# instr_fetch

Figure 1. A small window of the routed layout (instr_fetch).
Window x 74 to 99, y 74 to 99 um. Cells in gray, sequential cells in the stronger gray; small squares are vias.
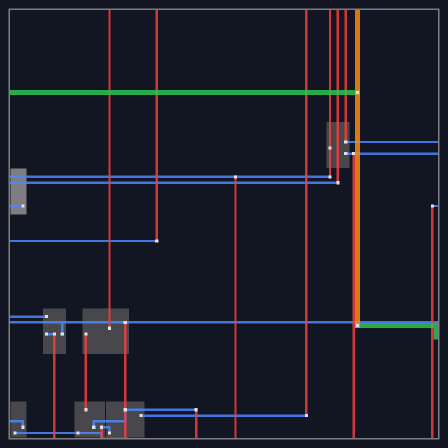
Figure 2. M2 wires (instr_fetch).
(2 px per um)
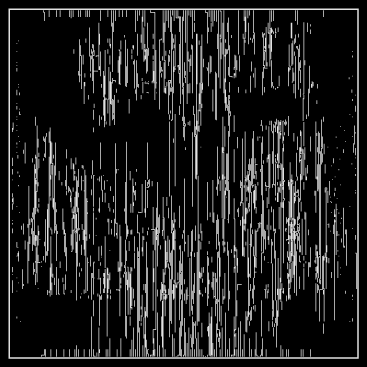
$ cat config.mk
export PLATFORM = sky130hd
export DESIGN_NAME = instr_fetch
export DESIGN_NICKNAME = d
export VERILOG_FILES = /design/src/rtl/mips_pkg.sv /design/src/rtl/instr_fetch_npc_sel.sv /design/src/rtl/instr_fetch.sv
export SDC_FILE = /design/constraint.sdc
export NUM_CORES = 1
export LEC_CHECK = 0
export CAP_MARGIN = 15
export CELL_PAD_IN_SITES_DETAIL_PLACEMENT = 0
export CELL_PAD_IN_SITES_GLOBAL_PLACEMENT = 2
export CORE_MARGIN = 2
export CORE_UTILIZATION = 22
export CTS_CLUSTER_SIZE = 8
export DETAILED_ROUTE_END_ITERATION = 16
export PLACE_DENSITY_LB_ADDON = 0.25
export SLEW_MARGIN = 15
export SYNTH_ARGS = -nofsm -noshare
export SYNTH_HDL_FRONTEND = slang
export SYNTH_HIERARCHICAL = 1
export SYNTH_SLANG_ARGS = --single-unit
$ cat constraint.sdc
create_clock -name clk -period 5.3 [get_ports clk]
set_input_delay 0.53 -clock clk [delete_from_list [all_inputs] [get_ports clk]]
set_output_delay 0.53 -clock clk [all_outputs]
set_load 0.02 [all_outputs]
$ cat src/rtl/mips_pkg.sv
// Shared MIPS definitions for the fetch stage: instruction fields, control-flow
// encodings and the fetch controller state.
package mips_pkg;

    localparam logic [31:0] NOP_WORD = 32'h0000_0000;

    localparam int OPCODE_LSB = 26;
    localparam int RS_LSB     = 21;
    localparam int RT_LSB     = 16;
    localparam int RD_LSB     = 11;
    localparam int SHAMT_LSB  = 6;
    localparam int FUNCT_LSB  = 0;

    localparam logic [5:0] OP_RTYPE   = 6'h00;
    localparam logic [5:0] OP_J       = 6'h02;
    localparam logic [5:0] OP_JAL     = 6'h03;
    localparam logic [5:0] OP_BEQ     = 6'h04;
    localparam logic [5:0] OP_BNE     = 6'h05;
    localparam logic [5:0] OP_ADDI    = 6'h08;
    localparam logic [5:0] OP_LW      = 6'h23;
    localparam logic [5:0] OP_SW      = 6'h2B;
    localparam logic [5:0] FUNCT_JR   = 6'h08;
    localparam logic [5:0] FUNCT_JALR = 6'h09;

    typedef enum logic [1:0] {
        RUN   = 2'd0,
        HALT  = 2'd1,
        FAULT = 2'd2
    } fetch_state_t;

    // True for words that redirect the PC (jumps, branches, register jumps).
    function automatic logic is_ctrl_flow(input logic [31:0] word);
        logic [5:0] op;
        logic [5:0] fn;
        op = word[OPCODE_LSB +: 6];
        fn = word[FUNCT_LSB +: 6];
        return (op == OP_J) || (op == OP_JAL) || (op == OP_BEQ) || (op == OP_BNE) ||
               ((op == OP_RTYPE) && ((fn == FUNCT_JR) || (fn == FUNCT_JALR)));
    endfunction

endpackage

$ cat src/rtl/instr_fetch_npc_sel.sv
// Next-PC selection for the fetch stage: jr > jump > branch > sequential,
// plus a word-alignment check on the chosen target.
module npc_sel (
    input  logic [31:0] pc_plus4,
    input  logic        branch_taken,
    input  logic [31:0] branch_offset,
    input  logic        jump,
    input  logic [25:0] jump_target,
    input  logic        jr,
    input  logic [31:0] jr_addr,
    output logic [31:0] next_pc,
    output logic        misaligned
);

    // NOTE: next_pc gets a default before the priority chain so no path leaves it unassigned (no latch).
    always_comb begin
        next_pc = pc_plus4;
        if (jr) begin
            next_pc = jr_addr;
        end else if (jump) begin
            next_pc = {pc_plus4[31:28], jump_target, 2'b00};
        end else if (branch_taken) begin
            next_pc = pc_plus4 + (branch_offset << 2);
        end
    end

    assign misaligned = |next_pc[1:0];

endmodule

$ cat src/rtl/instr_fetch.sv
// PC register, instruction ROM and RUN/HALT/FAULT fetch controller. The ROM image is
// passed in as IMEM_INIT, word i occupying bits [32*i +: 32].
module instr_fetch
    import mips_pkg::*;
#(
    parameter logic [31:0]              RESET_PC   = 32'h0000_0000,
    parameter int                       IMEM_WORDS = 256,
    parameter logic [IMEM_WORDS*32-1:0] IMEM_INIT  = '0,
    parameter logic [31:0]              HALT_WORD  = 32'hFFFF_FFFF
) (
    input  logic        clk,
    input  logic        rst,
    input  logic        stall,
    input  logic        branch_taken,
    input  logic [31:0] branch_offset,
    input  logic        jump,
    input  logic [25:0] jump_target,
    input  logic        jr,
    input  logic [31:0] jr_addr,
    output logic [31:0] pc,
    output logic [31:0] pc_plus4,
    output logic [31:0] instr,
    output logic        instr_valid,
    output logic [5:0]  opcode,
    output logic [4:0]  rs,
    output logic [4:0]  rt,
    output logic [4:0]  rd,
    output logic [4:0]  shamt,
    output logic [5:0]  funct,
    output logic [15:0] imm,
    output logic [25:0] jaddr,
    output logic        halted,
    output logic        fault,
    output logic [31:0] instr_count
);

    localparam int IDX_W = (IMEM_WORDS > 1) ? $clog2(IMEM_WORDS) : 1;

    fetch_state_t state;
    logic [31:0]  word_index;
    logic         in_range;
    logic [31:0]  rom_word;
    logic [31:0]  next_pc;
    logic         misaligned;

    assign word_index = (pc - RESET_PC) >> 2;
    assign in_range   = word_index < 32'(IMEM_WORDS);
    assign rom_word   = IMEM_INIT[{word_index[IDX_W-1:0], 5'b0} +: 32];
    assign pc_plus4   = pc + 32'd4;

    assign instr       = (state == RUN && in_range) ? rom_word : NOP_WORD;
    assign instr_valid = (state == RUN) && in_range && (rom_word != HALT_WORD);

    assign opcode = instr[OPCODE_LSB +: 6];
    assign rs     = instr[RS_LSB +: 5];
    assign rt     = instr[RT_LSB +: 5];
    assign rd     = instr[RD_LSB +: 5];
    assign shamt  = instr[SHAMT_LSB +: 5];
    assign funct  = instr[FUNCT_LSB +: 6];
    assign imm    = instr[15:0];
    assign jaddr  = instr[25:0];

    assign halted = (state == HALT);
    assign fault  = (state == FAULT);

    // Redirect controls only count while a real instruction is being fetched.
    npc_sel u_npc_sel (
        .pc_plus4      (pc_plus4),
        .branch_taken  (branch_taken & instr_valid),
        .branch_offset (branch_offset),
        .jump          (jump & instr_valid),
        .jump_target   (jump_target),
        .jr            (jr & instr_valid),
        .jr_addr       (jr_addr),
        .next_pc       (next_pc),
        .misaligned    (misaligned)
    );

    // NOTE: all state here is registered with non-blocking assignments so every reader sees pre-edge values.
    always_ff @(posedge clk) begin
        if (rst) begin
            pc          <= RESET_PC;
            state       <= RUN;
            instr_count <= '0;
        end else if (state == RUN && !stall) begin
            if (instr_valid) begin
                instr_count <= instr_count + 32'd1;
            end
            if (!in_range) begin
                state <= FAULT;
            end else if (misaligned) begin
                state <= FAULT;
            end else if (rom_word == HALT_WORD) begin
                state <= HALT;
            end else begin
                pc <= next_pc;
            end
        end
    end

endmodule

==> flow_summary.ini <==
; yosys + openroad results
[layout]
final_nets = 1155
diodes = 0
lay_top_cells = clkdlybuf4s50_1 (191), conb_1 (106), nor2_1 (94)

[synthesis]
ys_async_sr_fraction = 0
netlist_area_sq_um = 6330

[pwr]
power.total_mw = 5.42
comb-power_mw = 4.05

[detailed_routing]
drtAntennaViolNets = 0

[critical_path]
critPathCaptureType = flip-flop
start_kind = flip-flop
cp_max_fo = 7
path_cells = nand4_1 -> or3_1 -> nor2_1 -> xor2_1 -> ha_1 -> a21oi_1 -> o22ai_1 -> o21ai_0 -> a21boi_0 -> a311oi_2 -> o21ai_1 -> a2111oi_1 -> a211o_1 -> nand3_1 -> a21oi_1 -> nor2_1

[place]
port_buffers = 192

[clock_tree]
postCtsSetupBuffers = 0
cts_buffer_depth = 2

[global_route]
grt_start_max_net_pins = 69

[status]
outcome = completed
About Figure 1:
| color | layer |
|---|---|
| red | met2 |
| green | met3 |
| blue | met1 |
| orange | met4 |
cells with their middle in the window: 6
sequential cells in the window: 0
most frequent: nor2_1 (2)

About Figure 2:
share of all routed wire: 48%
main direction: vertical
DRT Wirelength: 23100 um
via count: 6279
met2 Use GR: 0.259

worst register-to-register path: stages (launching register included):
cell and delay [ns]:
dfxtp_1 0.46, nand4_1 0.27, or3_1 0.47, nor2_1 0.13, xor2_1 0.28, ha_1 0.42
a21oi_1 0.27, o22ai_1 0.11, o21ai_0 0.14, a21boi_0 0.12, a311oi_2 0.37, o21ai_1 0.23
a2111oi_1 0.65, a211o_1 0.18, nand3_1 0.06, a21oi_1 0.13, nor2_1 0.05
registers in the layout (all words and copies together) (netlist names):
register / count
instr_count: 32
pc: 32
state: 2

# rio_frame_codec_flat

Figure 3. M2 wires (rio_frame_codec_flat).
(1 px per um)
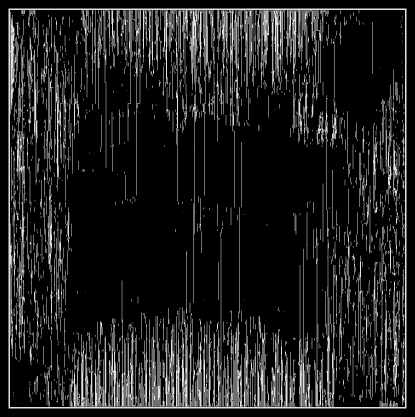
Figure 4. Routing congestion (rio_frame_codec_flat).
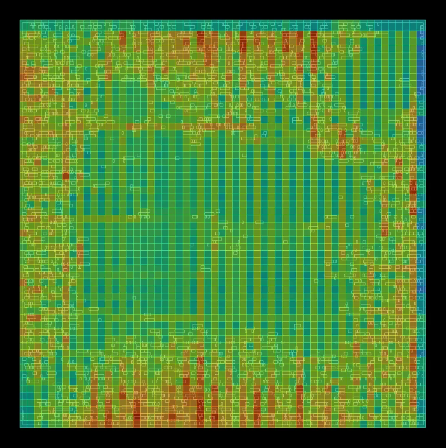
## config.mk

```make
export PLATFORM = sky130hd
export DESIGN_NAME = rio_frame_codec_flat
export DESIGN_NICKNAME = d
export VERILOG_FILES = /design/src/rtl/rio_frame_codec_if.sv /design/src/rtl/rio_frame_codec.sv /design/src/flat_wrapper.sv
export SDC_FILE = /design/constraint.sdc
export NUM_CORES = 1
export LEC_CHECK = 0
export ABC_AREA = 1
export CAP_MARGIN = 20
export CORE_AREA = 2 2 393 395
export CTS_CLUSTER_SIZE = 20
export DETAILED_ROUTE_END_ITERATION = 10
export DIE_AREA = 0 0 395 397
export GPL_TIMING_DRIVEN = 1
export HOLD_SLACK_MARGIN = 0.03
export PLACE_DENSITY_LB_ADDON = 0.12
export REMOVE_ABC_BUFFERS = 1
export SLEW_MARGIN = 20
export SYNTH_ARGS = -nofsm -noshare
export SYNTH_HDL_FRONTEND = slang
export SYNTH_SLANG_ARGS = --single-unit
```

## constraint.sdc

```tcl
create_clock -name sysclk -period 15.78 [get_ports sysclk]
set_input_delay 3.156 -clock sysclk [delete_from_list [all_inputs] [get_ports sysclk]]
set_output_delay 3.156 -clock sysclk [all_outputs]
set_load 0.005 [all_outputs]
```

## src/rtl/rio_frame_codec_if.sv

```systemverilog
// rio_frame_codec_if: bundles the SPI frame buffers, the joint/vout/dout command
// outputs and the feedback inputs of rio_frame_codec into one port.
// Optional macro RIO_FRAME_CHECKSUM_EN adds a trailing XOR checksum byte to both
// frames and the csum_err pulse.
interface rio_frame_codec_if #(
   parameter int NUM_JOINTS = 5,
   parameter int NUM_VOUTS  = 2,
   parameter int NUM_VINS   = 1,
   parameter int NUM_DOUT   = 4,
   parameter int NUM_DIN    = 5
);
   localparam int RX_BITS = 32*(1+NUM_JOINTS+NUM_VOUTS)+16;
   localparam int TX_BITS = 32*(1+NUM_JOINTS+NUM_VINS)+8;
`ifdef RIO_FRAME_CHECKSUM_EN
   localparam int BUFFER_SIZE = ((RX_BITS > TX_BITS) ? RX_BITS : TX_BITS) + 8;
`else
   localparam int BUFFER_SIZE = (RX_BITS > TX_BITS) ? RX_BITS : TX_BITS;
`endif
   // A build with zero vout or vin channels keeps one dummy word so the vectors stay legal.
   localparam int VOUT_W = (NUM_VOUTS > 0) ? 32*NUM_VOUTS : 32;
   localparam int VIN_W  = (NUM_VINS  > 0) ? 32*NUM_VINS  : 32;

   logic [BUFFER_SIZE-1:0]  rx_frame;
   logic                    rx_strobe;
   logic                    estop_in;
   logic [NUM_DIN-1:0]      din;
   logic [32*NUM_JOINTS-1:0] joint_feedback;
   logic [VIN_W-1:0]        process_variable;
   logic [BUFFER_SIZE-1:0]  tx_frame;
   logic [32*NUM_JOINTS-1:0] joint_freq_cmd;
   logic [NUM_JOINTS-1:0]   joint_enable;
   logic [VOUT_W-1:0]       set_point;
   logic [NUM_DOUT-1:0]     dout;
   logic                    error;
   logic [15:0]             frame_count;
`ifdef RIO_FRAME_CHECKSUM_EN
   logic                    csum_err;
`endif

   modport master (
      output rx_frame, rx_strobe, estop_in, din, joint_feedback, process_variable,
      input  tx_frame, joint_freq_cmd, joint_enable, set_point, dout, error, frame_count
`ifdef RIO_FRAME_CHECKSUM_EN
      , input csum_err
`endif
   );

   modport slave (
      input  rx_frame, rx_strobe, estop_in, din, joint_feedback, process_variable,
      output tx_frame, joint_freq_cmd, joint_enable, set_point, dout, error, frame_count
`ifdef RIO_FRAME_CHECKSUM_EN
      , output csum_err
`endif
   );
endinterface

```

## src/rtl/rio_frame_codec.sv

```systemverilog
// rio_frame_codec: decodes SPI command frames into joint/vout/dout registers,
// snapshots feedback into the transmit frame, and runs the frame watchdog and
// ESTOP state machine that drive the TX header and the global error line.
// Words travel little-endian on the wire; the frame MSB is the first wire byte.
// Optional macro RIO_FRAME_CHECKSUM_EN: trailing XOR checksum byte on RX and TX,
// checked for validity, with csum_err pulsing on a header-good/checksum-bad frame.
module rio_frame_codec #(
   parameter int          NUM_JOINTS     = 5,
   parameter int          NUM_VOUTS      = 2,
   parameter int          NUM_VINS       = 1,
   parameter int          NUM_DOUT       = 4,
   parameter int          NUM_DIN        = 5,
   parameter logic [31:0] RX_HEADER      = 32'h74697277,
   parameter int          TIMEOUT_CYCLES = 100000
) (
   input logic              sysclk,
   input logic              rst,
   rio_frame_codec_if.slave bus
);
   // These must match the interface instance parameters.
   localparam int RX_BITS = 32*(1+NUM_JOINTS+NUM_VOUTS)+16;
   localparam int TX_BITS = 32*(1+NUM_JOINTS+NUM_VINS)+8;
`ifdef RIO_FRAME_CHECKSUM_EN
   localparam int BUFFER_SIZE = ((RX_BITS > TX_BITS) ? RX_BITS : TX_BITS) + 8;
`else
   localparam int BUFFER_SIZE = (RX_BITS > TX_BITS) ? RX_BITS : TX_BITS;
`endif
   localparam int VOUT_W   = (NUM_VOUTS > 0) ? 32*NUM_VOUTS : 32;
   localparam int VIN_W    = (NUM_VINS  > 0) ? 32*NUM_VINS  : 32;
   localparam int CMD_BASE = BUFFER_SIZE - 32*(1+NUM_JOINTS+NUM_VOUTS);
   localparam int TX_BASE  = BUFFER_SIZE - 32*(1+NUM_JOINTS+NUM_VINS);
   localparam int WD_W     = $clog2(TIMEOUT_CYCLES);
   localparam logic [WD_W-1:0] WD_LAST = WD_W'(TIMEOUT_CYCLES-1);
   localparam logic [31:0] HDR_DATA = 32'h64617461;
   localparam logic [31:0] HDR_ESTP = 32'h65737470;

   typedef enum logic [1:0] {
      WAIT_FIRST = 2'd0,
      RUN        = 2'd1,
      TIMEOUT    = 2'd2,
      ESTOP      = 2'd3
   } state_t;

   state_t state, state_next;

   // Converts between a value and its little-endian wire field (involution).
   function automatic logic [31:0] bswap(input logic [31:0] w);
      return {w[7:0], w[15:8], w[23:16], w[31:24]};
   endfunction

   logic                      armed;
   logic                      hdr_ok, csum_ok, seen, valid, timeout, err;
   logic [WD_W-1:0]           wd_count;
   logic [32*NUM_JOINTS-1:0]  cmd_dec, cmd_q, fb_snap;
   logic [VOUT_W-1:0]         sp_dec, sp_q;
   logic [7:0]                en_byte, dout_byte;
   logic [NUM_JOINTS-1:0]     en_dec, en_q;
   logic [NUM_DOUT-1:0]       dout_dec, dout_q;
   logic [15:0]               fc_q;
   logic [VIN_W-1:0]          pv_snap;
   logic [NUM_DIN-1:0]        din_snap;
   logic [BUFFER_SIZE-1:0]    tx;
   logic                      unused_rx;

   // Pad bytes and spare enable/dout bits carry no meaning.
   assign unused_rx = ^bus.rx_frame;

   // Drops the first edge after reset release so a strobe held across reset is ignored.
   always_ff @(posedge sysclk or posedge rst) begin
      if (rst) armed <= 1'b0;
      else     armed <= 1'b1;
   end

   // Unpacks the command fields of the received frame from their wire byte order.
   always_comb begin
      cmd_dec = '0;
      sp_dec  = '0;
      for (int j = 0; j < NUM_JOINTS; j++)
         cmd_dec[32*j +: 32] = bswap(bus.rx_frame[BUFFER_SIZE-32*(2+j) +: 32]);
      for (int v = 0; v < NUM_VOUTS; v++)
         sp_dec[32*v +: 32] = bswap(bus.rx_frame[BUFFER_SIZE-32*(2+NUM_JOINTS+v) +: 32]);
      en_byte   = bus.rx_frame[CMD_BASE-8 +: 8];
      dout_byte = bus.rx_frame[CMD_BASE-16 +: 8];
      en_dec    = en_byte[NUM_JOINTS-1:0];
      dout_dec  = dout_byte[NUM_DOUT-1:0];
   end

   assign hdr_ok = (bswap(bus.rx_frame[BUFFER_SIZE-32 +: 32]) == RX_HEADER);

`ifdef RIO_FRAME_CHECKSUM_EN
   logic [7:0] rx_sum;
   logic       csum_err_q;

   // XOR of every RX byte ahead of the checksum byte.
   always_comb begin
      rx_sum = '0;
      for (int b = 1; b < BUFFER_SIZE/8; b++)
         rx_sum = rx_sum ^ bus.rx_frame[8*b +: 8];
   end

   assign csum_ok = (rx_sum == bus.rx_frame[7:0]);

   // One-cycle flag for a frame whose header matched but whose checksum did not.
   always_ff @(posedge sysclk or posedge rst) begin
      if (rst) csum_err_q <= 1'b0;
      else     csum_err_q <= seen & hdr_ok & ~csum_ok;
   end

   assign bus.csum_err = csum_err_q;
`else
   assign csum_ok = 1'b1;
`endif

   assign seen    = armed & bus.rx_strobe;
   assign valid   = seen & hdr_ok & csum_ok;
   assign timeout = (wd_count == WD_LAST);

   // State register.
   always_ff @(posedge sysclk or posedge rst) begin
      if (rst) state <= WAIT_FIRST;
      else     state <= state_next;
   end

   // Next-state and error decode; ESTOP request beats any simultaneous frame.
   always_comb begin
      state_next = state;
      err        = 1'b1;
      case (state)
         WAIT_FIRST: if (valid) state_next = RUN;
         RUN: begin
            err = 1'b0;
            if (!valid && timeout) state_next = TIMEOUT;
         end
         TIMEOUT:    if (valid) state_next = RUN;
         ESTOP:      if (valid) state_next = RUN;
         default:    state_next = WAIT_FIRST;
      endcase
      if (bus.estop_in) state_next = ESTOP;
   end

   // Saturating frame watchdog, restarted by every valid frame and parked in ESTOP.
   always_ff @(posedge sysclk or posedge rst) begin
      if (rst)                          wd_count <= '0;
      else if (valid || state == ESTOP) wd_count <= '0;
      else if (!timeout)                wd_count <= wd_count + WD_W'(1);
   end

   // Command registers and frame counter, loaded only by a valid frame.
   always_ff @(posedge sysclk or posedge rst) begin
      if (rst) begin
         cmd_q  <= '0;
         sp_q   <= '0;
         en_q   <= '0;
         dout_q <= '0;
         fc_q   <= '0;
      end else if (valid) begin
         cmd_q  <= cmd_dec;
         sp_q   <= sp_dec;
         en_q   <= en_dec;
         dout_q <= dout_dec;
         fc_q   <= fc_q + 16'd1;
      end
   end

   // Feedback snapshot taken together on any strobe so the next TX frame is coherent.
   always_ff @(posedge sysclk or posedge rst) begin
      if (rst) begin
         fb_snap  <= '0;
         pv_snap  <= '0;
         din_snap <= '0;
      end else if (seen) begin
         fb_snap  <= bus.joint_feedback;
         pv_snap  <= bus.process_variable;
         din_snap <= bus.din;
      end
   end

   // Assembles the transmit frame; the header follows the current state every cycle.
   always_comb begin
      tx = '0;
      tx[BUFFER_SIZE-32 +: 32] = bswap((state == ESTOP) ? HDR_ESTP : HDR_DATA);
      for (int j = 0; j < NUM_JOINTS; j++)
         tx[BUFFER_SIZE-32*(2+j) +: 32] = bswap(fb_snap[32*j +: 32]);
      for (int i = 0; i < NUM_VINS; i++)
         tx[BUFFER_SIZE-32*(2+NUM_JOINTS+i) +: 32] = bswap(pv_snap[32*i +: 32]);
      tx[TX_BASE-8 +: 8] = 8'(din_snap);
`ifdef RIO_FRAME_CHECKSUM_EN
      for (int b = 1; b < BUFFER_SIZE/8; b++)
         tx[7:0] = tx[7:0] ^ tx[8*b +: 8];
`endif
   end

   assign bus.tx_frame       = tx;
   assign bus.joint_freq_cmd = cmd_q;
   assign bus.set_point      = sp_q;
   assign bus.dout           = dout_q;
   assign bus.error          = err;
   assign bus.joint_enable   = en_q & ~{NUM_JOINTS{err}};
   assign bus.frame_count    = fc_q;
endmodule

```

## src/flat_wrapper.sv

```systemverilog
// flat-port wrapper written by rule: the top's interface ports become plain ports
module rio_frame_codec_flat 
#(
   parameter int          NUM_JOINTS     = 5,
   parameter int          NUM_VOUTS      = 2,
   parameter int          NUM_VINS       = 1,
   parameter int          NUM_DOUT       = 4,
   parameter int          NUM_DIN        = 5,
   parameter logic [31:0] RX_HEADER      = 32'h74697277,
   parameter int          TIMEOUT_CYCLES = 100000
)
  (sysclk, rst, bus_rx_frame, bus_rx_strobe, bus_estop_in, bus_din, bus_joint_feedback, bus_process_variable, bus_tx_frame, bus_joint_freq_cmd, bus_joint_enable, bus_set_point, bus_dout, bus_error, bus_frame_count);
  rio_frame_codec_if #(.NUM_JOINTS(NUM_JOINTS), .NUM_VOUTS(NUM_VOUTS), .NUM_VINS(NUM_VINS), .NUM_DOUT(NUM_DOUT), .NUM_DIN(NUM_DIN)) bus_i ();
  input logic sysclk;
  input logic rst;
  input wire logic [$bits(bus_i.rx_frame)-1:0] bus_rx_frame;
  input wire logic [$bits(bus_i.rx_strobe)-1:0] bus_rx_strobe;
  input wire logic [$bits(bus_i.estop_in)-1:0] bus_estop_in;
  input wire logic [$bits(bus_i.din)-1:0] bus_din;
  input wire logic [$bits(bus_i.joint_feedback)-1:0] bus_joint_feedback;
  input wire logic [$bits(bus_i.process_variable)-1:0] bus_process_variable;
  output wire logic [$bits(bus_i.tx_frame)-1:0] bus_tx_frame;
  output wire logic [$bits(bus_i.joint_freq_cmd)-1:0] bus_joint_freq_cmd;
  output wire logic [$bits(bus_i.joint_enable)-1:0] bus_joint_enable;
  output wire logic [$bits(bus_i.set_point)-1:0] bus_set_point;
  output wire logic [$bits(bus_i.dout)-1:0] bus_dout;
  output wire logic [$bits(bus_i.error)-1:0] bus_error;
  output wire logic [$bits(bus_i.frame_count)-1:0] bus_frame_count;
  assign bus_i.rx_frame = bus_rx_frame;
  assign bus_i.rx_strobe = bus_rx_strobe;
  assign bus_i.estop_in = bus_estop_in;
  assign bus_i.din = bus_din;
  assign bus_i.joint_feedback = bus_joint_feedback;
  assign bus_i.process_variable = bus_process_variable;
  assign bus_tx_frame = bus_i.tx_frame;
  assign bus_joint_freq_cmd = bus_i.joint_freq_cmd;
  assign bus_joint_enable = bus_i.joint_enable;
  assign bus_set_point = bus_i.set_point;
  assign bus_dout = bus_i.dout;
  assign bus_error = bus_i.error;
  assign bus_frame_count = bus_i.frame_count;
  rio_frame_codec #(.NUM_JOINTS(NUM_JOINTS), .NUM_VOUTS(NUM_VOUTS), .NUM_VINS(NUM_VINS), .NUM_DOUT(NUM_DOUT), .NUM_DIN(NUM_DIN), .RX_HEADER(RX_HEADER), .TIMEOUT_CYCLES(TIMEOUT_CYCLES)) u_core (.sysclk(sysclk), .rst(rst), .bus(bus_i));
endmodule
```

==> flow_summary.ini <==
; yosys + openroad results
[status]
outcome = completed

[detailed_routing]
via_per_inst = 3.28
wl_met2_um = 44000
wl_met3_um = 8910

[layout]
comb_cells = 1576
comb_share = 0.194
nClkBuffers = 99
nFlopsAndLatches = 466

[synthesis]
yosysTopAreaCellShare = 0.619
flop_cell = dfrtp_1

[pwr]
pwr-share-clk = 0.462
switchingPower_uw = 856
clk-power_mw = 1.52

[global_route]
antenna_found_initial = 30

[timing]
max-slew-margin-rel = 0.389
rsz0062_at_grt = no
fmax_ghz = 0.132

[min_path]
hold_path_end = u_core.fb_snap[106]

[critical_path]
regToRegSetupSlack_ns = 10.91
slowest_delay_ns = 0.77
r2r_end = u_core.bus.joint_freq_cmd[147]
path_class = input port to flip-flop
## Picture notes: Figure 3
longest straight run: 169 um
wire length on this layer: 44.0 mm
nets with wire on the layer: 2775
share of all routed wire: 47%
main direction: vertical
DRT Wirelength: 93100 um
met2 Use GR: 0.190

## Picture notes: Figure 4
grt met1 use: 0.136
Core Util, Final: 0.210
global routing's busiest layer: met2
met3 usage: 0.0528
GRT Total Usage: 0.115

==> sequential cells by signal, indices dropped and copies added (netlist names) <==
| name | count |
|---|---|
| u_core.state | 2 |
| u_core.wd_count | 17 |
| u_core.bus.dout | 4 |
| u_core.armed | 1 |
| u_core.bus.joint_freq_cmd | 160 |
| u_core.pv_snap | 32 |
| u_core.bus.set_point | 64 |
| u_core.en_q | 5 |
| u_core.din_snap | 5 |
| u_core.bus.frame_count | 16 |
| u_core.fb_snap | 160 |

# i2c_xact_ctrl_flat

Figure 5. Cell sizes after repair (i2c_xact_ctrl_flat).
(3 px per um)
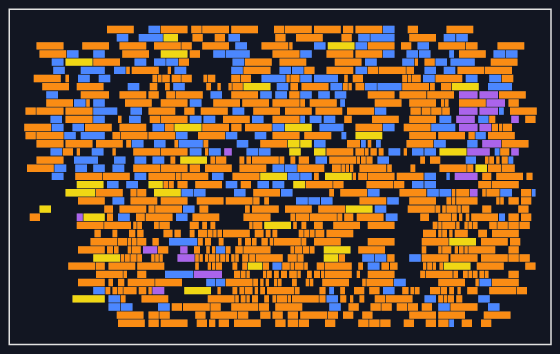
Figure 6. Routing congestion (i2c_xact_ctrl_flat).
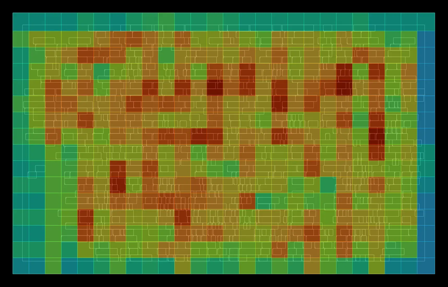
Figure 7. M2 wires (i2c_xact_ctrl_flat).
(3 px per um)
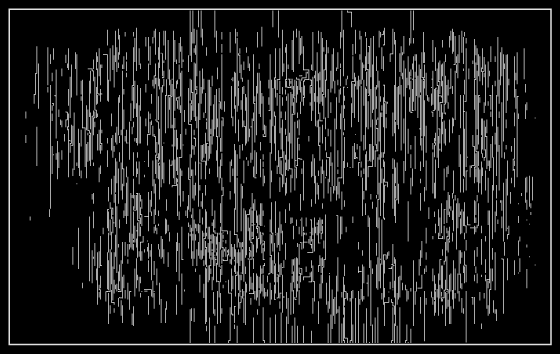
**src/rtl/i2c_ctrl_pkg.sv**
```systemverilog
// i2c_ctrl_pkg: shared types and constants for the I2C transaction controller.
// Holds the FSM state encoding, count/direction byte layout and timeout default.
package i2c_ctrl_pkg;

    typedef enum logic [2:0] {
        ST_IDLE,
        ST_SET_N,
        ST_SET_A,
        ST_EXEC,
        ST_WAIT,
        ST_FIN
    } state_t;

    // count/direction byte: count in [7:4], read flag in [3], [2:0] zero
    localparam int NB_MSB = 7;
    localparam int NB_LSB = 4;
    localparam int RD_BIT = 3;

    // 2 ms at 40 MHz
    localparam int TIMEOUT_CYC_DEF = 80000;

    function automatic logic [7:0] nbyte_word(input logic [3:0] n,
                                              input logic       rd);
        logic [7:0] w;
        w = '0;
        w[NB_MSB:NB_LSB] = n;
        w[RD_BIT] = rd;
        return w;
    endfunction

endpackage

```
**src/rtl/i2c_xact_ctrl_if.sv**
```systemverilog
// i2c_xact_ctrl_if: bus between the transaction controller (master) and the
// I2C master interface (slave): select/load/write strobes, EXECUTE, READY,
// readback strobe/data and slave NACK flag.
interface i2c_xact_ctrl_if;

    logic       DEV_SEL;
    logic       LOAD_N_BYTE;
    logic       LOAD_ADDR;
    logic [3:0] WRT_ADDR;
    logic [7:0] WRT_DATA;
    logic       WRT_ENA;
    logic       EXECUTE;
    logic       I_READY;
    logic       I_RBK_WE;
    logic [7:0] I_RBK_DATA;
    logic       I_S_NACK;

    modport master (
        output DEV_SEL, LOAD_N_BYTE, LOAD_ADDR,
        output WRT_ADDR, WRT_DATA, WRT_ENA, EXECUTE,
        input  I_READY, I_RBK_WE, I_RBK_DATA, I_S_NACK
    );

    modport slave (
        input  DEV_SEL, LOAD_N_BYTE, LOAD_ADDR,
        input  WRT_ADDR, WRT_DATA, WRT_ENA, EXECUTE,
        output I_READY, I_RBK_WE, I_RBK_DATA, I_S_NACK
    );

endinterface

```
**src/rtl/i2c_rbk_fifo.sv**
```systemverilog
// i2c_rbk_fifo: first-word-fall-through readback FIFO, depth 2**AW.
// Ports: CLK40/RST, wr/wdata push, rd pop, ovf_clr, dout head, empty, cnt, sticky ovf.
module i2c_rbk_fifo #(
    parameter int AW = 4
) (
    input  logic          CLK40,
    input  logic          RST,
    input  logic          wr,
    input  logic [7:0]    wdata,
    input  logic          rd,
    input  logic          ovf_clr,
    output logic [7:0]    dout,
    output logic          empty,
    output logic [AW:0]   cnt,
    output logic          ovf
);

    localparam int DEPTH = 2 ** AW;

    logic [7:0]    mem [DEPTH];
    logic [AW-1:0] wp;
    logic [AW-1:0] rp;
    logic          full;
    logic          do_rd;
    logic          do_wr;

    assign full  = cnt[AW];
    assign empty = (cnt == '0);
    assign dout  = mem[rp];

    // a pop in the same cycle frees the slot, so a full FIFO still accepts
    assign do_rd = rd && !empty;
    assign do_wr = wr && (!full || do_rd);

    always_ff @(posedge CLK40 or posedge RST) begin
        if (RST) begin
            wp  <= '0;
            rp  <= '0;
            cnt <= '0;
            ovf <= 1'b0;
            for (int i = 0; i < DEPTH; i++) begin
                mem[i] <= '0;
            end
        end else begin
            if (do_wr) begin
                mem[wp] <= wdata;
                wp      <= wp + 1'b1;
            end
            if (do_rd) begin
                rp <= rp + 1'b1;
            end
            if (do_wr && !do_rd) begin
                cnt <= cnt + 1'b1;
            end else if (do_rd && !do_wr) begin
                cnt <= cnt - 1'b1;
            end
            if (ovf_clr) begin
                ovf <= 1'b0;
            end else if (wr && !do_wr) begin
                ovf <= 1'b1;
            end
        end
    end

endmodule

```
**src/rtl/i2c_xact_ctrl.sv**
```systemverilog
// i2c_xact_ctrl: CLK40 transaction controller driving the I2C master interface.
// Ports: host payload/GO inputs, bus (master modport), status BUSY/DONE/NACK_ERR/
// TO_ERR, readback FIFO RBK_*. Optional I2C_XACT_RETRY_EN adds NACK retry + RETRY_CNT.
module i2c_xact_ctrl
    import i2c_ctrl_pkg::*;
#(
    parameter int TIMEOUT_CYC = TIMEOUT_CYC_DEF,
    parameter int RBK_AW      = 4
) (
    input  logic              CLK40,
    input  logic              RST,
    input  logic              HOST_WE,
    input  logic [7:0]        HOST_DATA,
    input  logic              HOST_GO,
    input  logic [3:0]        GO_NBYTES,
    input  logic              GO_READ,
    input  logic [7:0]        GO_ADDR,
    input  logic              RBK_RD,
    i2c_xact_ctrl_if.master   bus,
    output logic              BUSY,
    output logic              DONE,
    output logic              NACK_ERR,
    output logic              TO_ERR,
    output logic [7:0]        RBK_DOUT,
    output logic              RBK_EMPTY,
    output logic [RBK_AW:0]   RBK_CNT,
    output logic              RBK_OVF
`ifdef I2C_XACT_RETRY_EN
    ,
    output logic [1:0]        RETRY_CNT
`endif
);

    localparam int TMO_W = $clog2(TIMEOUT_CYC + 1);

    state_t       state;
    logic [3:0]   wr_ptr;
    logic [3:0]   nbytes_q;
    logic         read_q;
    logic [7:0]   addr_q;
    logic [TMO_W-1:0] tmo;
    logic         tmo_hit;
    logic [1:0]   ready_q;
    logic [1:0]   nack_q;
    logic         ready_s;
    logic         nack_s;
    logic         go_ok;

    // READY idles high, so the chain starts high to avoid a false busy
    always_ff @(posedge CLK40 or posedge RST) begin
        if (RST) begin
            ready_q <= 2'b11;
            nack_q  <= 2'b00;
        end else begin
            ready_q <= {ready_q[0], bus.I_READY};
            nack_q  <= {nack_q[0], bus.I_S_NACK};
        end
    end

    assign ready_s = ready_q[1];
    assign nack_s  = nack_q[1];
    assign tmo_hit = (tmo == TMO_W'(TIMEOUT_CYC - 1));
    assign go_ok   = HOST_GO && (state == ST_IDLE);

    always_ff @(posedge CLK40 or posedge RST) begin
        if (RST) begin
            state           <= ST_IDLE;
            wr_ptr          <= '0;
            nbytes_q        <= '0;
            read_q          <= 1'b0;
            addr_q          <= '0;
            tmo             <= '0;
            bus.DEV_SEL     <= 1'b0;
            bus.LOAD_N_BYTE <= 1'b0;
            bus.LOAD_ADDR   <= 1'b0;
            bus.WRT_ADDR    <= '0;
            bus.WRT_DATA    <= '0;
            bus.WRT_ENA     <= 1'b0;
            bus.EXECUTE     <= 1'b0;
            BUSY            <= 1'b0;
            DONE            <= 1'b0;
            NACK_ERR        <= 1'b0;
            TO_ERR          <= 1'b0;
`ifdef I2C_XACT_RETRY_EN
            RETRY_CNT       <= 2'd0;
`endif
        end else begin
            DONE            <= 1'b0;
            bus.WRT_ENA     <= 1'b0;
            bus.LOAD_N_BYTE <= 1'b0;
            bus.LOAD_ADDR   <= 1'b0;
            unique case (state)
                ST_IDLE: begin
                    bus.DEV_SEL <= HOST_WE;
                    if (HOST_WE) begin
                        bus.WRT_ENA  <= 1'b1;
                        bus.WRT_ADDR <= wr_ptr;
                        bus.WRT_DATA <= HOST_DATA;
                        wr_ptr       <= wr_ptr + 1'b1;
                    end
                    // a same-cycle byte is emitted first; SET_N output follows
                    if (HOST_GO) begin
                        nbytes_q <= GO_NBYTES;
                        read_q   <= GO_READ;
                        addr_q   <= GO_ADDR;
                        BUSY     <= 1'b1;
                        NACK_ERR <= 1'b0;
                        TO_ERR   <= 1'b0;
`ifdef I2C_XACT_RETRY_EN
                        RETRY_CNT <= 2'd0;
`endif
                        state    <= ST_SET_N;
                    end
                end
                ST_SET_N: begin
                    bus.DEV_SEL     <= 1'b1;
                    bus.LOAD_N_BYTE <= 1'b1;
                    bus.WRT_DATA    <= nbyte_word(nbytes_q, read_q);
                    state           <= ST_SET_A;
                end
                ST_SET_A: begin
                    bus.DEV_SEL   <= 1'b1;
                    bus.LOAD_ADDR <= 1'b1;
                    bus.WRT_DATA  <= addr_q;
                    tmo           <= '0;
                    state         <= ST_EXEC;
                end
                ST_EXEC, ST_WAIT: begin
                    if (tmo_hit) begin
                        bus.EXECUTE <= 1'b0;
                        bus.DEV_SEL <= 1'b0;
                        TO_ERR      <= 1'b1;
                        DONE        <= 1'b1;
                        BUSY        <= 1'b0;
                        wr_ptr      <= '0;
                        state       <= ST_IDLE;
                    end else begin
                        tmo         <= tmo + 1'b1;
                        bus.DEV_SEL <= 1'b1;
                        if (state == ST_EXEC) begin
                            // hold EXECUTE until the slow FSM shows it saw it
                            if (!ready_s) begin
                                bus.EXECUTE <= 1'b0;
                                tmo         <= '0;
                                state       <= ST_WAIT;
                            end else begin
                                bus.EXECUTE <= 1'b1;
                            end
                        end else if (ready_s) begin
                            state <= ST_FIN;
                        end
                    end
                end
                ST_FIN: begin
`ifdef I2C_XACT_RETRY_EN
                    if (nack_s && (RETRY_CNT < 2'd2)) begin
                        RETRY_CNT <= RETRY_CNT + 1'b1;
                        state     <= ST_SET_N;
                    end else
`endif
                    begin
                        DONE        <= 1'b1;
                        NACK_ERR    <= nack_s;
                        BUSY        <= 1'b0;
                        bus.DEV_SEL <= 1'b0;
                        wr_ptr      <= '0;
                        state       <= ST_IDLE;
                    end
                end
                default: begin
                    state <= ST_IDLE;
                end
            endcase
        end
    end

    i2c_rbk_fifo #(
        .AW (RBK_AW)
    ) u_fifo (
        .CLK40   (CLK40),
        .RST     (RST),
        .wr      (bus.I_RBK_WE),
        .wdata   (bus.I_RBK_DATA),
        .rd      (RBK_RD),
        .ovf_clr (go_ok),
        .dout    (RBK_DOUT),
        .empty   (RBK_EMPTY),
        .cnt     (RBK_CNT),
        .ovf     (RBK_OVF)
    );

endmodule

```
**src/flat_wrapper.sv**
```systemverilog
// flat-port wrapper written by rule: the top's interface ports become plain ports
module i2c_xact_ctrl_flat import i2c_ctrl_pkg::*;
#(
    parameter int TIMEOUT_CYC = TIMEOUT_CYC_DEF,
    parameter int RBK_AW      = 4
)
  (CLK40, RST, HOST_WE, HOST_DATA, HOST_GO, GO_NBYTES, GO_READ, GO_ADDR, RBK_RD, BUSY, DONE, NACK_ERR, TO_ERR, RBK_DOUT, RBK_EMPTY, RBK_CNT, RBK_OVF, bus_DEV_SEL, bus_LOAD_N_BYTE, bus_LOAD_ADDR, bus_WRT_ADDR, bus_WRT_DATA, bus_WRT_ENA, bus_EXECUTE, bus_I_READY, bus_I_RBK_WE, bus_I_RBK_DATA, bus_I_S_NACK);
  i2c_xact_ctrl_if bus_i ();
  input  logic CLK40;
  input  logic RST;
  input  logic HOST_WE;
  input  logic [7:0] HOST_DATA;
  input  logic HOST_GO;
  input  logic [3:0] GO_NBYTES;
  input  logic GO_READ;
  input  logic [7:0] GO_ADDR;
  input  logic RBK_RD;
  output logic BUSY;
  output logic DONE;
  output logic NACK_ERR;
  output logic TO_ERR;
  output logic [7:0] RBK_DOUT;
  output logic RBK_EMPTY;
  output logic [RBK_AW:0] RBK_CNT;
  output logic RBK_OVF;
  output wire logic [$bits(bus_i.DEV_SEL)-1:0] bus_DEV_SEL;
  output wire logic [$bits(bus_i.LOAD_N_BYTE)-1:0] bus_LOAD_N_BYTE;
  output wire logic [$bits(bus_i.LOAD_ADDR)-1:0] bus_LOAD_ADDR;
  output wire logic [$bits(bus_i.WRT_ADDR)-1:0] bus_WRT_ADDR;
  output wire logic [$bits(bus_i.WRT_DATA)-1:0] bus_WRT_DATA;
  output wire logic [$bits(bus_i.WRT_ENA)-1:0] bus_WRT_ENA;
  output wire logic [$bits(bus_i.EXECUTE)-1:0] bus_EXECUTE;
  input wire logic [$bits(bus_i.I_READY)-1:0] bus_I_READY;
  input wire logic [$bits(bus_i.I_RBK_WE)-1:0] bus_I_RBK_WE;
  input wire logic [$bits(bus_i.I_RBK_DATA)-1:0] bus_I_RBK_DATA;
  input wire logic [$bits(bus_i.I_S_NACK)-1:0] bus_I_S_NACK;
  assign bus_DEV_SEL = bus_i.DEV_SEL;
  assign bus_LOAD_N_BYTE = bus_i.LOAD_N_BYTE;
  assign bus_LOAD_ADDR = bus_i.LOAD_ADDR;
  assign bus_WRT_ADDR = bus_i.WRT_ADDR;
  assign bus_WRT_DATA = bus_i.WRT_DATA;
  assign bus_WRT_ENA = bus_i.WRT_ENA;
  assign bus_EXECUTE = bus_i.EXECUTE;
  assign bus_i.I_READY = bus_I_READY;
  assign bus_i.I_RBK_WE = bus_I_RBK_WE;
  assign bus_i.I_RBK_DATA = bus_I_RBK_DATA;
  assign bus_i.I_S_NACK = bus_I_S_NACK;
  i2c_xact_ctrl #(.TIMEOUT_CYC(TIMEOUT_CYC), .RBK_AW(RBK_AW)) u_core (.CLK40(CLK40), .RST(RST), .HOST_WE(HOST_WE), .HOST_DATA(HOST_DATA), .HOST_GO(HOST_GO), .GO_NBYTES(GO_NBYTES), .GO_READ(GO_READ), .GO_ADDR(GO_ADDR), .RBK_RD(RBK_RD), .bus(bus_i), .BUSY(BUSY), .DONE(DONE), .NACK_ERR(NACK_ERR), .TO_ERR(TO_ERR), .RBK_DOUT(RBK_DOUT), .RBK_EMPTY(RBK_EMPTY), .RBK_CNT(RBK_CNT), .RBK_OVF(RBK_OVF));
endmodule
```
**config.mk**
```make
export PLATFORM = sky130hd
export DESIGN_NAME = i2c_xact_ctrl_flat
export DESIGN_NICKNAME = d
export VERILOG_FILES = /design/src/rtl/i2c_ctrl_pkg.sv /design/src/rtl/i2c_xact_ctrl_if.sv /design/src/rtl/i2c_rbk_fifo.sv /design/src/rtl/i2c_xact_ctrl.sv /design/src/flat_wrapper.sv
export SDC_FILE = /design/constraint.sdc
export NUM_CORES = 1
export LEC_CHECK = 0
export CORE_ASPECT_RATIO = 0.6
export CORE_MARGIN = 4
export CORE_UTILIZATION = 55
export DETAILED_ROUTE_END_ITERATION = 10
export GPL_TIMING_DRIVEN = 0
export PLACE_DENSITY = 0.73
export SLEW_MARGIN = 20
export SYNTH_ARGS = -nofsm -noshare
export SYNTH_HDL_FRONTEND = slang
export SYNTH_HIERARCHICAL = 1
export SYNTH_SLANG_ARGS = --single-unit
```
**constraint.sdc**
```tcl
create_clock -name CLK40 -period 9.3 [get_ports CLK40]
set_input_delay 1.86 -clock CLK40 [delete_from_list [all_inputs] [get_ports CLK40]]
set_output_delay 1.86 -clock CLK40 [all_outputs]
set_load 0.01 [all_outputs]
```
==> flow_summary.ini <==
; yosys + openroad results
[status]
outcome = completed

[layout]
seq_area_sq_um = 5110
syn2layout_area_growth_pct = 17.6
mostFrequentLayoutCell = dfrtp_1

[min_path]
hp-start = u_core/ready_q[0]
hold-path-cell-count = 0

[synthesis]
netlist_area_sq_um = 9770

[critical_path]
cpMaxStageDelayCell = clkbuf_1
critical_path.startpoint = u_core/u_fifo/rp[2]
regToRegSetupSlack_ns = 6.45
regToRegStartpoint = u_core/u_fifo/cnt[4]

[timing]
fin_hold_ws_ns = 0.359
max-slew-margin-rel = 0.376
fin_crit_ns = 4.71

[pwr]
switchingPower_mw = 1.45
About Figure 5:
| color | size | cells | share | most used |
|---|---|---|---|---|
| yellow | drive 6 and up | 35 | 4.0% | clkbuf_16 |
| orange | drive 1 or less | 620 | 71% | dfrtp_1 |
| purple | drive 3 to 4 | 21 | 2.4% | nand3_4 |
| blue | drive 2 | 192 | 22% | mux2_2 |

About Figure 6:
GRT Total Usage: 0.236
DR WL/cell: 21.6 um

About Figure 7:
share of all routed wire: 43%
wire length on this layer: 10300 um
main direction: vertical
nets with wire on the layer: 829
DRT Wirelength: 23800 um
via count: 6746
met2 Use GR: 0.343

cell families (layout without fill, tap and decap cells):
logic type | count (synthesis) | after routing | share of synthesized area
xor gates and xnor gates | 13 | 13 | 0.0117
and+or+nand+nor | 153 | 153 | 0.0966
adders and majority gates | 13 | 13 | 0.0174
muxes | 195 | 195 | 0.240
buffers and inverters | 59 | 168 | 0.0302
AOI/OAI and AO/OA | 122 | 122 | 0.0809
DFF | 204 | 204 | 0.523

# ripple_carry_adder

Figure 8. Cell sizes after repair (ripple_carry_adder).
(12 px per um)
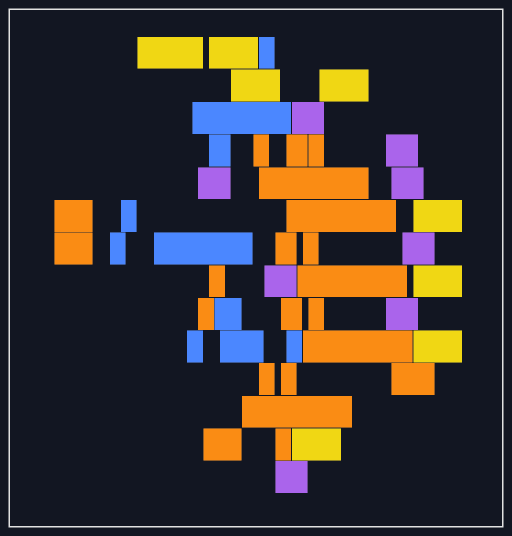
Figure 9. M2 wires (ripple_carry_adder).
(8 px per um)
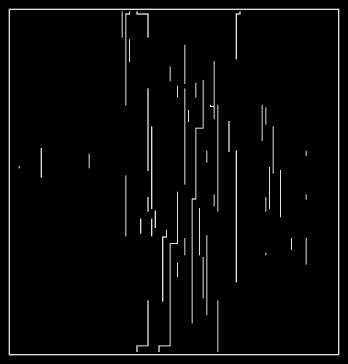
Figure 10. Cell area per tile (ripple_carry_adder).
(8 px per um) 8 x 9 tiles, from black (low) to pale yellow (high), 0 to 100% covered.
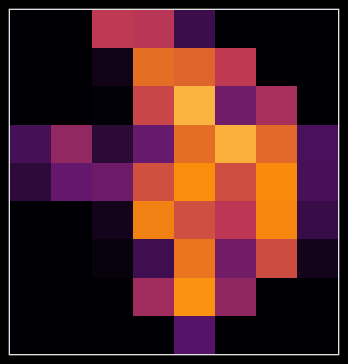
### config.mk
export PLATFORM = sky130hd
export DESIGN_NAME = ripple_carry_adder
export DESIGN_NICKNAME = d
export VERILOG_FILES = /design/src/rtl/ripple_carry_adder_pkg.sv /design/src/rtl/full_adder.sv /design/src/rtl/ripple_carry_adder.sv
export SDC_FILE = /design/constraint.sdc
export NUM_CORES = 1
export LEC_CHECK = 0
export ABC_AREA = 1
export CAP_MARGIN = 20
export CORE_AREA = 2 2 39 41
export DETAILED_ROUTE_END_ITERATION = 10
export DIE_AREA = 0 0 41 43
export GPL_TIMING_DRIVEN = 0
export MAX_ROUTING_LAYER = met4
export PLACE_DENSITY = 0.49
export SYNTH_ARGS = -nofsm -noshare
export SYNTH_HDL_FRONTEND = slang
export SYNTH_SLANG_ARGS = --single-unit
### constraint.sdc
create_clock -name clk -period 0.8 [get_ports clk]
set_input_delay 0.24 -clock clk [delete_from_list [all_inputs] [get_ports clk]]
set_output_delay 0.24 -clock clk [all_outputs]
set_load 0.02 [all_outputs]
### src/rtl/ripple_carry_adder_pkg.sv
// ripple_carry_adder_pkg: shared constants for the ripple-carry adder slice.
//   DEFAULT_WIDTH - default operand/sum width used by ripple_carry_adder.
package ripple_carry_adder_pkg;
    localparam int DEFAULT_WIDTH = 2;
endpackage

### src/rtl/full_adder.sv
// full_adder: one-bit combinational full-adder cell.
//   a, b  - operand bits
//   cin   - carry in
//   s     - sum bit
//   cout  - carry out
module full_adder (
    input  logic a,
    input  logic b,
    input  logic cin,
    output logic s,
    output logic cout
);
    assign s    = a ^ b ^ cin;
    assign cout = (a & b) | (cin & (a ^ b));
endmodule

### src/rtl/ripple_carry_adder.sv
// ripple_carry_adder: WIDTH-bit ripple-carry adder with a registered result stage.
//   clk, rst_n - clock, asynchronous active-low reset
//   in_valid   - operands valid; result captured on the next rising edge
//   a, b, cin  - operands and carry in
//   sum        - registered a + b + cin modulo 2^WIDTH
//   c_out      - registered carry out of the MSB
//   overflow   - registered signed overflow (carry into MSB ^ carry out of MSB)
//   out_valid  - one-cycle strobe per accepted operand set
module ripple_carry_adder
    import ripple_carry_adder_pkg::*;
#(
    parameter int WIDTH = DEFAULT_WIDTH
) (
    input  logic             clk,
    input  logic             rst_n,
    input  logic             in_valid,
    input  logic [WIDTH-1:0] a,
    input  logic [WIDTH-1:0] b,
    input  logic             cin,
    output logic [WIDTH-1:0] sum,
    output logic             c_out,
    output logic             overflow,
    output logic             out_valid
);
    logic [WIDTH:0]   w_c;
    logic [WIDTH-1:0] w_s;
    logic             w_ovf;
    logic [WIDTH-1:0] r_sum;
    logic             r_cout;
    logic             r_ovf;
    logic             r_valid;

    assign w_c[0] = cin;

    genvar i;
    generate
        for (i = 0; i < WIDTH; i++) begin : g_fa
            full_adder u_fa (
                .a   (a[i]),
                .b   (b[i]),
                .cin (w_c[i]),
                .s   (w_s[i]),
                .cout(w_c[i+1])
            );
        end
    endgenerate

    // For WIDTH=1 the carry into the MSB is cin itself, which w_c[0] already holds.
    assign w_ovf = w_c[WIDTH] ^ w_c[WIDTH-1];

    // Result registers load only on accepted operands, so idle-cycle operand
    // values (including X) never reach the held outputs.
    always_ff @(posedge clk or negedge rst_n) begin
        if (!rst_n) begin
            r_sum   <= '0;
            r_cout  <= 1'b0;
            r_ovf   <= 1'b0;
            r_valid <= 1'b0;
        end else begin
            r_valid <= in_valid;
            if (in_valid) begin
                r_sum  <= w_s;
                r_cout <= w_c[WIDTH];
                r_ovf  <= w_ovf;
            end
        end
    end

    assign sum       = r_sum;
    assign c_out     = r_cout;
    assign overflow  = r_ovf;
    assign out_valid = r_valid;
endmodule

==> flow_summary.ini <==
; yosys + openroad results
[status]
outcome = complete, but fails checks
violations = negative setup slack

[place]
port_buffers = 12

[synthesis]
ys_sh_mux = 0
netlist_logic_family_top = adder cells
topCellsByArea = dfrtp_1 (52%), fa_1 (17%), inv_1 (11%), nand2_1 (11%), o21ai_0 (4.1%)
flop_cell = dfrtp_1
synth.cellmix.simpleShare = 0.130
netlist_area_sq_um = 241
xor_share = 0
synth_area_leader_cell = dfrtp_1

[critical_path]
path_class = input port to flip-flop
reg2regPathDepth = 4
regToRegSetupSlack_ns = -0.06
slowest_delay_ns = 0.53
crit_top_cell = fa_2
cp_max_fo = 2
regToRegStartpoint = c_out
r2r_end = c_out

[pwr]
pwr-share-clk = 0.333
power.total_uw = 867
seq_power_share = 0.353

[clock_tree]
postCtsSetupBuffers = 3
ctsResizeCount = 48
cts.clk_slew.worst_paths_ns = 0.04
cts_buffer_depth = 2
cts_max_level = 1

[layout]
largest_register_ffs = 2
syn2layout_area_growth_pct = 94.3
final_nets = 58
inv_count = 8
comb_share = 0.211
finalInstanceArea_sq_um = 469

[timing]
max-slew-margin-rel = 0.858
setup_viol = 9
fin_ws_ns = -0.406

[global_route]
grt-ovfl-total = 0
antenna_found_initial = 0
track_usage = 0.0691

[detailed_routing]
drc_errors = 0

[run]
tool_warnings = 29
About Figure 8:
| color | size | cells | share | most used |
|---|---|---|---|---|
| yellow | drive 6 and up | 8 | 17% | buf_6 |
| orange | drive 1 or less | 21 | 45% | nand2_1 |
| purple | drive 3 to 4 | 8 | 17% | buf_4 |
| blue | drive 2 | 10 | 21% | inv_2 |

About Figure 9:
wire length on this layer: 268 um
nets with wire on the layer: 45
DRT Wirelength: 452 um
met2 Use GR: 0.0813
via count: 220

About Figure 10:
nearly empty tiles: 42%
fullest tile: 84%
densest ninth of the die: center
mean over tiles: 26%
FP Core Util: 0.175
core box area: 1380 sq um
Core Util, Final: 0.339

## critical path: cells and delay by family
kind                       cells  cell delay [ns]
buffers and inverters          2             0.10
adders and majority gates      2             0.93
AOI/OAI and AO/OA              1             0.05
## power by group through the flow
stage	clock (mW)	combinational [mW]	sequential [mW]
final	0.289	0.271	0.306
after global routing	0.316	0.294	0.310
after CTS	0.307	0.247	0.306
after detailed placement	0	0.219	0.305
after global placement	0	0.217	0.305
after floorplan	0	0.0624	0.344
## routing by layer
metal,global-route usage,share of wire
met1,0.0649,0.36
met2,0.0813,0.59
met3,0.0157,0.051
met4,0.120,0
met5,-,0

# exec_alu_pipe_flat

Figure 11. A small window of the routed layout (exec_alu_pipe_flat).
Window x 93 to 118, y 93 to 118 um. Cells in gray, sequential cells in the stronger gray; small squares are vias.
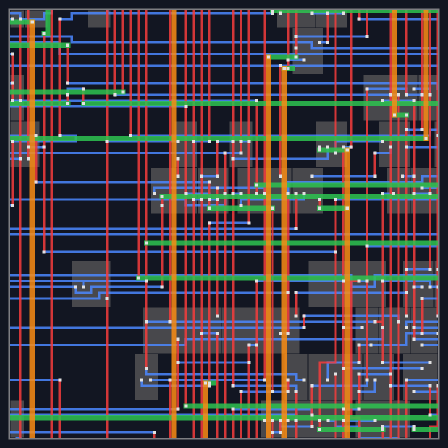
`src/rtl/exec_alu_pipe_if.sv`:
```
// Issue-side and result-side signal bundle for the execute-stage ALU.
// Handshake: a transfer happens on a rising edge where valid && ready; valid/payload hold until then, ready never depends on valid.
interface exec_alu_pipe_if #(
    parameter int DATA_W  = 16,
    parameter int INSTR_W = 16,
    parameter int IMM_W   = 5
) ();
    logic               in_valid;
    logic               in_ready;
    logic [11:0]        alusignals;
    logic               isimmediate;
    logic [DATA_W-1:0]  op1;
    logic [DATA_W-1:0]  op2;
    logic [IMM_W-1:0]   immx;
    logic [INSTR_W-1:0] instrin;
    logic               iswb;
    logic               flush;
    logic               out_valid;
    logic               out_ready;
    logic [DATA_W-1:0]  aluresult;
    logic [INSTR_W-1:0] instrout;
    logic [DATA_W-1:0]  op2_out;
    logic               iswb_out;
    logic               isld_out;
    logic               isst_out;
    logic               zero_flag;
    logic               carry_flag;

    modport master (
        output in_valid, alusignals, isimmediate, op1, op2, immx, instrin, iswb, flush, out_ready,
        input  in_ready, out_valid, aluresult, instrout, op2_out, iswb_out, isld_out, isst_out,
               zero_flag, carry_flag
    );

    modport slave (
        input  in_valid, alusignals, isimmediate, op1, op2, immx, instrin, iswb, flush, out_ready,
        output in_ready, out_valid, aluresult, instrout, op2_out, iswb_out, isld_out, isst_out,
               zero_flag, carry_flag
    );
endinterface

```
`src/rtl/exec_alu_pipe.sv`:
```
// Handshaked execute-stage ALU: single-cycle ops complete in one edge, multiply holds the unit
// for MUL_STAGES cycles; supports branch flush and output backpressure.
module exec_alu_pipe #(
    parameter int DATA_W     = 16,
    parameter int INSTR_W    = 16,
    parameter int IMM_W      = 5,
    parameter int MUL_STAGES = 2
) (
    input  logic           clk,
    input  logic           reset,
    exec_alu_pipe_if.slave bus,
    output logic           dbg_state
);

    typedef enum logic {
        ST_RUN = 1'b0,
        ST_MUL = 1'b1
    } state_t;

    localparam int               CNT_W     = (MUL_STAGES > 1) ? $clog2(MUL_STAGES) : 1;
    localparam logic [CNT_W-1:0] CNT_LOAD  = CNT_W'(MUL_STAGES - 1);
    localparam logic [DATA_W:0]  SHIFT_LIM = (DATA_W + 1)'(DATA_W);
    localparam bit               MUL_MULTI = (MUL_STAGES > 1);

    state_t           state_q, state_d;
    logic [CNT_W-1:0] cnt_q, cnt_d;

    logic [DATA_W-1:0] a_in, b_in, alu_res;
    logic [DATA_W:0]   add_sum;
    logic              alu_carry;
    logic              is_mul_op, go_mul;
    logic              slot_free, in_ready_c, accept, mul_done;

    logic [DATA_W-1:0]  m_a, m_b, m_op2, mul_prod;
    logic [INSTR_W-1:0] m_instr;
    logic               m_iswb, m_isld, m_isst;

    logic               out_valid_q;
    logic [DATA_W-1:0]  aluresult_q, op2_out_q;
    logic [INSTR_W-1:0] instrout_q;
    logic               iswb_out_q, isld_out_q, isst_out_q, zero_flag_q, carry_flag_q;

    assign a_in = bus.op1;
    assign b_in = bus.isimmediate ? DATA_W'(bus.immx) : bus.op2;

    // Lower bit index wins; add/ld/st share the adder.
    always_comb begin
        add_sum   = {1'b0, a_in} + {1'b0, b_in};
        alu_res   = '0;
        alu_carry = 1'b0;
        if (|bus.alusignals[2:0]) begin
            alu_res   = add_sum[DATA_W-1:0];
            alu_carry = add_sum[DATA_W];
        end else if (bus.alusignals[3]) begin
            alu_res   = a_in - b_in;
            alu_carry = (a_in < b_in);
        end else if (bus.alusignals[4]) begin
            alu_res = a_in * b_in;
        end else if (bus.alusignals[5]) begin
            if (a_in == b_in)     alu_res = DATA_W'(1);
            else if (a_in > b_in) alu_res = DATA_W'(2);
        end else if (bus.alusignals[6]) begin
            alu_res = b_in;
        end else if (bus.alusignals[7]) begin
            alu_res = a_in | b_in;
        end else if (bus.alusignals[8]) begin
            alu_res = a_in & b_in;
        end else if (bus.alusignals[9]) begin
            alu_res = ~a_in;
        end else if (bus.alusignals[10]) begin
            if ({1'b0, b_in} < SHIFT_LIM) alu_res = a_in << b_in;
        end else if (bus.alusignals[11]) begin
            if ({1'b0, b_in} < SHIFT_LIM) alu_res = a_in >> b_in;
        end
    end

    assign is_mul_op = bus.alusignals[4] && !(|bus.alusignals[3:0]);
    assign go_mul    = is_mul_op && MUL_MULTI;
    assign slot_free = !out_valid_q || bus.out_ready;
    assign mul_prod  = m_a * m_b;

    always_ff @(posedge clk) begin
        if (reset) begin
            state_q <= ST_RUN;
            cnt_q   <= '0;
        end else begin
            state_q <= state_d;
            cnt_q   <= cnt_d;
        end
    end

    always_comb begin
        state_d    = state_q;
        cnt_d      = cnt_q;
        in_ready_c = 1'b0;
        accept     = 1'b0;
        mul_done   = 1'b0;
        case (state_q)
            ST_RUN: begin
                in_ready_c = !bus.flush && slot_free;
                accept     = bus.in_valid && in_ready_c;
                if (accept && go_mul) begin
                    state_d = ST_MUL;
                    cnt_d   = CNT_LOAD;
                end
            end
            ST_MUL: begin
                if (cnt_q != '0) begin
                    cnt_d = cnt_q - 1'b1;
                end else if (slot_free) begin
                    mul_done = 1'b1;
                    state_d  = ST_RUN;
                end
            end
            default: state_d = ST_RUN;
        endcase
        // A taken branch kills any multiply in progress and blocks completion.
        if (bus.flush) begin
            state_d  = ST_RUN;
            cnt_d    = '0;
            mul_done = 1'b0;
        end
    end

    always_ff @(posedge clk) begin
        if (reset) begin
            m_a     <= '0;
            m_b     <= '0;
            m_op2   <= '0;
            m_instr <= '0;
            m_iswb  <= 1'b0;
            m_isld  <= 1'b0;
            m_isst  <= 1'b0;
        end else if (accept && go_mul) begin
            m_a     <= a_in;
            m_b     <= b_in;
            m_op2   <= bus.op2;
            m_instr <= bus.instrin;
            m_iswb  <= bus.iswb;
            m_isld  <= bus.alusignals[1];
            m_isst  <= bus.alusignals[2];
        end
    end

    always_ff @(posedge clk) begin
        if (reset) begin
            out_valid_q  <= 1'b0;
            aluresult_q  <= '0;
            instrout_q   <= '0;
            op2_out_q    <= '0;
            iswb_out_q   <= 1'b0;
            isld_out_q   <= 1'b0;
            isst_out_q   <= 1'b0;
            zero_flag_q  <= 1'b0;
            carry_flag_q <= 1'b0;
        end else if (bus.flush) begin
            out_valid_q <= 1'b0;
        end else if (accept && !go_mul) begin
            out_valid_q  <= 1'b1;
            aluresult_q  <= alu_res;
            instrout_q   <= bus.instrin;
            op2_out_q    <= bus.op2;
            iswb_out_q   <= bus.iswb;
            isld_out_q   <= bus.alusignals[1];
            isst_out_q   <= bus.alusignals[2];
            zero_flag_q  <= (alu_res == '0);
            carry_flag_q <= alu_carry;
        end else if (mul_done) begin
            out_valid_q  <= 1'b1;
            aluresult_q  <= mul_prod;
            instrout_q   <= m_instr;
            op2_out_q    <= m_op2;
            iswb_out_q   <= m_iswb;
            isld_out_q   <= m_isld;
            isst_out_q   <= m_isst;
            zero_flag_q  <= (mul_prod == '0);
            carry_flag_q <= 1'b0;
        end else if (out_valid_q && bus.out_ready) begin
            out_valid_q <= 1'b0;
        end
    end

    assign bus.in_ready   = in_ready_c;
    assign bus.out_valid  = out_valid_q;
    assign bus.aluresult  = aluresult_q;
    assign bus.instrout   = instrout_q;
    assign bus.op2_out    = op2_out_q;
    assign bus.iswb_out   = iswb_out_q;
    assign bus.isld_out   = isld_out_q;
    assign bus.isst_out   = isst_out_q;
    assign bus.zero_flag  = zero_flag_q;
    assign bus.carry_flag = carry_flag_q;
    assign dbg_state      = (state_q == ST_MUL);

endmodule

```
`src/flat_wrapper.sv`:
```
// flat-port wrapper written by rule: the top's interface ports become plain ports
module exec_alu_pipe_flat 
#(
    parameter int DATA_W     = 16,
    parameter int INSTR_W    = 16,
    parameter int IMM_W      = 5,
    parameter int MUL_STAGES = 2
)
  (clk, reset, dbg_state, bus_in_valid, bus_alusignals, bus_isimmediate, bus_op1, bus_op2, bus_immx, bus_instrin, bus_iswb, bus_flush, bus_out_ready, bus_in_ready, bus_out_valid, bus_aluresult, bus_instrout, bus_op2_out, bus_iswb_out, bus_isld_out, bus_isst_out, bus_zero_flag, bus_carry_flag);
  exec_alu_pipe_if #(.DATA_W(DATA_W), .INSTR_W(INSTR_W), .IMM_W(IMM_W)) bus_i ();
  input  logic clk;
  input  logic reset;
  output logic dbg_state;
  input wire logic [$bits(bus_i.in_valid)-1:0] bus_in_valid;
  input wire logic [$bits(bus_i.alusignals)-1:0] bus_alusignals;
  input wire logic [$bits(bus_i.isimmediate)-1:0] bus_isimmediate;
  input wire logic [$bits(bus_i.op1)-1:0] bus_op1;
  input wire logic [$bits(bus_i.op2)-1:0] bus_op2;
  input wire logic [$bits(bus_i.immx)-1:0] bus_immx;
  input wire logic [$bits(bus_i.instrin)-1:0] bus_instrin;
  input wire logic [$bits(bus_i.iswb)-1:0] bus_iswb;
  input wire logic [$bits(bus_i.flush)-1:0] bus_flush;
  input wire logic [$bits(bus_i.out_ready)-1:0] bus_out_ready;
  output wire logic [$bits(bus_i.in_ready)-1:0] bus_in_ready;
  output wire logic [$bits(bus_i.out_valid)-1:0] bus_out_valid;
  output wire logic [$bits(bus_i.aluresult)-1:0] bus_aluresult;
  output wire logic [$bits(bus_i.instrout)-1:0] bus_instrout;
  output wire logic [$bits(bus_i.op2_out)-1:0] bus_op2_out;
  output wire logic [$bits(bus_i.iswb_out)-1:0] bus_iswb_out;
  output wire logic [$bits(bus_i.isld_out)-1:0] bus_isld_out;
  output wire logic [$bits(bus_i.isst_out)-1:0] bus_isst_out;
  output wire logic [$bits(bus_i.zero_flag)-1:0] bus_zero_flag;
  output wire logic [$bits(bus_i.carry_flag)-1:0] bus_carry_flag;
  assign bus_i.in_valid = bus_in_valid;
  assign bus_i.alusignals = bus_alusignals;
  assign bus_i.isimmediate = bus_isimmediate;
  assign bus_i.op1 = bus_op1;
  assign bus_i.op2 = bus_op2;
  assign bus_i.immx = bus_immx;
  assign bus_i.instrin = bus_instrin;
  assign bus_i.iswb = bus_iswb;
  assign bus_i.flush = bus_flush;
  assign bus_i.out_ready = bus_out_ready;
  assign bus_in_ready = bus_i.in_ready;
  assign bus_out_valid = bus_i.out_valid;
  assign bus_aluresult = bus_i.aluresult;
  assign bus_instrout = bus_i.instrout;
  assign bus_op2_out = bus_i.op2_out;
  assign bus_iswb_out = bus_i.iswb_out;
  assign bus_isld_out = bus_i.isld_out;
  assign bus_isst_out = bus_i.isst_out;
  assign bus_zero_flag = bus_i.zero_flag;
  assign bus_carry_flag = bus_i.carry_flag;
  exec_alu_pipe #(.DATA_W(DATA_W), .INSTR_W(INSTR_W), .IMM_W(IMM_W), .MUL_STAGES(MUL_STAGES)) u_core (.clk(clk), .reset(reset), .bus(bus_i), .dbg_state(dbg_state));
endmodule
```
`config.mk`:
```
export PLATFORM = sky130hd
export DESIGN_NAME = exec_alu_pipe_flat
export DESIGN_NICKNAME = d
export VERILOG_FILES = /design/src/rtl/exec_alu_pipe_if.sv /design/src/rtl/exec_alu_pipe.sv /design/src/flat_wrapper.sv
export SDC_FILE = /design/constraint.sdc
export NUM_CORES = 1
export LEC_CHECK = 0
export ABC_CLOCK_PERIOD_IN_PS = 18550
export CORE_MARGIN = 2
export CORE_UTILIZATION = 40
export DETAILED_ROUTE_END_ITERATION = 10
export MAX_ROUTING_LAYER = met4
export PLACE_DENSITY = 0.68
export SETUP_SLACK_MARGIN = 0.3
export SLEW_MARGIN = 0
export SYNTH_ARGS = -nofsm -noshare
export SYNTH_HDL_FRONTEND = slang
export SYNTH_SLANG_ARGS = --single-unit
```
`constraint.sdc`:
```
create_clock -name clk -period 18.55 [get_ports clk]
set_clock_uncertainty 0.2 [all_clocks]
set_input_delay 5.565 -clock clk [delete_from_list [all_inputs] [get_ports clk]]
set_output_delay 5.565 -clock clk [all_outputs]
set_load 0.03 [all_outputs]
```
==> flow_summary.ini <==
; yosys + openroad results
[pwr]
power.total_mw = 1.44
switchingPower_uw = 659
p_int_uw = 784
peakVddDrop_mv = 0.0733
clk-power_uw = 315

[detailed_routing]
wl_met3_um = 5080
drtAntennaViolNets = 0
drc_errors = 0

[synthesis]
netlist_logic_family_top = adder cells
fp_nets = 2621
synth-compound-area-share = 0.170
ys.flops = 123
netlist_area_sq_um = 17300
synth.avg_cell_area_sq_um = 7.70
synth-edff-count = 0

[global_route]
grt_first_pass_wirelength_um = 100000
antenna_found_initial = 2
track_usage = 0.303
grt_use_met2 = 0.482

[clock_tree]
postCtsSetupBuffers = 0
root_buffer = clkbuf_16
insertion_delay_ns = 0.42
cts.sinks = 123

[critical_path]
crit_family = adder cells
path_class = input port to flip-flop
regToRegSetupSlack_ns = 11.96

[place]
hpwlAfterDp_um = 49400
post-place-cells = 2813
port_buffers = 127

[timing]
fin_crit_sh = 0.759
fin_hold_ws_ns = 0.254

[layout]
final_util = 0.457
mostFrequentLayoutCell = nand2_1

[status]
outcome = completed

[floorplanning]
ioPinCount = 128
About Figure 11:
| color | layer |
|---|---|
| orange | met4 |
| red | met2 |
| blue | met1 |
| green | met3 |
most frequent: inv_1 (4), o21ai_0 (4), xnor2_1 (4)
cells with their middle in the window: 32
sequential cells in the window: 0

## cell type report
type	count	area, sq um	area share
Antenna cell	2	5.00	0.000256
Timing Repair Buffer	170	1590	0.0814
Clock inverter	13	121	0.00621
Sequential cell	123	2460	0.126
Multi-Input combinational cell	1693	13200	0.675
Clock buffer	18	439	0.0225
Inverter	281	1050	0.0539
Tap cell	546	683	0.0349
## worst min-delay path, cell delays in order, from the launching register on
cell,delay (ns)
dfxtp_1,0.31
nand2_1,0.05
a21oi_1,0.05

# jackpot_controller

Figure 12. Routing congestion (jackpot_controller).
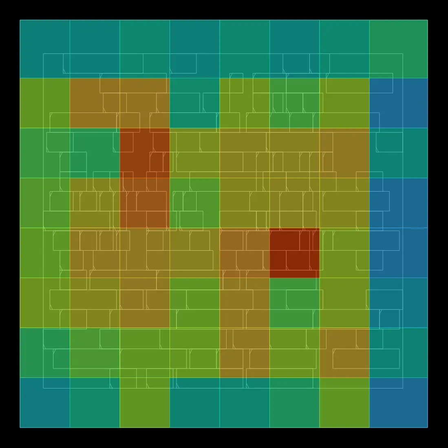
Figure 13. Cell sizes after repair (jackpot_controller).
(8 px per um)
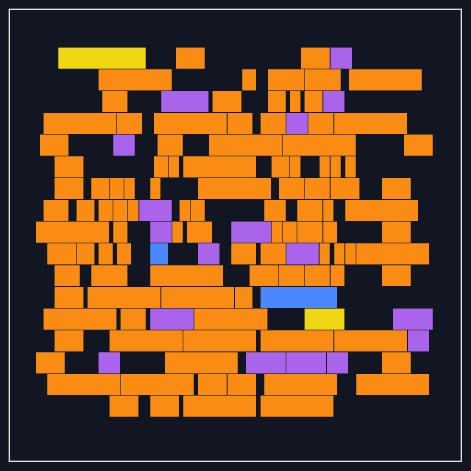
File: src/rtl/jackpot_pkg.sv
// Shared types and constants for the jackpot game core.
//   state_t    : game FSM states
//   LED_START  : one-hot bit 0, the LED pattern at reset and after a WIN
//   ALL_ON     : every LED lit, the first frame of the WIN flash
//   clog2()    : width of the WIN flash counter
package jackpot_pkg;

    typedef enum logic {
        ST_SPIN = 1'b0,
        ST_WIN  = 1'b1
    } state_t;

    localparam int N_LEDS_DEFAULT = 4;

    // Sized to the widest supported bank; users slice down to N_LEDS.
    localparam int MAX_LEDS = 32;
    localparam logic [MAX_LEDS-1:0] LED_START = MAX_LEDS'(1);
    localparam logic [MAX_LEDS-1:0] ALL_ON    = '1;

    // Bits needed to count 0..value-1, never less than one.
    function automatic int clog2(input int value);
        int w;
        int v;
        w = 0;
        v = value - 1;
        while (v > 0) begin
            w = w + 1;
            v = v >> 1;
        end
        return (w < 1) ? 1 : w;
    endfunction

endpackage

File: src/rtl/jackpot_controller_switch_sync_edge.sv
// Switch conditioning: 2-flop synchroniser followed by a previous-value
// register, producing a one-cycle pulse per rising edge of each bit.
//   CLOCK   : board clock
//   RESET_N : asynchronous active-low reset
//   d       : raw asynchronous switch inputs
//   edge_o  : rising-edge pulses, valid two cycles after capture
module switch_sync_edge #(
    parameter int WIDTH = 4
) (
    input  logic             CLOCK,
    input  logic             RESET_N,
    input  logic [WIDTH-1:0] d,
    output logic [WIDTH-1:0] edge_o
);

    logic [WIDTH-1:0] sync1_q;
    logic [WIDTH-1:0] sync2_q;
    logic [WIDTH-1:0] prev_q;

    always_ff @(posedge CLOCK or negedge RESET_N) begin
        if (!RESET_N) begin
            sync1_q <= '0;
            sync2_q <= '0;
            prev_q  <= '0;
        end else begin
            sync1_q <= d;
            sync2_q <= sync1_q;
            prev_q  <= sync2_q;
        end
    end

    assign edge_o = sync2_q & ~prev_q;

endmodule

File: src/rtl/jackpot_controller.sv
// Jackpot game core. A single lit LED rotates on each TICK; a rising
// switch edge on exactly the lit position is a hit (WIN flash, SCORE+1),
// any other rising edge pattern is a miss (one-cycle MISS pulse).
//   CLOCK    : board clock
//   RESET_N  : asynchronous active-low reset
//   TICK     : one-cycle enable from the divider, level-sampled
//   SWITCHES : raw slide switches
//   LEDS     : LED drive
//   WIN      : high while in the WIN flash
//   MISS     : one-cycle pulse per wrong switch event
//   SCORE    : saturating win count
//
// state   | meaning
// --------+----------------------------------------------------------
// ST_SPIN | one-hot LED rotates on TICK, switch edges are judged
// ST_WIN  | LEDS toggle all-on/all-off on TICK for WIN_TICKS ticks
module jackpot_controller
    import jackpot_pkg::*;
#(
    parameter int N_LEDS    = N_LEDS_DEFAULT,
    parameter int WIN_TICKS = 8,
    parameter int SCORE_W   = 8
) (
    input  logic               CLOCK,
    input  logic               RESET_N,
    input  logic               TICK,
    input  logic [N_LEDS-1:0]  SWITCHES,
    output logic [N_LEDS-1:0]  LEDS,
    output logic               WIN,
    output logic               MISS,
    output logic [SCORE_W-1:0] SCORE
);

    localparam int CNT_W = clog2(WIN_TICKS);
    localparam logic [N_LEDS-1:0]  LEDS_INIT = LED_START[N_LEDS-1:0];
    localparam logic [N_LEDS-1:0]  LEDS_ALL  = ALL_ON[N_LEDS-1:0];
    localparam logic [CNT_W-1:0]   CNT_LAST  = CNT_W'(WIN_TICKS - 1);
    localparam logic [SCORE_W-1:0] SCORE_MAX = '1;

    logic [N_LEDS-1:0] sw_edge;

    state_t             state_q, state_d;
    logic [N_LEDS-1:0]  leds_q, leds_d;
    logic [CNT_W-1:0]   cnt_q, cnt_d;
    logic [SCORE_W-1:0] score_q, score_d;
    logic               win_q, win_d;
    logic               miss_q, miss_d;

    switch_sync_edge #(
        .WIDTH (N_LEDS)
    ) u_sync (
        .CLOCK   (CLOCK),
        .RESET_N (RESET_N),
        .d       (SWITCHES),
        .edge_o  (sw_edge)
    );

    always_comb begin
        state_d = state_q;
        leds_d  = leds_q;
        cnt_d   = cnt_q;
        score_d = score_q;
        miss_d  = 1'b0;

        case (state_q)
            ST_SPIN: begin
                // Judged against the pre-rotation LEDS; a hit suppresses
                // the rotation, a miss does not.
                if ((sw_edge != '0) && (sw_edge == leds_q)) begin
                    state_d = ST_WIN;
                    leds_d  = LEDS_ALL;
                    cnt_d   = '0;
                    if (score_q != SCORE_MAX) begin
                        score_d = score_q + SCORE_W'(1);
                    end
                end else begin
                    if (sw_edge != '0) begin
                        miss_d = 1'b1;
                    end
                    if (TICK) begin
                        leds_d = {leds_q[N_LEDS-2:0], leds_q[N_LEDS-1]};
                    end
                end
            end
            ST_WIN: begin
                if (TICK) begin
                    if (cnt_q == CNT_LAST) begin
                        state_d = ST_SPIN;
                        leds_d  = LEDS_INIT;
                        cnt_d   = '0;
                    end else begin
                        leds_d = ~leds_q;
                        cnt_d  = cnt_q + CNT_W'(1);
                    end
                end
            end
        endcase

        win_d = (state_d == ST_WIN);
    end

    always_ff @(posedge CLOCK or negedge RESET_N) begin
        if (!RESET_N) begin
            state_q <= ST_SPIN;
            leds_q  <= LEDS_INIT;
            cnt_q   <= '0;
            score_q <= '0;
            win_q   <= 1'b0;
            miss_q  <= 1'b0;
        end else begin
            state_q <= state_d;
            leds_q  <= leds_d;
            cnt_q   <= cnt_d;
            score_q <= score_d;
            win_q   <= win_d;
            miss_q  <= miss_d;
        end
    end

    assign LEDS  = leds_q;
    assign WIN   = win_q;
    assign MISS  = miss_q;
    assign SCORE = score_q;

endmodule
File: config.mk
export PLATFORM = sky130hd
export DESIGN_NAME = jackpot_controller
export DESIGN_NICKNAME = d
export VERILOG_FILES = /design/src/rtl/jackpot_pkg.sv /design/src/rtl/jackpot_controller_switch_sync_edge.sv /design/src/rtl/jackpot_controller.sv
export SDC_FILE = /design/constraint.sdc
export NUM_CORES = 1
export LEC_CHECK = 0
export CORE_MARGIN = 3
export CORE_UTILIZATION = 49
export DETAILED_ROUTE_END_ITERATION = 8
export HOLD_SLACK_MARGIN = 0.02
export PLACE_DENSITY = 0.78
export SLEW_MARGIN = 25
export SYNTH_ARGS = -nofsm -noshare
export SYNTH_HDL_FRONTEND = slang
export SYNTH_SLANG_ARGS = --single-unit
export TNS_END_PERCENT = 5
File: constraint.sdc
create_clock -name CLOCK -period 1.7 [get_ports CLOCK]
set_input_delay 0.17 -clock CLOCK [delete_from_list [all_inputs] [get_ports CLOCK]]
set_output_delay 0.17 -clock CLOCK [all_outputs]
set_load 0.02 [all_outputs]
==> flow_summary.ini <==
; yosys + openroad results
[layout]
comb_cells = 64
final_nets = 136
seq_area_sq_um = 727
nClkBuffers = 6
mi_logic_area_sq_um = 480
clock_area_frac = 0.0568
largest_class = sequential cells

[critical_path]
cp_max_fo = 2
critPathCaptureType = output port
regToRegSetupSlack_ns = 0.11
path_buffers = 1
path_class = flip-flop to output port
crit_cells = 1

[synthesis]
synth-compound-area-share = 0.0867
postSynthSeqShare = 0.586
synth.cellmix.simpleShare = 0.180
synth_chip_area_sq_um = 1240
ys_sh_adder = 0.0302
ys.flops = 29
netlist_area_sq_um = 1240
ys_async_sr_fraction = 1.00
yosys_warnings = 0
synth.avg_cell_area_sq_um = 12.4
topCellsByArea = dfrtp_1 (56%), xnor2_1 (6.4%), nand2b_4 (4.4%), ha_1 (3.0%), nand2_1 (3.0%)

[detailed_routing]
via_per_inst = 5.15
top_layer_used = met4
wl_met2_um = 936
first_pass_iters = 4

[floorplanning]
die_w_um = 56.3
tap_cells = 28
dieArea_sq_um = 3170
initCoreUtil = 0.540

[pwr]
powerSeq_uw = 960
seq_power_share = 0.406
peakVddDrop_mv = 1.04

[global_route]
grtUsageMet1 = 0.204
grt_first_pass_wirelength_um = 3670

[timing]
fmax_ghz = 0.604

[status]
outcome = completed
Notes on Figure 12 above:
met3 usage: 0.0552
DR WL/cell: 13.9 um
met2 Use GR: 0.214
GRT Total Usage: 0.158
Core Util, Final: 0.681

Notes on Figure 13 above:
| color | size | cells | share |
|---|---|---|---|
| orange | drive 1 or less | 106 | 83% |
| yellow | drive 6 and up | 2 | 1.6% |
| blue | drive 2 | 2 | 1.6% |
| purple | drive 3 to 4 | 17 | 13% |
Worst Slack Setup Final: 0.0435 ns
Area Growth Syn to Fin: 26.1%
nonclk buf count: 23
post-route cell area: 1570 sq um

flip-flops by register name, summed over array words and instances, names as in the netlist:
name,cells
SCORE,8
u_sync.sync1_q,4
u_sync.prev_q,4
LEDS,4
WIN,1
cnt_q,3
u_sync.sync2_q,4
MISS,1
cell usage in the layout, fill, tap and decap left out, types with 4 or more instances in the layout:
cell	instances
and3_1	5
clkbuf_4	5
clkdlybuf4s50_1	20
dfrtp_1	28
nand2_1	10
nand2b_4	4
nand3_1	6
o221ai_1	4
xnor2_1	9

# switch_debouncer

File: src/rtl/switch_debouncer.sv
// -----------------------------------------------------------------------------
// switch_debouncer
//
// Conditions the raw slide-switch bus feeding the 4-bit greater-than
// comparator (operands are switches [7:4] and [3:0]). Each raw pin passes
// through a two-flop synchroniser. The synchronised word is then debounced as
// a whole, so both comparator operands always update together in one cycle.
//
// Ports:
//   clk        in   1      system clock
//   n_rst      in   1      synchronous, active-low reset
//   sw_raw     in   WIDTH  asynchronous switch pins
//   sw_stable  out  WIDTH  debounced bus (registered)
//   changed    out  1      one-cycle pulse (registered) when sw_stable updates
//
// Parameters:
//   WIDTH          switch bus width
//   STABLE_CYCLES  consecutive identical synchronised samples needed to
//                  commit a new value (must be >= 1)
// -----------------------------------------------------------------------------
module switch_debouncer #(
  parameter int WIDTH         = 8,
  parameter int STABLE_CYCLES = 1000000
) (
  input  logic             clk,
  input  logic             n_rst,
  input  logic [WIDTH-1:0] sw_raw,
  output logic [WIDTH-1:0] sw_stable,
  output logic             changed
);

  localparam int CNT_W = (STABLE_CYCLES < 1) ? 1 : $clog2(STABLE_CYCLES + 1);
  localparam logic [CNT_W-1:0] CNT_MAX  = CNT_W'(STABLE_CYCLES);
  localparam logic [CNT_W-1:0] CNT_ONE  = CNT_W'(1);
  localparam logic [CNT_W-1:0] CNT_ZERO = CNT_W'(0);

  typedef enum logic [0:0] {
    IDLE     = 1'b0,
    COUNTING = 1'b1
  } state_t;

  logic [WIDTH-1:0] sync1_r;
  logic [WIDTH-1:0] sync2_r;
  logic [WIDTH-1:0] cand_r;
  logic [WIDTH-1:0] sw_stable_r;
  logic [CNT_W-1:0] cnt_r;
  logic             changed_r;
  state_t           state_r;

  state_t           state_next_s;
  logic [WIDTH-1:0] cand_next_s;
  logic [WIDTH-1:0] stable_next_s;
  logic [CNT_W-1:0] cnt_next_s;
  logic             changed_next_s;

  // Two-flop synchroniser; only sync2_r is used downstream.
  always_ff @(posedge clk) begin
    if (!n_rst) begin
      sync1_r <= {WIDTH{1'b0}};
      sync2_r <= {WIDTH{1'b0}};
    end else begin
      sync1_r <= sw_raw;
      sync2_r <= sync1_r;
    end
  end

  // State register plus the registered datapath and outputs.
  always_ff @(posedge clk) begin
    if (!n_rst) begin
      state_r     <= IDLE;
      cand_r      <= {WIDTH{1'b0}};
      cnt_r       <= CNT_ZERO;
      sw_stable_r <= {WIDTH{1'b0}};
      changed_r   <= 1'b0;
    end else begin
      state_r     <= state_next_s;
      cand_r      <= cand_next_s;
      cnt_r       <= cnt_next_s;
      sw_stable_r <= stable_next_s;
      changed_r   <= changed_next_s;
    end
  end

  // Next-state logic. In COUNTING the checks are prioritised: bounce back to
  // the committed value, then a new candidate, then qualification complete.
  always_comb begin
    state_next_s = state_r;
    case (state_r)
      IDLE: begin
        if (sync2_r != sw_stable_r) begin
          state_next_s = COUNTING;
        end else begin
          state_next_s = IDLE;
        end
      end
      COUNTING: begin
        if (sync2_r == sw_stable_r) begin
          state_next_s = IDLE;
        end else if (sync2_r != cand_r) begin
          state_next_s = COUNTING;
        end else if (cnt_r == CNT_MAX) begin
          state_next_s = IDLE;
        end else begin
          state_next_s = COUNTING;
        end
      end
      default: begin
        state_next_s = IDLE;
      end
    endcase
  end

  // Datapath/output next values. Any bit change in the word restarts the
  // count, and the counter is cleared on commit so it never exceeds CNT_MAX.
  always_comb begin
    cand_next_s    = cand_r;
    cnt_next_s     = cnt_r;
    stable_next_s  = sw_stable_r;
    changed_next_s = 1'b0;
    case (state_r)
      IDLE: begin
        if (sync2_r != sw_stable_r) begin
          cand_next_s = sync2_r;
          cnt_next_s  = CNT_ONE;
        end else begin
          cnt_next_s  = CNT_ZERO;
        end
      end
      COUNTING: begin
        if (sync2_r == sw_stable_r) begin
          cnt_next_s = CNT_ZERO;
        end else if (sync2_r != cand_r) begin
          cand_next_s = sync2_r;
          cnt_next_s  = CNT_ONE;
        end else if (cnt_r == CNT_MAX) begin
          stable_next_s  = cand_r;
          changed_next_s = 1'b1;
          cnt_next_s     = CNT_ZERO;
        end else begin
          cnt_next_s = cnt_r + CNT_ONE;
        end
      end
      default: begin
        cnt_next_s = CNT_ZERO;
      end
    endcase
  end

  assign sw_stable = sw_stable_r;
  assign changed   = changed_r;

endmodule
File: config.mk
export PLATFORM = sky130hd
export DESIGN_NAME = switch_debouncer
export DESIGN_NICKNAME = d
export VERILOG_FILES = /design/src/rtl/switch_debouncer.sv
export SDC_FILE = /design/constraint.sdc
export NUM_CORES = 1
export LEC_CHECK = 0
export CORE_MARGIN = 5
export CORE_UTILIZATION = 30
export CTS_BUF_LIST = sky130_fd_sc_hd__clkbuf_2
export DETAILED_ROUTE_END_ITERATION = 6
export PLACE_DENSITY = 0.43
export SLEW_MARGIN = 20
export SYNTH_ARGS = -nofsm -noshare
export SYNTH_HDL_FRONTEND = slang
export SYNTH_SLANG_ARGS = --single-unit
File: constraint.sdc
create_clock -name clk -period 1.89 [get_ports clk]
set_input_delay 0.189 -clock clk [delete_from_list [all_inputs] [get_ports clk]]
set_output_delay 0.189 -clock clk [all_outputs]
set_load 0.02 [all_outputs]
==> flow_summary.ini <==
; yosys + openroad results
[status]
outcome = completed

[clock_tree]
postCtsSetupBuffers = 0
cts_tree = done
cts-buffers-inserted = 5
ctsResizeCount = 0

[timing]
final.setup_skew_ns = 0.0180
worst_pin_slew_ns = 0.354
slew_violations = 0

[pwr]
power.total_mw = 2.04
power_density_nw_per_um2 = 763
cellLeakagePower_nw = 1.04
power.group.top = sequential cells

[global_route]
use_met3 = 0.0313
antenna_found_initial = 0
gr-max-usage-layer = met2
grt_start_max_net_pins = 42
grt-ovfl-total = 0

[layout]
diodes = 0
finalInstanceArea_sq_um = 2680
final_nets = 269

[critical_path]
reg2regPathDepth = 6
regToRegSetupSlack_ns = 0.15
cp_max_fo = 19
critPathCaptureType = flip-flop

[detailed_routing]
top_layer_used = met4
first_iter_violations = 42
wl_met2_um = 2020
wl_met3_um = 162
first_pass_iters = 4

[synthesis]
synth.avg_cell_area_sq_um = 9.76
topCellsByArea = dfxtp_1 (49%), xor2_1 (7.5%), mux2i_1 (7.2%), nand2_1 (5.6%), xnor2_1 (5.5%)
netlist_area_sq_um = 2230

[floorplanning]
rows = 31
dieArea_sq_um = 9240

[place]
place_congestion = 0.665
==> worst max-delay path, delay by kind of cell, from the launching register on <==
kind / cells / cell delay [ns]
and+or+nand+nor: 3 / 0.80
DFF: 1 / 0.45
buffers and inverters: 1 / 0.17
xor gates and xnor gates: 1 / 0.15
AOI/OAI and AO/OA: 1 / 0.10
==> final cells by class <==
class	count	area, sq um
Timing Repair Buffer	29	275
Clock inverter	3	63.8
Sequential cell	54	1080
Multi-Input combinational cell	164	1100
Tap cell	99	124
Inverter	3	11.3
Clock buffer	5	25.0
Fill cell	773	4570
Figure 14. A small window of the routed layout (switch_debouncer).
Window x 36 to 61, y 36 to 61 um. Cells in gray, sequential cells in the stronger gray; small squares are vias.
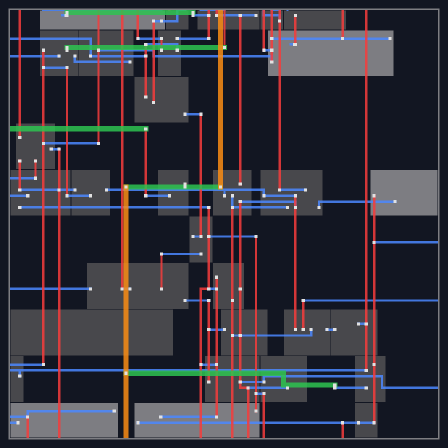
| color | layer |
|---|---|
| orange | met4 |
| blue | met1 |
| green | met3 |
| red | met2 |
cells with their middle in the window: 25
most frequent: dfxtp_1 (4), buf_4 (3)
sequential cells in the window: 4
netlist names of flops here include: `sw_stable` (2)


# seq_arb_4in_requester_flat

Figure 15. Cell sizes after repair (seq_arb_4in_requester_flat).
(4 px per um)
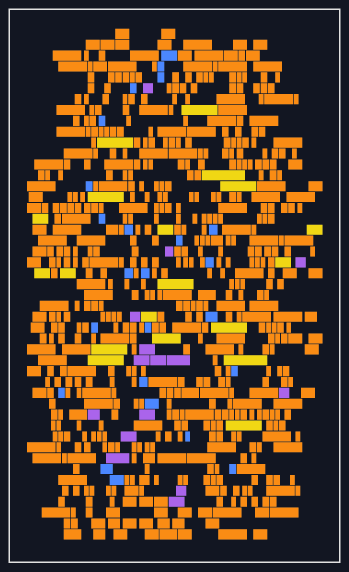
Figure 16. Routing congestion (seq_arb_4in_requester_flat).
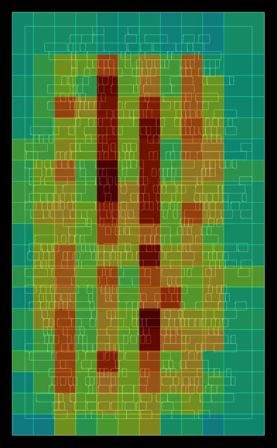
**config.mk**
```make
export PLATFORM = sky130hd
export DESIGN_NAME = seq_arb_4in_requester_flat
export DESIGN_NICKNAME = d
export VERILOG_FILES = /design/src/rtl/seq_arb_4in_requester_pkg.sv /design/src/rtl/seq_arb_4in_requester_if.sv /design/src/rtl/seq_arb_4in_requester_req_queue.sv /design/src/rtl/seq_arb_4in_requester.sv /design/src/flat_wrapper.sv
export SDC_FILE = /design/constraint.sdc
export NUM_CORES = 1
export LEC_CHECK = 0
export ABC_AREA = 1
export CAP_MARGIN = 20
export CORE_ASPECT_RATIO = 1.75
export CORE_MARGIN = 4
export CORE_UTILIZATION = 40
export DETAILED_ROUTE_END_ITERATION = 8
export GPL_TIMING_DRIVEN = 0
export HOLD_SLACK_MARGIN = 0.15
export SYNTH_ARGS = -nofsm -noshare
export SYNTH_HDL_FRONTEND = slang
export SYNTH_SLANG_ARGS = --single-unit
export TNS_END_PERCENT = 20
```
**constraint.sdc**
```tcl
create_clock -name clk -period 2.7 [get_ports clk]
set_input_delay 0.405 -clock clk [delete_from_list [all_inputs] [get_ports clk]]
set_output_delay 0.405 -clock clk [all_outputs]
set_load 0.05 [all_outputs]
```
**src/rtl/seq_arb_4in_requester_pkg.sv**
```systemverilog
// Shared definitions for the requester front end of the 4-input arbiter.
package seq_arb_pkg;

    localparam int NPORTS = 4;

    typedef logic [1:0] port_idx_t;

    // True when zero or one bit of v is set.
    function automatic logic onehot0(logic [3:0] v);
        return (v & (v - 4'd1)) == 4'd0;
    endfunction

    // Index of the lowest set bit of v (0 when v is zero).
    function automatic port_idx_t lowest_idx(logic [3:0] v);
        port_idx_t idx;
        idx = '0;
        for (int i = NPORTS - 1; i >= 0; i--) begin
            if (v[i]) idx = port_idx_t'(i);
        end
        return idx;
    endfunction

endpackage

```
**src/rtl/seq_arb_4in_requester_if.sv**
```systemverilog
// Handshake bundle between producers, the external arbiter, the downstream
// channel and the requester front end.
interface seq_arb_4in_requester_if #(parameter int nbits = 8);
    import seq_arb_pkg::*;

    logic [NPORTS-1:0]       in_val;
    logic [NPORTS-1:0]       in_rdy;
    logic [NPORTS*nbits-1:0] in_msg;
    logic [NPORTS-1:0]       reqs;
    logic [NPORTS-1:0]       grants;
    logic                    out_val;
    logic                    out_rdy;
    logic [nbits-1:0]        out_msg;
    port_idx_t               out_src;
    logic                    err;

    // Front-end side.
    modport slave (
        input  in_val, in_msg, grants, out_rdy,
        output in_rdy, reqs, out_val, out_msg, out_src, err
    );

    // Environment side (producers, arbiter, consumer).
    modport master (
        output in_val, in_msg, grants, out_rdy,
        input  in_rdy, reqs, out_val, out_msg, out_src, err
    );

endinterface

```
**src/rtl/seq_arb_4in_requester_req_queue.sv**
```systemverilog
// Two-entry per-port message FIFO. A full queue refuses an enqueue even in
// a cycle where it also dequeues, so enq_rdy depends only on stored state.
module seq_arb_req_queue #(
    parameter int nbits = 8
) (
    input  logic             clk,
    input  logic             reset,
    input  logic             enq_val,
    output logic             enq_rdy,
    input  logic [nbits-1:0] enq_msg,
    input  logic             deq_en,
    output logic [nbits-1:0] head_msg,
    output logic             not_empty
);

    logic [nbits-1:0] mem_q [2];
    logic [nbits-1:0] mem_d [2];
    logic             wr_ptr_q, wr_ptr_d;
    logic             rd_ptr_q, rd_ptr_d;
    logic [1:0]       count_q, count_d;
    logic             enq_fire;
    logic             deq_fire;

    assign enq_rdy   = (count_q != 2'd2);
    assign not_empty = (count_q != 2'd0);
    assign head_msg  = mem_q[rd_ptr_q];
    assign enq_fire  = enq_val && enq_rdy;
    assign deq_fire  = deq_en && not_empty;

    // Next-state: write at wr_ptr, pop at rd_ptr, count saturates at 0..2.
    always_comb begin
        mem_d    = mem_q;
        wr_ptr_d = wr_ptr_q;
        rd_ptr_d = rd_ptr_q;
        count_d  = count_q;
        if (enq_fire) begin
            mem_d[wr_ptr_q] = enq_msg;
            wr_ptr_d        = ~wr_ptr_q;
        end
        if (deq_fire) begin
            rd_ptr_d = ~rd_ptr_q;
        end
        case ({enq_fire, deq_fire})
            2'b10:   count_d = count_q + 2'd1;
            2'b01:   count_d = count_q - 2'd1;
            default: count_d = count_q;
        endcase
    end

    // State registers; reset discards any queued messages.
    always_ff @(posedge clk) begin
        if (!reset) begin
            mem_q[0] <= '0;
            mem_q[1] <= '0;
            wr_ptr_q <= 1'b0;
            rd_ptr_q <= 1'b0;
            count_q  <= 2'd0;
        end else begin
            mem_q    <= mem_d;
            wr_ptr_q <= wr_ptr_d;
            rd_ptr_q <= rd_ptr_d;
            count_q  <= count_d;
        end
    end

endmodule

```
**src/rtl/seq_arb_4in_requester.sv**
```systemverilog
// Requester front end: buffers four input streams, raises arbiter requests
// only when downstream can accept, and forwards the granted head message.
module seq_arb_4in_requester
    import seq_arb_pkg::*;
#(
    parameter int nbits = 8
) (
    input  logic                    clk,
    input  logic                    reset,
    seq_arb_4in_requester_if.slave  bus
);

    logic [NPORTS-1:0]            enq_rdy;
    logic [NPORTS-1:0]            not_empty;
    logic [NPORTS-1:0]            deq_en;
    logic [NPORTS-1:0]            eff;
    logic [NPORTS-1:0][nbits-1:0] head_msg;
    port_idx_t                    sel;
    logic                         out_val;
    logic [nbits-1:0]             out_msg;
    port_idx_t                    out_src;
    logic                         err_q, err_d;

    for (genvar i = 0; i < NPORTS; i++) begin : g_q
        seq_arb_req_queue #(.nbits(nbits)) u_q (
            .clk       (clk),
            .reset     (reset),
            .enq_val   (bus.in_val[i]),
            .enq_rdy   (enq_rdy[i]),
            .enq_msg   (bus.in_msg[i*nbits +: nbits]),
            .deq_en    (deq_en[i]),
            .head_msg  (head_msg[i]),
            .not_empty (not_empty[i])
        );
    end

    // Requests are gated by out_rdy so the arbiter never rotates on a grant
    // that cannot be consumed; everything is held low while in reset.
    assign bus.in_rdy = enq_rdy & {NPORTS{reset}};
    assign bus.reqs   = not_empty & {NPORTS{bus.out_rdy & reset}};
    assign eff        = bus.grants & bus.reqs;
    assign sel        = lowest_idx(eff);

    // Output mux and dequeue decode: only the selected port pops, so stray
    // grant bits never drain a queue.
    always_comb begin
        out_val = |eff;
        out_msg = '0;
        out_src = '0;
        deq_en  = '0;
        if (out_val) begin
            out_msg     = head_msg[sel];
            out_src     = sel;
            deq_en[sel] = 1'b1;
        end
    end

    assign bus.out_val = out_val;
    assign bus.out_msg = out_msg;
    assign bus.out_src = out_src;

    // Sticky protocol error on multi-hot grants or grants without a request.
    always_comb begin
        err_d = err_q | ~onehot0(bus.grants) | (|(bus.grants & ~bus.reqs));
    end

    // Error flag register, cleared only by reset.
    always_ff @(posedge clk) begin
        if (!reset) err_q <= 1'b0;
        else        err_q <= err_d;
    end

    assign bus.err = err_q & reset;

endmodule

```
**src/flat_wrapper.sv**
```systemverilog
// flat-port wrapper written by rule: the top's interface ports become plain ports
module seq_arb_4in_requester_flat import seq_arb_pkg::*;
#(
    parameter int nbits = 8
)
  (clk, reset, bus_in_val, bus_in_msg, bus_grants, bus_out_rdy, bus_in_rdy, bus_reqs, bus_out_val, bus_out_msg, bus_out_src, bus_err);
  seq_arb_4in_requester_if #(.nbits(nbits)) bus_i ();
  input  logic clk;
  input  logic reset;
  input wire logic [$bits(bus_i.in_val)-1:0] bus_in_val;
  input wire logic [$bits(bus_i.in_msg)-1:0] bus_in_msg;
  input wire logic [$bits(bus_i.grants)-1:0] bus_grants;
  input wire logic [$bits(bus_i.out_rdy)-1:0] bus_out_rdy;
  output wire logic [$bits(bus_i.in_rdy)-1:0] bus_in_rdy;
  output wire logic [$bits(bus_i.reqs)-1:0] bus_reqs;
  output wire logic [$bits(bus_i.out_val)-1:0] bus_out_val;
  output wire logic [$bits(bus_i.out_msg)-1:0] bus_out_msg;
  output wire logic [$bits(bus_i.out_src)-1:0] bus_out_src;
  output wire logic [$bits(bus_i.err)-1:0] bus_err;
  assign bus_i.in_val = bus_in_val;
  assign bus_i.in_msg = bus_in_msg;
  assign bus_i.grants = bus_grants;
  assign bus_i.out_rdy = bus_out_rdy;
  assign bus_in_rdy = bus_i.in_rdy;
  assign bus_reqs = bus_i.reqs;
  assign bus_out_val = bus_i.out_val;
  assign bus_out_msg = bus_i.out_msg;
  assign bus_out_src = bus_i.out_src;
  assign bus_err = bus_i.err;
  seq_arb_4in_requester #(.nbits(nbits)) u_core (.clk(clk), .reset(reset), .bus(bus_i));
endmodule
```
==> flow_summary.ini <==
; yosys + openroad results
[synthesis]
fp_nets = 605
synth_area_leader_cell = dfxtp_1
ys_sh_adder = 0.0130
synth_chip_area_sq_um = 3860
yosysTopAreaCellShare = 0.421
ys_async_sr_fraction = 0
flop_cell = dfxtp_1
ys.flops = 81
yosys_cells = 558
postSynthSeqShare = 0.421
synth.avg_cell_area_sq_um = 6.91

[critical_path]
start_kind = flip-flop
reg2regPathDepth = 12
cpMaxStageDelayCell = dfxtp_1
worstPathArrival_ns = 2.14
cp_max_fo = 10
path_cells = clkbuf_1 -> clkbuf_2 -> o21ai_0 -> o21ai_0 -> nand2_1 -> nand2_1 -> buf_2
path_buffers = 3

[timing]
fin_crit_ns = 2.54
setup_viol = 0
rsz0062_at_grt = no
fin_crit_sh = 0.941
max-slew-margin-rel = 0.476

[layout]
finalInstanceArea_sq_um = 4960
syn2layout_area_growth_pct = 28.7
largest_register_ffs = 64
sh_seq_area = 0.327
diodes = 0
nFlopsAndLatches = 81
bufAreaShareNonClock = 0.150
comb_share = 0.382
lay_top_cells = nand2_1 (100), a21oi_1 (90), dfxtp_1 (81)

[pwr]
power_density_nw_per_um2 = 659
switching_share = 0.289
p_comb_frac = 0.202
pwr-share-clk = 0.389

[floorplanning]
tap_cells = 122

[place]
place_congestion = 0.833
port_buffers = 62
pre_cts_slack_ns = -0.802

[status]
outcome = completed

[detailed_routing]
drc_errors = 0

[global_route]
grt_use_met2 = 0.380

[clock_tree]
cts.sinks = 81
cts_max_level = 3
insertion_delay_ns = 0.33

[run]
maxCapViolCount = 0
Notes on Figure 15 above:
| color | size | cells | share |
|---|---|---|---|
| orange | drive 1 or less | 577 | 91% |
| yellow | drive 6 and up | 19 | 3.0% |
| purple | drive 3 to 4 | 15 | 2.4% |
| blue | drive 2 | 24 | 3.8% |

Notes on Figure 16 above:
global routing's busiest layer: met2
Core Util, Final: 0.524

## path summary, 6_finish.rpt
path,endpoint,from,slack [ns]
setup / recovery,bus_out_msg[2],u_core.g_q[1].u_q.rd_ptr_q,0.16
hold / removal,u_core.g_q[1].u_q.mem_q[7],u_core.g_q[1].u_q.mem_q[7],0.45
setup reg to reg,u_core.g_q[1].u_q.count_q[1],u_core.g_q[0].u_q.count_q[0],0.55
hold reg to reg,u_core.g_q[1].u_q.mem_q[7],u_core.g_q[1].u_q.mem_q[7],0.45
## worst min-delay path, cell delays in order (launching register included)
cell     delay (ns)
dfxtp_1        0.29
inv_1          0.06
a21oi_1        0.05

# serial_add_scheduler

Figure 17. Cell sizes after repair (serial_add_scheduler).
(8 px per um)
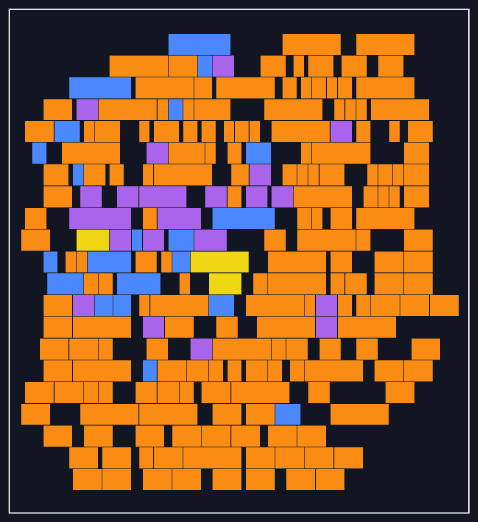
Figure 18. Register map, names as in the netlist (serial_add_scheduler).
(6 px per um)
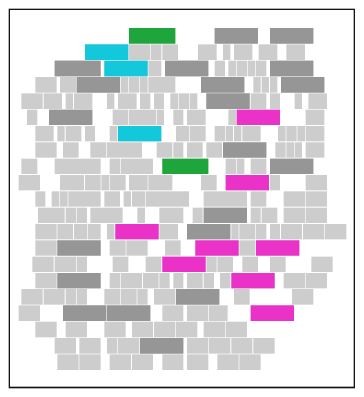
Figure 19. Routing congestion (serial_add_scheduler).
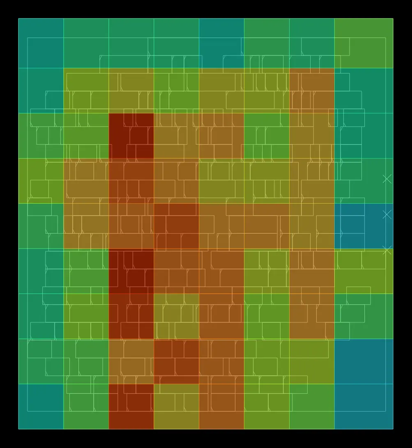
===== src/rtl/serial_add_scheduler.sv =====
`default_nettype none
// ============================================================================
// Module   : serial_add_scheduler
// Brief    : Two-requester round-robin front end around a single one-bit
//            full-adder slice. Each W-bit add is evaluated LSB first, one
//            bit per clock, with carry feedback. Results are tagged with
//            the id of the requester that owns them.
// Revision : 1.0 - initial release
// ============================================================================
module serial_add_scheduler #(
  parameter int W = 8
) (
  input  logic         clk,
  input  logic         reset,
  input  logic         req0_valid,
  output logic         req0_ready,
  input  logic [W-1:0] req0_a,
  input  logic [W-1:0] req0_b,
  input  logic         req0_cin,
  input  logic         req1_valid,
  output logic         req1_ready,
  input  logic [W-1:0] req1_a,
  input  logic [W-1:0] req1_b,
  input  logic         req1_cin,
  output logic         res_valid,
  input  logic         res_ready,
  output logic [W-1:0] res_sum,
  output logic         res_cout,
  output logic         res_id
);

  localparam int CNT_W = (W > 1) ? $clog2(W) : 1;

  typedef enum logic [1:0] {
    IDLE = 2'd0,
    RUN  = 2'd1,
    DONE = 2'd2
  } state_t;

  state_t           r_state;
  state_t           w_state_next;
  logic             r_ptr;
  logic [W-1:0]     r_a;
  logic [W-1:0]     r_b;
  logic [W-1:0]     r_sum;
  logic             r_c;
  logic             r_cout;
  logic             r_id;
  logic [CNT_W-1:0] r_cnt;

  logic w_grant0;
  logic w_grant1;
  logic w_hs;
  logic w_last;
  logic w_abit;
  logic w_bbit;
  logic w_sbit;
  logic w_cnext;

  // Round-robin grant; only offered in IDLE and never while reset is asserted.
  always_comb begin
    w_grant0 = 1'b0;
    w_grant1 = 1'b0;
    if (r_state == IDLE && reset) begin
      if (req0_valid && req1_valid) begin
        w_grant0 = ~r_ptr;
        w_grant1 = r_ptr;
      end else begin
        w_grant0 = req0_valid;
        w_grant1 = req1_valid;
      end
    end
  end

  assign req0_ready = w_grant0;
  assign req1_ready = w_grant1;
  assign w_hs       = w_grant0 | w_grant1;

  // The operand registers shift right each RUN cycle, so bit 0 is always
  // the bit currently being added; this keeps W=1 free of index corner cases.
  assign w_abit  = r_a[0];
  assign w_bbit  = r_b[0];
  assign w_sbit  = w_abit ^ w_bbit ^ r_c;
  assign w_cnext = (w_abit & w_bbit) | (r_c & (w_abit ^ w_bbit));
  assign w_last  = (r_cnt == CNT_W'(W - 1));

  // State register.
  always_ff @(posedge clk) begin
    if (!reset) begin
      r_state <= IDLE;
    end else begin
      r_state <= w_state_next;
    end
  end

  // Next-state and result-valid decode.
  always_comb begin
    w_state_next = r_state;
    res_valid    = 1'b0;
    case (r_state)
      IDLE: begin
        if (w_hs) w_state_next = RUN;
      end
      RUN: begin
        if (w_last) w_state_next = DONE;
      end
      DONE: begin
        res_valid = 1'b1;
        if (res_ready) w_state_next = IDLE;
      end
      default: w_state_next = IDLE;
    endcase
  end

  // Operand capture on handshake, then one full-adder step per RUN cycle.
  // Sum bits enter at the MSB and shift down, landing in place after W steps.
  always_ff @(posedge clk) begin
    if (!reset) begin
      r_ptr  <= 1'b0;
      r_a    <= '0;
      r_b    <= '0;
      r_sum  <= '0;
      r_c    <= 1'b0;
      r_cout <= 1'b0;
      r_id   <= 1'b0;
      r_cnt  <= '0;
    end else if (w_hs) begin
      r_a   <= w_grant1 ? req1_a : req0_a;
      r_b   <= w_grant1 ? req1_b : req0_b;
      r_c   <= w_grant1 ? req1_cin : req0_cin;
      r_id  <= w_grant1;
      r_ptr <= ~w_grant1;
      r_cnt <= '0;
    end else if (r_state == RUN) begin
      r_a   <= r_a >> 1;
      r_b   <= r_b >> 1;
      r_c   <= w_cnext;
      r_sum <= (r_sum >> 1) | (W'(w_sbit) << (W - 1));
      r_cnt <= r_cnt + 1'b1;
      if (w_last) r_cout <= w_cnext;
    end
  end

  assign res_sum  = r_sum;
  assign res_cout = r_cout;
  assign res_id   = r_id;

endmodule
`default_nettype wire


===== config.mk =====
export PLATFORM = sky130hd
export DESIGN_NAME = serial_add_scheduler
export DESIGN_NICKNAME = d
export VERILOG_FILES = /design/src/rtl/serial_add_scheduler.sv
export SDC_FILE = /design/constraint.sdc
export NUM_CORES = 1
export LEC_CHECK = 0
export CAP_MARGIN = 20
export CORE_ASPECT_RATIO = 1.1
export CORE_UTILIZATION = 44
export DETAILED_ROUTE_END_ITERATION = 16
export PLACE_DENSITY = 0.84
export SYNTH_ARGS = -nofsm -noshare
export SYNTH_HDL_FRONTEND = slang
export SYNTH_SLANG_ARGS = --single-unit
export TNS_END_PERCENT = 50

===== constraint.sdc =====
create_clock -name clk -period 1.45 [get_ports clk]
set_clock_uncertainty 0.1 [all_clocks]
set_input_delay 0.145 -clock clk [delete_from_list [all_inputs] [get_ports clk]]
set_output_delay 0.145 -clock clk [all_outputs]
set_load 0.01 [all_outputs]

==> flow_summary.ini <==
; yosys + openroad results
[status]
outcome = complete, but fails checks
violations = design-rule violations

[detailed_routing]
drc_errors = 3
via_per_inst = 5.45

[critical_path]
r2r_end = r_a[5]
critical_path.startpoint = r_state[1]
reg2regPathDepth = 5
cp_max_fo = 2

[floorplanning]
die_w_um = 57.3
rows = 21

[synthesis]
synthCells = 158
yosysMostFrequentCell = dfxtp_1
synth.avg_cell_area_sq_um = 9.35
yosysUniqueCellTypes = 29

[timing]
setup_tns_ns = 0
fmax_ghz = 0.692

[global_route]
antenna_found_initial = 0

[clock_tree]
postCtsSetupBuffers = 0
ctsResizeCount = 28

[layout]
comb_cells = 115
nFlopsAndLatches = 33
final_nets = 264
nClkBuffers = 5
seq_area_sq_um = 664

[min_path]
hold-path-cell-count = 3
## Picture notes: Figure 17
| color | size | cells | share |
|---|---|---|---|
| purple | drive 3 to 4 | 21 | 9.4% |
| orange | drive 1 or less | 178 | 80% |
| blue | drive 2 | 21 | 9.4% |
| yellow | drive 6 and up | 3 | 1.3% |

## Picture notes: Figure 18
| color | signal | sequential cells |
|---|---|---|
| magenta | `r_b` | 8 |
| green | `r_state` | 2 |
| cyan | `r_cnt` | 3 |

## Picture notes: Figure 19
met2 Use GR: 0.399
GRT Total Usage: 0.213

[worst max-delay path, stage by stage (launching register included)]
cell and delay [ns]:
dfxtp_2 0.36, nor2_4 0.11, nand2_1 0.08, a211oi_2 0.15, buf_2 0.16
[logic make-up (layout without fill, tap and decap cells)]
group | count (synthesis) | in the layout | share of synthesized area
buffers and inverters | 11 | 75 | 0.0525
AND-OR/OR-AND | 55 | 56 | 0.243
XOR/XNOR | 1 | 1 | 0.00593
multiplexers | 15 | 15 | 0.102
flip-flops | 33 | 33 | 0.447
AND/OR/NAND/NOR | 40 | 40 | 0.119
adder cells (fa/ha/maj) | 3 | 3 | 0.0305

# cube_scan_ctrl

Figure 20. Routing congestion (cube_scan_ctrl).
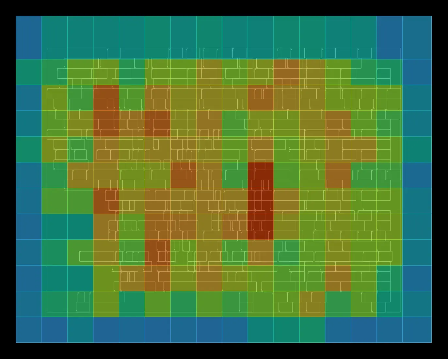
### src/rtl/cube_scan_ctrl.sv
// Row-group scan controller for a 16-group LED cube: fetches one column word per
// group from a double-banked frame RAM, lights it for DWELL cycles, blanks, advances.
module cube_scan_ctrl #(
  parameter int unsigned DWELL = 1000,
  parameter int unsigned BLANK = 16
) (
  input  logic        clk,
  input  logic        rst_n,
  input  logic        enable,
  input  logic        frame_req,
  output logic        frame_ack,
  output logic        buf_sel,
  output logic        rd_en,
  output logic [4:0]  rd_addr,
  input  logic [31:0] rd_data,
  output logic [31:0] col_data,
  output logic [3:0]  sel,
  output logic        sel_valid,
  output logic        frame_start
);

  typedef enum logic [2:0] {
    ST_IDLE,
    ST_FETCH,
    ST_LOAD,
    ST_SHOW,
    ST_BLANK
  } state_t;

  localparam logic [15:0] DWELL_LAST = 16'(DWELL - 1);
  localparam logic [15:0] BLANK_LAST = 16'(BLANK - 1);

  state_t      state, state_d;
  logic [15:0] cnt, cnt_d;
  logic [3:0]  group, group_d;
  logic        buf_sel_d, frame_ack_d;
  logic        rd_en_d, sel_valid_d, frame_start_d, load;
  logic [4:0]  rd_addr_d;
  logic [31:0] col_data_d;
  logic [3:0]  sel_d;

  always_comb begin
    // NOTE: every signal gets a default first so no path leaves it unassigned (no latch).
    state_d     = state;
    cnt_d       = cnt;
    group_d     = group;
    buf_sel_d   = buf_sel;
    frame_ack_d = 1'b0;

    // Stopping wins over everything, including a swap that would fall on this cycle.
    if (state != ST_IDLE && !enable) begin
      state_d = ST_IDLE;
      cnt_d   = '0;
      group_d = '0;
    end else begin
      case (state)
        ST_IDLE:  if (enable) state_d = ST_FETCH;
        ST_FETCH: state_d = ST_LOAD;
        ST_LOAD: begin
          state_d = ST_SHOW;
          cnt_d   = '0;
        end
        ST_SHOW: begin
          if (cnt == DWELL_LAST) begin
            state_d = ST_BLANK;
            cnt_d   = '0;
          end else begin
            cnt_d = cnt + 16'd1;
          end
        end
        ST_BLANK: begin
          if (cnt == BLANK_LAST) begin
            state_d = ST_FETCH;
            cnt_d   = '0;
            group_d = group + 4'd1;
            // Bank swap only at the frame boundary so a frame is never mixed.
            if (group == 4'd15 && frame_req) begin
              buf_sel_d   = ~buf_sel;
              frame_ack_d = 1'b1;
            end
          end else begin
            cnt_d = cnt + 16'd1;
          end
        end
        default: state_d = ST_IDLE;
      endcase
    end

    // Outputs are decoded from the state being entered so they register in step with it.
    rd_en_d       = (state_d == ST_FETCH);
    rd_addr_d     = rd_en_d ? {buf_sel_d, group_d} : rd_addr;
    sel_valid_d   = (state_d == ST_SHOW);
    frame_start_d = (state_d == ST_LOAD) && (group_d == 4'd0);
    load          = (state == ST_LOAD) && (state_d == ST_SHOW);
    col_data_d    = load ? rd_data : col_data;
    sel_d         = load ? group : sel;
  end

  always_ff @(posedge clk or negedge rst_n) begin
    if (!rst_n) begin
      state       <= ST_IDLE;
      cnt         <= '0;
      group       <= '0;
      buf_sel     <= 1'b0;
      frame_ack   <= 1'b0;
      rd_en       <= 1'b0;
      rd_addr     <= '0;
      col_data    <= '0;
      sel         <= '0;
      sel_valid   <= 1'b0;
      frame_start <= 1'b0;
    end else begin
      // NOTE: non-blocking so every register samples pre-edge values regardless of order.
      state       <= state_d;
      cnt         <= cnt_d;
      group       <= group_d;
      buf_sel     <= buf_sel_d;
      frame_ack   <= frame_ack_d;
      rd_en       <= rd_en_d;
      rd_addr     <= rd_addr_d;
      col_data    <= col_data_d;
      sel         <= sel_d;
      sel_valid   <= sel_valid_d;
      frame_start <= frame_start_d;
    end
  end

endmodule

### config.mk
export PLATFORM = sky130hd
export DESIGN_NAME = cube_scan_ctrl
export DESIGN_NICKNAME = d
export VERILOG_FILES = /design/src/rtl/cube_scan_ctrl.sv
export SDC_FILE = /design/constraint.sdc
export NUM_CORES = 1
export LEC_CHECK = 0
export CORE_ASPECT_RATIO = 0.75
export CORE_MARGIN = 8
export CORE_UTILIZATION = 45
export CTS_CLUSTER_DIAMETER = 150
export CTS_CLUSTER_SIZE = 24
export DETAILED_ROUTE_END_ITERATION = 16
export GPL_ROUTABILITY_DRIVEN = 0
export HOLD_SLACK_MARGIN = 0.15
export PLACE_DENSITY_LB_ADDON = 0.3
export SYNTH_ARGS = -nofsm -noshare
export SYNTH_HDL_FRONTEND = slang
export SYNTH_SLANG_ARGS = --single-unit
### constraint.sdc
create_clock -name clk -period 2.6 [get_ports clk]
set_clock_uncertainty 0.05 [all_clocks]
set_input_delay 0.39 -clock clk [delete_from_list [all_inputs] [get_ports clk]]
set_output_delay 0.39 -clock clk [all_outputs]
set_load 0.005 [all_outputs]
==> flow_summary.ini <==
; yosys + openroad results
[status]
outcome = completed

[synthesis]
synth-edff-count = 0
flop_cell = dfrtp_1
synth-compound-area-share = 0.0748
ys_async_sr_fraction = 1.00
synth.cellmix.simpleShare = 0.158
yosysUniqueCellTypes = 46

[place]
port_buffers = 81

[layout]
lay_top_cells = clkdlybuf4s50_1 (80), dfrtp_1 (69), mux2_2 (40)
nClkBuffers = 9
comb_share = 0.304
mostFrequentLayoutCell = clkdlybuf4s50_1

[min_path]
hp-start = buf_sel

[pwr]
peakVddDrop_mv = 0.319
power.total_mw = 2.79

[critical_path]
start_kind = flip-flop
r2r_end = cnt[10]
reg2regPathDepth = 6
regToRegStartpoint = cnt[4]
cp_max_fo = 25
path_cells = nor3_1 -> and4_1 -> a2bb2oi_4 -> nor2b_1 -> o21ai_0 -> o31ai_1

[clock_tree]
ctsResizeCount = 0
cts_max_level = 3
cts-buffers-inserted = 9
hold_buffers = 1

[global_route]
grt_pass1_vias = 2209
track_usage = 0.144

[run]
tool_warnings = 26
About Figure 20:
DR WL/cell: 16.0 um
grt met1 use: 0.194
Core Util, Final: 0.626
met2 Use GR: 0.202

[where the power goes]
part	total (mW)	switching, mW	internal [mW]
Sequential	1.31	0.0821	1.23
Combinational	0.633	0.192	0.442
Clock	0.841	0.403	0.437
[layer usage]
layer	track usage	up-vias	wire [um]
li1	-	1065	-
met1	0.194	1068	3220
met2	0.202	63	2950
met3	0.0579	8	540
met4	0.0543	0	64
met5	0	-	0
[state kept, by name, indices dropped and copies added (netlist names), 3 cells and up]
| signal | flops |
|---|---|
| rd_addr | 5 |
| group | 4 |
| col_data | 32 |
| cnt | 16 |
| state | 3 |
| sel | 4 |

# wallace_multiplier

### src/rtl/wallace_multiplier.sv
// Unsigned 4x4 Wallace-tree multiplier: two 3:2/2:2 reduction levels, a ripple
// carry-propagate adder and a registered 8-bit product.
module wallace_ha (
   input  logic x,
   input  logic y,
   output logic sum,
   output logic carry
);
   assign sum   = x ^ y;
   assign carry = x & y;
endmodule

module wallace_fa (
   input  logic x,
   input  logic y,
   input  logic z,
   output logic sum,
   output logic carry
);
   assign sum   = x ^ y ^ z;
   assign carry = (x & y) | (x & z) | (y & z);
endmodule

module wallace_multiplier (
   input  logic       clk,
   input  logic       rst,
   input  logic [3:0] a,
   input  logic [3:0] b,
   output logic [7:0] pro
);
   // pp[i][j] carries weight 2^(i+j)
   logic [3:0][3:0] pp;
   logic [7:0]      prod;

   for (genvar i = 0; i < 4; i++) begin : g_row
      for (genvar j = 0; j < 4; j++) begin : g_col
         assign pp[i][j] = a[j] & b[i];
      end
   end

   // level 1: column heights 1,2,3,4,3,2,1 -> 1,1,2,3,2,2,2
   logic s1_1, c1_1, s1_2, c1_2, s1_3, c1_3, s1_4, c1_4, s1_5, c1_5;

   wallace_ha h1_1 (.x(pp[0][1]), .y(pp[1][0]), .sum(s1_1), .carry(c1_1));
   wallace_fa f1_2 (.x(pp[0][2]), .y(pp[1][1]), .z(pp[2][0]), .sum(s1_2), .carry(c1_2));
   wallace_fa f1_3 (.x(pp[0][3]), .y(pp[1][2]), .z(pp[2][1]), .sum(s1_3), .carry(c1_3));
   wallace_fa f1_4 (.x(pp[1][3]), .y(pp[2][2]), .z(pp[3][1]), .sum(s1_4), .carry(c1_4));
   wallace_ha h1_5 (.x(pp[2][3]), .y(pp[3][2]), .sum(s1_5), .carry(c1_5));

   // level 2: every column ends with at most two bits; column 7 gets one
   logic s2_3, c2_3, s2_4, c2_4, s2_5, c2_5, s2_6, c2_6;

   wallace_fa f2_3 (.x(s1_3), .y(pp[3][0]), .z(c1_2), .sum(s2_3), .carry(c2_3));
   wallace_ha h2_4 (.x(s1_4), .y(c1_3), .sum(s2_4), .carry(c2_4));
   wallace_ha h2_5 (.x(s1_5), .y(c1_4), .sum(s2_5), .carry(c2_5));
   wallace_ha h2_6 (.x(pp[3][3]), .y(c1_5), .sum(s2_6), .carry(c2_6));

   // final ripple adder over columns 2..7
   logic r2, r3, r4, r5, r6;

   assign prod[0] = pp[0][0];
   assign prod[1] = s1_1;
   wallace_ha ha_2 (.x(s1_2), .y(c1_1), .sum(prod[2]), .carry(r2));
   wallace_ha ha_3 (.x(s2_3), .y(r2), .sum(prod[3]), .carry(r3));
   wallace_fa fa_4 (.x(s2_4), .y(c2_3), .z(r3), .sum(prod[4]), .carry(r4));
   wallace_fa fa_5 (.x(s2_5), .y(c2_4), .z(r4), .sum(prod[5]), .carry(r5));
   wallace_fa fa_6 (.x(s2_6), .y(c2_5), .z(r5), .sum(prod[6]), .carry(r6));
   // c2_6 and r6 are never both set since 15*15 < 256, so xor is exact here
   assign prod[7] = c2_6 ^ r6;

   always_ff @(posedge clk) begin
      if (rst) pro <= 8'h00;
      else     pro <= prod;
   end
endmodule

### config.mk
export PLATFORM = sky130hd
export DESIGN_NAME = wallace_multiplier
export DESIGN_NICKNAME = d
export VERILOG_FILES = /design/src/rtl/wallace_multiplier.sv
export SDC_FILE = /design/constraint.sdc
export NUM_CORES = 1
export LEC_CHECK = 0
export CAP_MARGIN = 0
export CORE_AREA = 2 2 39 41
export DETAILED_ROUTE_END_ITERATION = 10
export DIE_AREA = 0 0 41 43
export HOLD_SLACK_MARGIN = 0.15
export PLACE_DENSITY_LB_ADDON = 0.1
export SLEW_MARGIN = 10
export SYNTH_ARGS = -nofsm -noshare
export SYNTH_HDL_FRONTEND = slang
export SYNTH_SLANG_ARGS = --single-unit
export TNS_END_PERCENT = 50
### constraint.sdc
create_clock -name clk -period 5.9 [get_ports clk]
set_input_delay 1.18 -clock clk [delete_from_list [all_inputs] [get_ports clk]]
set_output_delay 1.18 -clock clk [all_outputs]
set_load 0.02 [all_outputs]
Figure 21. Cell sizes after repair (wallace_multiplier).
(12 px per um)
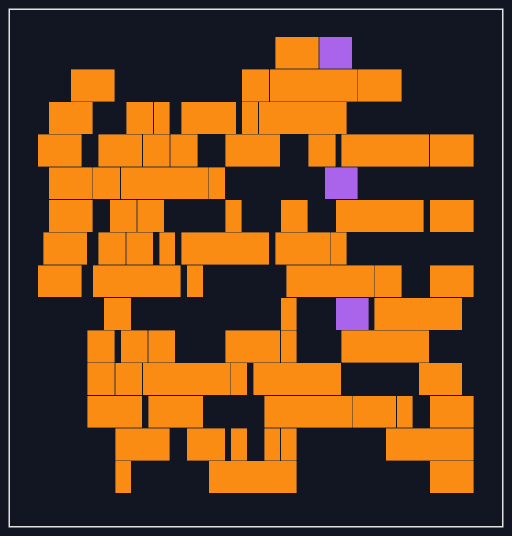
| color | size | cells | share | most used |
|---|---|---|---|---|
| purple | drive 3 to 4 | 3 | 3.9% | clkbuf_4 |
| orange | drive 1 or less | 73 | 96% | clkdlybuf4s50_1 |

==> flow_summary.ini <==
; yosys + openroad results
[critical_path]
critPathCaptureType = flip-flop
path_cells = clkdlybuf4s50_1 -> and2_1 -> fa_1 -> inv_1 -> fa_1 -> inv_1 -> ha_1 -> fa_1 -> inv_1 -> fa_1 -> fa_1 -> xor2_1 -> nor2_1
cp.required_ns = 6.02
path_class = input port to flip-flop
crit_cells = 13

[detailed_routing]
drt-total-wl_um = 781
first_pass_iters = 1
drtAntennaViolNets = 0
via_per_inst = 4.30

[clock_tree]
root_buffer = clkbuf_4
cts_tree = done

[layout]
top_register = pro
layoutNonFillerInstCount = 92
largest_register_ffs = 8
lay_top_cells = clkdlybuf4s50_1 (17), and2_1 (14), inv_1 (9)

[global_route]
gr-max-usage-layer = met2
track_usage = 0.129

[timing]
fin_ws_ns = 1.79
finalHoldViolations = 0
fin_crit_sh = 0.697

[run]
tool_warnings = 26
maxCapViolCount = 0

[synthesis]
ys.flops = 8
xor_share = 0.0155
yosys_warnings = 0
synth-compound-area-share = 0
yosysTopAreaCellShare = 0.283
synth.avg_cell_area_sq_um = 10.1
yosysMostFrequentCell = and2_1

[pwr]
cellLeakagePower_nw = 0.352
peakVddDrop_mv = 0.0587
p_int_uw = 112
switchingPower_uw = 42.9
power_density_nw_per_um2 = 200

[min_path]
hold_path_end = pro[0]

[floorplanning]
dieArea_sq_um = 1760
rows = 14

[place]
pre_cts_slack_ns = 1.51

[status]
outcome = completed
cell type report:
type,count,area (sq um)
Fill cell,133,606
Clock buffer,3,22.5
Timing Repair Buffer,17,170
Sequential cell,8,160
Inverter,9,33.8
Multi-Input combinational cell,39,372
Tap cell,16,20.0
power groups by stage:
stage               clock network (mW)  logic [mW]  registers (mW)
global placement                     0      0.0548          0.0629
global route                    0.0452      0.0631          0.0628
CTS                             0.0417      0.0561          0.0620
detailed placement                   0      0.0556          0.0631
floorplan                            0      0.0229          0.0715
finish                          0.0387      0.0546          0.0620

# seg_scan_driver

### src/rtl/seg_pkg.sv
// Shared glyph constants and scan FSM state encoding for the timer's 7-segment displays.
// Glyphs are active-low {g,f,e,d,c,b,a}.
package seg_pkg;

   localparam logic [6:0] SEG_0     = 7'b1000000;
   localparam logic [6:0] SEG_1     = 7'b1111001;
   localparam logic [6:0] SEG_2     = 7'b0100100;
   localparam logic [6:0] SEG_3     = 7'b0110000;
   localparam logic [6:0] SEG_4     = 7'b0011001;
   localparam logic [6:0] SEG_5     = 7'b0010010;
   localparam logic [6:0] SEG_6     = 7'b0000010;
   localparam logic [6:0] SEG_7     = 7'b1111000;
   localparam logic [6:0] SEG_8     = 7'b0000000;
   localparam logic [6:0] SEG_9     = 7'b0010000;
   localparam logic [6:0] SEG_A     = 7'b0001000;
   localparam logic [6:0] SEG_B     = 7'b0000011;
   localparam logic [6:0] SEG_C     = 7'b1000110;
   localparam logic [6:0] SEG_D     = 7'b0100001;
   localparam logic [6:0] SEG_E     = 7'b0000110;
   localparam logic [6:0] SEG_F     = 7'b0001110;
   // BLANK is a lit slot showing nothing; OFF is the idle/gap drive. Same pattern, different intent.
   localparam logic [6:0] SEG_BLANK = 7'b1111111;
   localparam logic [6:0] SEG_OFF   = 7'b1111111;

   typedef enum logic [1:0] {
      IDLE,
      SHOW,
      GAP
   } state_t;

endpackage

### src/rtl/seg_hex_decode.sv
// Combinational nibble-to-glyph decoder (active-low segments), zero latency.
// hex_en=0 renders 10..15 as blank; blank=1 forces blank regardless of nibble.
module seg_hex_decode
   import seg_pkg::*;
(
   input  logic [3:0] nib,
   input  logic       hex_en,
   input  logic       blank,
   output logic [6:0] seg
);

   always_comb begin
      seg = SEG_BLANK;
      if (!blank) begin
         case (nib)
            4'h0:    seg = SEG_0;
            4'h1:    seg = SEG_1;
            4'h2:    seg = SEG_2;
            4'h3:    seg = SEG_3;
            4'h4:    seg = SEG_4;
            4'h5:    seg = SEG_5;
            4'h6:    seg = SEG_6;
            4'h7:    seg = SEG_7;
            4'h8:    seg = SEG_8;
            4'h9:    seg = SEG_9;
            4'hA:    seg = hex_en ? SEG_A : SEG_BLANK;
            4'hB:    seg = hex_en ? SEG_B : SEG_BLANK;
            4'hC:    seg = hex_en ? SEG_C : SEG_BLANK;
            4'hD:    seg = hex_en ? SEG_D : SEG_BLANK;
            4'hE:    seg = hex_en ? SEG_E : SEG_BLANK;
            default: seg = hex_en ? SEG_F : SEG_BLANK;
         endcase
      end
   end

endmodule

### src/rtl/seg_scan_driver.sv
// Time-multiplexed common-anode 7-segment scanner with per-frame input snapshot and anode-off gaps.
// All outputs registered: pins follow the FSM/index one cycle after each state change.
module seg_scan_driver
   import seg_pkg::*;
#(
   parameter int DIGITS     = 4,
   parameter int CLK_DIV    = 50000,
   parameter int GAP_CYCLES = 2,
   parameter int HEX_EN     = 1
) (
   input  logic                  clk,
   input  logic                  rst_n,
   input  logic                  en,
   input  logic [4*DIGITS-1:0]   digits_in,
   input  logic [DIGITS-1:0]     dp_in,
   input  logic                  lz_blank,
   output logic [6:0]            seg_out,
   output logic                  dp_out,
   output logic [DIGITS-1:0]     an_out,
   output logic                  frame_done
);

   localparam int IW = (DIGITS > 1) ? $clog2(DIGITS) : 1;
   localparam int DW = $clog2(CLK_DIV);
   localparam int GW = (GAP_CYCLES > 1) ? $clog2(GAP_CYCLES) : 1;

   localparam logic [IW-1:0] IDX_LAST   = IW'(DIGITS - 1);
   localparam logic [DW-1:0] DWELL_LAST = DW'(CLK_DIV - 1);
   localparam logic [GW-1:0] GAP_LAST   = GW'((GAP_CYCLES > 0) ? GAP_CYCLES - 1 : 0);

   state_t              state, state_nxt;
   logic [IW-1:0]       idx, idx_nxt;
   logic [DW-1:0]       dwell, dwell_nxt;
   logic [GW-1:0]       gap, gap_nxt;
   logic                snap_take, fd_nxt, adv;

   logic [4*DIGITS-1:0] snap_dig;
   logic [DIGITS-1:0]   snap_dp;
   logic                snap_lz;

   logic [3:0]          cur_nib;
   logic                cur_dp, cur_blank, run;
   logic [6:0]          glyph;
   logic [DIGITS-1:0]   an_nxt;

   always_ff @(posedge clk or negedge rst_n) begin
      if (!rst_n) begin
         state    <= IDLE;
         idx      <= '0;
         dwell    <= '0;
         gap      <= '0;
         snap_dig <= '0;
         snap_dp  <= '0;
         snap_lz  <= 1'b0;
      end else begin
         state <= state_nxt;
         idx   <= idx_nxt;
         dwell <= dwell_nxt;
         gap   <= gap_nxt;
         if (snap_take) begin
            snap_dig <= digits_in;
            snap_dp  <= dp_in;
            snap_lz  <= lz_blank;
         end
      end
   end

   always_comb begin
      state_nxt = state;
      idx_nxt   = idx;
      dwell_nxt = dwell;
      gap_nxt   = gap;
      snap_take = 1'b0;
      fd_nxt    = 1'b0;
      adv       = 1'b0;
      if (!en) begin
         state_nxt = IDLE;
         idx_nxt   = '0;
         dwell_nxt = '0;
         gap_nxt   = '0;
      end else begin
         case (state)
            IDLE: begin
               state_nxt = SHOW;
               idx_nxt   = '0;
               dwell_nxt = '0;
               gap_nxt   = '0;
               snap_take = 1'b1;
            end
            SHOW: begin
               if (dwell == DWELL_LAST) begin
                  dwell_nxt = '0;
                  if (GAP_CYCLES > 0) state_nxt = GAP;
                  else                adv       = 1'b1;
               end else begin
                  dwell_nxt = dwell + 1'b1;
               end
            end
            GAP: begin
               if (gap == GAP_LAST) begin
                  gap_nxt = '0;
                  adv     = 1'b1;
               end else begin
                  gap_nxt = gap + 1'b1;
               end
            end
            default: state_nxt = IDLE;
         endcase
         // Wrapping past the last digit closes the frame and refreshes the snapshot.
         if (adv) begin
            state_nxt = SHOW;
            if (idx == IDX_LAST) begin
               idx_nxt   = '0;
               fd_nxt    = 1'b1;
               snap_take = 1'b1;
            end else begin
               idx_nxt = idx + 1'b1;
            end
         end
      end
   end

   // Walk from the most significant digit down; run stays high while every nibble so far is zero.
   always_comb begin
      run       = snap_lz;
      cur_nib   = 4'h0;
      cur_dp    = 1'b0;
      cur_blank = 1'b0;
      for (int k = DIGITS - 1; k >= 0; k--) begin
         run = run & (snap_dig[4*k +: 4] == 4'h0);
         if (idx == IW'(k)) begin
            cur_nib   = snap_dig[4*k +: 4];
            cur_dp    = snap_dp[k];
            cur_blank = run && (k != 0);
         end
      end
   end

   always_comb begin
      an_nxt = '1;
      for (int k = 0; k < DIGITS; k++) begin
         an_nxt[k] = !((state == SHOW) && (idx == IW'(k)));
      end
   end

   seg_hex_decode u_dec (
      .nib    (cur_nib),
      .hex_en (HEX_EN != 0),
      .blank  (cur_blank),
      .seg    (glyph)
   );

   always_ff @(posedge clk or negedge rst_n) begin
      if (!rst_n) begin
         seg_out    <= SEG_OFF;
         dp_out     <= 1'b1;
         an_out     <= '1;
         frame_done <= 1'b0;
      end else begin
         an_out     <= an_nxt;
         frame_done <= fd_nxt;
         if (state == SHOW) begin
            seg_out <= glyph;
            dp_out  <= ~cur_dp;
         end else begin
            seg_out <= SEG_OFF;
            dp_out  <= 1'b1;
         end
      end
   end

endmodule

### config.mk
export PLATFORM = sky130hd
export DESIGN_NAME = seg_scan_driver
export DESIGN_NICKNAME = d
export VERILOG_FILES = /design/src/rtl/seg_pkg.sv /design/src/rtl/seg_hex_decode.sv /design/src/rtl/seg_scan_driver.sv
export SDC_FILE = /design/constraint.sdc
export NUM_CORES = 1
export LEC_CHECK = 0
export CAP_MARGIN = 25
export CELL_PAD_IN_SITES_DETAIL_PLACEMENT = 1
export CELL_PAD_IN_SITES_GLOBAL_PLACEMENT = 1
export CORE_MARGIN = 4
export CORE_UTILIZATION = 35
export CTS_BUF_LIST = sky130_fd_sc_hd__clkbuf_8 sky130_fd_sc_hd__clkbuf_16
export CTS_CLUSTER_DIAMETER = 100
export DETAILED_ROUTE_END_ITERATION = 6
export GPL_TIMING_DRIVEN = 0
export PLACE_DENSITY_LB_ADDON = 0.1
export SYNTH_ARGS = -nofsm -noshare
export SYNTH_HDL_FRONTEND = slang
export SYNTH_SLANG_ARGS = --single-unit
### constraint.sdc
create_clock -name clk -period 2 [get_ports clk]
set_input_delay 0.6 -clock clk [delete_from_list [all_inputs] [get_ports clk]]
set_output_delay 0.6 -clock clk [all_outputs]
set_load 0.03 [all_outputs]
==> flow_summary.ini <==
; yosys + openroad results
[status]
outcome = completed

[synthesis]
yosys_cells = 270
synth-edff-count = 0
synthCells = 270
fp_nets = 299
synth-compound-area-share = 0.137
ys_sh_adder = 0.0223
yosysTopAreaCellShare = 0.384
topCellsByArea = dfrtp_1 (38%), dfstp_2 (11%), mux2_2 (8.4%), nor2_1 (3.6%), nand2_1 (3.5%)

[timing]
setup_viol = 0
slew_violations = 0
fmax_ghz = 0.500
setup_tns_ns = 0
worst_pin_slew_ns = 0.619
fin_crit_ns = 2.00

[global_route]
grt-ovfl-total = 0
grt_first_pass_wirelength_um = 11700
use_met3 = 0.0266
grt_pass1_vias = 2275

[pwr]
p_comb_frac = 0.212

[detailed_routing]
drtAntennaViolNets = 0
via_per_inst = 5.25
top_layer_used = met4

[floorplanning]
rows = 32
dieArea_sq_um = 9500
initCoreUtil = 0.361
die_h_um = 97.5

[layout]
final_nets = 362
diodes = 0
mostFrequentLayoutCell = dfrtp_1
bufAreaShareNonClock = 0.168
sh_seq_area = 0.369
largest_class = combinational gates
comb_cells = 194

[min_path]
hold_class = input port to async pin

[critical_path]
path_class = flip-flop to flip-flop
r2r_end = seg_out[3]
crit_cells = 9

[clock_tree]
insertion_delay_ns = 0.30
ctsResizeCount = 40
hold_buffers = 0

[run]
maxCapViolCount = 0

[place]
post-place-cells = 409
place_congestion = 0.729
port_buffers = 36
## cell families after synthesis
kind of cell / after synthesis
xor gates and xnor gates: 8
and+or+nand+nor: 107
muxes: 21
AOI/OAI and AO/OA: 53
DFF: 55
adders and majority gates: 5
buffers and inverters: 21
## stage by stage
stage | hold slack (ns) | power (mW) | cell area [sq um]
after floorplan | 0.304 | 1.55 | 2800
after global placement | 0.489 | 1.72 | 3290
after detailed placement | 0.497 | 1.74 | 3310
after CTS | 0.311 | 2.40 | 3580
after global routing | 0.339 | 2.56 | 3770
final | 0.304 | 2.42 | 3770
Figure 22. Register map, names as in the netlist (seg_scan_driver).
(4 px per um)
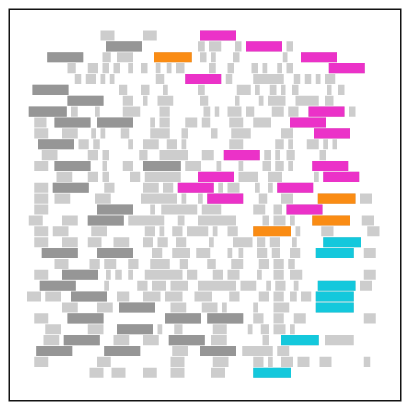
| color | signal | sequential cells |
|---|---|---|
| magenta | `dwell` | 16 |
| cyan | `seg_out` | 7 |
| orange | `an_out` | 4 |
P_seq: 1.28 mW
register area: 1390 sq um

Figure 23. M2 wires (seg_scan_driver).
(4 px per um)
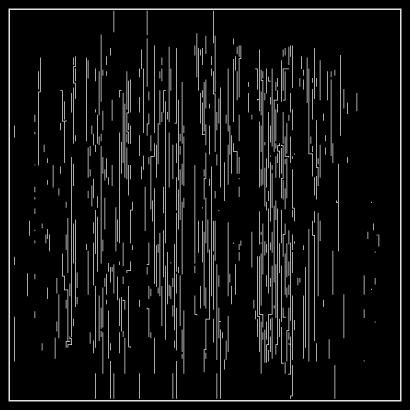
longest straight run: 44.9 um
nets with wire on the layer: 319
share of all routed wire: 47%
wire length on this layer: 3390 um
DRT Wirelength: 7160 um
via count: 2289
met2 Use GR: 0.241


# handshake_fifo

Figure 24. Register map, names as in the netlist (handshake_fifo).
(4 px per um)
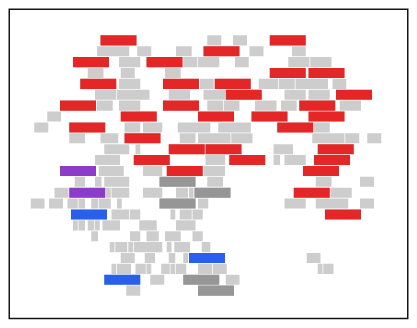
Figure 25. Cell sizes after repair (handshake_fifo).
(4 px per um)
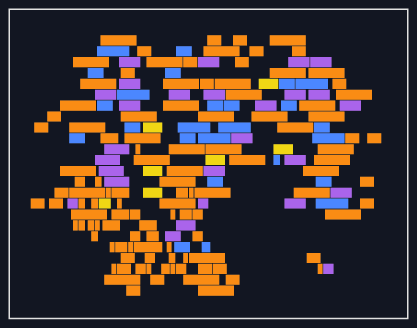
===== src/rtl/handshake_fifo_pkg.sv =====
// Shared types for the handshake FIFO: occupancy classification of the buffer
// and a helper that derives it from empty/full conditions.
package handshake_fifo_pkg;

    typedef enum logic [1:0] {
        OCC_EMPTY   = 2'd0,
        OCC_PARTIAL = 2'd1,
        OCC_FULL    = 2'd2
    } occ_state_e;

    function automatic occ_state_e occ_decode(input logic is_empty, input logic is_full);
        occ_state_e occ;
        if (is_empty) begin
            occ = OCC_EMPTY;
        end else if (is_full) begin
            occ = OCC_FULL;
        end else begin
            occ = OCC_PARTIAL;
        end
        return occ;
    endfunction

endpackage


===== src/rtl/handshake_fifo_mem.sv =====
// DEPTH x DATA_WIDTH flop storage for the handshake FIFO: one write port,
// asynchronously cleared, and a purely combinational read mux.
module handshake_fifo_mem #(
    parameter int DATA_WIDTH = 8,
    parameter int DEPTH      = 4,
    parameter int AW         = $clog2(DEPTH)
) (
    input  logic                  clk,
    input  logic                  rst,
    input  logic                  wr_en,
    input  logic [AW-1:0]         wr_addr,
    input  logic [DATA_WIDTH-1:0] wr_data,
    input  logic [AW-1:0]         rd_addr,
    output logic [DATA_WIDTH-1:0] rd_data
);

    logic [DATA_WIDTH-1:0] mem_q [DEPTH];
    logic [DATA_WIDTH-1:0] mem_d [DEPTH];

    always_comb begin
        mem_d = mem_q;
        if (wr_en) begin
            mem_d[wr_addr] = wr_data;
        end
    end

    always_ff @(posedge clk or posedge rst) begin
        if (rst) begin
            for (int i = 0; i < DEPTH; i++) begin
                mem_q[i] <= '0;
            end
        end else begin
            mem_q <= mem_d;
        end
    end

    assign rd_data = mem_q[rd_addr];

endmodule


===== src/rtl/handshake_fifo.sv =====
// Elastic valid/ready buffer of DEPTH entries with occupancy count, almost-full
// flag and synchronous flush; all handshake outputs come from registered state.
module handshake_fifo
    import handshake_fifo_pkg::*;
#(
    parameter  int DATA_WIDTH = 8,
    parameter  int DEPTH      = 4,
    parameter  int AF_LEVEL   = 3,
    localparam int AW         = $clog2(DEPTH)
) (
    input  logic                  clk,
    input  logic                  rst,
    input  logic                  flush,
    input  logic [DATA_WIDTH-1:0] s_data,
    input  logic                  s_valid,
    output logic                  s_ready,
    output logic [DATA_WIDTH-1:0] m_data,
    output logic                  m_valid,
    input  logic                  m_ready,
    output logic [AW:0]           count,
    output logic                  almost_full
);

    localparam logic [AW:0] DEPTH_CNT = (AW + 1)'(DEPTH);
    localparam logic [AW:0] AF_CNT    = (AW + 1)'(AF_LEVEL);

    logic [AW-1:0] wr_ptr_q, wr_ptr_d;
    logic [AW-1:0] rd_ptr_q, rd_ptr_d;
    logic [AW:0]   count_q, count_d;
    logic          almost_full_q, almost_full_d;
    occ_state_e    occ_q, occ_d;

    logic push;
    logic pop;
    logic wr_en;

    // Handshakes use only the registered occupancy, so no input-to-output paths.
    assign s_ready = (occ_q != OCC_FULL);
    assign m_valid = (occ_q != OCC_EMPTY);
    assign push    = s_valid && s_ready;
    assign pop     = m_valid && m_ready;
    assign wr_en   = push && !flush;

    always_comb begin
        wr_ptr_d = wr_ptr_q;
        rd_ptr_d = rd_ptr_q;
        count_d  = count_q;
        if (flush) begin
            wr_ptr_d = '0;
            rd_ptr_d = '0;
            count_d  = '0;
        end else begin
            if (push) begin
                wr_ptr_d = wr_ptr_q + 1'b1;
            end
            if (pop) begin
                rd_ptr_d = rd_ptr_q + 1'b1;
            end
            case ({push, pop})
                2'b10:   count_d = count_q + 1'b1;
                2'b01:   count_d = count_q - 1'b1;
                default: count_d = count_q;
            endcase
        end
        occ_d         = occ_decode(count_d == '0, count_d == DEPTH_CNT);
        almost_full_d = (count_d >= AF_CNT);
    end

    always_ff @(posedge clk or posedge rst) begin
        if (rst) begin
            wr_ptr_q      <= '0;
            rd_ptr_q      <= '0;
            count_q       <= '0;
            almost_full_q <= 1'b0;
            occ_q         <= OCC_EMPTY;
        end else begin
            wr_ptr_q      <= wr_ptr_d;
            rd_ptr_q      <= rd_ptr_d;
            count_q       <= count_d;
            almost_full_q <= almost_full_d;
            occ_q         <= occ_d;
        end
    end

    assign count       = count_q;
    assign almost_full = almost_full_q;

    handshake_fifo_mem #(
        .DATA_WIDTH (DATA_WIDTH),
        .DEPTH      (DEPTH),
        .AW         (AW)
    ) u_mem (
        .clk     (clk),
        .rst     (rst),
        .wr_en   (wr_en),
        .wr_addr (wr_ptr_q),
        .wr_data (s_data),
        .rd_addr (rd_ptr_q),
        .rd_data (m_data)
    );

endmodule

===== config.mk =====
export PLATFORM = sky130hd
export DESIGN_NAME = handshake_fifo
export DESIGN_NICKNAME = d
export VERILOG_FILES = /design/src/rtl/handshake_fifo_pkg.sv /design/src/rtl/handshake_fifo_mem.sv /design/src/rtl/handshake_fifo.sv
export SDC_FILE = /design/constraint.sdc
export NUM_CORES = 1
export LEC_CHECK = 0
export CORE_ASPECT_RATIO = 0.75
export CORE_MARGIN = 5
export CORE_UTILIZATION = 35
export DETAILED_ROUTE_END_ITERATION = 7
export SYNTH_ARGS = -nofsm -noshare
export SYNTH_HDL_FRONTEND = slang
export SYNTH_SLANG_ARGS = --single-unit

===== constraint.sdc =====
create_clock -name clk -period 2.63 [get_ports clk]
set_input_delay 0.3945 -clock clk [delete_from_list [all_inputs] [get_ports clk]]
set_output_delay 0.3945 -clock clk [all_outputs]
set_load 0.01 [all_outputs]

==> flow_summary.ini <==
; yosys + openroad results
[status]
outcome = completed

[critical_path]
r2r_end = occ_q[1]
path_buffers = 2
slowest_delay_ns = 0.54
critPathCaptureType = output port
regToRegSetupSlack_ns = 0.45
path_cells = buf_4 -> mux4_2 -> clkdlybuf4s50_1
start_kind = flip-flop
cp_max_fo = 8
crit_family = buffers and inverters

[layout]
bufAreaShareNonClock = 0.112
clock_area_frac = 0.0360
largest_class = sequential cells
mi_logic_area_sq_um = 987
nClkBuffers = 7
final_nets = 187
finalInstanceArea_sq_um = 2530

[min_path]
hold_path_end = u_mem.mem_q[10]
hp-start = u_mem.mem_q[10]

[detailed_routing]
first_iter_violations = 47
drt-total-wl_um = 4050
via_per_inst = 4.81
first_pass_iters = 4
wl_per_cell_um = 16.4

[floorplanning]
die_w_um = 99.3
core_sq_um = 5800
rows = 24
die_h_um = 77.0

[pwr]
pwr-share-clk = 0.197
seq_power_share = 0.443
comb-power_uw = 782
power.group.top = sequential cells
peakVddDrop_mv = 0.236
p_comb_frac = 0.360
power_density_nw_per_um2 = 857
switching_share = 0.289
power.total_mw = 2.17
p_int_mw = 1.54

[place]
port_buffers = 26
dpl_cell_area_sq_um = 2440
pre_cts_slack_ns = 0.157
place_congestion = 0.697

[synthesis]
synth.cellmix.simpleShare = 0.0813
common_cells = dfrtp_1 (42), mux2_4 (18), mux2_2 (14)
yosys_warnings = 0
yosys_cells = 137
ys_sh_mux = 0.295
ys_async_sr_fraction = 1.00
synth_area_leader_cell = dfrtp_1
xor_share = 0.0167
fp_nets = 156

[timing]
finalHoldViolations = 0
worst_pin_slew_ns = 0.533
fin_ws_ns = 0.295
final.setup_skew_ns = 0.00335
rsz0062_at_grt = no
fmax_ghz = 0.428
fin_crit_ns = 2.34

[clock_tree]
cts-buffers-inserted = 5
root_buffer = clkbuf_8
cts_max_level = 2
postCtsSetupBuffers = 0
insertion_delay_ns = 0.29
ctsResizeCount = 0

[global_route]
antenna_found_initial = 0
Notes on Figure 24 above:
| color | signal | sequential cells |
|---|---|---|
| blue | `count` | 3 |
| purple | `wr_ptr_q` | 2 |
| red | `u_mem.mem_q` | 32 |
P_seq: 963 uW
fraction of area in registers: 0.415
register area: 1050 sq um
Core Util, Final: 0.437

Notes on Figure 25 above:
| color | size | cells | share | most used |
|---|---|---|---|---|
| yellow | drive 6 and up | 7 | 4.1% | clkbuf_8 |
| purple | drive 3 to 4 | 27 | 16% | mux2_4 |
| blue | drive 2 | 25 | 15% | mux2_2 |
| orange | drive 1 or less | 110 | 65% | dfrtp_1 |

logic make-up after synthesis:
family,Yosys count
and+or+nand+nor,22
xor gates and xnor gates,4
muxes,41
buffers and inverters,10
DFF,42
adders and majority gates,6
AOI/OAI and AO/OA,12
metal layers:
layer	track usage	wire length [um]	share of wire	vias to the layer above
li1	-	-	-	553
met1	0.135	1720	0.43	604
met2	0.202	2040	0.50	27
met3	0.0345	231	0.057	4
met4	0.0437	56	0.014	0
met5	0	0	0	-
state kept, by name, indices dropped and copies added, names as in the netlist:
name	flops
count	3
wr_ptr_q	2
almost_full	1
rd_ptr_q	2
occ_q	2
u_mem.mem_q	32

# range_match_tree_param

## src/rtl/rmt_pkg.sv

```systemverilog
// Shared sizing and tree-index helpers for the parametrised range-match tree.
// Nodes are numbered breadth-first from the root at 0; leaves follow the internal nodes.
package rmt_pkg;

    function automatic int node_count(input int depth);
        return (1 << depth) - 1;
    endfunction

    function automatic int leaf_count(input int depth);
        return 1 << depth;
    endfunction

    // Left child on key < bound, right child on key >= bound.
    function automatic int child_index(input int node, input logic go_right);
        return 2 * node + (go_right ? 2 : 1);
    endfunction

    function automatic int leaf_offset(input int depth);
        return node_count(depth);
    endfunction

    // DEPTH+1 bits hold every node index up to the last leaf, 2**(DEPTH+1)-2.
    function automatic int node_idx_width(input int depth);
        return depth + 1;
    endfunction

endpackage

```

## src/rtl/rmt_level_stage.sv

```systemverilog
// One tree level: unsigned compare against the node boundary and a registered step to the child.
module rmt_level_stage
    import rmt_pkg::*;
#(
    parameter int DATA_WIDTH = 32,
    parameter int DEPTH      = 4,
    localparam int NODE_W    = node_idx_width(DEPTH)
) (
    input  logic                  clk,
    input  logic                  reset,
    input  logic                  in_valid,
    input  logic [DATA_WIDTH-1:0] in_key,
    input  logic [NODE_W-1:0]     in_node,
    input  logic [DATA_WIDTH-1:0] bound,
    output logic                  out_valid,
    output logic [DATA_WIDTH-1:0] out_key,
    output logic [NODE_W-1:0]     out_node
);

    logic go_right;

    assign go_right = (in_key >= bound);

    // Bubbles advance like real entries so the pipeline never stalls.
    always_ff @(posedge clk) begin
        if (reset) begin
            out_valid <= 1'b0;
            out_key   <= '0;
            out_node  <= '0;
        end else begin
            out_valid <= in_valid;
            out_key   <= in_key;
            out_node  <= NODE_W'(child_index(int'(in_node), go_right));
        end
    end

endmodule

```

## src/rtl/range_match_tree_param.sv

```systemverilog
// Pipelined range-match binary search tree for one header field, with a runtime
// write port for node boundaries and per-leaf rule-ID sets.
module range_match_tree_param
    import rmt_pkg::*;
#(
    parameter int DATA_WIDTH = 32,
    parameter int DEPTH      = 4,
    parameter int RIDS_WIDTH = 32,
    localparam int NODE_W    = node_idx_width(DEPTH),
    localparam int NODES     = node_count(DEPTH),
    localparam int LEAVES    = leaf_count(DEPTH),
    localparam int WDATA_W   = (DATA_WIDTH > RIDS_WIDTH) ? DATA_WIDTH : RIDS_WIDTH
) (
    input  logic                  clk,
    input  logic                  reset,
    input  logic                  in_valid,
    input  logic [DATA_WIDTH-1:0] in_key,
    input  logic                  cfg_we,
    input  logic                  cfg_sel,
    input  logic [NODE_W-1:0]     cfg_addr,
    input  logic [WDATA_W-1:0]    cfg_wdata,
    output logic                  out_valid,
    output logic [RIDS_WIDTH-1:0] out_rids,
    output logic [DEPTH-1:0]      out_leaf
);

    localparam logic [NODE_W-1:0] NODES_LIMIT  = NODE_W'(NODES);
    localparam logic [NODE_W-1:0] LEAVES_LIMIT = NODE_W'(LEAVES);
    localparam logic [NODE_W-1:0] LEAF_BASE    = NODE_W'(leaf_offset(DEPTH));

    logic [DATA_WIDTH-1:0] bound_mem [NODES];
    logic [RIDS_WIDTH-1:0] rids_mem  [LEAVES];

    logic                  s_valid [DEPTH+1];
    logic [DATA_WIDTH-1:0] s_key   [DEPTH+1];
    logic [NODE_W-1:0]     s_node  [DEPTH+1];

    logic                  s0_valid;
    logic [DATA_WIDTH-1:0] s0_key;
    logic [DEPTH-1:0]      leaf;
    logic                  unused_last_key;

    // Out-of-range addresses are dropped rather than aliased onto a real entry.
    always_ff @(posedge clk) begin
        if (reset) begin
            for (int i = 0; i < NODES; i++)  bound_mem[i] <= '0;
            for (int i = 0; i < LEAVES; i++) rids_mem[i]  <= '0;
        end else if (cfg_we) begin
            if (!cfg_sel && (cfg_addr < NODES_LIMIT))
                bound_mem[cfg_addr[DEPTH-1:0]] <= cfg_wdata[DATA_WIDTH-1:0];
            if (cfg_sel && (cfg_addr < LEAVES_LIMIT))
                rids_mem[cfg_addr[DEPTH-1:0]] <= cfg_wdata[RIDS_WIDTH-1:0];
        end
    end

    always_ff @(posedge clk) begin
        if (reset) begin
            s0_valid <= 1'b0;
            s0_key   <= '0;
        end else begin
            s0_valid <= in_valid;
            s0_key   <= in_key;
        end
    end

    assign s_valid[0] = s0_valid;
    assign s_key[0]   = s0_key;
    assign s_node[0]  = '0;

    // At level L the node index is below NODES, so its low DEPTH bits address the bound array.
    for (genvar lvl = 0; lvl < DEPTH; lvl++) begin : g_level
        rmt_level_stage #(
            .DATA_WIDTH(DATA_WIDTH),
            .DEPTH     (DEPTH)
        ) u_stage (
            .clk      (clk),
            .reset    (reset),
            .in_valid (s_valid[lvl]),
            .in_key   (s_key[lvl]),
            .in_node  (s_node[lvl]),
            .bound    (bound_mem[s_node[lvl][DEPTH-1:0]]),
            .out_valid(s_valid[lvl+1]),
            .out_key  (s_key[lvl+1]),
            .out_node (s_node[lvl+1])
        );
    end

    assign leaf            = DEPTH'(s_node[DEPTH] - LEAF_BASE);
    assign unused_last_key = ^s_key[DEPTH];

    // Result fields only move on a valid entry so they hold across bubbles.
    always_ff @(posedge clk) begin
        if (reset) begin
            out_valid <= 1'b0;
            out_rids  <= '0;
            out_leaf  <= '0;
        end else begin
            out_valid <= s_valid[DEPTH];
            if (s_valid[DEPTH]) begin
                out_rids <= rids_mem[leaf];
                out_leaf <= leaf;
            end
        end
    end

endmodule

```

## config.mk

```make
export PLATFORM = sky130hd
export DESIGN_NAME = range_match_tree_param
export DESIGN_NICKNAME = d
export VERILOG_FILES = /design/src/rtl/rmt_pkg.sv /design/src/rtl/rmt_level_stage.sv /design/src/rtl/range_match_tree_param.sv
export SDC_FILE = /design/constraint.sdc
export NUM_CORES = 2
export LEC_CHECK = 0
export CORE_UTILIZATION = 30
export DETAILED_ROUTE_END_ITERATION = 16
export PLACE_DENSITY = 0.5
export SYNTH_ARGS = -nofsm -noshare
export SYNTH_HDL_FRONTEND = slang
export SYNTH_SLANG_ARGS = --single-unit
export TNS_END_PERCENT = 1
```

## constraint.sdc

```tcl
create_clock -name clk -period 6.3 [get_ports clk]
set_clock_uncertainty 0.1 [all_clocks]
set_input_delay 1.26 -clock clk [delete_from_list [all_inputs] [get_ports clk]]
set_output_delay 1.26 -clock clk [all_outputs]
set_load 0.02 [all_outputs]
```

Figure 26. Register map, names as in the netlist (range_match_tree_param).
(1 px per um)
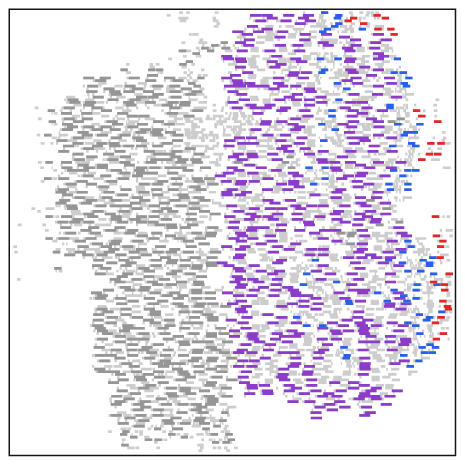
| color | signal | sequential cells |
|---|---|---|
| red | `s0_key` | 32 |
| blue | `g_level.u_stage.out_key` | 96 |
| purple | `bound_mem` | 512 |
not colored: 568
P_seq: 9.33 mW
fraction of area in registers: 0.508
register area: 34500 sq um
Core Util, Final: 0.348

==> flow_summary.ini <==
; yosys + openroad results
[status]
outcome = completed

[pwr]
switching_share = 0.250
power_density_nw_per_um2 = 288
p_comb_frac = 0.119
pwr-share-clk = 0.404
clk-power_mw = 7.92
switchingPower_mw = 4.90

[critical_path]
cp.required_ns = 6.84
cpMaxStageDelayCell = dfxtp_4
cp_max_fo = 27
path_buffers = 3

[clock_tree]
ctsResizeCount = 0
hold_buffers = 0
cts.clk_slew.worst_paths_ns = 0.06

[floorplanning]
core_sq_um = 195000

[synthesis]
synth_chip_area_sq_um = 58800
ys_async_sr_fraction = 0
topCellsByArea = edfxtp_1 (52%), mux4_2 (19%), and2_1 (11%), dfxtp_1 (6.3%), ha_1 (2.9%)

[layout]
fillers = 18480
layoutNonFillerInstCount = 6623
final_nets = 4089

[place]
dpl_cell_area_sq_um = 63500
post-place-cells = 6361

[detailed_routing]
wl_met3_um = 11400
wl_met2_um = 91800

[timing]
setup_viol = 0
fin_ws_ns = 1.61

[global_route]
gr-max-usage-layer = met2
grtUsageMet1 = 0.249
grt_pass1_vias = 34181
Figure 27. Routing congestion (range_match_tree_param).
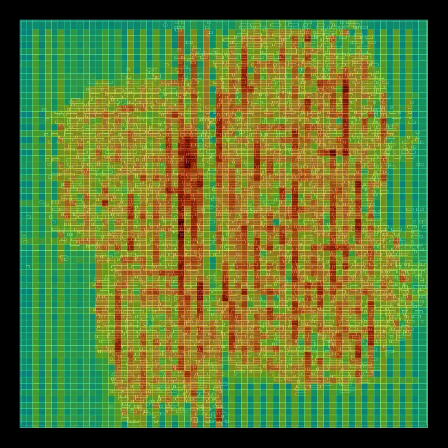
met3 usage: 0.0333
met2 Use GR: 0.317

==> path summary, 6_finish.rpt <==
kind,cells past startpoint,endpoint,startpoint,slack [ns]
worst max-delay path,13,g_level[2].u_stage.out_node[2],g_level[1].u_stage.out_node[0],1.61
worst min-delay path,1,g_level[2].u_stage.out_valid,g_level[1].u_stage.out_valid,0.34
worst max register to register,13,g_level[2].u_stage.out_node[2],g_level[1].u_stage.out_node[0],1.61
worst min register to register,1,g_level[2].u_stage.out_valid,g_level[1].u_stage.out_valid,0.34

# hc595_frame_rx

<file path="src/rtl/hc595_pkg.sv">
// Shared framing definitions for the 74HC595 tube link: widths, receiver FSM states and
// the serial bit-order mapping used by both the serializer and the receiver.
package hc595_pkg;

  localparam int SEL_W      = 6;
  localparam int SEG_W      = 8;
  localparam int FRAME_BITS = SEL_W + SEG_W;

  typedef enum logic [1:0] {
    IDLE,
    SHIFT,
    FULL,
    OVER
  } state_e;

  typedef struct packed {
    logic [SEL_W-1:0] sel;
    logic [SEG_W-1:0] seg;
  } frame_t;

  // sel[0] is shifted first so it ends up in the MSB; seg[7] follows sel[5].
  function automatic frame_t unpack_frame(input logic [FRAME_BITS-1:0] sr);
    frame_t f;
    for (int i = 0; i < SEL_W; i++) begin
      f.sel[i] = sr[FRAME_BITS-1-i];
    end
    f.seg = sr[SEG_W-1:0];
    return f;
  endfunction

endpackage

</file>
<file path="src/rtl/hc595_edge_det.sv">
// Single-register rise detector; the rise flag is valid in the same cycle the input first
// reads high, so the consumer acts on the very clock edge that samples it.
module hc595_edge_det (
  input  logic clk,
  input  logic rst_n,
  input  logic din,
  output logic rise
);

  logic prev_q;
  logic prev_d;

  always_comb begin
    prev_d = din;
  end

  always_ff @(posedge clk or negedge rst_n) begin
    if (!rst_n) begin
      prev_q <= 1'b0;
    end else begin
      prev_q <= prev_d;
    end
  end

  assign rise = din & ~prev_q;

endmodule

</file>
<file path="src/rtl/hc595_frame_rx.sv">
// Receive-side model of the 74HC595 chain: rebuilds sel/seg from shcp/stcp/ds/oe and adds
// bit-count and stall checks that the real shift register cannot report.
module hc595_frame_rx
  import hc595_pkg::*;
#(
  parameter int TIMEOUT = 16
) (
  input  logic             clk,
  input  logic             rst_n,
  input  logic             shcp,
  input  logic             stcp,
  input  logic             ds,
  input  logic             oe,
  output logic [SEL_W-1:0] sel,
  output logic [SEG_W-1:0] seg,
  output logic             blank,
  output logic             frame_valid,
  output logic             frame_err,
  output logic [15:0]      frame_cnt
);

  localparam int CW = $clog2(FRAME_BITS + 2);
  localparam int IW = $clog2(TIMEOUT + 1);

  logic shcp_rise;
  logic stcp_rise;

  hc595_edge_det u_shcp_det (
    .clk  (clk),
    .rst_n(rst_n),
    .din  (shcp),
    .rise (shcp_rise)
  );

  hc595_edge_det u_stcp_det (
    .clk  (clk),
    .rst_n(rst_n),
    .din  (stcp),
    .rise (stcp_rise)
  );

  state_e                state_q, state_d;
  logic [FRAME_BITS-1:0] sr_q, sr_d;
  logic [CW-1:0]         bit_cnt_q, bit_cnt_d;
  logic [IW-1:0]         idle_q, idle_d;
  logic [SEL_W-1:0]      sel_q, sel_d;
  logic [SEG_W-1:0]      seg_q, seg_d;
  logic                  blank_q, blank_d;
  logic                  valid_q, valid_d;
  logic                  err_q, err_d;
  logic [15:0]           frame_cnt_q, frame_cnt_d;

  state_e                st_shift;
  logic [CW-1:0]         cnt_shift;
  frame_t                frame;

  always_comb begin
    state_d     = state_q;
    sr_d        = sr_q;
    bit_cnt_d   = bit_cnt_q;
    idle_d      = idle_q;
    sel_d       = sel_q;
    seg_d       = seg_q;
    blank_d     = oe;
    valid_d     = 1'b0;
    err_d       = 1'b0;
    frame_cnt_d = frame_cnt_q;
    st_shift    = state_q;
    cnt_shift   = bit_cnt_q;
    frame       = unpack_frame(sr_q);

    // The shift is resolved first so a latch in the same cycle sees the new bit.
    if (shcp_rise) begin
      sr_d = {sr_q[FRAME_BITS-2:0], ds};
      if (bit_cnt_q != CW'(FRAME_BITS + 1)) begin
        cnt_shift = bit_cnt_q + CW'(1);
      end
      case (state_q)
        IDLE:    st_shift = SHIFT;
        SHIFT:   st_shift = (cnt_shift == CW'(FRAME_BITS)) ? FULL : SHIFT;
        FULL:    st_shift = OVER;
        default: st_shift = OVER;
      endcase
      state_d   = st_shift;
      bit_cnt_d = cnt_shift;
      idle_d    = '0;
    end else if (state_q != IDLE) begin
      if (idle_q == IW'(TIMEOUT - 1)) begin
        err_d     = 1'b1;
        state_d   = IDLE;
        bit_cnt_d = '0;
        idle_d    = '0;
      end else begin
        idle_d = idle_q + IW'(1);
      end
    end

    if (stcp_rise) begin
      state_d   = IDLE;
      bit_cnt_d = '0;
      idle_d    = '0;
      if (st_shift == FULL) begin
        frame       = unpack_frame(sr_d);
        sel_d       = frame.sel;
        seg_d       = frame.seg;
        valid_d     = 1'b1;
        err_d       = 1'b0;
        frame_cnt_d = frame_cnt_q + 16'd1;
      end else begin
        err_d = 1'b1;
      end
    end
  end

  always_ff @(posedge clk or negedge rst_n) begin
    if (!rst_n) begin
      state_q     <= IDLE;
      sr_q        <= '0;
      bit_cnt_q   <= '0;
      idle_q      <= '0;
      sel_q       <= '0;
      seg_q       <= '0;
      blank_q     <= 1'b1;
      valid_q     <= 1'b0;
      err_q       <= 1'b0;
      frame_cnt_q <= '0;
    end else begin
      state_q     <= state_d;
      sr_q        <= sr_d;
      bit_cnt_q   <= bit_cnt_d;
      idle_q      <= idle_d;
      sel_q       <= sel_d;
      seg_q       <= seg_d;
      blank_q     <= blank_d;
      valid_q     <= valid_d;
      err_q       <= err_d;
      frame_cnt_q <= frame_cnt_d;
    end
  end

  assign sel         = sel_q;
  assign seg         = seg_q;
  assign blank       = blank_q;
  assign frame_valid = valid_q;
  assign frame_err   = err_q;
  assign frame_cnt   = frame_cnt_q;

endmodule

</file>
<file path="config.mk">
export PLATFORM = sky130hd
export DESIGN_NAME = hc595_frame_rx
export DESIGN_NICKNAME = d
export VERILOG_FILES = /design/src/rtl/hc595_pkg.sv /design/src/rtl/hc595_edge_det.sv /design/src/rtl/hc595_frame_rx.sv
export SDC_FILE = /design/constraint.sdc
export NUM_CORES = 1
export LEC_CHECK = 0
export ABC_AREA = 1
export CAP_MARGIN = 20
export CORE_UTILIZATION = 47
export CTS_BUF_LIST = sky130_fd_sc_hd__clkbuf_16
export DETAILED_ROUTE_END_ITERATION = 6
export PLACE_DENSITY = 0.79
export SYNTH_ARGS = -nofsm -noshare
export SYNTH_HDL_FRONTEND = slang
export SYNTH_SLANG_ARGS = --single-unit
</file>
<file path="constraint.sdc">
create_clock -name clk -period 4.74 [get_ports clk]
set_input_delay 1.185 -clock clk [delete_from_list [all_inputs] [get_ports clk]]
set_output_delay 1.185 -clock clk [all_outputs]
set_load 0.05 [all_outputs]
</file>
Figure 28. A small window of the routed layout (hc595_frame_rx).
Window x 28 to 53, y 28 to 53 um. Cells in gray, sequential cells in the stronger gray; small squares are vias.
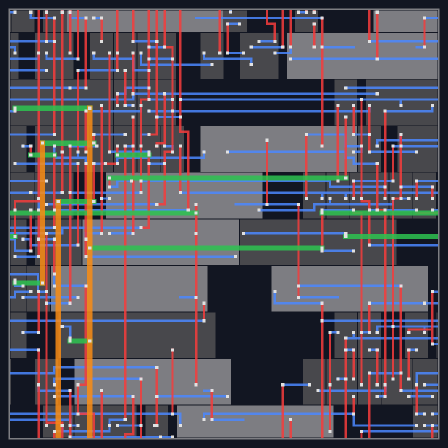
| color | layer |
|---|---|
| green | met3 |
| blue | met1 |
| red | met2 |
| orange | met4 |
netlist names of flops here include: `sr_q` (4), `frame_cnt` (2)
most frequent: nand2_1 (20), nand4_1 (9), dfrtp_1 (8)
cells with their middle in the window: 54
sequential cells in the window: 8

Figure 29. Register map, names as in the netlist (hc595_frame_rx).
(4 px per um)
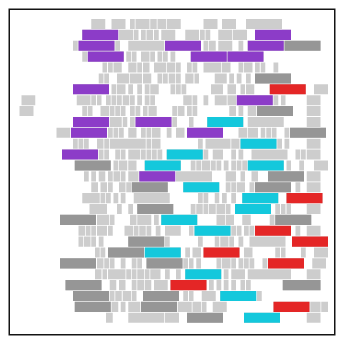
| color | signal | sequential cells |
|---|---|---|
| purple | `frame_cnt` | 16 |
| red | `seg` | 8 |
| cyan | `sr_q` | 14 |
not colored: 22

-- cell families (layout without fill, tap and decap cells) --
| family | count (synthesis) | count (layout) | share of synthesized area |
|---|---|---|---|
| AOI/OAI and AO/OA | 18 | 18 | 0.0333 |
| xor gates and xnor gates | 8 | 8 | 0.0239 |
| adders and majority gates | 4 | 4 | 0.0171 |
| buffers and inverters | 46 | 89 | 0.0708 |
| DFF | 60 | 60 | 0.512 |
| and+or+nand+nor | 230 | 230 | 0.343 |
-- power by group --
group	switching [mW]	internal [mW]
Combinational	0.246	0.110
Sequential	0.0541	0.584
Clock	0.227	0.403
==> flow_summary.ini <==
; yosys + openroad results
[global_route]
grtUsageMet1 = 0.272
use_met3 = 0.0483
antenna_found_initial = 0
grt_pass1_vias = 2440
grt_start_max_net_pins = 61
grt_use_met2 = 0.355

[place]
port_buffers = 38
hpwlAfterDp_um = 4140
post-place-cells = 468
pre_cts_slack_ns = 1.47
place_congestion = 0.884
dpl_cell_area_sq_um = 3340

[clock_tree]
cts.sinks = 60
cts-buffers-inserted = 9
hold_buffers = 0
root_buffer = clkbuf_16
cts_max_level = 3
postCtsSetupBuffers = 0

[timing]
fin_hold_ws_ns = 0.474
fin_crit_sh = 0.622
finalHoldViolations = 0
fin_crit_ns = 2.95
final.setup_skew_ns = 0.00534
fin_ws_ns = 1.79
fmax_ghz = 0.339
setup_viol = 0
slew_violations = 0

[floorplanning]
rows = 28
dieArea_sq_um = 6570
die_h_um = 81.0
tap_cells = 75
die_w_um = 81.0

[detailed_routing]
first_pass_iters = 4
drtAntennaViolNets = 0
wl_met2_um = 2970
top_layer_used = met4
first_iter_violations = 132
wl_met3_um = 312
route.vias.total = 2574
drt-total-wl_um = 6330

[layout]
inv_count = 32
final_util = 0.610
syn2layout_area_growth_pct = 23.7
layoutNonFillerInstCount = 484
seq_area_sq_um = 1500
finalInstanceArea_sq_um = 3630
nClkBuffers = 9

[critical_path]
crit_end = seg[4]
path_class = input port to flip-flop
start_kind = input port
cp_max_fo = 31
regToRegSetupSlack_ns = 2.61

[synthesis]
common_cells = nand2_1 (153), dfrtp_1 (59), nand4_1 (36)
synth_area_leader_cell = dfrtp_1
netlist_area_sq_um = 2940
yosys_warnings = 0
topCellsByArea = dfrtp_1 (50%), nand2_1 (20%), nand4_1 (7.7%), inv_1 (4.1%), nor2_1 (2.7%)
ys.flops = 60
flop_cell = dfrtp_1

[pwr]
power_density_nw_per_um2 = 447
power.total_mw = 1.62
peakVddDrop_mv = 0.292
cellLeakagePower_nw = 1.80

[status]
outcome = completed

[min_path]
hold_class = flip-flop to flip-flop

# program_loader

Figure 30. Cell sizes after repair (program_loader).
(8 px per um)
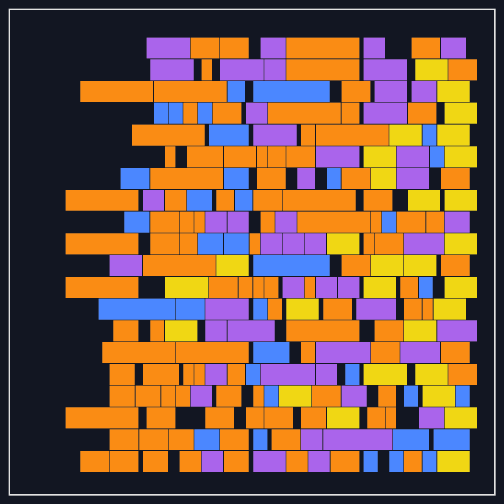
Figure 31. Register map, names as in the netlist (program_loader).
(6 px per um)
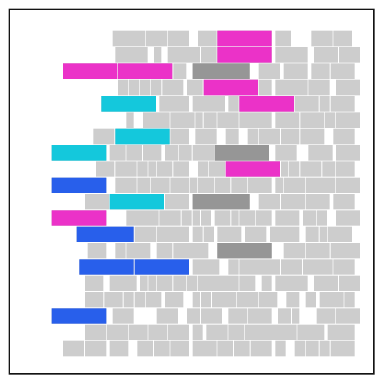
**config.mk**
```make
export PLATFORM = sky130hd
export DESIGN_NAME = program_loader
export DESIGN_NICKNAME = d
export VERILOG_FILES = /design/src/rtl/cpu_ctrl_pkg.sv /design/src/rtl/loader_ctrl_mux.sv /design/src/rtl/program_loader.sv
export SDC_FILE = /design/constraint.sdc
export NUM_CORES = 1
export LEC_CHECK = 0
export CAP_MARGIN = 20
export CORE_MARGIN = 2
export CORE_UTILIZATION = 40
export DETAILED_ROUTE_END_ITERATION = 8
export GPL_TIMING_DRIVEN = 0
export PLACE_DENSITY = 0.9
export RECOVER_POWER = 25
export SKIP_LAST_GASP = 1
export SYNTH_ARGS = -nofsm -noshare
export SYNTH_HDL_FRONTEND = slang
export SYNTH_SLANG_ARGS = --single-unit
```
**constraint.sdc**
```tcl
create_clock -name clk -period 1.5 [get_ports clk]
set_input_delay 0.15 -clock clk [delete_from_list [all_inputs] [get_ports clk]]
set_output_delay 0.15 -clock clk [all_outputs]
set_load 0.01 [all_outputs]
```
**src/rtl/cpu_ctrl_pkg.sv**
```systemverilog
// Control-word bit positions, the quiescent control word and the loader state
// encoding shared by the loader and the CPU top level.
package cpu_ctrl_pkg;

  localparam int CP   = 14;
  localparam int EP   = 13;
  localparam int LP   = 12;
  localparam int NLMA = 11;
  localparam int NLMD = 10;
  localparam int NCE  = 9;
  localparam int NLR  = 8;
  localparam int NLI  = 7;
  localparam int NEI  = 6;
  localparam int NLA  = 5;
  localparam int EA   = 4;
  localparam int SUB  = 3;
  localparam int EU   = 2;
  localparam int NLB  = 1;
  localparam int NLO  = 0;

  // Active-low strobes high, active-high strobes low: nothing happens.
  localparam logic [14:0] IDLE_WORD = 15'h0FE3;

  typedef enum logic [2:0] {
    ST_IDLE,
    ST_WAIT_BYTE,
    ST_ADDR,
    ST_DATA,
    ST_WRITE,
    ST_DONE
  } ld_state_t;

  function automatic logic [14:0] strobe_low(input int idx);
    return IDLE_WORD & ~(15'd1 << idx);
  endfunction

endpackage

```
**src/rtl/loader_ctrl_mux.sv**
```systemverilog
// Selects the control word and bus byte for the datapath: CPU word when the
// loader is idle, otherwise a loader word with a single active strobe.
module loader_ctrl_mux
  import cpu_ctrl_pkg::*;
(
  input  logic        pass_through,
  input  logic        is_addr,
  input  logic        is_data,
  input  logic        is_write,
  input  logic [14:0] ctrl_in,
  input  logic [7:0]  addr_byte,
  input  logic [7:0]  data_q,
  output logic [14:0] ctrl_out,
  output logic [7:0]  bus_out,
  output logic        bus_oe
);

  always_comb begin
    ctrl_out = IDLE_WORD;
    bus_out  = 8'h00;
    bus_oe   = 1'b0;
    if (pass_through) begin
      ctrl_out = ctrl_in;
    end else if (is_addr) begin
      ctrl_out = strobe_low(NLMA);
      bus_out  = addr_byte;
      bus_oe   = 1'b1;
    end else if (is_data) begin
      ctrl_out = strobe_low(NLMD);
      bus_out  = data_q;
      bus_oe   = 1'b1;
    end else if (is_write) begin
      // nCE stays high from IDLE_WORD, so RAM is written and not read onto the bus.
      ctrl_out = strobe_low(NLR);
    end
  end

endmodule

```
**src/rtl/program_loader.sv**
```systemverilog
// Byte loader that takes over the CPU bus, MAR and RAM while holding the CPU in
// reset, writing consecutive bytes from address 0.
//
// state      | meaning
// IDLE       | CPU owns the datapath, ctrl_in passed through
// WAIT_BYTE  | ld_ready high, waiting for the next loader byte
// ADDR       | drive addr on bus, latch MAR
// DATA       | drive captured byte on bus, latch MDR
// WRITE      | write RAM, advance address or finish
// DONE       | one-cycle load_done pulse, CPU still in reset
module program_loader
  import cpu_ctrl_pkg::*;
#(
  parameter int RAM_BYTES = 16,
  parameter int ADDR_W    = 4
) (
  input  logic              clk,
  input  logic              rst_n,
  input  logic              start_load,
  input  logic [7:0]        ld_data,
  input  logic              ld_valid,
  input  logic              ld_last,
  output logic              ld_ready,
  input  logic [14:0]       ctrl_in,
  output logic [14:0]       ctrl_out,
  output logic [7:0]        bus_out,
  output logic              bus_oe,
  output logic              cpu_rst_n,
  output logic              busy,
  output logic              load_done,
  output logic [ADDR_W:0]   byte_count
);

  localparam logic [ADDR_W-1:0] LAST_ADDR = ADDR_W'(RAM_BYTES - 1);

  ld_state_t         state;
  logic [ADDR_W-1:0] addr;
  logic [7:0]        data_q;
  logic              last_q;

  always_ff @(posedge clk or negedge rst_n) begin
    if (!rst_n) begin
      state      <= ST_IDLE;
      addr       <= '0;
      byte_count <= '0;
      data_q     <= 8'h00;
      last_q     <= 1'b0;
    end else begin
      case (state)
        ST_IDLE: begin
          if (start_load) begin
            state      <= ST_WAIT_BYTE;
            addr       <= '0;
            byte_count <= '0;
          end
        end
        ST_WAIT_BYTE: begin
          if (ld_valid) begin
            data_q <= ld_data;
            last_q <= ld_last;
            state  <= ST_ADDR;
          end
        end
        ST_ADDR:  state <= ST_DATA;
        ST_DATA:  state <= ST_WRITE;
        ST_WRITE: begin
          byte_count <= byte_count + 1'b1;
          if (last_q || addr == LAST_ADDR) begin
            state <= ST_DONE;
          end else begin
            addr  <= addr + 1'b1;
            state <= ST_WAIT_BYTE;
          end
        end
        ST_DONE:  state <= ST_IDLE;
        default:  state <= ST_IDLE;
      endcase
    end
  end

  assign busy      = (state != ST_IDLE);
  assign ld_ready  = (state == ST_WAIT_BYTE);
  assign load_done = (state == ST_DONE);
  assign cpu_rst_n = rst_n & ~busy;

  // The rst_n term keeps ctrl_out quiescent while reset is asserted.
  loader_ctrl_mux u_mux (
    .pass_through (rst_n && (state == ST_IDLE)),
    .is_addr      (state == ST_ADDR),
    .is_data      (state == ST_DATA),
    .is_write     (state == ST_WRITE),
    .ctrl_in      (ctrl_in),
    .addr_byte    (8'(addr)),
    .data_q       (data_q),
    .ctrl_out     (ctrl_out),
    .bus_out      (bus_out),
    .bus_oe       (bus_oe)
  );

endmodule

```
==> flow_summary.ini <==
; yosys + openroad results
[status]
outcome = complete, but fails checks
violations = negative setup slack

[synthesis]
yosysUniqueCellTypes = 37
flop_cell = dfrtp_1
common_cells = dfrtp_1 (21), mux2_4 (8), nor2_1 (8)
ys_async_sr_fraction = 1.00
synth.avg_cell_area_sq_um = 10.4
yosysTopAreaCellShare = 0.411
ys.flops = 21

[timing]
worst_pin_slew_ns = 0.968
setup_viol = 47
rsz0062_at_grt = yes
fin_ws_ns = -0.438
max-slew-margin-rel = 0.352

[clock_tree]
hold_buffers = 1
cts.clk_slew.worst_paths_ns = 0.13
insertion_delay_ns = 0.33

[layout]
largest_class = buffers
drive_above_1_share = 0.514
reg_top3 = data_q x8, byte_count x5, addr x4
seq_area_sq_um = 529
diodes = 0
top_register = data_q
comb_share = 0.353
mostFrequentLayoutCell = clkdlybuf4s50_1
nClkBuffers = 4

[detailed_routing]
first_iter_violations = 111
top_layer_used = met4
met1_length_um = 2120
drc_errors = 0

[critical_path]
start_kind = flip-flop
worstPathArrival_ns = 1.79
crit_cells = 6
path_cells = nor4b_4 -> buf_4 -> buf_6 -> buf_6 -> and2_4 -> buf_6
critPathCaptureType = output port
critical_path.startpoint = state[1]
path_buffers = 4
cp_max_fo = 3

[min_path]
hp-start = ld_data[2]
hold_class = input port to flip-flop
hold_path_end = data_q[2]

[global_route]
grtUsageMet1 = 0.282
track_usage = 0.253
use_met3 = 0.0576
grt_use_met2 = 0.455

[place]
port_buffers = 60
post-place-cells = 227

[pwr]
power_density_nw_per_um2 = 1790
peakVddDrop_mv = 0.746

[run]
maxCapViolCount = 0

[floorplanning]
dieArea_sq_um = 3660
About Figure 30:
| color | size | cells | share | most used |
|---|---|---|---|---|
| orange | drive 1 or less | 106 | 49% | clkdlybuf4s50_1 |
| blue | drive 2 | 35 | 16% | buf_2 |
| yellow | drive 6 and up | 29 | 13% | buf_6 |
| purple | drive 3 to 4 | 48 | 22% | buf_4 |
Area Growth Syn to Fin: 83.3%
post-route cell area: 2340 sq um
nonclk buf count: 97
Worst Slack Setup Final: -0.438 ns

About Figure 31:
| color | signal | sequential cells |
|---|---|---|
| blue | `byte_count` | 5 |
| magenta | `data_q` | 8 |
| cyan | `addr` | 4 |
not colored: 4

## cells by family after synthesis
family | share of synthesized area
compound gates | 0.128
xor+xnor | 0.0137
fa+ha+maj | 0.0196
buf+inv | 0.0548
flops | 0.411
mux | 0.125
simple gates | 0.247
## power by group through the flow
stage / combinational (mW) / clock, mW / sequential [mW]
final: 2.89 / 0.300 / 1.01
after global routing: 3.01 / 0.318 / 1.02
after CTS: 2.27 / 0.284 / 0.983
after detailed placement: 1.83 / 0 / 0.983
after global placement: 1.78 / 0 / 0.960
after floorplan: 1.10 / 0 / 0.940

# ps2_scancode_rx_flat

$ cat config.mk
export PLATFORM = sky130hd
export DESIGN_NAME = ps2_scancode_rx_flat
export DESIGN_NICKNAME = d
export VERILOG_FILES = /design/src/rtl/ps2_scancode_rx_if.sv /design/src/rtl/ps2_scancode_rx.sv /design/src/flat_wrapper.sv
export SDC_FILE = /design/constraint.sdc
export NUM_CORES = 1
export LEC_CHECK = 0
export CAP_MARGIN = 20
export CORE_MARGIN = 4
export CORE_UTILIZATION = 56
export DETAILED_ROUTE_END_ITERATION = 8
export GPL_ROUTABILITY_DRIVEN = 0
export PLACE_DENSITY = 0.75
export SLEW_MARGIN = 5
export SYNTH_ARGS = -nofsm -noshare
export SYNTH_HDL_FRONTEND = slang
export SYNTH_SLANG_ARGS = --single-unit
$ cat constraint.sdc
create_clock -name i_clk -period 2.6 [get_ports i_clk]
set_input_delay 0.52 -clock i_clk [delete_from_list [all_inputs] [get_ports i_clk]]
set_output_delay 0.52 -clock i_clk [all_outputs]
set_load 0.01 [all_outputs]
$ cat src/rtl/ps2_scancode_rx_if.sv
// ps2_scancode_rx_if: decoded scan-code bus from the PS/2 receiver to the glyph and control logic
interface ps2_scancode_rx_if;
  logic [7:0] o_key;
  logic       o_code_valid;
  logic [7:0] o_code;
  logic       o_code_break;
  logic       o_code_ext;
  logic       o_frame_err;
  modport master (output o_key, o_code_valid, o_code, o_code_break, o_code_ext, o_frame_err);
  modport slave  (input  o_key, o_code_valid, o_code, o_code_break, o_code_ext, o_frame_err);
endinterface

$ cat src/rtl/ps2_scancode_rx.sv
// ps2_scancode_rx: PS/2 set-2 frame receiver with E0/F0 prefix decode; define PS2_BREAK_CLEAR_EN to blank o_key on release
module ps2_scancode_rx #(
  parameter int SYNC_STAGES = 2,
  parameter int FILTER_LEN  = 4,
  parameter int TIMEOUT_CYC = 5000
) (
  input  logic               i_clk,
  input  logic               i_rst_n,
  input  logic               i_ps2_clk,
  input  logic               i_ps2_data,
  ps2_scancode_rx_if.master  bus
);
  localparam int FW = $clog2(FILTER_LEN + 1);
  localparam int TW = $clog2(TIMEOUT_CYC + 1);
  typedef enum logic [2:0] {S_IDLE, S_DATA, S_PARITY, S_STOP, S_PROCESS} state_t;
  state_t                 r_state, w_next;
  logic [SYNC_STAGES-1:0] r_clk_sync, r_dat_sync;
  logic [FW-1:0]          r_filt_cnt;
  logic                   r_filt, r_filt_d;
  logic [2:0]             r_cnt;
  logic [7:0]             r_data, r_key, w_key_nxt;
  logic                   r_par, r_ext, r_brk, r_err;
  logic [TW-1:0]          r_to;
  logic                   w_clk_s, w_dat_s, w_fall, w_active, w_timeout, w_frame_ok, w_is_code, w_err;
  assign w_clk_s    = r_clk_sync[SYNC_STAGES-1];
  assign w_dat_s    = r_dat_sync[SYNC_STAGES-1];
  assign w_fall     = r_filt_d & ~r_filt;
  assign w_active   = (r_state == S_DATA) || (r_state == S_PARITY) || (r_state == S_STOP);
  assign w_timeout  = w_active && !w_fall && (r_to == TW'(TIMEOUT_CYC));
  assign w_frame_ok = w_dat_s & (^{r_data, r_par});
  // Synchronize the pins and debounce the PS/2 clock; pins idle high
  always_ff @(posedge i_clk or negedge i_rst_n) begin
    if (!i_rst_n) begin
      r_clk_sync <= '1;
      r_dat_sync <= '1;
      r_filt     <= 1'b1;
      r_filt_d   <= 1'b1;
      r_filt_cnt <= '0;
    end else begin
      r_clk_sync <= {r_clk_sync[SYNC_STAGES-2:0], i_ps2_clk};
      r_dat_sync <= {r_dat_sync[SYNC_STAGES-2:0], i_ps2_data};
      r_filt_d   <= r_filt;
      if (w_clk_s == r_filt) r_filt_cnt <= '0;
      else if (r_filt_cnt == FW'(FILTER_LEN - 1)) begin
        r_filt     <= w_clk_s;
        r_filt_cnt <= '0;
      end else r_filt_cnt <= r_filt_cnt + 1'b1;
    end
  end
  // FSM state register
  always_ff @(posedge i_clk or negedge i_rst_n) begin
    if (!i_rst_n) r_state <= S_IDLE;
    else          r_state <= w_next;
  end
  // Next-state logic; a mid-frame timeout always returns to IDLE
  always_comb begin
    w_next = r_state;
    case (r_state)
      S_IDLE:    w_next = (w_fall && !w_dat_s) ? S_DATA : S_IDLE;
      S_DATA:    w_next = (w_fall && r_cnt == 3'd7) ? S_PARITY : S_DATA;
      S_PARITY:  w_next = w_fall ? S_STOP : S_PARITY;
      S_STOP:    w_next = !w_fall ? S_STOP : w_frame_ok ? S_PROCESS : S_IDLE;
      default:   w_next = S_IDLE;
    endcase
    if (w_timeout) w_next = S_IDLE;
  end
  // Output decode: code events, error detection and next displayed key
  always_comb begin
    w_is_code = (r_state == S_PROCESS) && (r_data != 8'hE0) && (r_data != 8'hF0);
    w_err     = (r_state == S_STOP && w_fall && !w_frame_ok) || w_timeout;
`ifdef PS2_BREAK_CLEAR_EN
    w_key_nxt = !w_is_code ? r_key : !r_brk ? r_data : (r_data == r_key) ? 8'h00 : r_key;
`else
    w_key_nxt = (w_is_code && !r_brk) ? r_data : r_key;
`endif
  end
  // Frame datapath: bit capture, timeout counter, prefix flags and held key
  always_ff @(posedge i_clk or negedge i_rst_n) begin
    if (!i_rst_n) begin
      r_cnt  <= '0;
      r_data <= '0;
      r_par  <= 1'b0;
      r_to   <= '0;
      r_ext  <= 1'b0;
      r_brk  <= 1'b0;
      r_key  <= '0;
      r_err  <= 1'b0;
    end else begin
      r_cnt <= (r_state != S_DATA) ? 3'd0 : w_fall ? r_cnt + 3'd1 : r_cnt;
      if (r_state == S_DATA && w_fall) r_data[r_cnt] <= w_dat_s;
      if (r_state == S_PARITY && w_fall) r_par <= w_dat_s;
      r_to  <= (w_fall || r_state == S_IDLE) ? '0 : (r_to == TW'(TIMEOUT_CYC)) ? r_to : r_to + 1'b1;
      r_err <= w_err;
      r_key <= w_key_nxt;
      if (w_err || w_is_code) begin
        r_ext <= 1'b0;
        r_brk <= 1'b0;
      end else if (r_state == S_PROCESS) begin
        if (r_data == 8'hE0) r_ext <= 1'b1;
        if (r_data == 8'hF0) r_brk <= 1'b1;
      end
    end
  end
  assign bus.o_key        = w_key_nxt;
  assign bus.o_code_valid = w_is_code;
  assign bus.o_code       = r_data;
  assign bus.o_code_break = w_is_code & r_brk;
  assign bus.o_code_ext   = w_is_code & r_ext;
  assign bus.o_frame_err  = r_err;
endmodule

$ cat src/flat_wrapper.sv
// flat-port wrapper written by rule: the top's interface ports become plain ports
module ps2_scancode_rx_flat 
#(
  parameter int SYNC_STAGES = 2,
  parameter int FILTER_LEN  = 4,
  parameter int TIMEOUT_CYC = 5000
)
  (i_clk, i_rst_n, i_ps2_clk, i_ps2_data, bus_o_key, bus_o_code_valid, bus_o_code, bus_o_code_break, bus_o_code_ext, bus_o_frame_err);
  ps2_scancode_rx_if bus_i ();
  input  logic i_clk;
  input  logic i_rst_n;
  input  logic i_ps2_clk;
  input  logic i_ps2_data;
  output wire logic [$bits(bus_i.o_key)-1:0] bus_o_key;
  output wire logic [$bits(bus_i.o_code_valid)-1:0] bus_o_code_valid;
  output wire logic [$bits(bus_i.o_code)-1:0] bus_o_code;
  output wire logic [$bits(bus_i.o_code_break)-1:0] bus_o_code_break;
  output wire logic [$bits(bus_i.o_code_ext)-1:0] bus_o_code_ext;
  output wire logic [$bits(bus_i.o_frame_err)-1:0] bus_o_frame_err;
  assign bus_o_key = bus_i.o_key;
  assign bus_o_code_valid = bus_i.o_code_valid;
  assign bus_o_code = bus_i.o_code;
  assign bus_o_code_break = bus_i.o_code_break;
  assign bus_o_code_ext = bus_i.o_code_ext;
  assign bus_o_frame_err = bus_i.o_frame_err;
  ps2_scancode_rx #(.SYNC_STAGES(SYNC_STAGES), .FILTER_LEN(FILTER_LEN), .TIMEOUT_CYC(TIMEOUT_CYC)) u_core (.i_clk(i_clk), .i_rst_n(i_rst_n), .i_ps2_clk(i_ps2_clk), .i_ps2_data(i_ps2_data), .bus(bus_i));
endmodule
==> flow_summary.ini <==
; yosys + openroad results
[timing]
setup_viol = 3
fin_hold_ws_ns = 0.146
fin_ws_ns = -0.109
final.setup_skew_ns = 0.00503
worst_pin_slew_ns = 0.695

[synthesis]
synthCells = 197
synth.avg_cell_area_sq_um = 11.4
yosysTopAreaCellShare = 0.466
synth-edff-count = 0

[clock_tree]
root_buffer = clkbuf_8
cts_tree = done

[pwr]
switchingPower_uw = 842
power.total_mw = 2.51

[status]
outcome = complete, but fails checks
violations = negative setup slack

[detailed_routing]
drc_errors = 0
first_iter_violations = 97

[critical_path]
path_cells = nand4b_1 -> or4_4 -> nor2b_4 -> nor2b_4 -> buf_4 -> mux2_4 -> buf_6
path_buffers = 2

[global_route]
grt_pass1_vias = 1659

[layout]
mostFrequentLayoutCell = dfrtp_1
mi_logic_area_sq_um = 988

[run]
tool_warnings = 29
cell type report:
type | instances | area share
clock inverters | 2 | 0.0138
multi-input cells | 136 | 0.352
inverters | 6 | 0.00802
flip-flops and latches | 48 | 0.431
clock buffers | 6 | 0.0294
repair buffers | 44 | 0.144
well taps | 48 | 0.0214
cell families after synthesis:
family | Yosys count
AND-OR/OR-AND | 16
XOR/XNOR | 18
adder cells (fa/ha/maj) | 5
buffers and inverters | 13
flip-flops | 48
multiplexers | 19
AND/OR/NAND/NOR | 78
Figure 32. A small window of the routed layout (ps2_scancode_rx_flat).
Window x 23 to 48, y 23 to 48 um. Cells in gray, sequential cells in the stronger gray; small squares are vias.
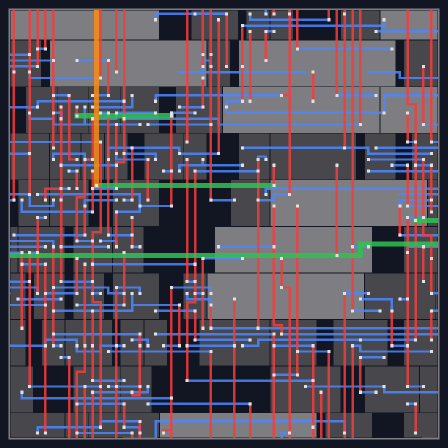
| color | layer |
|---|---|
| orange | met4 |
| blue | met1 |
| green | met3 |
| red | met2 |
cells with their middle in the window: 59
most frequent: dfrtp_1 (8), nor2_1 (6), buf_4 (6)
netlist names of flops here include: `u_core.bus.o_code` (4), `u_core.r_state` (2), `u_core.r_to` (2)
sequential cells in the window: 8

Figure 33. M2 wires (ps2_scancode_rx_flat).
(4 px per um)
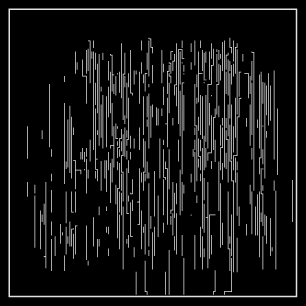
main direction: vertical
share of all routed wire: 52%
wire length on this layer: 2440 um
nets with wire on the layer: 230


# prog_loader

Figure 34. A small window of the routed layout (prog_loader).
Window x 48 to 73, y 48 to 73 um. Cells in gray, sequential cells in the stronger gray; small squares are vias.
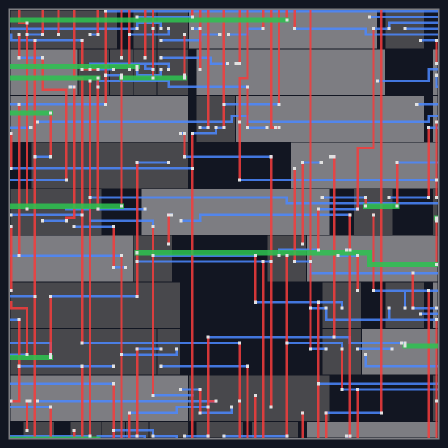
Figure 35. Cell sizes after repair (prog_loader).
(4 px per um)
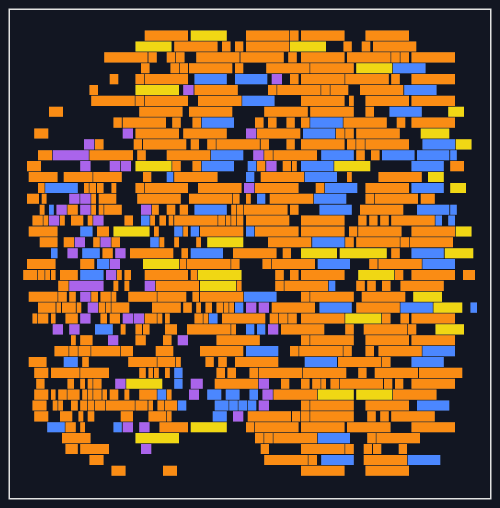
`src/rtl/prog_loader_pkg.sv`:
```
// ----------------------------------------------------------------------------
// prog_loader_pkg
//   Shared constants and the loader state type for the writable program store.
//   The other files pull these in with import prog_loader_pkg::*.
//   Contents:
//     PL_DEPTH       number of instruction words (equals 2**PL_AW)
//     PL_AW          fetch/write address width (the core's 4-bit PC)
//     PL_DW          instruction and stream byte width
//     loader_state_t loader FSM states
// ----------------------------------------------------------------------------
package prog_loader_pkg;

   localparam int PL_DEPTH = 16;
   localparam int PL_AW    = 4;
   localparam int PL_DW    = 8;

   typedef enum logic [2:0] {
      IDLE  = 3'd0,
      LOAD  = 3'd1,
      CHECK = 3'd2,
      RUN   = 3'd3,
      ERR   = 3'd4
   } loader_state_t;

endpackage : prog_loader_pkg

```
`src/rtl/prog_ram.sv`:
```
// ----------------------------------------------------------------------------
// prog_ram
//   DEPTH x DW program storage. Writes are synchronous. Reads are asynchronous
//   so the core sees its instruction in the same cycle it presents the PC.
//   The whole array clears synchronously while resetn is high, so a partial
//   image never survives a reset.
//   Ports:
//     clk     in   clock
//     resetn  in   synchronous clear, active-high
//     i_we    in   write enable
//     i_waddr in   write address
//     i_wdata in   write data
//     i_raddr in   read address
//     o_rdata out  mem[i_raddr], combinational
// ----------------------------------------------------------------------------
module prog_ram
   import prog_loader_pkg::*;
#(
   parameter int DEPTH = PL_DEPTH,
   parameter int AW    = PL_AW,
   parameter int DW    = PL_DW
) (
   input  logic          clk,
   input  logic          resetn,
   input  logic          i_we,
   input  logic [AW-1:0] i_waddr,
   input  logic [DW-1:0] i_wdata,
   input  logic [AW-1:0] i_raddr,
   output logic [DW-1:0] o_rdata
);

   logic [DW-1:0] r_mem [DEPTH];

   always_ff @(posedge clk) begin
      if (resetn) begin
         for (int i = 0; i < DEPTH; i++) begin
            r_mem[i] <= '0;
         end
      end else if (i_we) begin
         r_mem[i_waddr] <= i_wdata;
      end
   end

   // No bypass: a word written at edge N appears here after edge N.
   assign o_rdata = r_mem[i_raddr];

endmodule : prog_ram

```
`src/rtl/prog_loader.sv`:
```
// ----------------------------------------------------------------------------
// prog_loader
//   Writable program store with a byte-stream loader, placed in front of the
//   4-bit core in place of its fixed instruction ROM. A load is DEPTH image
//   bytes followed by one checksum byte; the image is accepted when the 8-bit
//   sum of all DEPTH+1 bytes is zero. The core is held in reset until a
//   verified image is present or a run is requested from IDLE.
//   Ports:
//     clk         in   core clock
//     resetn      in   synchronous reset, active-high
//     load_start  in   pulse: begin/restart a load (wins over everything)
//     run_req     in   pulse: release the core from IDLE with current contents
//     in_valid    in   stream byte valid
//     in_data     in   stream byte
//     in_ready    out  loader accepts a byte this cycle (combinational)
//     addr        in   fetch address from the core PC
//     inst        out  instruction at addr (combinational)
//     core_hold   out  1 = core held in reset (registered)
//     load_err    out  sticky checksum failure, cleared by load_start/reset
//     busy        out  loader in LOAD or CHECK
// ----------------------------------------------------------------------------
module prog_loader
   import prog_loader_pkg::*;
#(
   parameter int DEPTH = PL_DEPTH,
   parameter int AW    = PL_AW,
   parameter int DW    = PL_DW
) (
   input  logic          clk,
   input  logic          resetn,
   input  logic          load_start,
   input  logic          run_req,
   input  logic          in_valid,
   input  logic [DW-1:0] in_data,
   output logic          in_ready,
   input  logic [AW-1:0] addr,
   output logic [DW-1:0] inst,
   output logic          core_hold,
   output logic          load_err,
   output logic          busy
);

   loader_state_t r_state;
   loader_state_t w_state_next;

   logic [AW-1:0] r_wr_ptr;
   logic [AW-1:0] w_wr_ptr_next;
   logic [DW-1:0] r_sum;
   logic [DW-1:0] w_sum_next;
   logic [DW-1:0] w_sum_plus_byte;
   logic          r_load_err;
   logic          w_load_err_next;
   logic          r_core_hold;

   logic          w_in_ready;
   logic          w_accept;
   logic          w_mem_we;

   // A load_start in the same cycle masks ready so a byte presented alongside
   // the restart is never consumed by the discarded load.
   assign w_in_ready = ((r_state == LOAD) || (r_state == CHECK)) && !load_start;
   assign w_accept   = in_valid && w_in_ready;

   // Running sum including the byte on the bus; wraps mod 2**DW by width.
   assign w_sum_plus_byte = r_sum + in_data;

   // ------------------------------------------------------------------------
   // Next-state / datapath control
   // ------------------------------------------------------------------------
   always_comb begin
      w_state_next    = r_state;
      w_wr_ptr_next   = r_wr_ptr;
      w_sum_next      = r_sum;
      w_load_err_next = r_load_err;
      w_mem_we        = 1'b0;

      if (load_start) begin
         w_state_next    = LOAD;
         w_wr_ptr_next   = '0;
         w_sum_next      = '0;
         w_load_err_next = 1'b0;
      end else begin
         case (r_state)
            IDLE: begin
               if (run_req) begin
                  w_state_next = RUN;
               end
            end

            LOAD: begin
               if (w_accept) begin
                  w_mem_we      = 1'b1;
                  w_sum_next    = w_sum_plus_byte;
                  // Pointer wraps naturally; the last word hands over to CHECK.
                  w_wr_ptr_next = r_wr_ptr + AW'(1);
                  if (r_wr_ptr == AW'(DEPTH - 1)) begin
                     w_state_next = CHECK;
                  end
               end
            end

            CHECK: begin
               if (w_accept) begin
                  if (w_sum_plus_byte == '0) begin
                     w_state_next = RUN;
                  end else begin
                     w_state_next    = ERR;
                     w_load_err_next = 1'b1;
                  end
               end
            end

            RUN: begin
               // Only load_start (handled above) or reset leaves RUN.
            end

            ERR: begin
               // run_req is deliberately ignored here.
            end

            default: begin
               w_state_next = IDLE;
            end
         endcase
      end
   end

   // ------------------------------------------------------------------------
   // State and control registers
   // ------------------------------------------------------------------------
   always_ff @(posedge clk) begin
      if (resetn) begin
         r_state     <= IDLE;
         r_wr_ptr    <= '0;
         r_sum       <= '0;
         r_load_err  <= 1'b0;
         r_core_hold <= 1'b1;
      end else begin
         r_state     <= w_state_next;
         r_wr_ptr    <= w_wr_ptr_next;
         r_sum       <= w_sum_next;
         r_load_err  <= w_load_err_next;
         // Decoded from the next state so hold drops on the very edge that
         // enters RUN and rises on the edge that leaves it.
         r_core_hold <= (w_state_next != RUN);
      end
   end

   // ------------------------------------------------------------------------
   // Program storage
   // ------------------------------------------------------------------------
   prog_ram #(
      .DEPTH (DEPTH),
      .AW    (AW),
      .DW    (DW)
   ) u_prog_ram (
      .clk     (clk),
      .resetn  (resetn),
      .i_we    (w_mem_we),
      .i_waddr (r_wr_ptr),
      .i_wdata (in_data),
      .i_raddr (addr),
      .o_rdata (inst)
   );

   assign in_ready  = w_in_ready;
   assign core_hold = r_core_hold;
   assign load_err  = r_load_err;
   assign busy      = (r_state == LOAD) || (r_state == CHECK);

endmodule : prog_loader

```
`config.mk`:
```
export PLATFORM = sky130hd
export DESIGN_NAME = prog_loader
export DESIGN_NICKNAME = d
export VERILOG_FILES = /design/src/rtl/prog_loader_pkg.sv /design/src/rtl/prog_ram.sv /design/src/rtl/prog_loader.sv
export SDC_FILE = /design/constraint.sdc
export NUM_CORES = 1
export LEC_CHECK = 0
export CAP_MARGIN = 20
export CORE_AREA = 3 3 117 119
export CTS_CLUSTER_DIAMETER = 200
export DETAILED_ROUTE_END_ITERATION = 7
export DIE_AREA = 0 0 120 122
export GPL_TIMING_DRIVEN = 1
export HOLD_SLACK_MARGIN = 0.1
export PLACE_DENSITY = 0.76
export RECOVER_POWER = 25
export SETUP_SLACK_MARGIN = 0.2
export SLEW_MARGIN = 0
export SYNTH_ARGS = -nofsm -noshare
export SYNTH_HDL_FRONTEND = slang
export SYNTH_SLANG_ARGS = --single-unit
```
`constraint.sdc`:
```
create_clock -name clk -period 2.43 [get_ports clk]
set_input_delay 0.243 -clock clk [delete_from_list [all_inputs] [get_ports clk]]
set_output_delay 0.243 -clock clk [all_outputs]
set_load 0.02 [all_outputs]
```
==> flow_summary.ini <==
; yosys + openroad results
[status]
outcome = completed

[detailed_routing]
wl_per_cell_um = 19.3
via_per_inst = 5.57
wl_met2_um = 7570
first_pass_iters = 5
drtAntennaViolNets = 0

[layout]
comb_cells = 320
syn2layout_area_growth_pct = 21.1
mostFrequentLayoutCell = edfxtp_1
inv_count = 7
nFlopsAndLatches = 145
final_nets = 604
finalInstanceArea_sq_um = 8460
largest_class = sequential cells
nClkBuffers = 17
sh_seq_area = 0.494

[place]
dpl_cell_area_sq_um = 7830
place_congestion = 0.867
pre_cts_slack_ns = -0.325
port_buffers = 28

[synthesis]
yosys_warnings = 0
yosysMostFrequentCell = edfxtp_1
yosys_cells = 498
synth-edff-count = 128
synth_chip_area_sq_um = 6990
netlist_logic_family_top = simple AND/OR/NAND/NOR gates
netlist_area_sq_um = 6990

[critical_path]
path_cells = ha_4 -> inv_2 -> fa_2 -> and2b_2 -> o22ai_2 -> xnor2_2 -> nor4b_4 -> buf_4 -> nand3_2 -> a22o_1
crit_family = simple AND/OR/NAND/NOR gates
cp_max_fo = 3
worstPathArrival_ns = 2.65
crit_cells = 10
reg2regPathDepth = 10
slowest_delay_ns = 0.38

[min_path]
hold-path-cell-count = 2
hold_path_end = u_prog_ram.r_mem[11][2]

[global_route]
grt_pass1_vias = 4335
grt_first_pass_wirelength_um = 23700
antenna_found_initial = 0

[clock_tree]
cts.clk_slew.worst_paths_ns = 0.06
cts.sinks = 145
cts_buffer_depth = 2
root_buffer = clkbuf_16
insertion_delay_ns = 0.42
cts-buffers-inserted = 17

[pwr]
cellLeakagePower_nw = 3.16
power_density_nw_per_um2 = 694
peakVddDrop_mv = 0.430

[timing]
max-slew-margin-rel = 0.667
slew_violations = 0
worst_pin_slew_ns = 0.493
rsz0062_at_grt = yes
fmax_ghz = 0.428
fin_crit_sh = 0.962
final.setup_skew_ns = 0.00485

[floorplanning]
die_w_um = 120
tap_cells = 172
## Picture notes: Figure 34
| color | layer |
|---|---|
| blue | met1 |
| green | met3 |
| red | met2 |
sequential cells in the window: 9
netlist names of flops here include: `u_prog_ram.r_mem` (9)
cells with their middle in the window: 30
most frequent: edfxtp_1 (9), and2_1 (7), nor2_1 (4)

## Picture notes: Figure 35
| color | size | cells | share | most used |
|---|---|---|---|---|
| purple | drive 3 to 4 | 49 | 8.4% | buf_4 |
| orange | drive 1 or less | 424 | 72% | edfxtp_1 |
| blue | drive 2 | 82 | 14% | mux4_2 |
| yellow | drive 6 and up | 31 | 5.3% | clkbuf_16 |

[power breakdown]
| part | switching [mW] | internal, mW |
|---|---|---|
| combinational | 0.256 | 0.245 |
| sequential | 0.0288 | 2.79 |
| clock | 0.967 | 1.58 |
[metal layers]
metal | up-vias | track usage
li1 | 1987 | -
met1 | 2075 | 0.283
met2 | 139 | 0.372
met3 | 20 | 0.0381
met4 | 0 | 0.0838
met5 | - | 0
[registers in the layout, summed over array words and instances, names as in the netlist]
| signal | count |
|---|---|
| load_err | 1 |
| r_sum | 8 |
| r_wr_ptr | 4 |
| r_state | 3 |
| core_hold | 1 |
| u_prog_ram.r_mem | 128 |

# pd_pluse_meas_flat

Figure 36. A small window of the routed layout (pd_pluse_meas_flat).
Window x 67 to 92, y 67 to 92 um. Cells in gray, sequential cells in the stronger gray; small squares are vias.
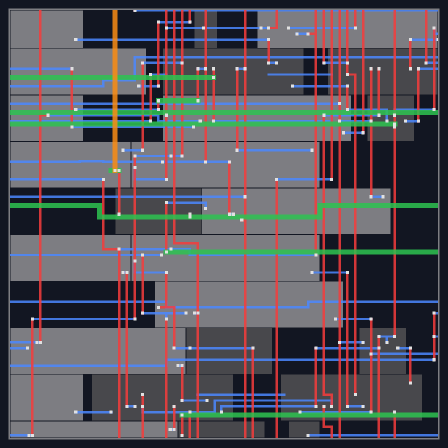
Figure 37. Routing congestion (pd_pluse_meas_flat).
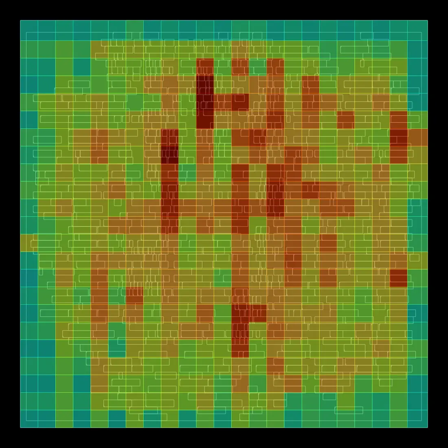
--- src/rtl/pd_pluse_meas_if.sv ---
// Control and readback bundle of the pulse-width measurement block.
// The master drives the strobes and read index; the slave drives status and read data.
interface pd_pluse_meas_if;
    logic        pluse_start;
    logic        meas_rd;
    logic [3:0]  meas_choice;
    logic [15:0] meas_data;
    logic        meas_valid;
    logic [4:0]  meas_cnt;
    logic        first_level;
    logic        meas_busy;
    logic        meas_done;
    logic        meas_tmo;

    modport master (
        output pluse_start, meas_rd, meas_choice,
        input  meas_data, meas_valid, meas_cnt, first_level, meas_busy, meas_done, meas_tmo
    );

    modport slave (
        input  pluse_start, meas_rd, meas_choice,
        output meas_data, meas_valid, meas_cnt, first_level, meas_busy, meas_done, meas_tmo
    );
endinterface

--- src/rtl/pd_pluse_meas.sv ---
// Measures up to 16 segment widths (in clk_sys cycles) between edges of an asynchronous line.
// Widths are stored in a 16-entry buffer and read back through a one-cycle-latency port.
module pd_pluse_meas #(
    parameter int unsigned SYNC_STAGES = 2
) (
    input  logic           clk_sys,
    input  logic           rst,
    input  logic           en_in,
    pd_pluse_meas_if.slave bus
);
    typedef enum logic [1:0] {StIdle, StArm, StMeas, StDone} state_e;

    localparam logic [15:0] WidthMax = 16'hFFFF;

    logic [SYNC_STAGES-1:0] sync_q;
    logic                   en_s;
    logic                   en_s_d_q;
    logic                   edge_s;

    state_e      state_q, state_d;
    logic [15:0] wcnt_q, wcnt_d;
    logic [4:0]  cnt_q, cnt_d;
    logic        first_q, first_d;
    logic        tmo_q, tmo_d;
    logic        busy_q, done_q;
    logic [15:0] data_q, data_d;
    logic        valid_q;
    logic [15:0] mem_q [16];
    logic        wr_en;
    logic [15:0] rd_word;

    assign en_s   = sync_q[SYNC_STAGES-1];
    assign edge_s = en_s ^ en_s_d_q;

    always_comb begin
        state_d = state_q;
        wcnt_d  = wcnt_q;
        cnt_d   = cnt_q;
        first_d = first_q;
        tmo_d   = tmo_q;
        wr_en   = 1'b0;
        if (bus.pluse_start) begin
            // Restart wins over any edge seen in the same cycle.
            state_d = StArm;
            cnt_d   = 5'd0;
            tmo_d   = 1'b0;
        end else begin
            unique case (state_q)
                StIdle: ;
                StArm: begin
                    if (edge_s) begin
                        wcnt_d  = 16'd1;
                        first_d = en_s;
                        state_d = StMeas;
                    end
                end
                StMeas: begin
                    if (edge_s || wcnt_q == WidthMax) begin
                        wr_en  = 1'b1;
                        cnt_d  = cnt_q + 5'd1;
                        wcnt_d = 16'd1;
                        if (!edge_s) begin
                            tmo_d   = 1'b1;
                            state_d = StDone;
                        end
                        if (cnt_q == 5'd15) begin
                            state_d = StDone;
                        end
                    end else begin
                        wcnt_d = wcnt_q + 16'd1;
                    end
                end
                StDone: ;
                default: state_d = StIdle;
            endcase
        end
    end

    // Forward the word being stored this cycle so a coincident read sees it.
    always_comb begin
        if (wr_en && bus.meas_choice == cnt_q[3:0]) begin
            rd_word = wcnt_q;
        end else begin
            rd_word = mem_q[bus.meas_choice];
        end
        data_d = data_q;
        if (bus.meas_rd) begin
            data_d = ({1'b0, bus.meas_choice} < cnt_d) ? rd_word : 16'h0000;
        end
    end

    always_ff @(posedge clk_sys) begin
        if (rst) begin
            sync_q   <= '0;
            en_s_d_q <= 1'b0;
            state_q  <= StIdle;
            wcnt_q   <= 16'd0;
            cnt_q    <= 5'd0;
            first_q  <= 1'b0;
            tmo_q    <= 1'b0;
            busy_q   <= 1'b0;
            done_q   <= 1'b0;
            data_q   <= 16'h0000;
            valid_q  <= 1'b0;
        end else begin
            sync_q   <= {sync_q[SYNC_STAGES-2:0], en_in};
            en_s_d_q <= en_s;
            state_q  <= state_d;
            wcnt_q   <= wcnt_d;
            cnt_q    <= cnt_d;
            first_q  <= first_d;
            tmo_q    <= tmo_d;
            busy_q   <= (state_d == StArm) || (state_d == StMeas);
            done_q   <= (state_d == StDone);
            data_q   <= data_d;
            valid_q  <= bus.meas_rd;
        end
    end

    // Buffer contents survive reset; meas_cnt gates what is readable.
    always_ff @(posedge clk_sys) begin
        if (wr_en && !rst) begin
            mem_q[cnt_q[3:0]] <= wcnt_q;
        end
    end

    assign bus.meas_data   = data_q;
    assign bus.meas_valid  = valid_q;
    assign bus.meas_cnt    = cnt_q;
    assign bus.first_level = first_q;
    assign bus.meas_busy   = busy_q;
    assign bus.meas_done   = done_q;
    assign bus.meas_tmo    = tmo_q;
endmodule

--- src/flat_wrapper.sv ---
// flat-port wrapper written by rule: the top's interface ports become plain ports
module pd_pluse_meas_flat 
#(
    parameter int unsigned SYNC_STAGES = 2
)
  (clk_sys, rst, en_in, bus_pluse_start, bus_meas_rd, bus_meas_choice, bus_meas_data, bus_meas_valid, bus_meas_cnt, bus_first_level, bus_meas_busy, bus_meas_done, bus_meas_tmo);
  pd_pluse_meas_if bus_i ();
  input  logic clk_sys;
  input  logic rst;
  input  logic en_in;
  input wire logic [$bits(bus_i.pluse_start)-1:0] bus_pluse_start;
  input wire logic [$bits(bus_i.meas_rd)-1:0] bus_meas_rd;
  input wire logic [$bits(bus_i.meas_choice)-1:0] bus_meas_choice;
  output wire logic [$bits(bus_i.meas_data)-1:0] bus_meas_data;
  output wire logic [$bits(bus_i.meas_valid)-1:0] bus_meas_valid;
  output wire logic [$bits(bus_i.meas_cnt)-1:0] bus_meas_cnt;
  output wire logic [$bits(bus_i.first_level)-1:0] bus_first_level;
  output wire logic [$bits(bus_i.meas_busy)-1:0] bus_meas_busy;
  output wire logic [$bits(bus_i.meas_done)-1:0] bus_meas_done;
  output wire logic [$bits(bus_i.meas_tmo)-1:0] bus_meas_tmo;
  assign bus_i.pluse_start = bus_pluse_start;
  assign bus_i.meas_rd = bus_meas_rd;
  assign bus_i.meas_choice = bus_meas_choice;
  assign bus_meas_data = bus_i.meas_data;
  assign bus_meas_valid = bus_i.meas_valid;
  assign bus_meas_cnt = bus_i.meas_cnt;
  assign bus_first_level = bus_i.first_level;
  assign bus_meas_busy = bus_i.meas_busy;
  assign bus_meas_done = bus_i.meas_done;
  assign bus_meas_tmo = bus_i.meas_tmo;
  pd_pluse_meas #(.SYNC_STAGES(SYNC_STAGES)) u_core (.clk_sys(clk_sys), .rst(rst), .en_in(en_in), .bus(bus_i));
endmodule
--- config.mk ---
export PLATFORM = sky130hd
export DESIGN_NAME = pd_pluse_meas_flat
export DESIGN_NICKNAME = d
export VERILOG_FILES = /design/src/rtl/pd_pluse_meas_if.sv /design/src/rtl/pd_pluse_meas.sv /design/src/flat_wrapper.sv
export SDC_FILE = /design/constraint.sdc
export NUM_CORES = 1
export LEC_CHECK = 0
export CAP_MARGIN = 0
export CORE_MARGIN = 2
export CORE_UTILIZATION = 50
export CTS_BUF_LIST = sky130_fd_sc_hd__clkbuf_8
export DETAILED_ROUTE_END_ITERATION = 10
export GPL_ROUTABILITY_DRIVEN = 0
export PLACE_DENSITY = 0.67
export SETUP_SLACK_MARGIN = 0.1
export SLEW_MARGIN = 20
export SYNTH_ARGS = -nofsm -noshare
export SYNTH_HDL_FRONTEND = slang
export SYNTH_SLANG_ARGS = --single-unit
--- constraint.sdc ---
create_clock -name clk_sys -period 5 [get_ports clk_sys]
set_input_delay 1 -clock clk_sys [delete_from_list [all_inputs] [get_ports clk_sys]]
set_output_delay 1 -clock clk_sys [all_outputs]
set_load 0.005 [all_outputs]
==> flow_summary.ini <==
; yosys + openroad results
[status]
outcome = completed

[place]
post-place-cells = 1056
pre_cts_slack_ns = 0.856
dpl_cell_area_sq_um = 13000

[pwr]
seq_power_share = 0.555
switchingPower_mw = 1.06
comb-power_uw = 201

[global_route]
grt-ovfl-total = 0
grt_start_max_net_pins = 46
antenna_found_initial = 0

[timing]
fin_ws_ns = 0.788
fin_hold_ws_ns = 0.450
finalHoldViolations = 0
fmax_ghz = 0.237
max-slew-margin-rel = 0.258
worst_pin_slew_ns = 1.11

[detailed_routing]
drtAntennaViolNets = 0
drt-total-wl_um = 26800
first_iter_violations = 676

[critical_path]
start_kind = flip-flop
cp.required_ns = 5.45
cp_max_fo = 21
path_cells = buf_4 -> ha_1 -> nand4_1 -> nor4_4 -> o21ai_0 -> xor2_1 -> or2_2 -> ha_1 -> a211oi_1 -> a31oi_1 -> or4_1 -> a41o_1 -> a311oi_1

[synthesis]
netlist_area_sq_um = 12100
synth_chip_area_sq_um = 12100
synth-compound-area-share = 0.0552
synth.cellmix.simpleShare = 0.0671

[layout]
mostFrequentLayoutCell = edfxtp_1
syn2layout_area_growth_pct = 14.8
final_util = 0.590
nClkBuffers = 57
layoutNonFillerInstCount = 1146

[floorplanning]
die_w_um = 160

[clock_tree]
insertion_delay_ns = 0.56
postCtsSetupBuffers = 0
cts_buffer_depth = 3

[run]
tool_warnings = 31
Notes on Figure 36 above:
| color | layer |
|---|---|
| blue | met1 |
| orange | met4 |
| green | met3 |
| red | met2 |
netlist names of flops here include: `u_core.mem_q` (10)
cells with their middle in the window: 19
most frequent: edfxtp_1 (10), mux4_2 (4)
sequential cells in the window: 10

Notes on Figure 37 above:
GRT Total Usage: 0.214
global routing's busiest layer: met2
met3 usage: 0.0395
DR WL/cell: 23.4 um
met2 Use GR: 0.360

final timing paths:
path	startpoint	end	slack, ns	cells after the start
worst max-delay path	u_core.wcnt_q[1]	u_core.bus.meas_data[13]	0.79	13
worst min-delay path	u_core.sync_q[0]	u_core.sync_q[1]	0.45	1
worst max register to register	u_core.wcnt_q[1]	u_core.bus.meas_data[13]	0.79	13
worst min register to register	u_core.sync_q[0]	u_core.sync_q[1]	0.45	1
layer usage:
layer | share of wire | global-route usage
met1 | 0.41 | 0.284
met2 | 0.50 | 0.360
met3 | 0.076 | 0.0395
met4 | 0.023 | 0.0707
met5 | 0 | 0

# onchip_mem_arbiter

Figure 38. Cell sizes after repair (onchip_mem_arbiter).
(4 px per um)
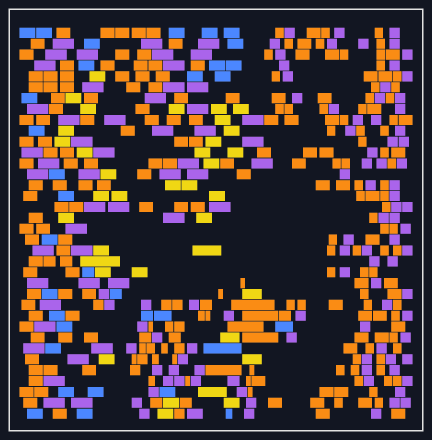
Figure 39. M2 wires (onchip_mem_arbiter).
(4 px per um)
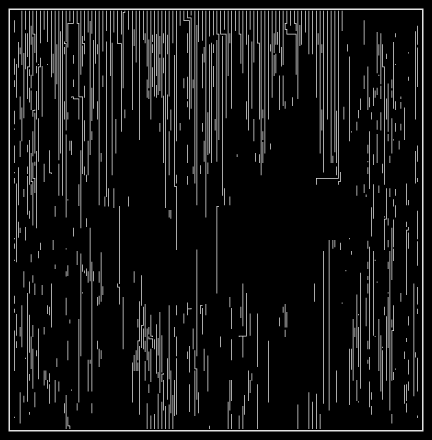
[config.mk]
export PLATFORM = sky130hd
export DESIGN_NAME = onchip_mem_arbiter
export DESIGN_NICKNAME = d
export VERILOG_FILES = /design/src/rtl/onchip_mem_arbiter.sv
export SDC_FILE = /design/constraint.sdc
export NUM_CORES = 1
export LEC_CHECK = 0
export CORE_AREA = 2 2 101 103
export DETAILED_ROUTE_END_ITERATION = 7
export DIE_AREA = 0 0 103 105
export PLACE_DENSITY_LB_ADDON = 0.05
export SYNTH_ARGS = -nofsm -noshare
export SYNTH_HDL_FRONTEND = slang
export SYNTH_SLANG_ARGS = --single-unit
export TNS_END_PERCENT = 1
[constraint.sdc]
create_clock -name clk -period 2.8 [get_ports clk]
set_input_delay 0.84 -clock clk [delete_from_list [all_inputs] [get_ports clk]]
set_output_delay 0.84 -clock clk [all_outputs]
set_load 0.03 [all_outputs]
[src/rtl/onchip_mem_arbiter.sv]
// Two-master round-robin arbiter in front of the single-port on-chip RAM, with 1-cycle read return.
// Build option: define ONCHIP_ARB_FIXED_PRIO_EN for fixed priority (m0 always wins contention).
module onchip_mem_arbiter #(
  parameter int DEPTH = 5120,
  parameter int AW    = 13,
  parameter int DW    = 32
) (
  input  logic              clk,
  input  logic              reset,
  input  logic              reset_req,

  input  logic [AW-1:0]     m0_address,
  input  logic [DW/8-1:0]   m0_byteenable,
  input  logic              m0_read,
  input  logic              m0_write,
  input  logic [DW-1:0]     m0_writedata,
  output logic              m0_waitrequest,
  output logic [DW-1:0]     m0_readdata,
  output logic              m0_readdatavalid,
  output logic              m0_oor,

  input  logic [AW-1:0]     m1_address,
  input  logic [DW/8-1:0]   m1_byteenable,
  input  logic              m1_read,
  input  logic              m1_write,
  input  logic [DW-1:0]     m1_writedata,
  output logic              m1_waitrequest,
  output logic [DW-1:0]     m1_readdata,
  output logic              m1_readdatavalid,
  output logic              m1_oor,

  output logic [AW-1:0]     mem_address,
  output logic [DW/8-1:0]   mem_byteenable,
  output logic              mem_chipselect,
  output logic              mem_write,
  output logic [DW-1:0]     mem_writedata,
  output logic              mem_clken,
  input  logic [DW-1:0]     mem_readdata
);

  localparam logic [AW:0] DEPTH_W = (AW+1)'(DEPTH);

  function automatic logic addr_in_range(input logic [AW-1:0] a);
    return {1'b0, a} < DEPTH_W;
  endfunction

  // Out-of-range reads and idle cycles return zero, never stale RAM output.
  function automatic logic [DW-1:0] rsp_data(input logic vld, input logic oor,
                                             input logic [DW-1:0] d);
    return (vld && !oor) ? d : '0;
  endfunction

  logic          req0, req1;
  logic          grant0, grant1, grant_any;
  logic          stall;
  logic [AW-1:0] g_addr;
  logic          g_write;
  logic          in_range;

  logic          rd_vld_p1;
  logic          rd_oor_p1;
  logic          rd_owner_p1;
  logic [1:0]    oor_p1;

  assign req0  = m0_read | m0_write;
  assign req1  = m1_read | m1_write;
  assign stall = reset | reset_req;

`ifdef ONCHIP_ARB_FIXED_PRIO_EN
  always_comb begin
    grant0 = 1'b0;
    grant1 = 1'b0;
    if (!stall) begin
      if (req0)      grant0 = 1'b1;
      else if (req1) grant1 = 1'b1;
    end
  end
`else
  // last_grant: 0 = m0 won most recently, 1 = m1 won most recently.
  logic last_grant;

  always_comb begin
    grant0 = 1'b0;
    grant1 = 1'b0;
    if (!stall) begin
      if (req0 && !req1)      grant0 = 1'b1;
      else if (req1 && !req0) grant1 = 1'b1;
      else if (req0 && req1) begin
        if (last_grant) grant0 = 1'b1;
        else            grant1 = 1'b1;
      end
    end
  end

  always_ff @(posedge clk or posedge reset) begin
    if (reset)          last_grant <= 1'b1;
    else if (grant_any) last_grant <= grant1;
  end
`endif

  assign grant_any      = grant0 | grant1;
  assign m0_waitrequest = req0 & ~grant0;
  assign m1_waitrequest = req1 & ~grant1;

  // Idle cycles park the RAM bus on m0's signals.
  assign g_addr   = grant1 ? m1_address : m0_address;
  assign g_write  = grant1 ? m1_write   : m0_write;
  assign in_range = addr_in_range(g_addr);

  assign mem_address    = g_addr;
  assign mem_byteenable = grant1 ? m1_byteenable : m0_byteenable;
  assign mem_writedata  = grant1 ? m1_writedata  : m0_writedata;
  assign mem_chipselect = grant_any & in_range;
  assign mem_write      = grant_any & g_write & in_range;
  assign mem_clken      = ~reset_req;

  // ---- stage p0 -> p1: capture response control for the granted access ----
  always_ff @(posedge clk or posedge reset) begin
    if (reset) begin
      rd_vld_p1 <= 1'b0;
      rd_oor_p1 <= 1'b0;
      oor_p1    <= 2'b00;
    end else begin
      rd_vld_p1 <= grant_any & ~g_write;
      rd_oor_p1 <= grant_any & ~g_write & ~in_range;
      oor_p1[0] <= grant0 & ~in_range;
      oor_p1[1] <= grant1 & ~in_range;
    end
  end

  always_ff @(posedge clk) begin
    if (grant_any && !g_write) rd_owner_p1 <= grant1;
  end

  // ---- stage p1: route RAM output to the owning master ----
  assign m0_readdatavalid = rd_vld_p1 & ~rd_owner_p1;
  assign m1_readdatavalid = rd_vld_p1 &  rd_owner_p1;
  assign m0_readdata      = rsp_data(m0_readdatavalid, rd_oor_p1, mem_readdata);
  assign m1_readdata      = rsp_data(m1_readdatavalid, rd_oor_p1, mem_readdata);
  assign m0_oor           = oor_p1[0];
  assign m1_oor           = oor_p1[1];

endmodule

==> flow_summary.ini <==
; yosys + openroad results
[timing]
fmax_ghz = 0.313
setup_viol = 51
slew_violations = 0
worst_pin_slew_ns = 0.324
fin_ws_ns = -0.399

[critical_path]
path_class = input port to output port
path_buffers = 3
r2r_end = rd_oor_p1
critPathCaptureType = output port
cpMaxStageDelayCell = or3_4
critical_path.startpoint = m0_read
worstPathArrival_ns = 2.36
regToRegStartpoint = last_grant

[min_path]
hold_class = input port to async pin

[pwr]
seq_power_share = 0.100
peakVddDrop_mv = 0.0953
pwr-share-clk = 0.130
comb-power_uw = 789
power_density_nw_per_um2 = 229

[status]
outcome = complete, but fails checks
violations = negative setup slack

[global_route]
grt_pass1_vias = 2321
grtUsageMet1 = 0.152

[place]
place_congestion = 0.838
port_buffers = 258

[clock_tree]
postCtsSetupBuffers = 0
cts_buffer_depth = 2
ctsResizeCount = 123
cts.sinks = 6

[detailed_routing]
top_layer_used = met4
wl_met2_um = 4730

[layout]
top_register = oor_p1
fillers = 991
layoutNonFillerInstCount = 577
diodes = 0
syn2layout_area_growth_pct = 169
lay_top_cells = clkdlybuf4s50_1 (132), buf_4 (88), and2_1 (65)

[synthesis]
topCellsByArea = mux2_4 (44%), and2_1 (24%), buf_12 (6.0%), dfrtp_1 (6.0%), edfxtp_1 (1.8%)
synth.avg_cell_area_sq_um = 9.84
synth_chip_area_sq_um = 1660
synth_area_leader_cell = mux2_4
yosys_cells = 169
netlist_area_sq_um = 1660
ys_sh_adder = 0
xor_share = 0
netlist_logic_family_top = multiplexers
flop_cell = dfrtp_1
ys.flops = 6
common_cells = and2_1 (65), mux2_4 (49), clkbuf_1 (6)

[floorplanning]
die_h_um = 105
Notes on Figure 38 above:
| color | size | cells | share | most used |
|---|---|---|---|---|
| yellow | drive 6 and up | 36 | 8.1% | buf_6 |
| blue | drive 2 | 33 | 7.4% | clkdlybuf4s15_2 |
| purple | drive 3 to 4 | 139 | 31% | buf_4 |
| orange | drive 1 or less | 236 | 53% | clkdlybuf4s50_1 |

Notes on Figure 39 above:
longest straight run: 51.5 um
main direction: vertical
share of all routed wire: 53%
DRT Wirelength: 8950 um
via count: 2293
met2 Use GR: 0.289

## cell type report
class	instances	area, sq um	area share
inverters	5	18.8	0.00419
multi-input cells	145	1370	0.306
clock buffers	4	45.0	0.0101
flip-flops and latches	6	156	0.0350
repair buffers	284	2720	0.608
well taps	133	166	0.0372
## through the flow
step | worst slack [ns] | power [mW] | util
6_report | -0.399 | 1.02 | 0.464
3_3_place_gp | -1.15 | 0.866 | 0.441
4_1_cts | -0.454 | 1.02 | 0.458
2_1_floorplan | -0.189 | 0.491 | -
3_5_place_dp | -1.15 | 0.867 | 0.441
5_1_grt | -0.433 | 1.07 | 0.464

# fp_add_sched

Figure 40. M2 wires (fp_add_sched).
(2 px per um)
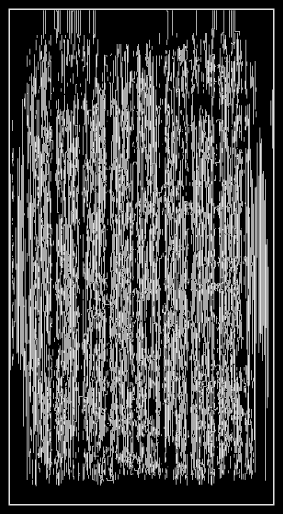
Figure 41. Register map, names as in the netlist (fp_add_sched).
(2 px per um)
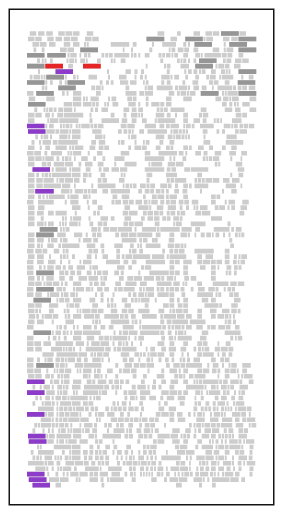
**src/rtl/fp_sched_pkg.sv**
```systemverilog
// fp_sched_pkg: shared number format, field positions and controller state encoding
// for the fp_add_sched scheduler.
`default_nettype none

package fp_sched_pkg;

  localparam int FP_EXP_W  = 4;
  localparam int FP_FRAC_W = 8;
  localparam int FP_W      = 1 + FP_EXP_W + FP_FRAC_W;

  localparam int SIGN_POS = FP_W - 1;
  localparam int EXP_MSB  = FP_W - 2;
  localparam int EXP_LSB  = FP_FRAC_W;
  localparam int FRAC_MSB = FP_FRAC_W - 1;
  localparam int FRAC_LSB = 0;

  localparam logic [1:0] ST_IDLE = 2'd0;
  localparam logic [1:0] ST_EXEC = 2'd1;
  localparam logic [1:0] ST_DONE = 2'd2;

  typedef enum logic [1:0] {
    IDLE = ST_IDLE,
    EXEC = ST_EXEC,
    DONE = ST_DONE
  } state_t;

endpackage

`default_nettype wire

```
**src/rtl/fp_adder.sv**
```systemverilog
// fp_adder: combinational add of two {sign, exp, frac} numbers with explicit leading
// one; exact alignment, round-to-nearest-even, saturate on overflow, flush on underflow.
`default_nettype none

module fp_adder #(
  parameter int EXP_W  = 4,
  parameter int FRAC_W = 8
) (
  input  logic                    a_sign,
  input  logic [EXP_W-1:0]        a_exp,
  input  logic [FRAC_W-1:0]       a_frac,
  input  logic                    b_sign,
  input  logic [EXP_W-1:0]        b_exp,
  input  logic [FRAC_W-1:0]       b_frac,
  output logic [EXP_W+FRAC_W:0]   sum
);

  // Wide enough to hold a fraction shifted by the largest exponent gap, plus carry.
  localparam int SUM_W = FRAC_W + (1 << EXP_W);
  localparam int EMAX  = (1 << EXP_W) - 1;

  logic [EXP_W-1:0]  emin, da, db;
  logic [SUM_W-1:0]  al_a, al_b, mag, rem, half;
  logic [FRAC_W-1:0] kept;
  logic [FRAC_W:0]   rnd;
  logic              res_sign, up;
  int                lead, sh, e;

  always_comb begin
    emin = (a_exp < b_exp) ? a_exp : b_exp;
    da   = a_exp - emin;
    db   = b_exp - emin;
    al_a = SUM_W'(a_frac) << da;
    al_b = SUM_W'(b_frac) << db;

    if (a_sign == b_sign) begin
      mag      = al_a + al_b;
      res_sign = a_sign;
    end else if (al_a >= al_b) begin
      mag      = al_a - al_b;
      res_sign = a_sign;
    end else begin
      mag      = al_b - al_a;
      res_sign = b_sign;
    end

    lead = 0;
    for (int i = 0; i < SUM_W; i++) begin
      if (mag[i]) lead = i;
    end

    sh   = 0;
    rem  = '0;
    half = '0;
    up   = 1'b0;
    if (lead > FRAC_W - 1) begin
      sh   = lead - (FRAC_W - 1);
      kept = FRAC_W'(mag >> sh);
      rem  = mag & ((SUM_W'(1) << sh) - SUM_W'(1));
      half = SUM_W'(1) << (sh - 1);
      up   = (rem > half) || ((rem == half) && kept[0]);
    end else begin
      kept = FRAC_W'(mag << ((FRAC_W - 1) - lead));
    end

    rnd = {1'b0, kept} + (FRAC_W + 1)'(up);
    e   = int'(emin) + lead - (FRAC_W - 1);
    if (rnd[FRAC_W]) begin
      rnd = rnd >> 1;
      e   = e + 1;
    end

    if ((mag == '0) || (e < 0)) begin
      sum = '0;
    end else if (e > EMAX) begin
      sum = {res_sign, {EXP_W{1'b1}}, {FRAC_W{1'b1}}};
    end else begin
      sum = {res_sign, EXP_W'(e), rnd[FRAC_W-1:0]};
    end
  end

endmodule

`default_nettype wire

```
**src/rtl/fp_add_sched.sv**
```systemverilog
// fp_add_sched: round-robin scheduler sharing one fp_adder between two valid/ready
// requesters; IDLE/EXEC/DONE controller with a held result register.
`default_nettype none

module fp_add_sched
  import fp_sched_pkg::*;
#(
  parameter int EXP_W  = FP_EXP_W,
  parameter int FRAC_W = FP_FRAC_W
) (
  input  logic            clk,
  input  logic            reset,
  input  logic            req0_valid,
  output logic            req0_ready,
  input  logic [FP_W-1:0] req0_a,
  input  logic [FP_W-1:0] req0_b,
  input  logic            req1_valid,
  output logic            req1_ready,
  input  logic [FP_W-1:0] req1_a,
  input  logic [FP_W-1:0] req1_b,
  output logic            res_valid,
  input  logic            res_ready,
  output logic [FP_W-1:0] res_data,
  output logic            res_id
);

  state_t          state, state_nxt;
  logic            last, id_q;
  logic [FP_W-1:0] op_a, op_b, sum;
  logic            acc0, acc1, accept;

  // A ready never looks at its own valid; on a tie the pointer picks !last.
  assign req0_ready = (state == IDLE) && (!req1_valid || last);
  assign req1_ready = (state == IDLE) && (!req0_valid || !last);
  assign acc0       = req0_valid && req0_ready;
  assign acc1       = req1_valid && req1_ready;
  assign accept     = acc0 || acc1;

  always_ff @(posedge clk or posedge reset) begin
    if (reset) state <= IDLE;
    else       state <= state_nxt;
  end

  always_comb begin
    state_nxt = state;
    case (state)
      IDLE:    if (accept) state_nxt = EXEC;
      EXEC:    state_nxt = DONE;
      DONE:    if (res_valid && res_ready) state_nxt = IDLE;
      default: state_nxt = IDLE;
    endcase
  end

  always_ff @(posedge clk or posedge reset) begin
    if (reset) begin
      op_a      <= '0;
      op_b      <= '0;
      id_q      <= 1'b0;
      last      <= 1'b1;
      res_valid <= 1'b0;
      res_data  <= '0;
      res_id    <= 1'b0;
    end else begin
      if (accept) begin
        op_a <= acc1 ? req1_a : req0_a;
        op_b <= acc1 ? req1_b : req0_b;
        id_q <= acc1;
        last <= acc1;
      end
      if (state == EXEC) begin
        res_data  <= sum;
        res_id    <= id_q;
        res_valid <= 1'b1;
      end else if ((state == DONE) && res_ready) begin
        res_valid <= 1'b0;
      end
    end
  end

  fp_adder #(
    .EXP_W  (EXP_W),
    .FRAC_W (FRAC_W)
  ) u_adder (
    .a_sign (op_a[SIGN_POS]),
    .a_exp  (op_a[EXP_MSB:EXP_LSB]),
    .a_frac (op_a[FRAC_MSB:FRAC_LSB]),
    .b_sign (op_b[SIGN_POS]),
    .b_exp  (op_b[EXP_MSB:EXP_LSB]),
    .b_frac (op_b[FRAC_MSB:FRAC_LSB]),
    .sum    (sum)
  );

endmodule

`default_nettype wire

```
**config.mk**
```make
export PLATFORM = sky130hd
export DESIGN_NAME = fp_add_sched
export DESIGN_NICKNAME = d
export VERILOG_FILES = /design/src/rtl/fp_sched_pkg.sv /design/src/rtl/fp_adder.sv /design/src/rtl/fp_add_sched.sv
export SDC_FILE = /design/constraint.sdc
export NUM_CORES = 1
export LEC_CHECK = 0
export CORE_ASPECT_RATIO = 2
export CORE_MARGIN = 8
export CORE_UTILIZATION = 45
export DETAILED_ROUTE_END_ITERATION = 8
export GPL_TIMING_DRIVEN = 0
export PLACE_DENSITY = 0.66
export SKIP_CTS_REPAIR_TIMING = 1
export SLEW_MARGIN = 40
export SYNTH_ARGS = -nofsm -noshare
export SYNTH_HDL_FRONTEND = slang
export SYNTH_SLANG_ARGS = --single-unit
```
**constraint.sdc**
```tcl
create_clock -name clk -period 12.98 [get_ports clk]
set_input_delay 1.298 -clock clk [delete_from_list [all_inputs] [get_ports clk]]
set_output_delay 1.298 -clock clk [all_outputs]
set_load 0.03 [all_outputs]
```
==> flow_summary.ini <==
; yosys + openroad results
[synthesis]
netlist_area_sq_um = 12000
ys_async_sr_fraction = 1.00
topCellsByArea = ha_1 (13%), dfrtp_1 (9.2%), nand2_1 (5.4%), a21oi_1 (5.3%), mux2i_1 (5.3%)
common_cells = nand2_1 (174), nor2_1 (166), a21oi_1 (128)
flop_cell = dfrtp_1
ys_sh_mux = 0.0824
synth-edff-count = 0
netlist_logic_family_top = AND-OR/OR-AND gates
yosys_cells = 1681
fp_nets = 1864
synth_chip_area_sq_um = 12000
ys_sh_adder = 0.135

[status]
violations = negative setup slack
outcome = complete, but fails checks

[timing]
final.setup_skew_ns = 0.0109
fmax_ghz = 0.0769
fin_hold_ws_ns = 0.485
setup_viol = 3
worst_pin_slew_ns = 0.864
finalHoldViolations = 0
fin_crit_ns = 13.00
slew_violations = 0
fin_ws_ns = -0.0179

[layout]
mi_logic_area_sq_um = 11400
comb_share = 0.716
nFlopsAndLatches = 45
final_nets = 2067
drive_above_1_share = 0.247
bufAreaShareNonClock = 0.149
diodes = 1
signal_buffers = 295
layoutNonFillerInstCount = 2230

[floorplanning]
die_w_um = 132
ioPinCount = 74
core_sq_um = 26300
initCoreUtil = 0.457

[place]
post-place-cells = 2101
port_buffers = 73
hpwlAfterDp_um = 47700

[clock_tree]
insertion_delay_ns = 0.33

[critical_path]
worstPathArrival_ns = 13.20
slowest_delay_ns = 0.53
cp_max_fo = 10

[global_route]
grtUsageMet1 = 0.307
grt_first_pass_wirelength_um = 86400
grt_pass1_vias = 13978
use_met3 = 0.0577
track_usage = 0.355

[detailed_routing]
via_per_inst = 6.67
route.vias.total = 14881
drt-total-wl_um = 62000
wl_per_cell_um = 27.8
drtAntennaViolNets = 0

[min_path]
hold_path_end = res_data[9]

[run]
tool_warnings = 78
Notes on Figure 40 above:
share of all routed wire: 51%
longest straight run: 151 um
main direction: vertical
nets with wire on the layer: 1791
wire length on this layer: 31.4 mm

Notes on Figure 41 above:
| color | signal | sequential cells |
|---|---|---|
| red | `state` | 2 |
| purple | `op_a` | 13 |
register area: 1130 sq um
fraction of area in registers: 0.0709

[placed cells by master, fill, tap and decap left out, drive strengths merged, types with 23 or more instances in the layout]
master,synthesis,routed
a211oi,35,35
a21o,30,30
a21oi,130,130
and2,24,24
and3,24,24
buf,39,174
clkbuf,60,53
clkdlybuf4s50,0,73
dfrtp,44,44
ha,120,120
inv,102,100
mux2i,64,64
nand2,174,174
nand2b,24,24
nand3,51,51
nand4,24,24
nor2,168,168
nor2b,28,28
nor3,50,50
nor4,23,23
o21ai,92,92
o31ai,26,26
xnor2,30,30

# nmcu_mem_arbiter

Figure 42. M2 wires (nmcu_mem_arbiter).
(3 px per um)
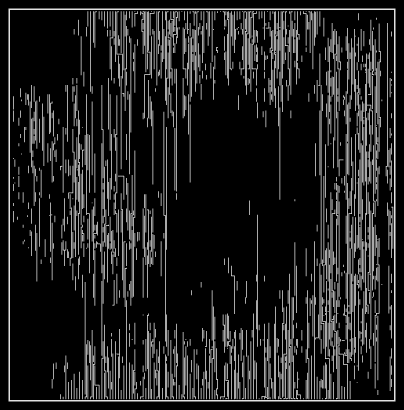
Figure 43. Cell area per tile (nmcu_mem_arbiter).
(3 px per um) 13 x 13 tiles, from black (low) to pale yellow (high), 0 to 100% covered.
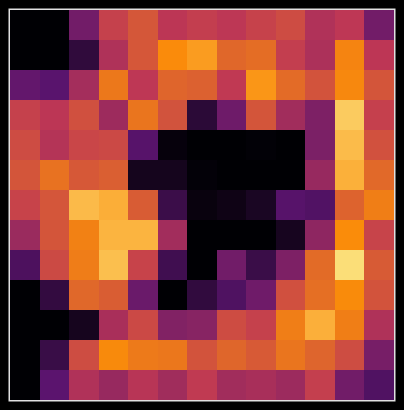
[config.mk]
export PLATFORM = sky130hd
export DESIGN_NAME = nmcu_mem_arbiter
export DESIGN_NICKNAME = d
export VERILOG_FILES = /design/src/rtl/nmcu_pkg.sv /design/src/rtl/rr_pick.sv /design/src/rtl/nmcu_mem_arbiter.sv
export SDC_FILE = /design/constraint.sdc
export NUM_CORES = 1
export LEC_CHECK = 0
export CORE_AREA = 2 2 126 128
export CTS_CLUSTER_DIAMETER = 50
export CTS_CLUSTER_SIZE = 8
export DETAILED_ROUTE_END_ITERATION = 10
export DIE_AREA = 0 0 128 130
export GPL_TIMING_DRIVEN = 0
export PLACE_DENSITY = 0.69
export SYNTH_ARGS = -nofsm -noshare
export SYNTH_HDL_FRONTEND = slang
export SYNTH_SLANG_ARGS = --single-unit
[constraint.sdc]
create_clock -name clk -period 1.8 [get_ports clk]
set_input_delay 0.54 -clock clk [delete_from_list [all_inputs] [get_ports clk]]
set_output_delay 0.54 -clock clk [all_outputs]
set_load 0.005 [all_outputs]
[src/rtl/nmcu_pkg.sv]
// rtl/nmcu_pkg.sv - shared types and widths for the NMCU memory arbiter
package nmcu_pkg;

    typedef enum logic [1:0] {
        IDLE    = 2'd0,
        BUSY    = 2'd1,
        RELEASE = 2'd2
    } arb_state_t;

    localparam int NMCU_ADDR_W = 16;
    localparam int NMCU_DATA_W = 32;

endpackage

[src/rtl/rr_pick.sv]
// rtl/rr_pick.sv - combinational round-robin picker: first set bit of req & ~mask at or after ptr
module rr_pick #(
    parameter int N  = 4,
    parameter int PW = 2
) (
    input  logic [N-1:0]  req,
    input  logic [PW-1:0] ptr,
    input  logic [N-1:0]  mask,
    output logic [N-1:0]  onehot,
    output logic          valid
);

    logic [N-1:0]   eligible;
    logic [2*N-1:0] dbl;
    logic [2*N-1:0] base;
    logic [2*N-1:0] hit;

    assign eligible = req & ~mask;
    assign dbl      = {eligible, eligible};
    assign base     = {{(2*N-1){1'b0}}, 1'b1} << ptr;
    // The subtraction borrows up to the first set bit at or above ptr; the upper copy handles wrap.
    assign hit      = dbl & ~(dbl - base);
    assign onehot   = hit[N-1:0] | hit[2*N-1:N];
    assign valid    = |eligible;

endmodule

[src/rtl/nmcu_mem_arbiter.sv]
// rtl/nmcu_mem_arbiter.sv - round-robin owner of the shared mem port for the sync_nmcu instances
// Optional counters stat_xfers/stat_wait when NMCU_ARB_STATS_EN is defined.
module nmcu_mem_arbiter
    import nmcu_pkg::*;
#(
    parameter int NUM_NMCUS     = 4,
    parameter int ADDR_WIDTH    = NMCU_ADDR_W,
    parameter int DATABUS_WIDTH = NMCU_DATA_W
) (
    input  logic                               clk,
    input  logic                               rst,
    input  logic [NUM_NMCUS-1:0]               req_sel,
    input  logic [NUM_NMCUS-1:0]               req_w,
    input  logic [NUM_NMCUS*ADDR_WIDTH-1:0]    req_addr,
    input  logic [NUM_NMCUS*DATABUS_WIDTH-1:0] req_wdata,
    output logic [NUM_NMCUS-1:0]               req_ready,
    output logic [DATABUS_WIDTH-1:0]           req_rdata,
    output logic [NUM_NMCUS-1:0]               grant,
    output logic                               mem_sel,
    output logic                               mem_w,
    output logic [ADDR_WIDTH-1:0]              address_bus,
    output logic [DATABUS_WIDTH-1:0]           mem_wdata,
    input  logic [DATABUS_WIDTH-1:0]           mem_rdata,
`ifdef NMCU_ARB_STATS_EN
    output logic [31:0]                        stat_xfers,
    output logic [31:0]                        stat_wait,
`endif
    input  logic                               ready
);

    localparam int PW = (NUM_NMCUS > 1) ? $clog2(NUM_NMCUS) : 1;

    arb_state_t           state, state_next;
    logic [NUM_NMCUS-1:0] grant_next;
    logic [NUM_NMCUS-1:0] last, last_next;
    logic [PW-1:0]        ptr, ptr_next;
    logic [PW-1:0]        g_idx;
    logic [PW-1:0]        adv_ptr;
    logic [NUM_NMCUS-1:0] pick_mask;
    logic [NUM_NMCUS-1:0] pick_onehot;
    logic                 pick_valid;

    // The just-served requester sits out the release cycle so it cannot be double-served.
    assign pick_mask = (state == RELEASE) ? last : '0;

    rr_pick #(
        .N  (NUM_NMCUS),
        .PW (PW)
    ) u_pick (
        .req    (req_sel),
        .ptr    (ptr),
        .mask   (pick_mask),
        .onehot (pick_onehot),
        .valid  (pick_valid)
    );

    always_comb begin
        g_idx = '0;
        for (int k = 0; k < NUM_NMCUS; k++) begin
            if (grant[k]) g_idx = PW'(k);
        end
    end

    assign adv_ptr = (g_idx == PW'(NUM_NMCUS - 1)) ? '0 : g_idx + PW'(1);

    always_ff @(posedge clk or posedge rst) begin
        if (rst) begin
            state <= IDLE;
            grant <= '0;
            last  <= '0;
            ptr   <= '0;
        end else begin
            state <= state_next;
            grant <= grant_next;
            last  <= last_next;
            ptr   <= ptr_next;
        end
    end

    always_comb begin
        state_next = state;
        grant_next = grant;
        last_next  = last;
        ptr_next   = ptr;
        req_ready  = '0;
        case (state)
            IDLE: begin
                if (pick_valid) begin
                    grant_next = pick_onehot;
                    state_next = BUSY;
                end
            end
            BUSY: begin
                // Completion wins over a same-cycle drop; either way the owner is released.
                if (ready || ((req_sel & grant) == '0)) begin
                    if (ready) req_ready = grant;
                    last_next  = grant;
                    ptr_next   = adv_ptr;
                    grant_next = '0;
                    state_next = RELEASE;
                end
            end
            RELEASE: begin
                if (pick_valid) begin
                    grant_next = pick_onehot;
                    state_next = BUSY;
                end else begin
                    state_next = IDLE;
                end
            end
            default: begin
                grant_next = '0;
                state_next = IDLE;
            end
        endcase
    end

    always_comb begin
        mem_w       = 1'b0;
        address_bus = '0;
        mem_wdata   = '0;
        if (state == BUSY) begin
            for (int k = 0; k < NUM_NMCUS; k++) begin
                if (grant[k]) begin
                    mem_w       = req_w[k];
                    address_bus = req_addr[k*ADDR_WIDTH +: ADDR_WIDTH];
                    mem_wdata   = req_wdata[k*DATABUS_WIDTH +: DATABUS_WIDTH];
                end
            end
        end
    end

    assign mem_sel   = (state == BUSY);
    assign req_rdata = rst ? '0 : mem_rdata;

`ifdef NMCU_ARB_STATS_EN
    always_ff @(posedge clk or posedge rst) begin
        if (rst) begin
            stat_xfers <= '0;
            stat_wait  <= '0;
        end else begin
            if ((|req_ready) && (stat_xfers != '1)) stat_xfers <= stat_xfers + 32'd1;
            if ((|(req_sel & ~grant)) && (stat_wait != '1)) stat_wait <= stat_wait + 32'd1;
        end
    end
`endif

endmodule

==> flow_summary.ini <==
; yosys + openroad results
[synthesis]
common_cells = nor2_1 (103), a21oi_1 (53), nor3_1 (50)
yosysUniqueCellTypes = 42
synth.cellmix.simpleShare = 0.376
synth.avg_cell_area_sq_um = 6.27
ys_async_sr_fraction = 1.00

[timing]
fin_hold_ws_ns = 0.510
slew_violations = 0
setup_viol = 61
fin_ws_ns = -0.666
rsz0062_at_grt = yes
fmax_ghz = 0.406

[floorplanning]
tap_cells = 192

[min_path]
hold_class = flip-flop to flip-flop

[clock_tree]
cts.sinks = 12
cts_max_level = 1
hold_buffers = 0
cts.clk_slew.worst_paths_ns = 0.05

[detailed_routing]
first_pass_iters = 4
drtAntennaViolNets = 0
drc_errors = 0
wl_met2_um = 9310

[layout]
nClkBuffers = 4
comb_cells = 337
syn2layout_area_growth_pct = 194
clock_area_frac = 0.0119
nFlopsAndLatches = 12
comb_share = 0.376

[global_route]
grtUsageMet1 = 0.265
antenna_found_initial = 1
track_usage = 0.200
grt_first_pass_wirelength_um = 25900

[critical_path]
slowest_delay_ns = 0.37
worstPathArrival_ns = 1.93
cp_max_fo = 7
crit_end = mem_wdata[19]

[run]
maxCapViolCount = 0

[status]
outcome = complete, but fails checks
violations = negative setup slack

[pwr]
p_int_mw = 5.10

[place]
hpwlAfterDp_um = 13500
## Picture notes: Figure 42
main direction: vertical
share of all routed wire: 49%

## Picture notes: Figure 43
densest ninth of the die: middle left
tiles over 75% full: 7.1%
fullest tile: 93%
FP Core Util: 0.164
core box area: 15400 sq um
Core Util, Final: 0.483

## placed cells by master (no fill, tap or decap), types with 3 or more instances in the layout
cell type	instances
clkdlybuf4s50_1	217
nor2_1	103
buf_2	74
a21oi_1	46
buf_4	36
nor3_1	31
a221oi_2	27
a221oi_4	22
nor2b_1	19
nor3_2	18
buf_6	15
dlymetal6s2s_1	15
buf_12	12
nor2b_4	12
clkbuf_2	11
dfrtp_1	11
clkbuf_8	10
clkbuf_16	10
inv_1	9
dlygate4sd2_1	8
a21oi_2	7
mux2_1	5
nand2_1	5
clkbuf_1	5
nand2b_1	4
buf_8	3
and3_1	3
clkdlybuf4s15_2	3

# regfile_write_scheduler

<file path="src/rtl/mips_pkg.sv">
`default_nettype none
// +-------------------------------------------------------------------------+
// | mips_pkg : shared register-file geometry and writeback requester ids     |
// | Rev 1.0                                                                  |
// +-------------------------------------------------------------------------+
package mips_pkg;

   localparam int REG_AW   = 4;
   localparam int REG_DW   = 16;
   localparam int NUM_REGS = 16;

   localparam int WB_ALU = 0;
   localparam int WB_MEM = 1;
   localparam int WB_IMM = 2;

   // Modulo wrap used by the round-robin search.
   function automatic int wrap_idx(input int v, input int n);
      return v % n;
   endfunction

endpackage : mips_pkg
`default_nettype wire

</file>
<file path="src/rtl/rr_arbiter.sv">
`default_nettype none
// +-------------------------------------------------------------------------+
// | rr_arbiter : round-robin one-hot arbiter holding the last-grant pointer  |
// | Rev 1.0                                                                  |
// +-------------------------------------------------------------------------+
module rr_arbiter
   import mips_pkg::*;
#(
   parameter int NREQ = 3
) (
   input  logic            clk,
   input  logic            clr,
   input  logic [NREQ-1:0] req,
   input  logic            enable,
   input  logic            advance,
   output logic [NREQ-1:0] grant
);

   localparam int            LW       = (NREQ > 1) ? $clog2(NREQ) : 1;
   localparam logic [LW-1:0] LAST_RST = LW'(NREQ - 1);

   logic [LW-1:0]   r_last;
   logic [LW-1:0]   w_cand;
   logic [LW-1:0]   w_win_idx;
   logic            w_found;
   logic [NREQ-1:0] w_grant;

   // Search starts one past the last winner and wraps, so the last winner
   // is considered only when nobody else is requesting.
   always_comb begin
      w_grant   = '0;
      w_found   = 1'b0;
      w_win_idx = r_last;
      w_cand    = r_last;
      for (int k = 1; k <= NREQ; k++) begin
         w_cand = LW'(wrap_idx(int'(r_last) + k, NREQ));
         if (!w_found && req[w_cand]) begin
            w_found          = 1'b1;
            w_win_idx        = w_cand;
            w_grant[w_cand]  = 1'b1;
         end
      end
      if (!enable) begin
         w_grant = '0;
      end
   end

   assign grant = w_grant;

   always_ff @(posedge clk or negedge clr) begin
      if (!clr) begin
         r_last <= LAST_RST;
      end else if (advance && w_found) begin
         r_last <= w_win_idx;
      end
   end

endmodule : rr_arbiter
`default_nettype wire

</file>
<file path="src/rtl/regfile_write_scheduler.sv">
`default_nettype none
// +-------------------------------------------------------------------------+
// | regfile_write_scheduler : arbitrates the register-file write port and    |
// | tracks outstanding writes in a per-register pending scoreboard. Rev 1.0  |
// +-------------------------------------------------------------------------+
module regfile_write_scheduler
   import mips_pkg::*;
#(
   parameter int NREQ = 3,
   parameter int AW   = REG_AW,
   parameter int DW   = REG_DW
) (
   input  logic                 clk,
   input  logic                 clr,
   input  logic                 hold,
   input  logic [NREQ-1:0]      req_valid,
   input  logic [NREQ*AW-1:0]   req_addr,
   input  logic [NREQ*DW-1:0]   req_data,
   output logic [NREQ-1:0]      req_ready,
   input  logic                 rsv_valid,
   input  logic [AW-1:0]        rsv_addr,
   output logic [AW-1:0]        wr_c,
   output logic [DW-1:0]        wr_data,
   output logic                 wr_load,
   output logic [(1<<AW)-1:0]   pend
);

   logic [NREQ-1:0]    w_grant;
   logic               w_arb_en;
   logic               w_xfer;
   logic [AW-1:0]      w_sel_addr;
   logic [DW-1:0]      w_sel_data;
   logic [(1<<AW)-1:0] w_pend_nxt;

   logic               r_wr_load;
   logic [AW-1:0]      r_wr_c;
   logic [DW-1:0]      r_wr_data;
   logic [(1<<AW)-1:0] r_pend;

   // Gating with clr keeps grants off for the whole reset interval.
   assign w_arb_en = ~hold & clr;

   rr_arbiter #(
      .NREQ    (NREQ)
   ) u_arb (
      .clk     (clk),
      .clr     (clr),
      .req     (req_valid),
      .enable  (w_arb_en),
      .advance (w_xfer),
      .grant   (w_grant)
   );

   assign req_ready = w_grant;
   assign w_xfer    = |(req_valid & w_grant);

   always_comb begin
      w_sel_addr = '0;
      w_sel_data = '0;
      for (int i = 0; i < NREQ; i++) begin
         if (w_grant[i]) begin
            w_sel_addr = req_addr[i*AW +: AW];
            w_sel_data = req_data[i*DW +: DW];
         end
      end
   end

   always_ff @(posedge clk or negedge clr) begin
      if (!clr) begin
         r_wr_load <= 1'b0;
         r_wr_c    <= '0;
         r_wr_data <= '0;
      end else begin
         r_wr_load <= w_xfer;
         if (w_xfer) begin
            r_wr_c    <= w_sel_addr;
            r_wr_data <= w_sel_data;
         end
      end
   end

   // Set is applied after clear so a fresh reservation survives a
   // completing write to the same register.
   always_comb begin
      w_pend_nxt = r_pend;
      if (r_wr_load) begin
         w_pend_nxt[r_wr_c] = 1'b0;
      end
      if (rsv_valid) begin
         w_pend_nxt[rsv_addr] = 1'b1;
      end
   end

   always_ff @(posedge clk or negedge clr) begin
      if (!clr) begin
         r_pend <= '0;
      end else begin
         r_pend <= w_pend_nxt;
      end
   end

   assign wr_load = r_wr_load;
   assign wr_c    = r_wr_c;
   assign wr_data = r_wr_data;
   assign pend    = r_pend;

endmodule : regfile_write_scheduler
`default_nettype wire

</file>
<file path="config.mk">
export PLATFORM = sky130hd
export DESIGN_NAME = regfile_write_scheduler
export DESIGN_NICKNAME = d
export VERILOG_FILES = /design/src/rtl/mips_pkg.sv /design/src/rtl/rr_arbiter.sv /design/src/rtl/regfile_write_scheduler.sv
export SDC_FILE = /design/constraint.sdc
export NUM_CORES = 1
export LEC_CHECK = 0
export ABC_AREA = 1
export CAP_MARGIN = 20
export CORE_MARGIN = 2
export CORE_UTILIZATION = 45
export CTS_BUF_LIST = sky130_fd_sc_hd__clkbuf_16
export CTS_CLUSTER_SIZE = 24
export DETAILED_ROUTE_END_ITERATION = 8
export PLACE_DENSITY = 0.83
export SYNTH_ARGS = -nofsm -noshare
export SYNTH_HDL_FRONTEND = slang
export SYNTH_SLANG_ARGS = --single-unit
</file>
<file path="constraint.sdc">
create_clock -name clk -period 4.6 [get_ports clk]
set_clock_uncertainty 0.2 [all_clocks]
set_input_delay 1.38 -clock clk [delete_from_list [all_inputs] [get_ports clk]]
set_output_delay 1.38 -clock clk [all_outputs]
set_load 0.005 [all_outputs]
</file>
==> flow_summary.ini <==
; yosys + openroad results
[status]
outcome = completed

[layout]
comb_cells = 284
comb_share = 0.344
sh_seq_area = 0.238
signal_buffers = 124
lay_top_cells = nand2_1 (106), clkdlybuf4s50_1 (104), nand3_1 (60)
syn2layout_area_growth_pct = 50.7

[critical_path]
path_class = input port to output port
cp.required_ns = 3.02
critical_path.startpoint = req_valid[1]
worstPathArrival_ns = 2.91
cp_max_fo = 4
r2r_end = wr_data[3]
critPathCaptureType = output port
regToRegSetupSlack_ns = 1.52

[floorplanning]
dieArea_sq_um = 6690
die_w_um = 81.8

[timing]
setup_tns_ns = 0
max-slew-margin-rel = 0.651
slew_violations = 0
fin_crit_sh = 0.975
fin_crit_ns = 4.49

[synthesis]
yosysTopAreaCellShare = 0.349
synth.avg_cell_area_sq_um = 6.74
yosys_cells = 404

[pwr]
switching_share = 0.410
power.group.top = combinational logic
power.total_mw = 2.10

[clock_tree]
cts_tree = done
cts-buffers-inserted = 5
ctsResizeCount = 7

[min_path]
hold_class = flip-flop to flip-flop
hold-path-cell-count = 2

[detailed_routing]
via_per_inst = 5.16
first_iter_violations = 136
drc_errors = 0

[global_route]
grt-ovfl-total = 0
==> kinds of logic (layout without fill, tap and decap cells) <==
family | Yosys count | count (layout) | share of synthesized area
compound gates | 40 | 40 | 0.0841
other cells | 0 | 1 | 0
simple gates | 240 | 240 | 0.409
fa+ha+maj | 4 | 4 | 0.0184
flops | 39 | 39 | 0.359
buf+inv | 81 | 193 | 0.129
==> state kept, by name, indices dropped and copies added (netlist names) <==
signal and flops:
pend 16, wr_data 16, wr_c 4, u_arb.r_last 2, wr_load 1
Figure 44. Routing congestion (regfile_write_scheduler).
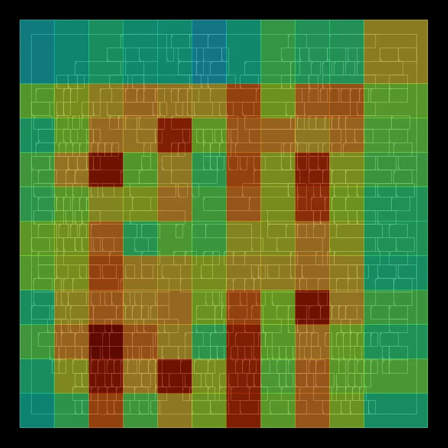
global routing's busiest layer: met2
met2 Use GR: 0.459
met3 usage: 0.0582

Figure 45. Register map, names as in the netlist (regfile_write_scheduler).
(4 px per um)
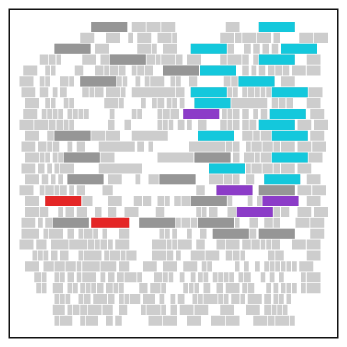
| color | signal | sequential cells |
|---|---|---|
| red | `u_arb.r_last` | 2 |
| cyan | `pend` | 16 |
| purple | `wr_c` | 4 |
not colored: 17


# keypad_entry_ctrl_flat

Figure 46. Routing congestion (keypad_entry_ctrl_flat).
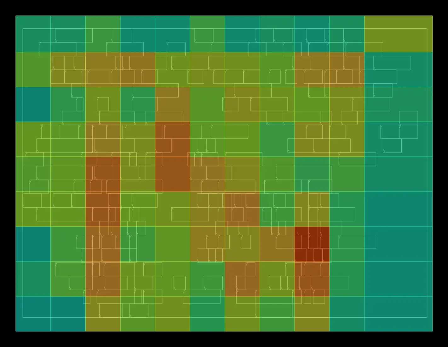
Figure 47. M2 wires (keypad_entry_ctrl_flat).
(4 px per um)
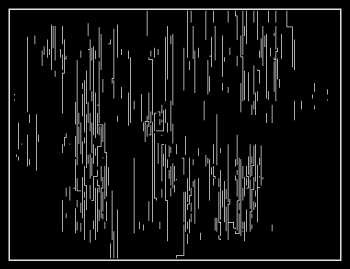
==> config.mk <==
export PLATFORM = sky130hd
export DESIGN_NAME = keypad_entry_ctrl_flat
export DESIGN_NICKNAME = d
export VERILOG_FILES = /design/src/rtl/keypad_entry_ctrl_pkg.sv /design/src/rtl/keypad_entry_ctrl_if.sv /design/src/rtl/keypad_entry_ctrl_debounce.sv /design/src/rtl/keypad_entry_ctrl.sv /design/src/flat_wrapper.sv
export SDC_FILE = /design/constraint.sdc
export NUM_CORES = 1
export LEC_CHECK = 0
export CAP_MARGIN = 25
export CORE_ASPECT_RATIO = 0.75
export CORE_UTILIZATION = 35
export DETAILED_ROUTE_END_ITERATION = 10
export PLACE_DENSITY_LB_ADDON = 0.1
export SLEW_MARGIN = 20
export SYNTH_ARGS = -nofsm -noshare
export SYNTH_HDL_FRONTEND = slang
export SYNTH_HIERARCHICAL = 1
export SYNTH_SLANG_ARGS = --single-unit
export TNS_END_PERCENT = 50
==> constraint.sdc <==
create_clock -name clk -period 7.7 [get_ports clk]
set_clock_uncertainty 0.2 [all_clocks]
set_input_delay 1.925 -clock clk [delete_from_list [all_inputs] [get_ports clk]]
set_output_delay 1.925 -clock clk [all_outputs]
set_load 0.05 [all_outputs]
==> src/rtl/keypad_entry_ctrl_pkg.sv <==
// Shared types and constants for the microwave keypad time-entry path.
package keypad_pkg;

  typedef enum logic [1:0] {
    IDLE         = 2'd0,
    DEBOUNCE     = 2'd1,
    WAIT_RELEASE = 2'd2
  } kp_state_t;

  localparam logic [3:0] BCD_NONE   = 4'hF;
  localparam int         NUM_DIGITS = 4;

  // Codes A..F from the encoder are treated exactly like "no key".
  function automatic logic key_present(input logic [3:0] d, input logic none);
    return !none && (d <= 4'd9);
  endfunction

endpackage

==> src/rtl/keypad_entry_ctrl_if.sv <==
// Keypad encoder / entry-buffer signal bundle between the controller and its neighbours.
interface keypad_entry_ctrl_if;
  logic [3:0] key_d;
  logic       key_none;
  logic       entry_en;
  logic       clear_entry;
  logic       enc_enablen;
  logic [3:0] sec_ones;
  logic [3:0] sec_tens;
  logic [3:0] min_ones;
  logic [3:0] min_tens;
  logic       digit_strobe;
  logic       entry_full;
  logic       entry_nonzero;

  modport master (
    output key_d, key_none, entry_en, clear_entry,
    input  enc_enablen, sec_ones, sec_tens, min_ones, min_tens,
           digit_strobe, entry_full, entry_nonzero
  );

  modport slave (
    input  key_d, key_none, entry_en, clear_entry,
    output enc_enablen, sec_ones, sec_tens, min_ones, min_tens,
           digit_strobe, entry_full, entry_nonzero
  );
endinterface

==> src/rtl/keypad_entry_ctrl_debounce.sv <==
// Press/release debouncer: yields one accept pulse per debounced key press.
module key_debounce
  import keypad_pkg::*;
#(
  parameter int DEBOUNCE_CYCLES = 4,
  parameter int DB_W            = 8
) (
  input  logic       clk,
  input  logic       rst,
  input  logic [3:0] key_d,
  input  logic       key_none,
  input  logic       entry_en,
  output logic       accept,
  output logic [3:0] digit
);

  localparam logic [DB_W-1:0] CNT_LAST = DB_W'(DEBOUNCE_CYCLES - 1);

  kp_state_t       state, state_nxt;
  logic [DB_W-1:0] cnt, cnt_nxt;
  logic [3:0]      cand, cand_nxt;
  logic            present;

  assign present = key_present(key_d, key_none);
  assign digit   = cand;

  always_ff @(posedge clk) begin
    if (rst) begin
      state <= IDLE;
      cnt   <= '0;
    end else begin
      state <= state_nxt;
      cnt   <= cnt_nxt;
    end
  end

  // Candidate digit is pure data; it is always reloaded before it is used.
  always_ff @(posedge clk) begin
    cand <= cand_nxt;
  end

  always_comb begin
    state_nxt = state;
    cnt_nxt   = cnt;
    cand_nxt  = cand;
    accept    = 1'b0;
    if (!entry_en) begin
      state_nxt = IDLE;
      cnt_nxt   = '0;
    end else begin
      unique case (state)
        IDLE: begin
          if (present) begin
            state_nxt = DEBOUNCE;
            cand_nxt  = key_d;
            cnt_nxt   = '0;
          end
        end
        DEBOUNCE: begin
          if (!present) begin
            state_nxt = IDLE;
          end else if (key_d != cand) begin
            cand_nxt = key_d;
            cnt_nxt  = '0;
          end else if (cnt == CNT_LAST) begin
            accept    = 1'b1;
            state_nxt = WAIT_RELEASE;
            cnt_nxt   = '0;
          end else begin
            cnt_nxt = cnt + 1'b1;
          end
        end
        WAIT_RELEASE: begin
          // Any key sample restarts the release run, so holding never re-triggers.
          if (present) begin
            cnt_nxt = '0;
          end else if (cnt == CNT_LAST) begin
            state_nxt = IDLE;
            cnt_nxt   = '0;
          end else begin
            cnt_nxt = cnt + 1'b1;
          end
        end
        default: state_nxt = IDLE;
      endcase
    end
  end

endmodule

==> src/rtl/keypad_entry_ctrl.sv <==
// Microwave time-entry controller: debounced keypad digits shift into an MM:SS BCD buffer.
module keypad_entry_ctrl
  import keypad_pkg::*;
#(
  parameter int DEBOUNCE_CYCLES = 4,
  parameter int DB_W            = 8
) (
  input  logic               clk,
  input  logic               rst,
  keypad_entry_ctrl_if.slave bus
);

  localparam logic [2:0] FULL_CNT = 3'(NUM_DIGITS);

  logic                          accept;
  logic [3:0]                    acc_digit;
  logic [NUM_DIGITS-1:0][3:0]    digits;
  logic [2:0]                    count;
  logic                          strobe_p1;
  logic                          enc_n;

  key_debounce #(
    .DEBOUNCE_CYCLES(DEBOUNCE_CYCLES),
    .DB_W           (DB_W)
  ) u_debounce (
    .clk     (clk),
    .rst     (rst),
    .key_d   (bus.key_d),
    .key_none(bus.key_none),
    .entry_en(bus.entry_en),
    .accept  (accept),
    .digit   (acc_digit)
  );

  // digits[0] is seconds ones; a new digit enters there and pushes the rest left.
  always_ff @(posedge clk) begin
    if (rst) begin
      digits    <= '0;
      count     <= '0;
      strobe_p1 <= 1'b0;
      enc_n     <= 1'b1;
    end else begin
      enc_n     <= !bus.entry_en;
      strobe_p1 <= 1'b0;
      if (bus.entry_en) begin
        if (bus.clear_entry) begin
          digits <= '0;
          count  <= '0;
        end else if (accept && count != FULL_CNT) begin
          strobe_p1 <= 1'b1;
          // A leading zero is acknowledged but leaves the buffer untouched.
          if (!(acc_digit == 4'd0 && count == 3'd0)) begin
            digits <= {digits[NUM_DIGITS-2:0], acc_digit};
            count  <= count + 3'd1;
          end
        end
      end
    end
  end

  assign bus.enc_enablen   = enc_n;
  assign bus.sec_ones      = digits[0];
  assign bus.sec_tens      = digits[1];
  assign bus.min_ones      = digits[2];
  assign bus.min_tens      = digits[3];
  assign bus.digit_strobe  = strobe_p1;
  assign bus.entry_full    = (count == FULL_CNT);
  assign bus.entry_nonzero = |digits;

endmodule
==> src/flat_wrapper.sv <==
// flat-port wrapper written by rule: the top's interface ports become plain ports
module keypad_entry_ctrl_flat import keypad_pkg::*;
#(
  parameter int DEBOUNCE_CYCLES = 4,
  parameter int DB_W            = 8
)
  (clk, rst, bus_key_d, bus_key_none, bus_entry_en, bus_clear_entry, bus_enc_enablen, bus_sec_ones, bus_sec_tens, bus_min_ones, bus_min_tens, bus_digit_strobe, bus_entry_full, bus_entry_nonzero);
  keypad_entry_ctrl_if bus_i ();
  input  logic clk;
  input  logic rst;
  input wire logic [$bits(bus_i.key_d)-1:0] bus_key_d;
  input wire logic [$bits(bus_i.key_none)-1:0] bus_key_none;
  input wire logic [$bits(bus_i.entry_en)-1:0] bus_entry_en;
  input wire logic [$bits(bus_i.clear_entry)-1:0] bus_clear_entry;
  output wire logic [$bits(bus_i.enc_enablen)-1:0] bus_enc_enablen;
  output wire logic [$bits(bus_i.sec_ones)-1:0] bus_sec_ones;
  output wire logic [$bits(bus_i.sec_tens)-1:0] bus_sec_tens;
  output wire logic [$bits(bus_i.min_ones)-1:0] bus_min_ones;
  output wire logic [$bits(bus_i.min_tens)-1:0] bus_min_tens;
  output wire logic [$bits(bus_i.digit_strobe)-1:0] bus_digit_strobe;
  output wire logic [$bits(bus_i.entry_full)-1:0] bus_entry_full;
  output wire logic [$bits(bus_i.entry_nonzero)-1:0] bus_entry_nonzero;
  assign bus_i.key_d = bus_key_d;
  assign bus_i.key_none = bus_key_none;
  assign bus_i.entry_en = bus_entry_en;
  assign bus_i.clear_entry = bus_clear_entry;
  assign bus_enc_enablen = bus_i.enc_enablen;
  assign bus_sec_ones = bus_i.sec_ones;
  assign bus_sec_tens = bus_i.sec_tens;
  assign bus_min_ones = bus_i.min_ones;
  assign bus_min_tens = bus_i.min_tens;
  assign bus_digit_strobe = bus_i.digit_strobe;
  assign bus_entry_full = bus_i.entry_full;
  assign bus_entry_nonzero = bus_i.entry_nonzero;
  keypad_entry_ctrl #(.DEBOUNCE_CYCLES(DEBOUNCE_CYCLES), .DB_W(DB_W)) u_core (.clk(clk), .rst(rst), .bus(bus_i));
endmodule
==> flow_summary.ini <==
; yosys + openroad results
[synthesis]
yosysUniqueCellTypes = 50
synth-edff-count = 4
synth.avg_cell_area_sq_um = 10.2
ys_async_sr_fraction = 0
synth.cellmix.simpleShare = 0.211

[critical_path]
reg2regPathDepth = 8
crit_family = AND-OR/OR-AND gates
crit_end = u_core/count[0]
slowest_delay_ns = 0.46
crit_cells = 9
regToRegStartpoint = u_core/u_debounce/cnt[0]

[timing]
slew_violations = 0
fin_ws_ns = 3.31
setup_tns_ns = 0
worst_pin_slew_ns = 0.841
finalHoldViolations = 0

[pwr]
p_int_uw = 313
power.group.top = sequential cells
seq_power_share = 0.467
cellLeakagePower_nw = 0.727

[layout]
bufAreaShareNonClock = 0.130
mostFrequentLayoutCell = dfxtp_1
final_nets = 212
nFlopsAndLatches = 35
top_register = u_core/u_debounce/cnt
lay_top_cells = dfxtp_1 (31), clkdlybuf4s50_1 (28), a22o_1 (15)
syn2layout_area_growth_pct = 26.6
sh_seq_area = 0.344
inv_count = 8
signal_buffers = 28
clock_area_frac = 0.0605
mi_logic_area_sq_um = 900
fillers = 443

[global_route]
track_usage = 0.163

[floorplanning]
dieArea_sq_um = 5140
die_h_um = 62.4

[detailed_routing]
via_per_inst = 5.50
drc_errors = 0

[clock_tree]
root_buffer = clkbuf_8
insertion_delay_ns = 0.28

[place]
pre_cts_slack_ns = 3.06
hpwlAfterDp_um = 2810

[status]
outcome = completed

[min_path]
hold_class = flip-flop to flip-flop
Notes on Figure 46 above:
met2 Use GR: 0.243
Core Util, Final: 0.471

Notes on Figure 47 above:
nets with wire on the layer: 184
main direction: vertical
wire length on this layer: 1690 um
longest straight run: 26.2 um
share of all routed wire: 44%
via count: 1402
DRT Wirelength: 3800 um

-- per-stage QoR --
step	power (mW)	cell area (sq um)	hold WS, ns	cells
floorplan	0.209	1700	0.242	166
global placement	0.219	2020	0.262	247
detailed placement	0.220	2020	0.261	247
CTS	0.406	2150	0.272	255
global route	0.417	2150	0.314	255
finish	0.402	2150	0.269	255
-- metal layers --
layer | wire, um | global-route usage
met1 | 1930 | 0.224
met2 | 1690 | 0.243
met3 | 145 | 0.0456
met4 | 38 | 0.0548
met5 | 0 | 0


==> screenshots <==
A small window of the routed layout.
shot_01.png
Window x 39 to 64, y 40 to 65 um. Cells in gray, sequential cells in the stronger gray; small squares are vias.
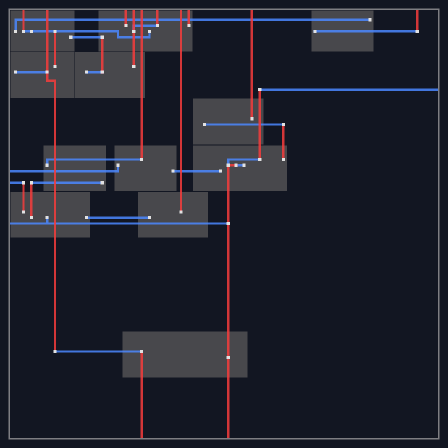
shot_02.png
Window x 18 to 43, y 18 to 43 um. Cells in gray, sequential cells in the stronger gray; small squares are vias.
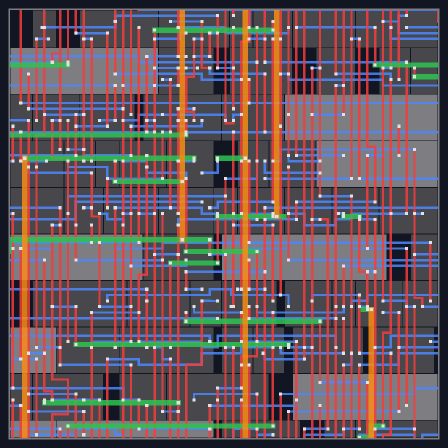
shot_03.png
Window x 8 to 33, y 9 to 34 um. Cells in gray, sequential cells in the stronger gray; small squares are vias.
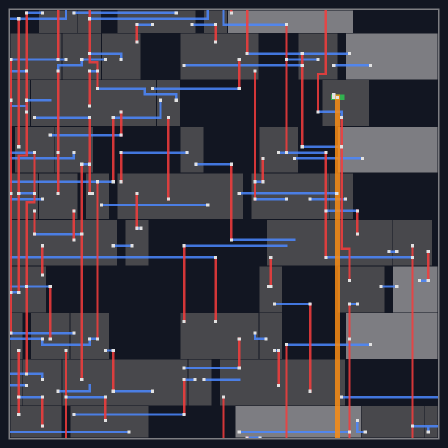
shot_04.png
Window x 78 to 103, y 43 to 68 um. Cells in gray, sequential cells in the stronger gray; small squares are vias.
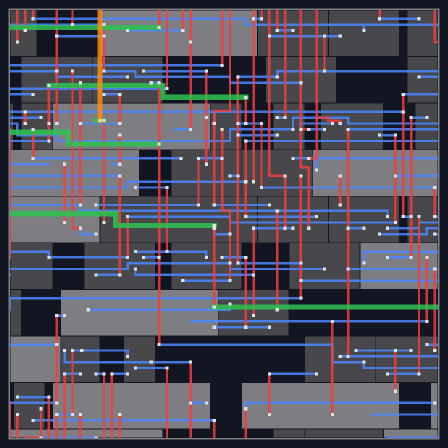
shot_05.png
Window x 185 to 210, y 186 to 211 um. Cells in gray, sequential cells in the stronger gray; small squares are vias.
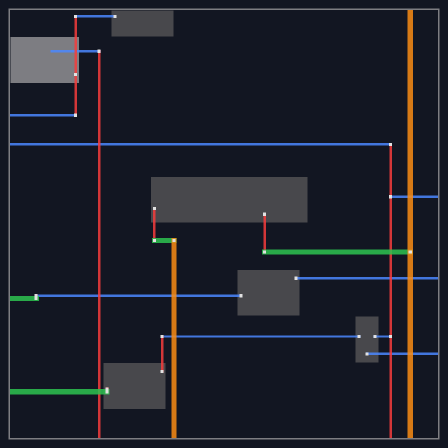
shot_06.png
Window x 53 to 78, y 111 to 136 um. Cells in gray, sequential cells in the stronger gray; small squares are vias.
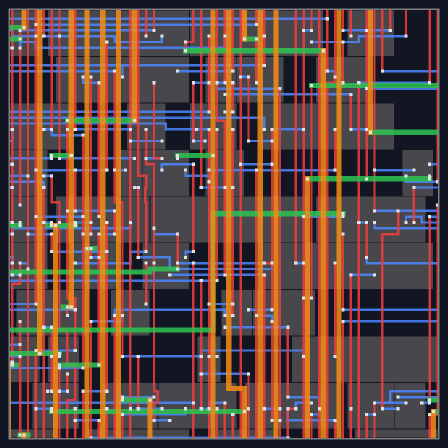
shot_04.png is i2c_xact_ctrl_flat.
shot_03.png is wallace_multiplier.
shot_02.png is program_loader.
shot_01.png is onchip_mem_arbiter.
shot_05.png is rio_frame_codec_flat.
shot_06.png is fp_add_sched.


==> screenshots <==
A small window of the routed layout.
picture 1
Window x 16 to 41, y 16 to 41 um. Cells in gray, sequential cells in the stronger gray; small squares are vias.
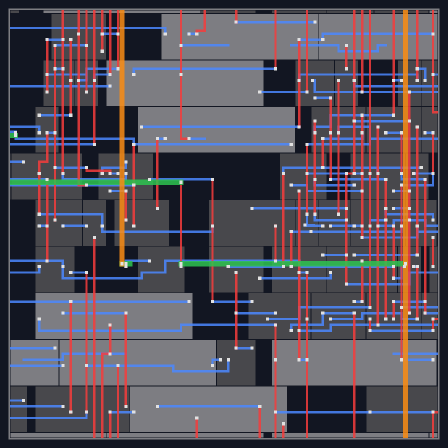
picture 2
Window x 210 to 235, y 210 to 235 um. Cells in gray, sequential cells in the stronger gray; small squares are vias.
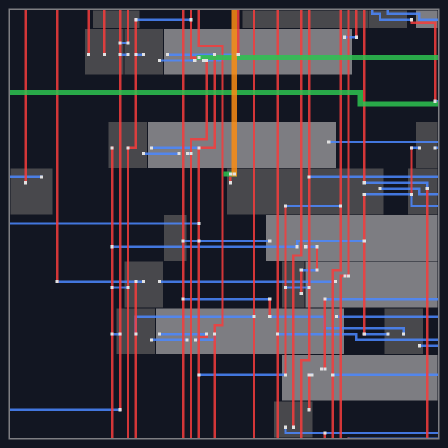
picture 3
Window x 29 to 54, y 56 to 81 um. Cells in gray, sequential cells in the stronger gray; small squares are vias.
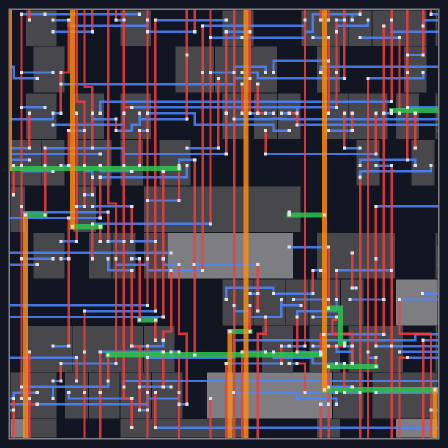
picture 4
Window x 43 to 68, y 31 to 56 um. Cells in gray, sequential cells in the stronger gray; small squares are vias.
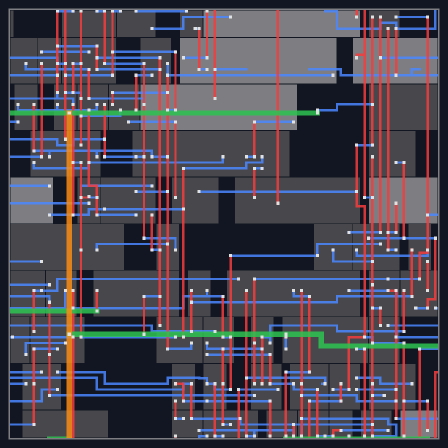
picture 5
Window x 37 to 62, y 26 to 51 um. Cells in gray, sequential cells in the stronger gray; small squares are vias.
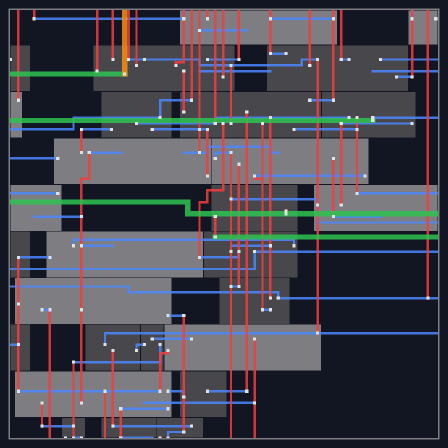
picture 6
Window x 16 to 41, y 19 to 44 um. Cells in gray, sequential cells in the stronger gray; small squares are vias.
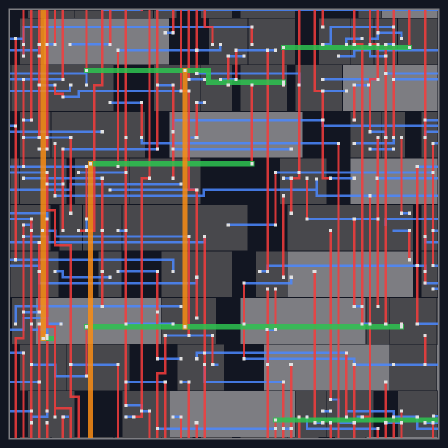
For handshake_fifo, see picture 5.
For cube_scan_ctrl, see picture 4.
For seq_arb_4in_requester_flat, see picture 3.
For jackpot_controller, see picture 1.
For range_match_tree_param, see picture 2.
For serial_add_scheduler, see picture 6.

Key to picture 1:
| color | layer |
|---|---|
| blue | met1 |
| orange | met4 |
| green | met3 |
| red | met2 |
most frequent: dfrtp_1 (7), nand2_1 (5)
cells with their middle in the window: 45
netlist names of flops here include: `LEDS` (2), `SCORE` (2), `cnt_q` (2)
sequential cells in the window: 8

No activity file was given, so power comes from the tool's default toggle rates.
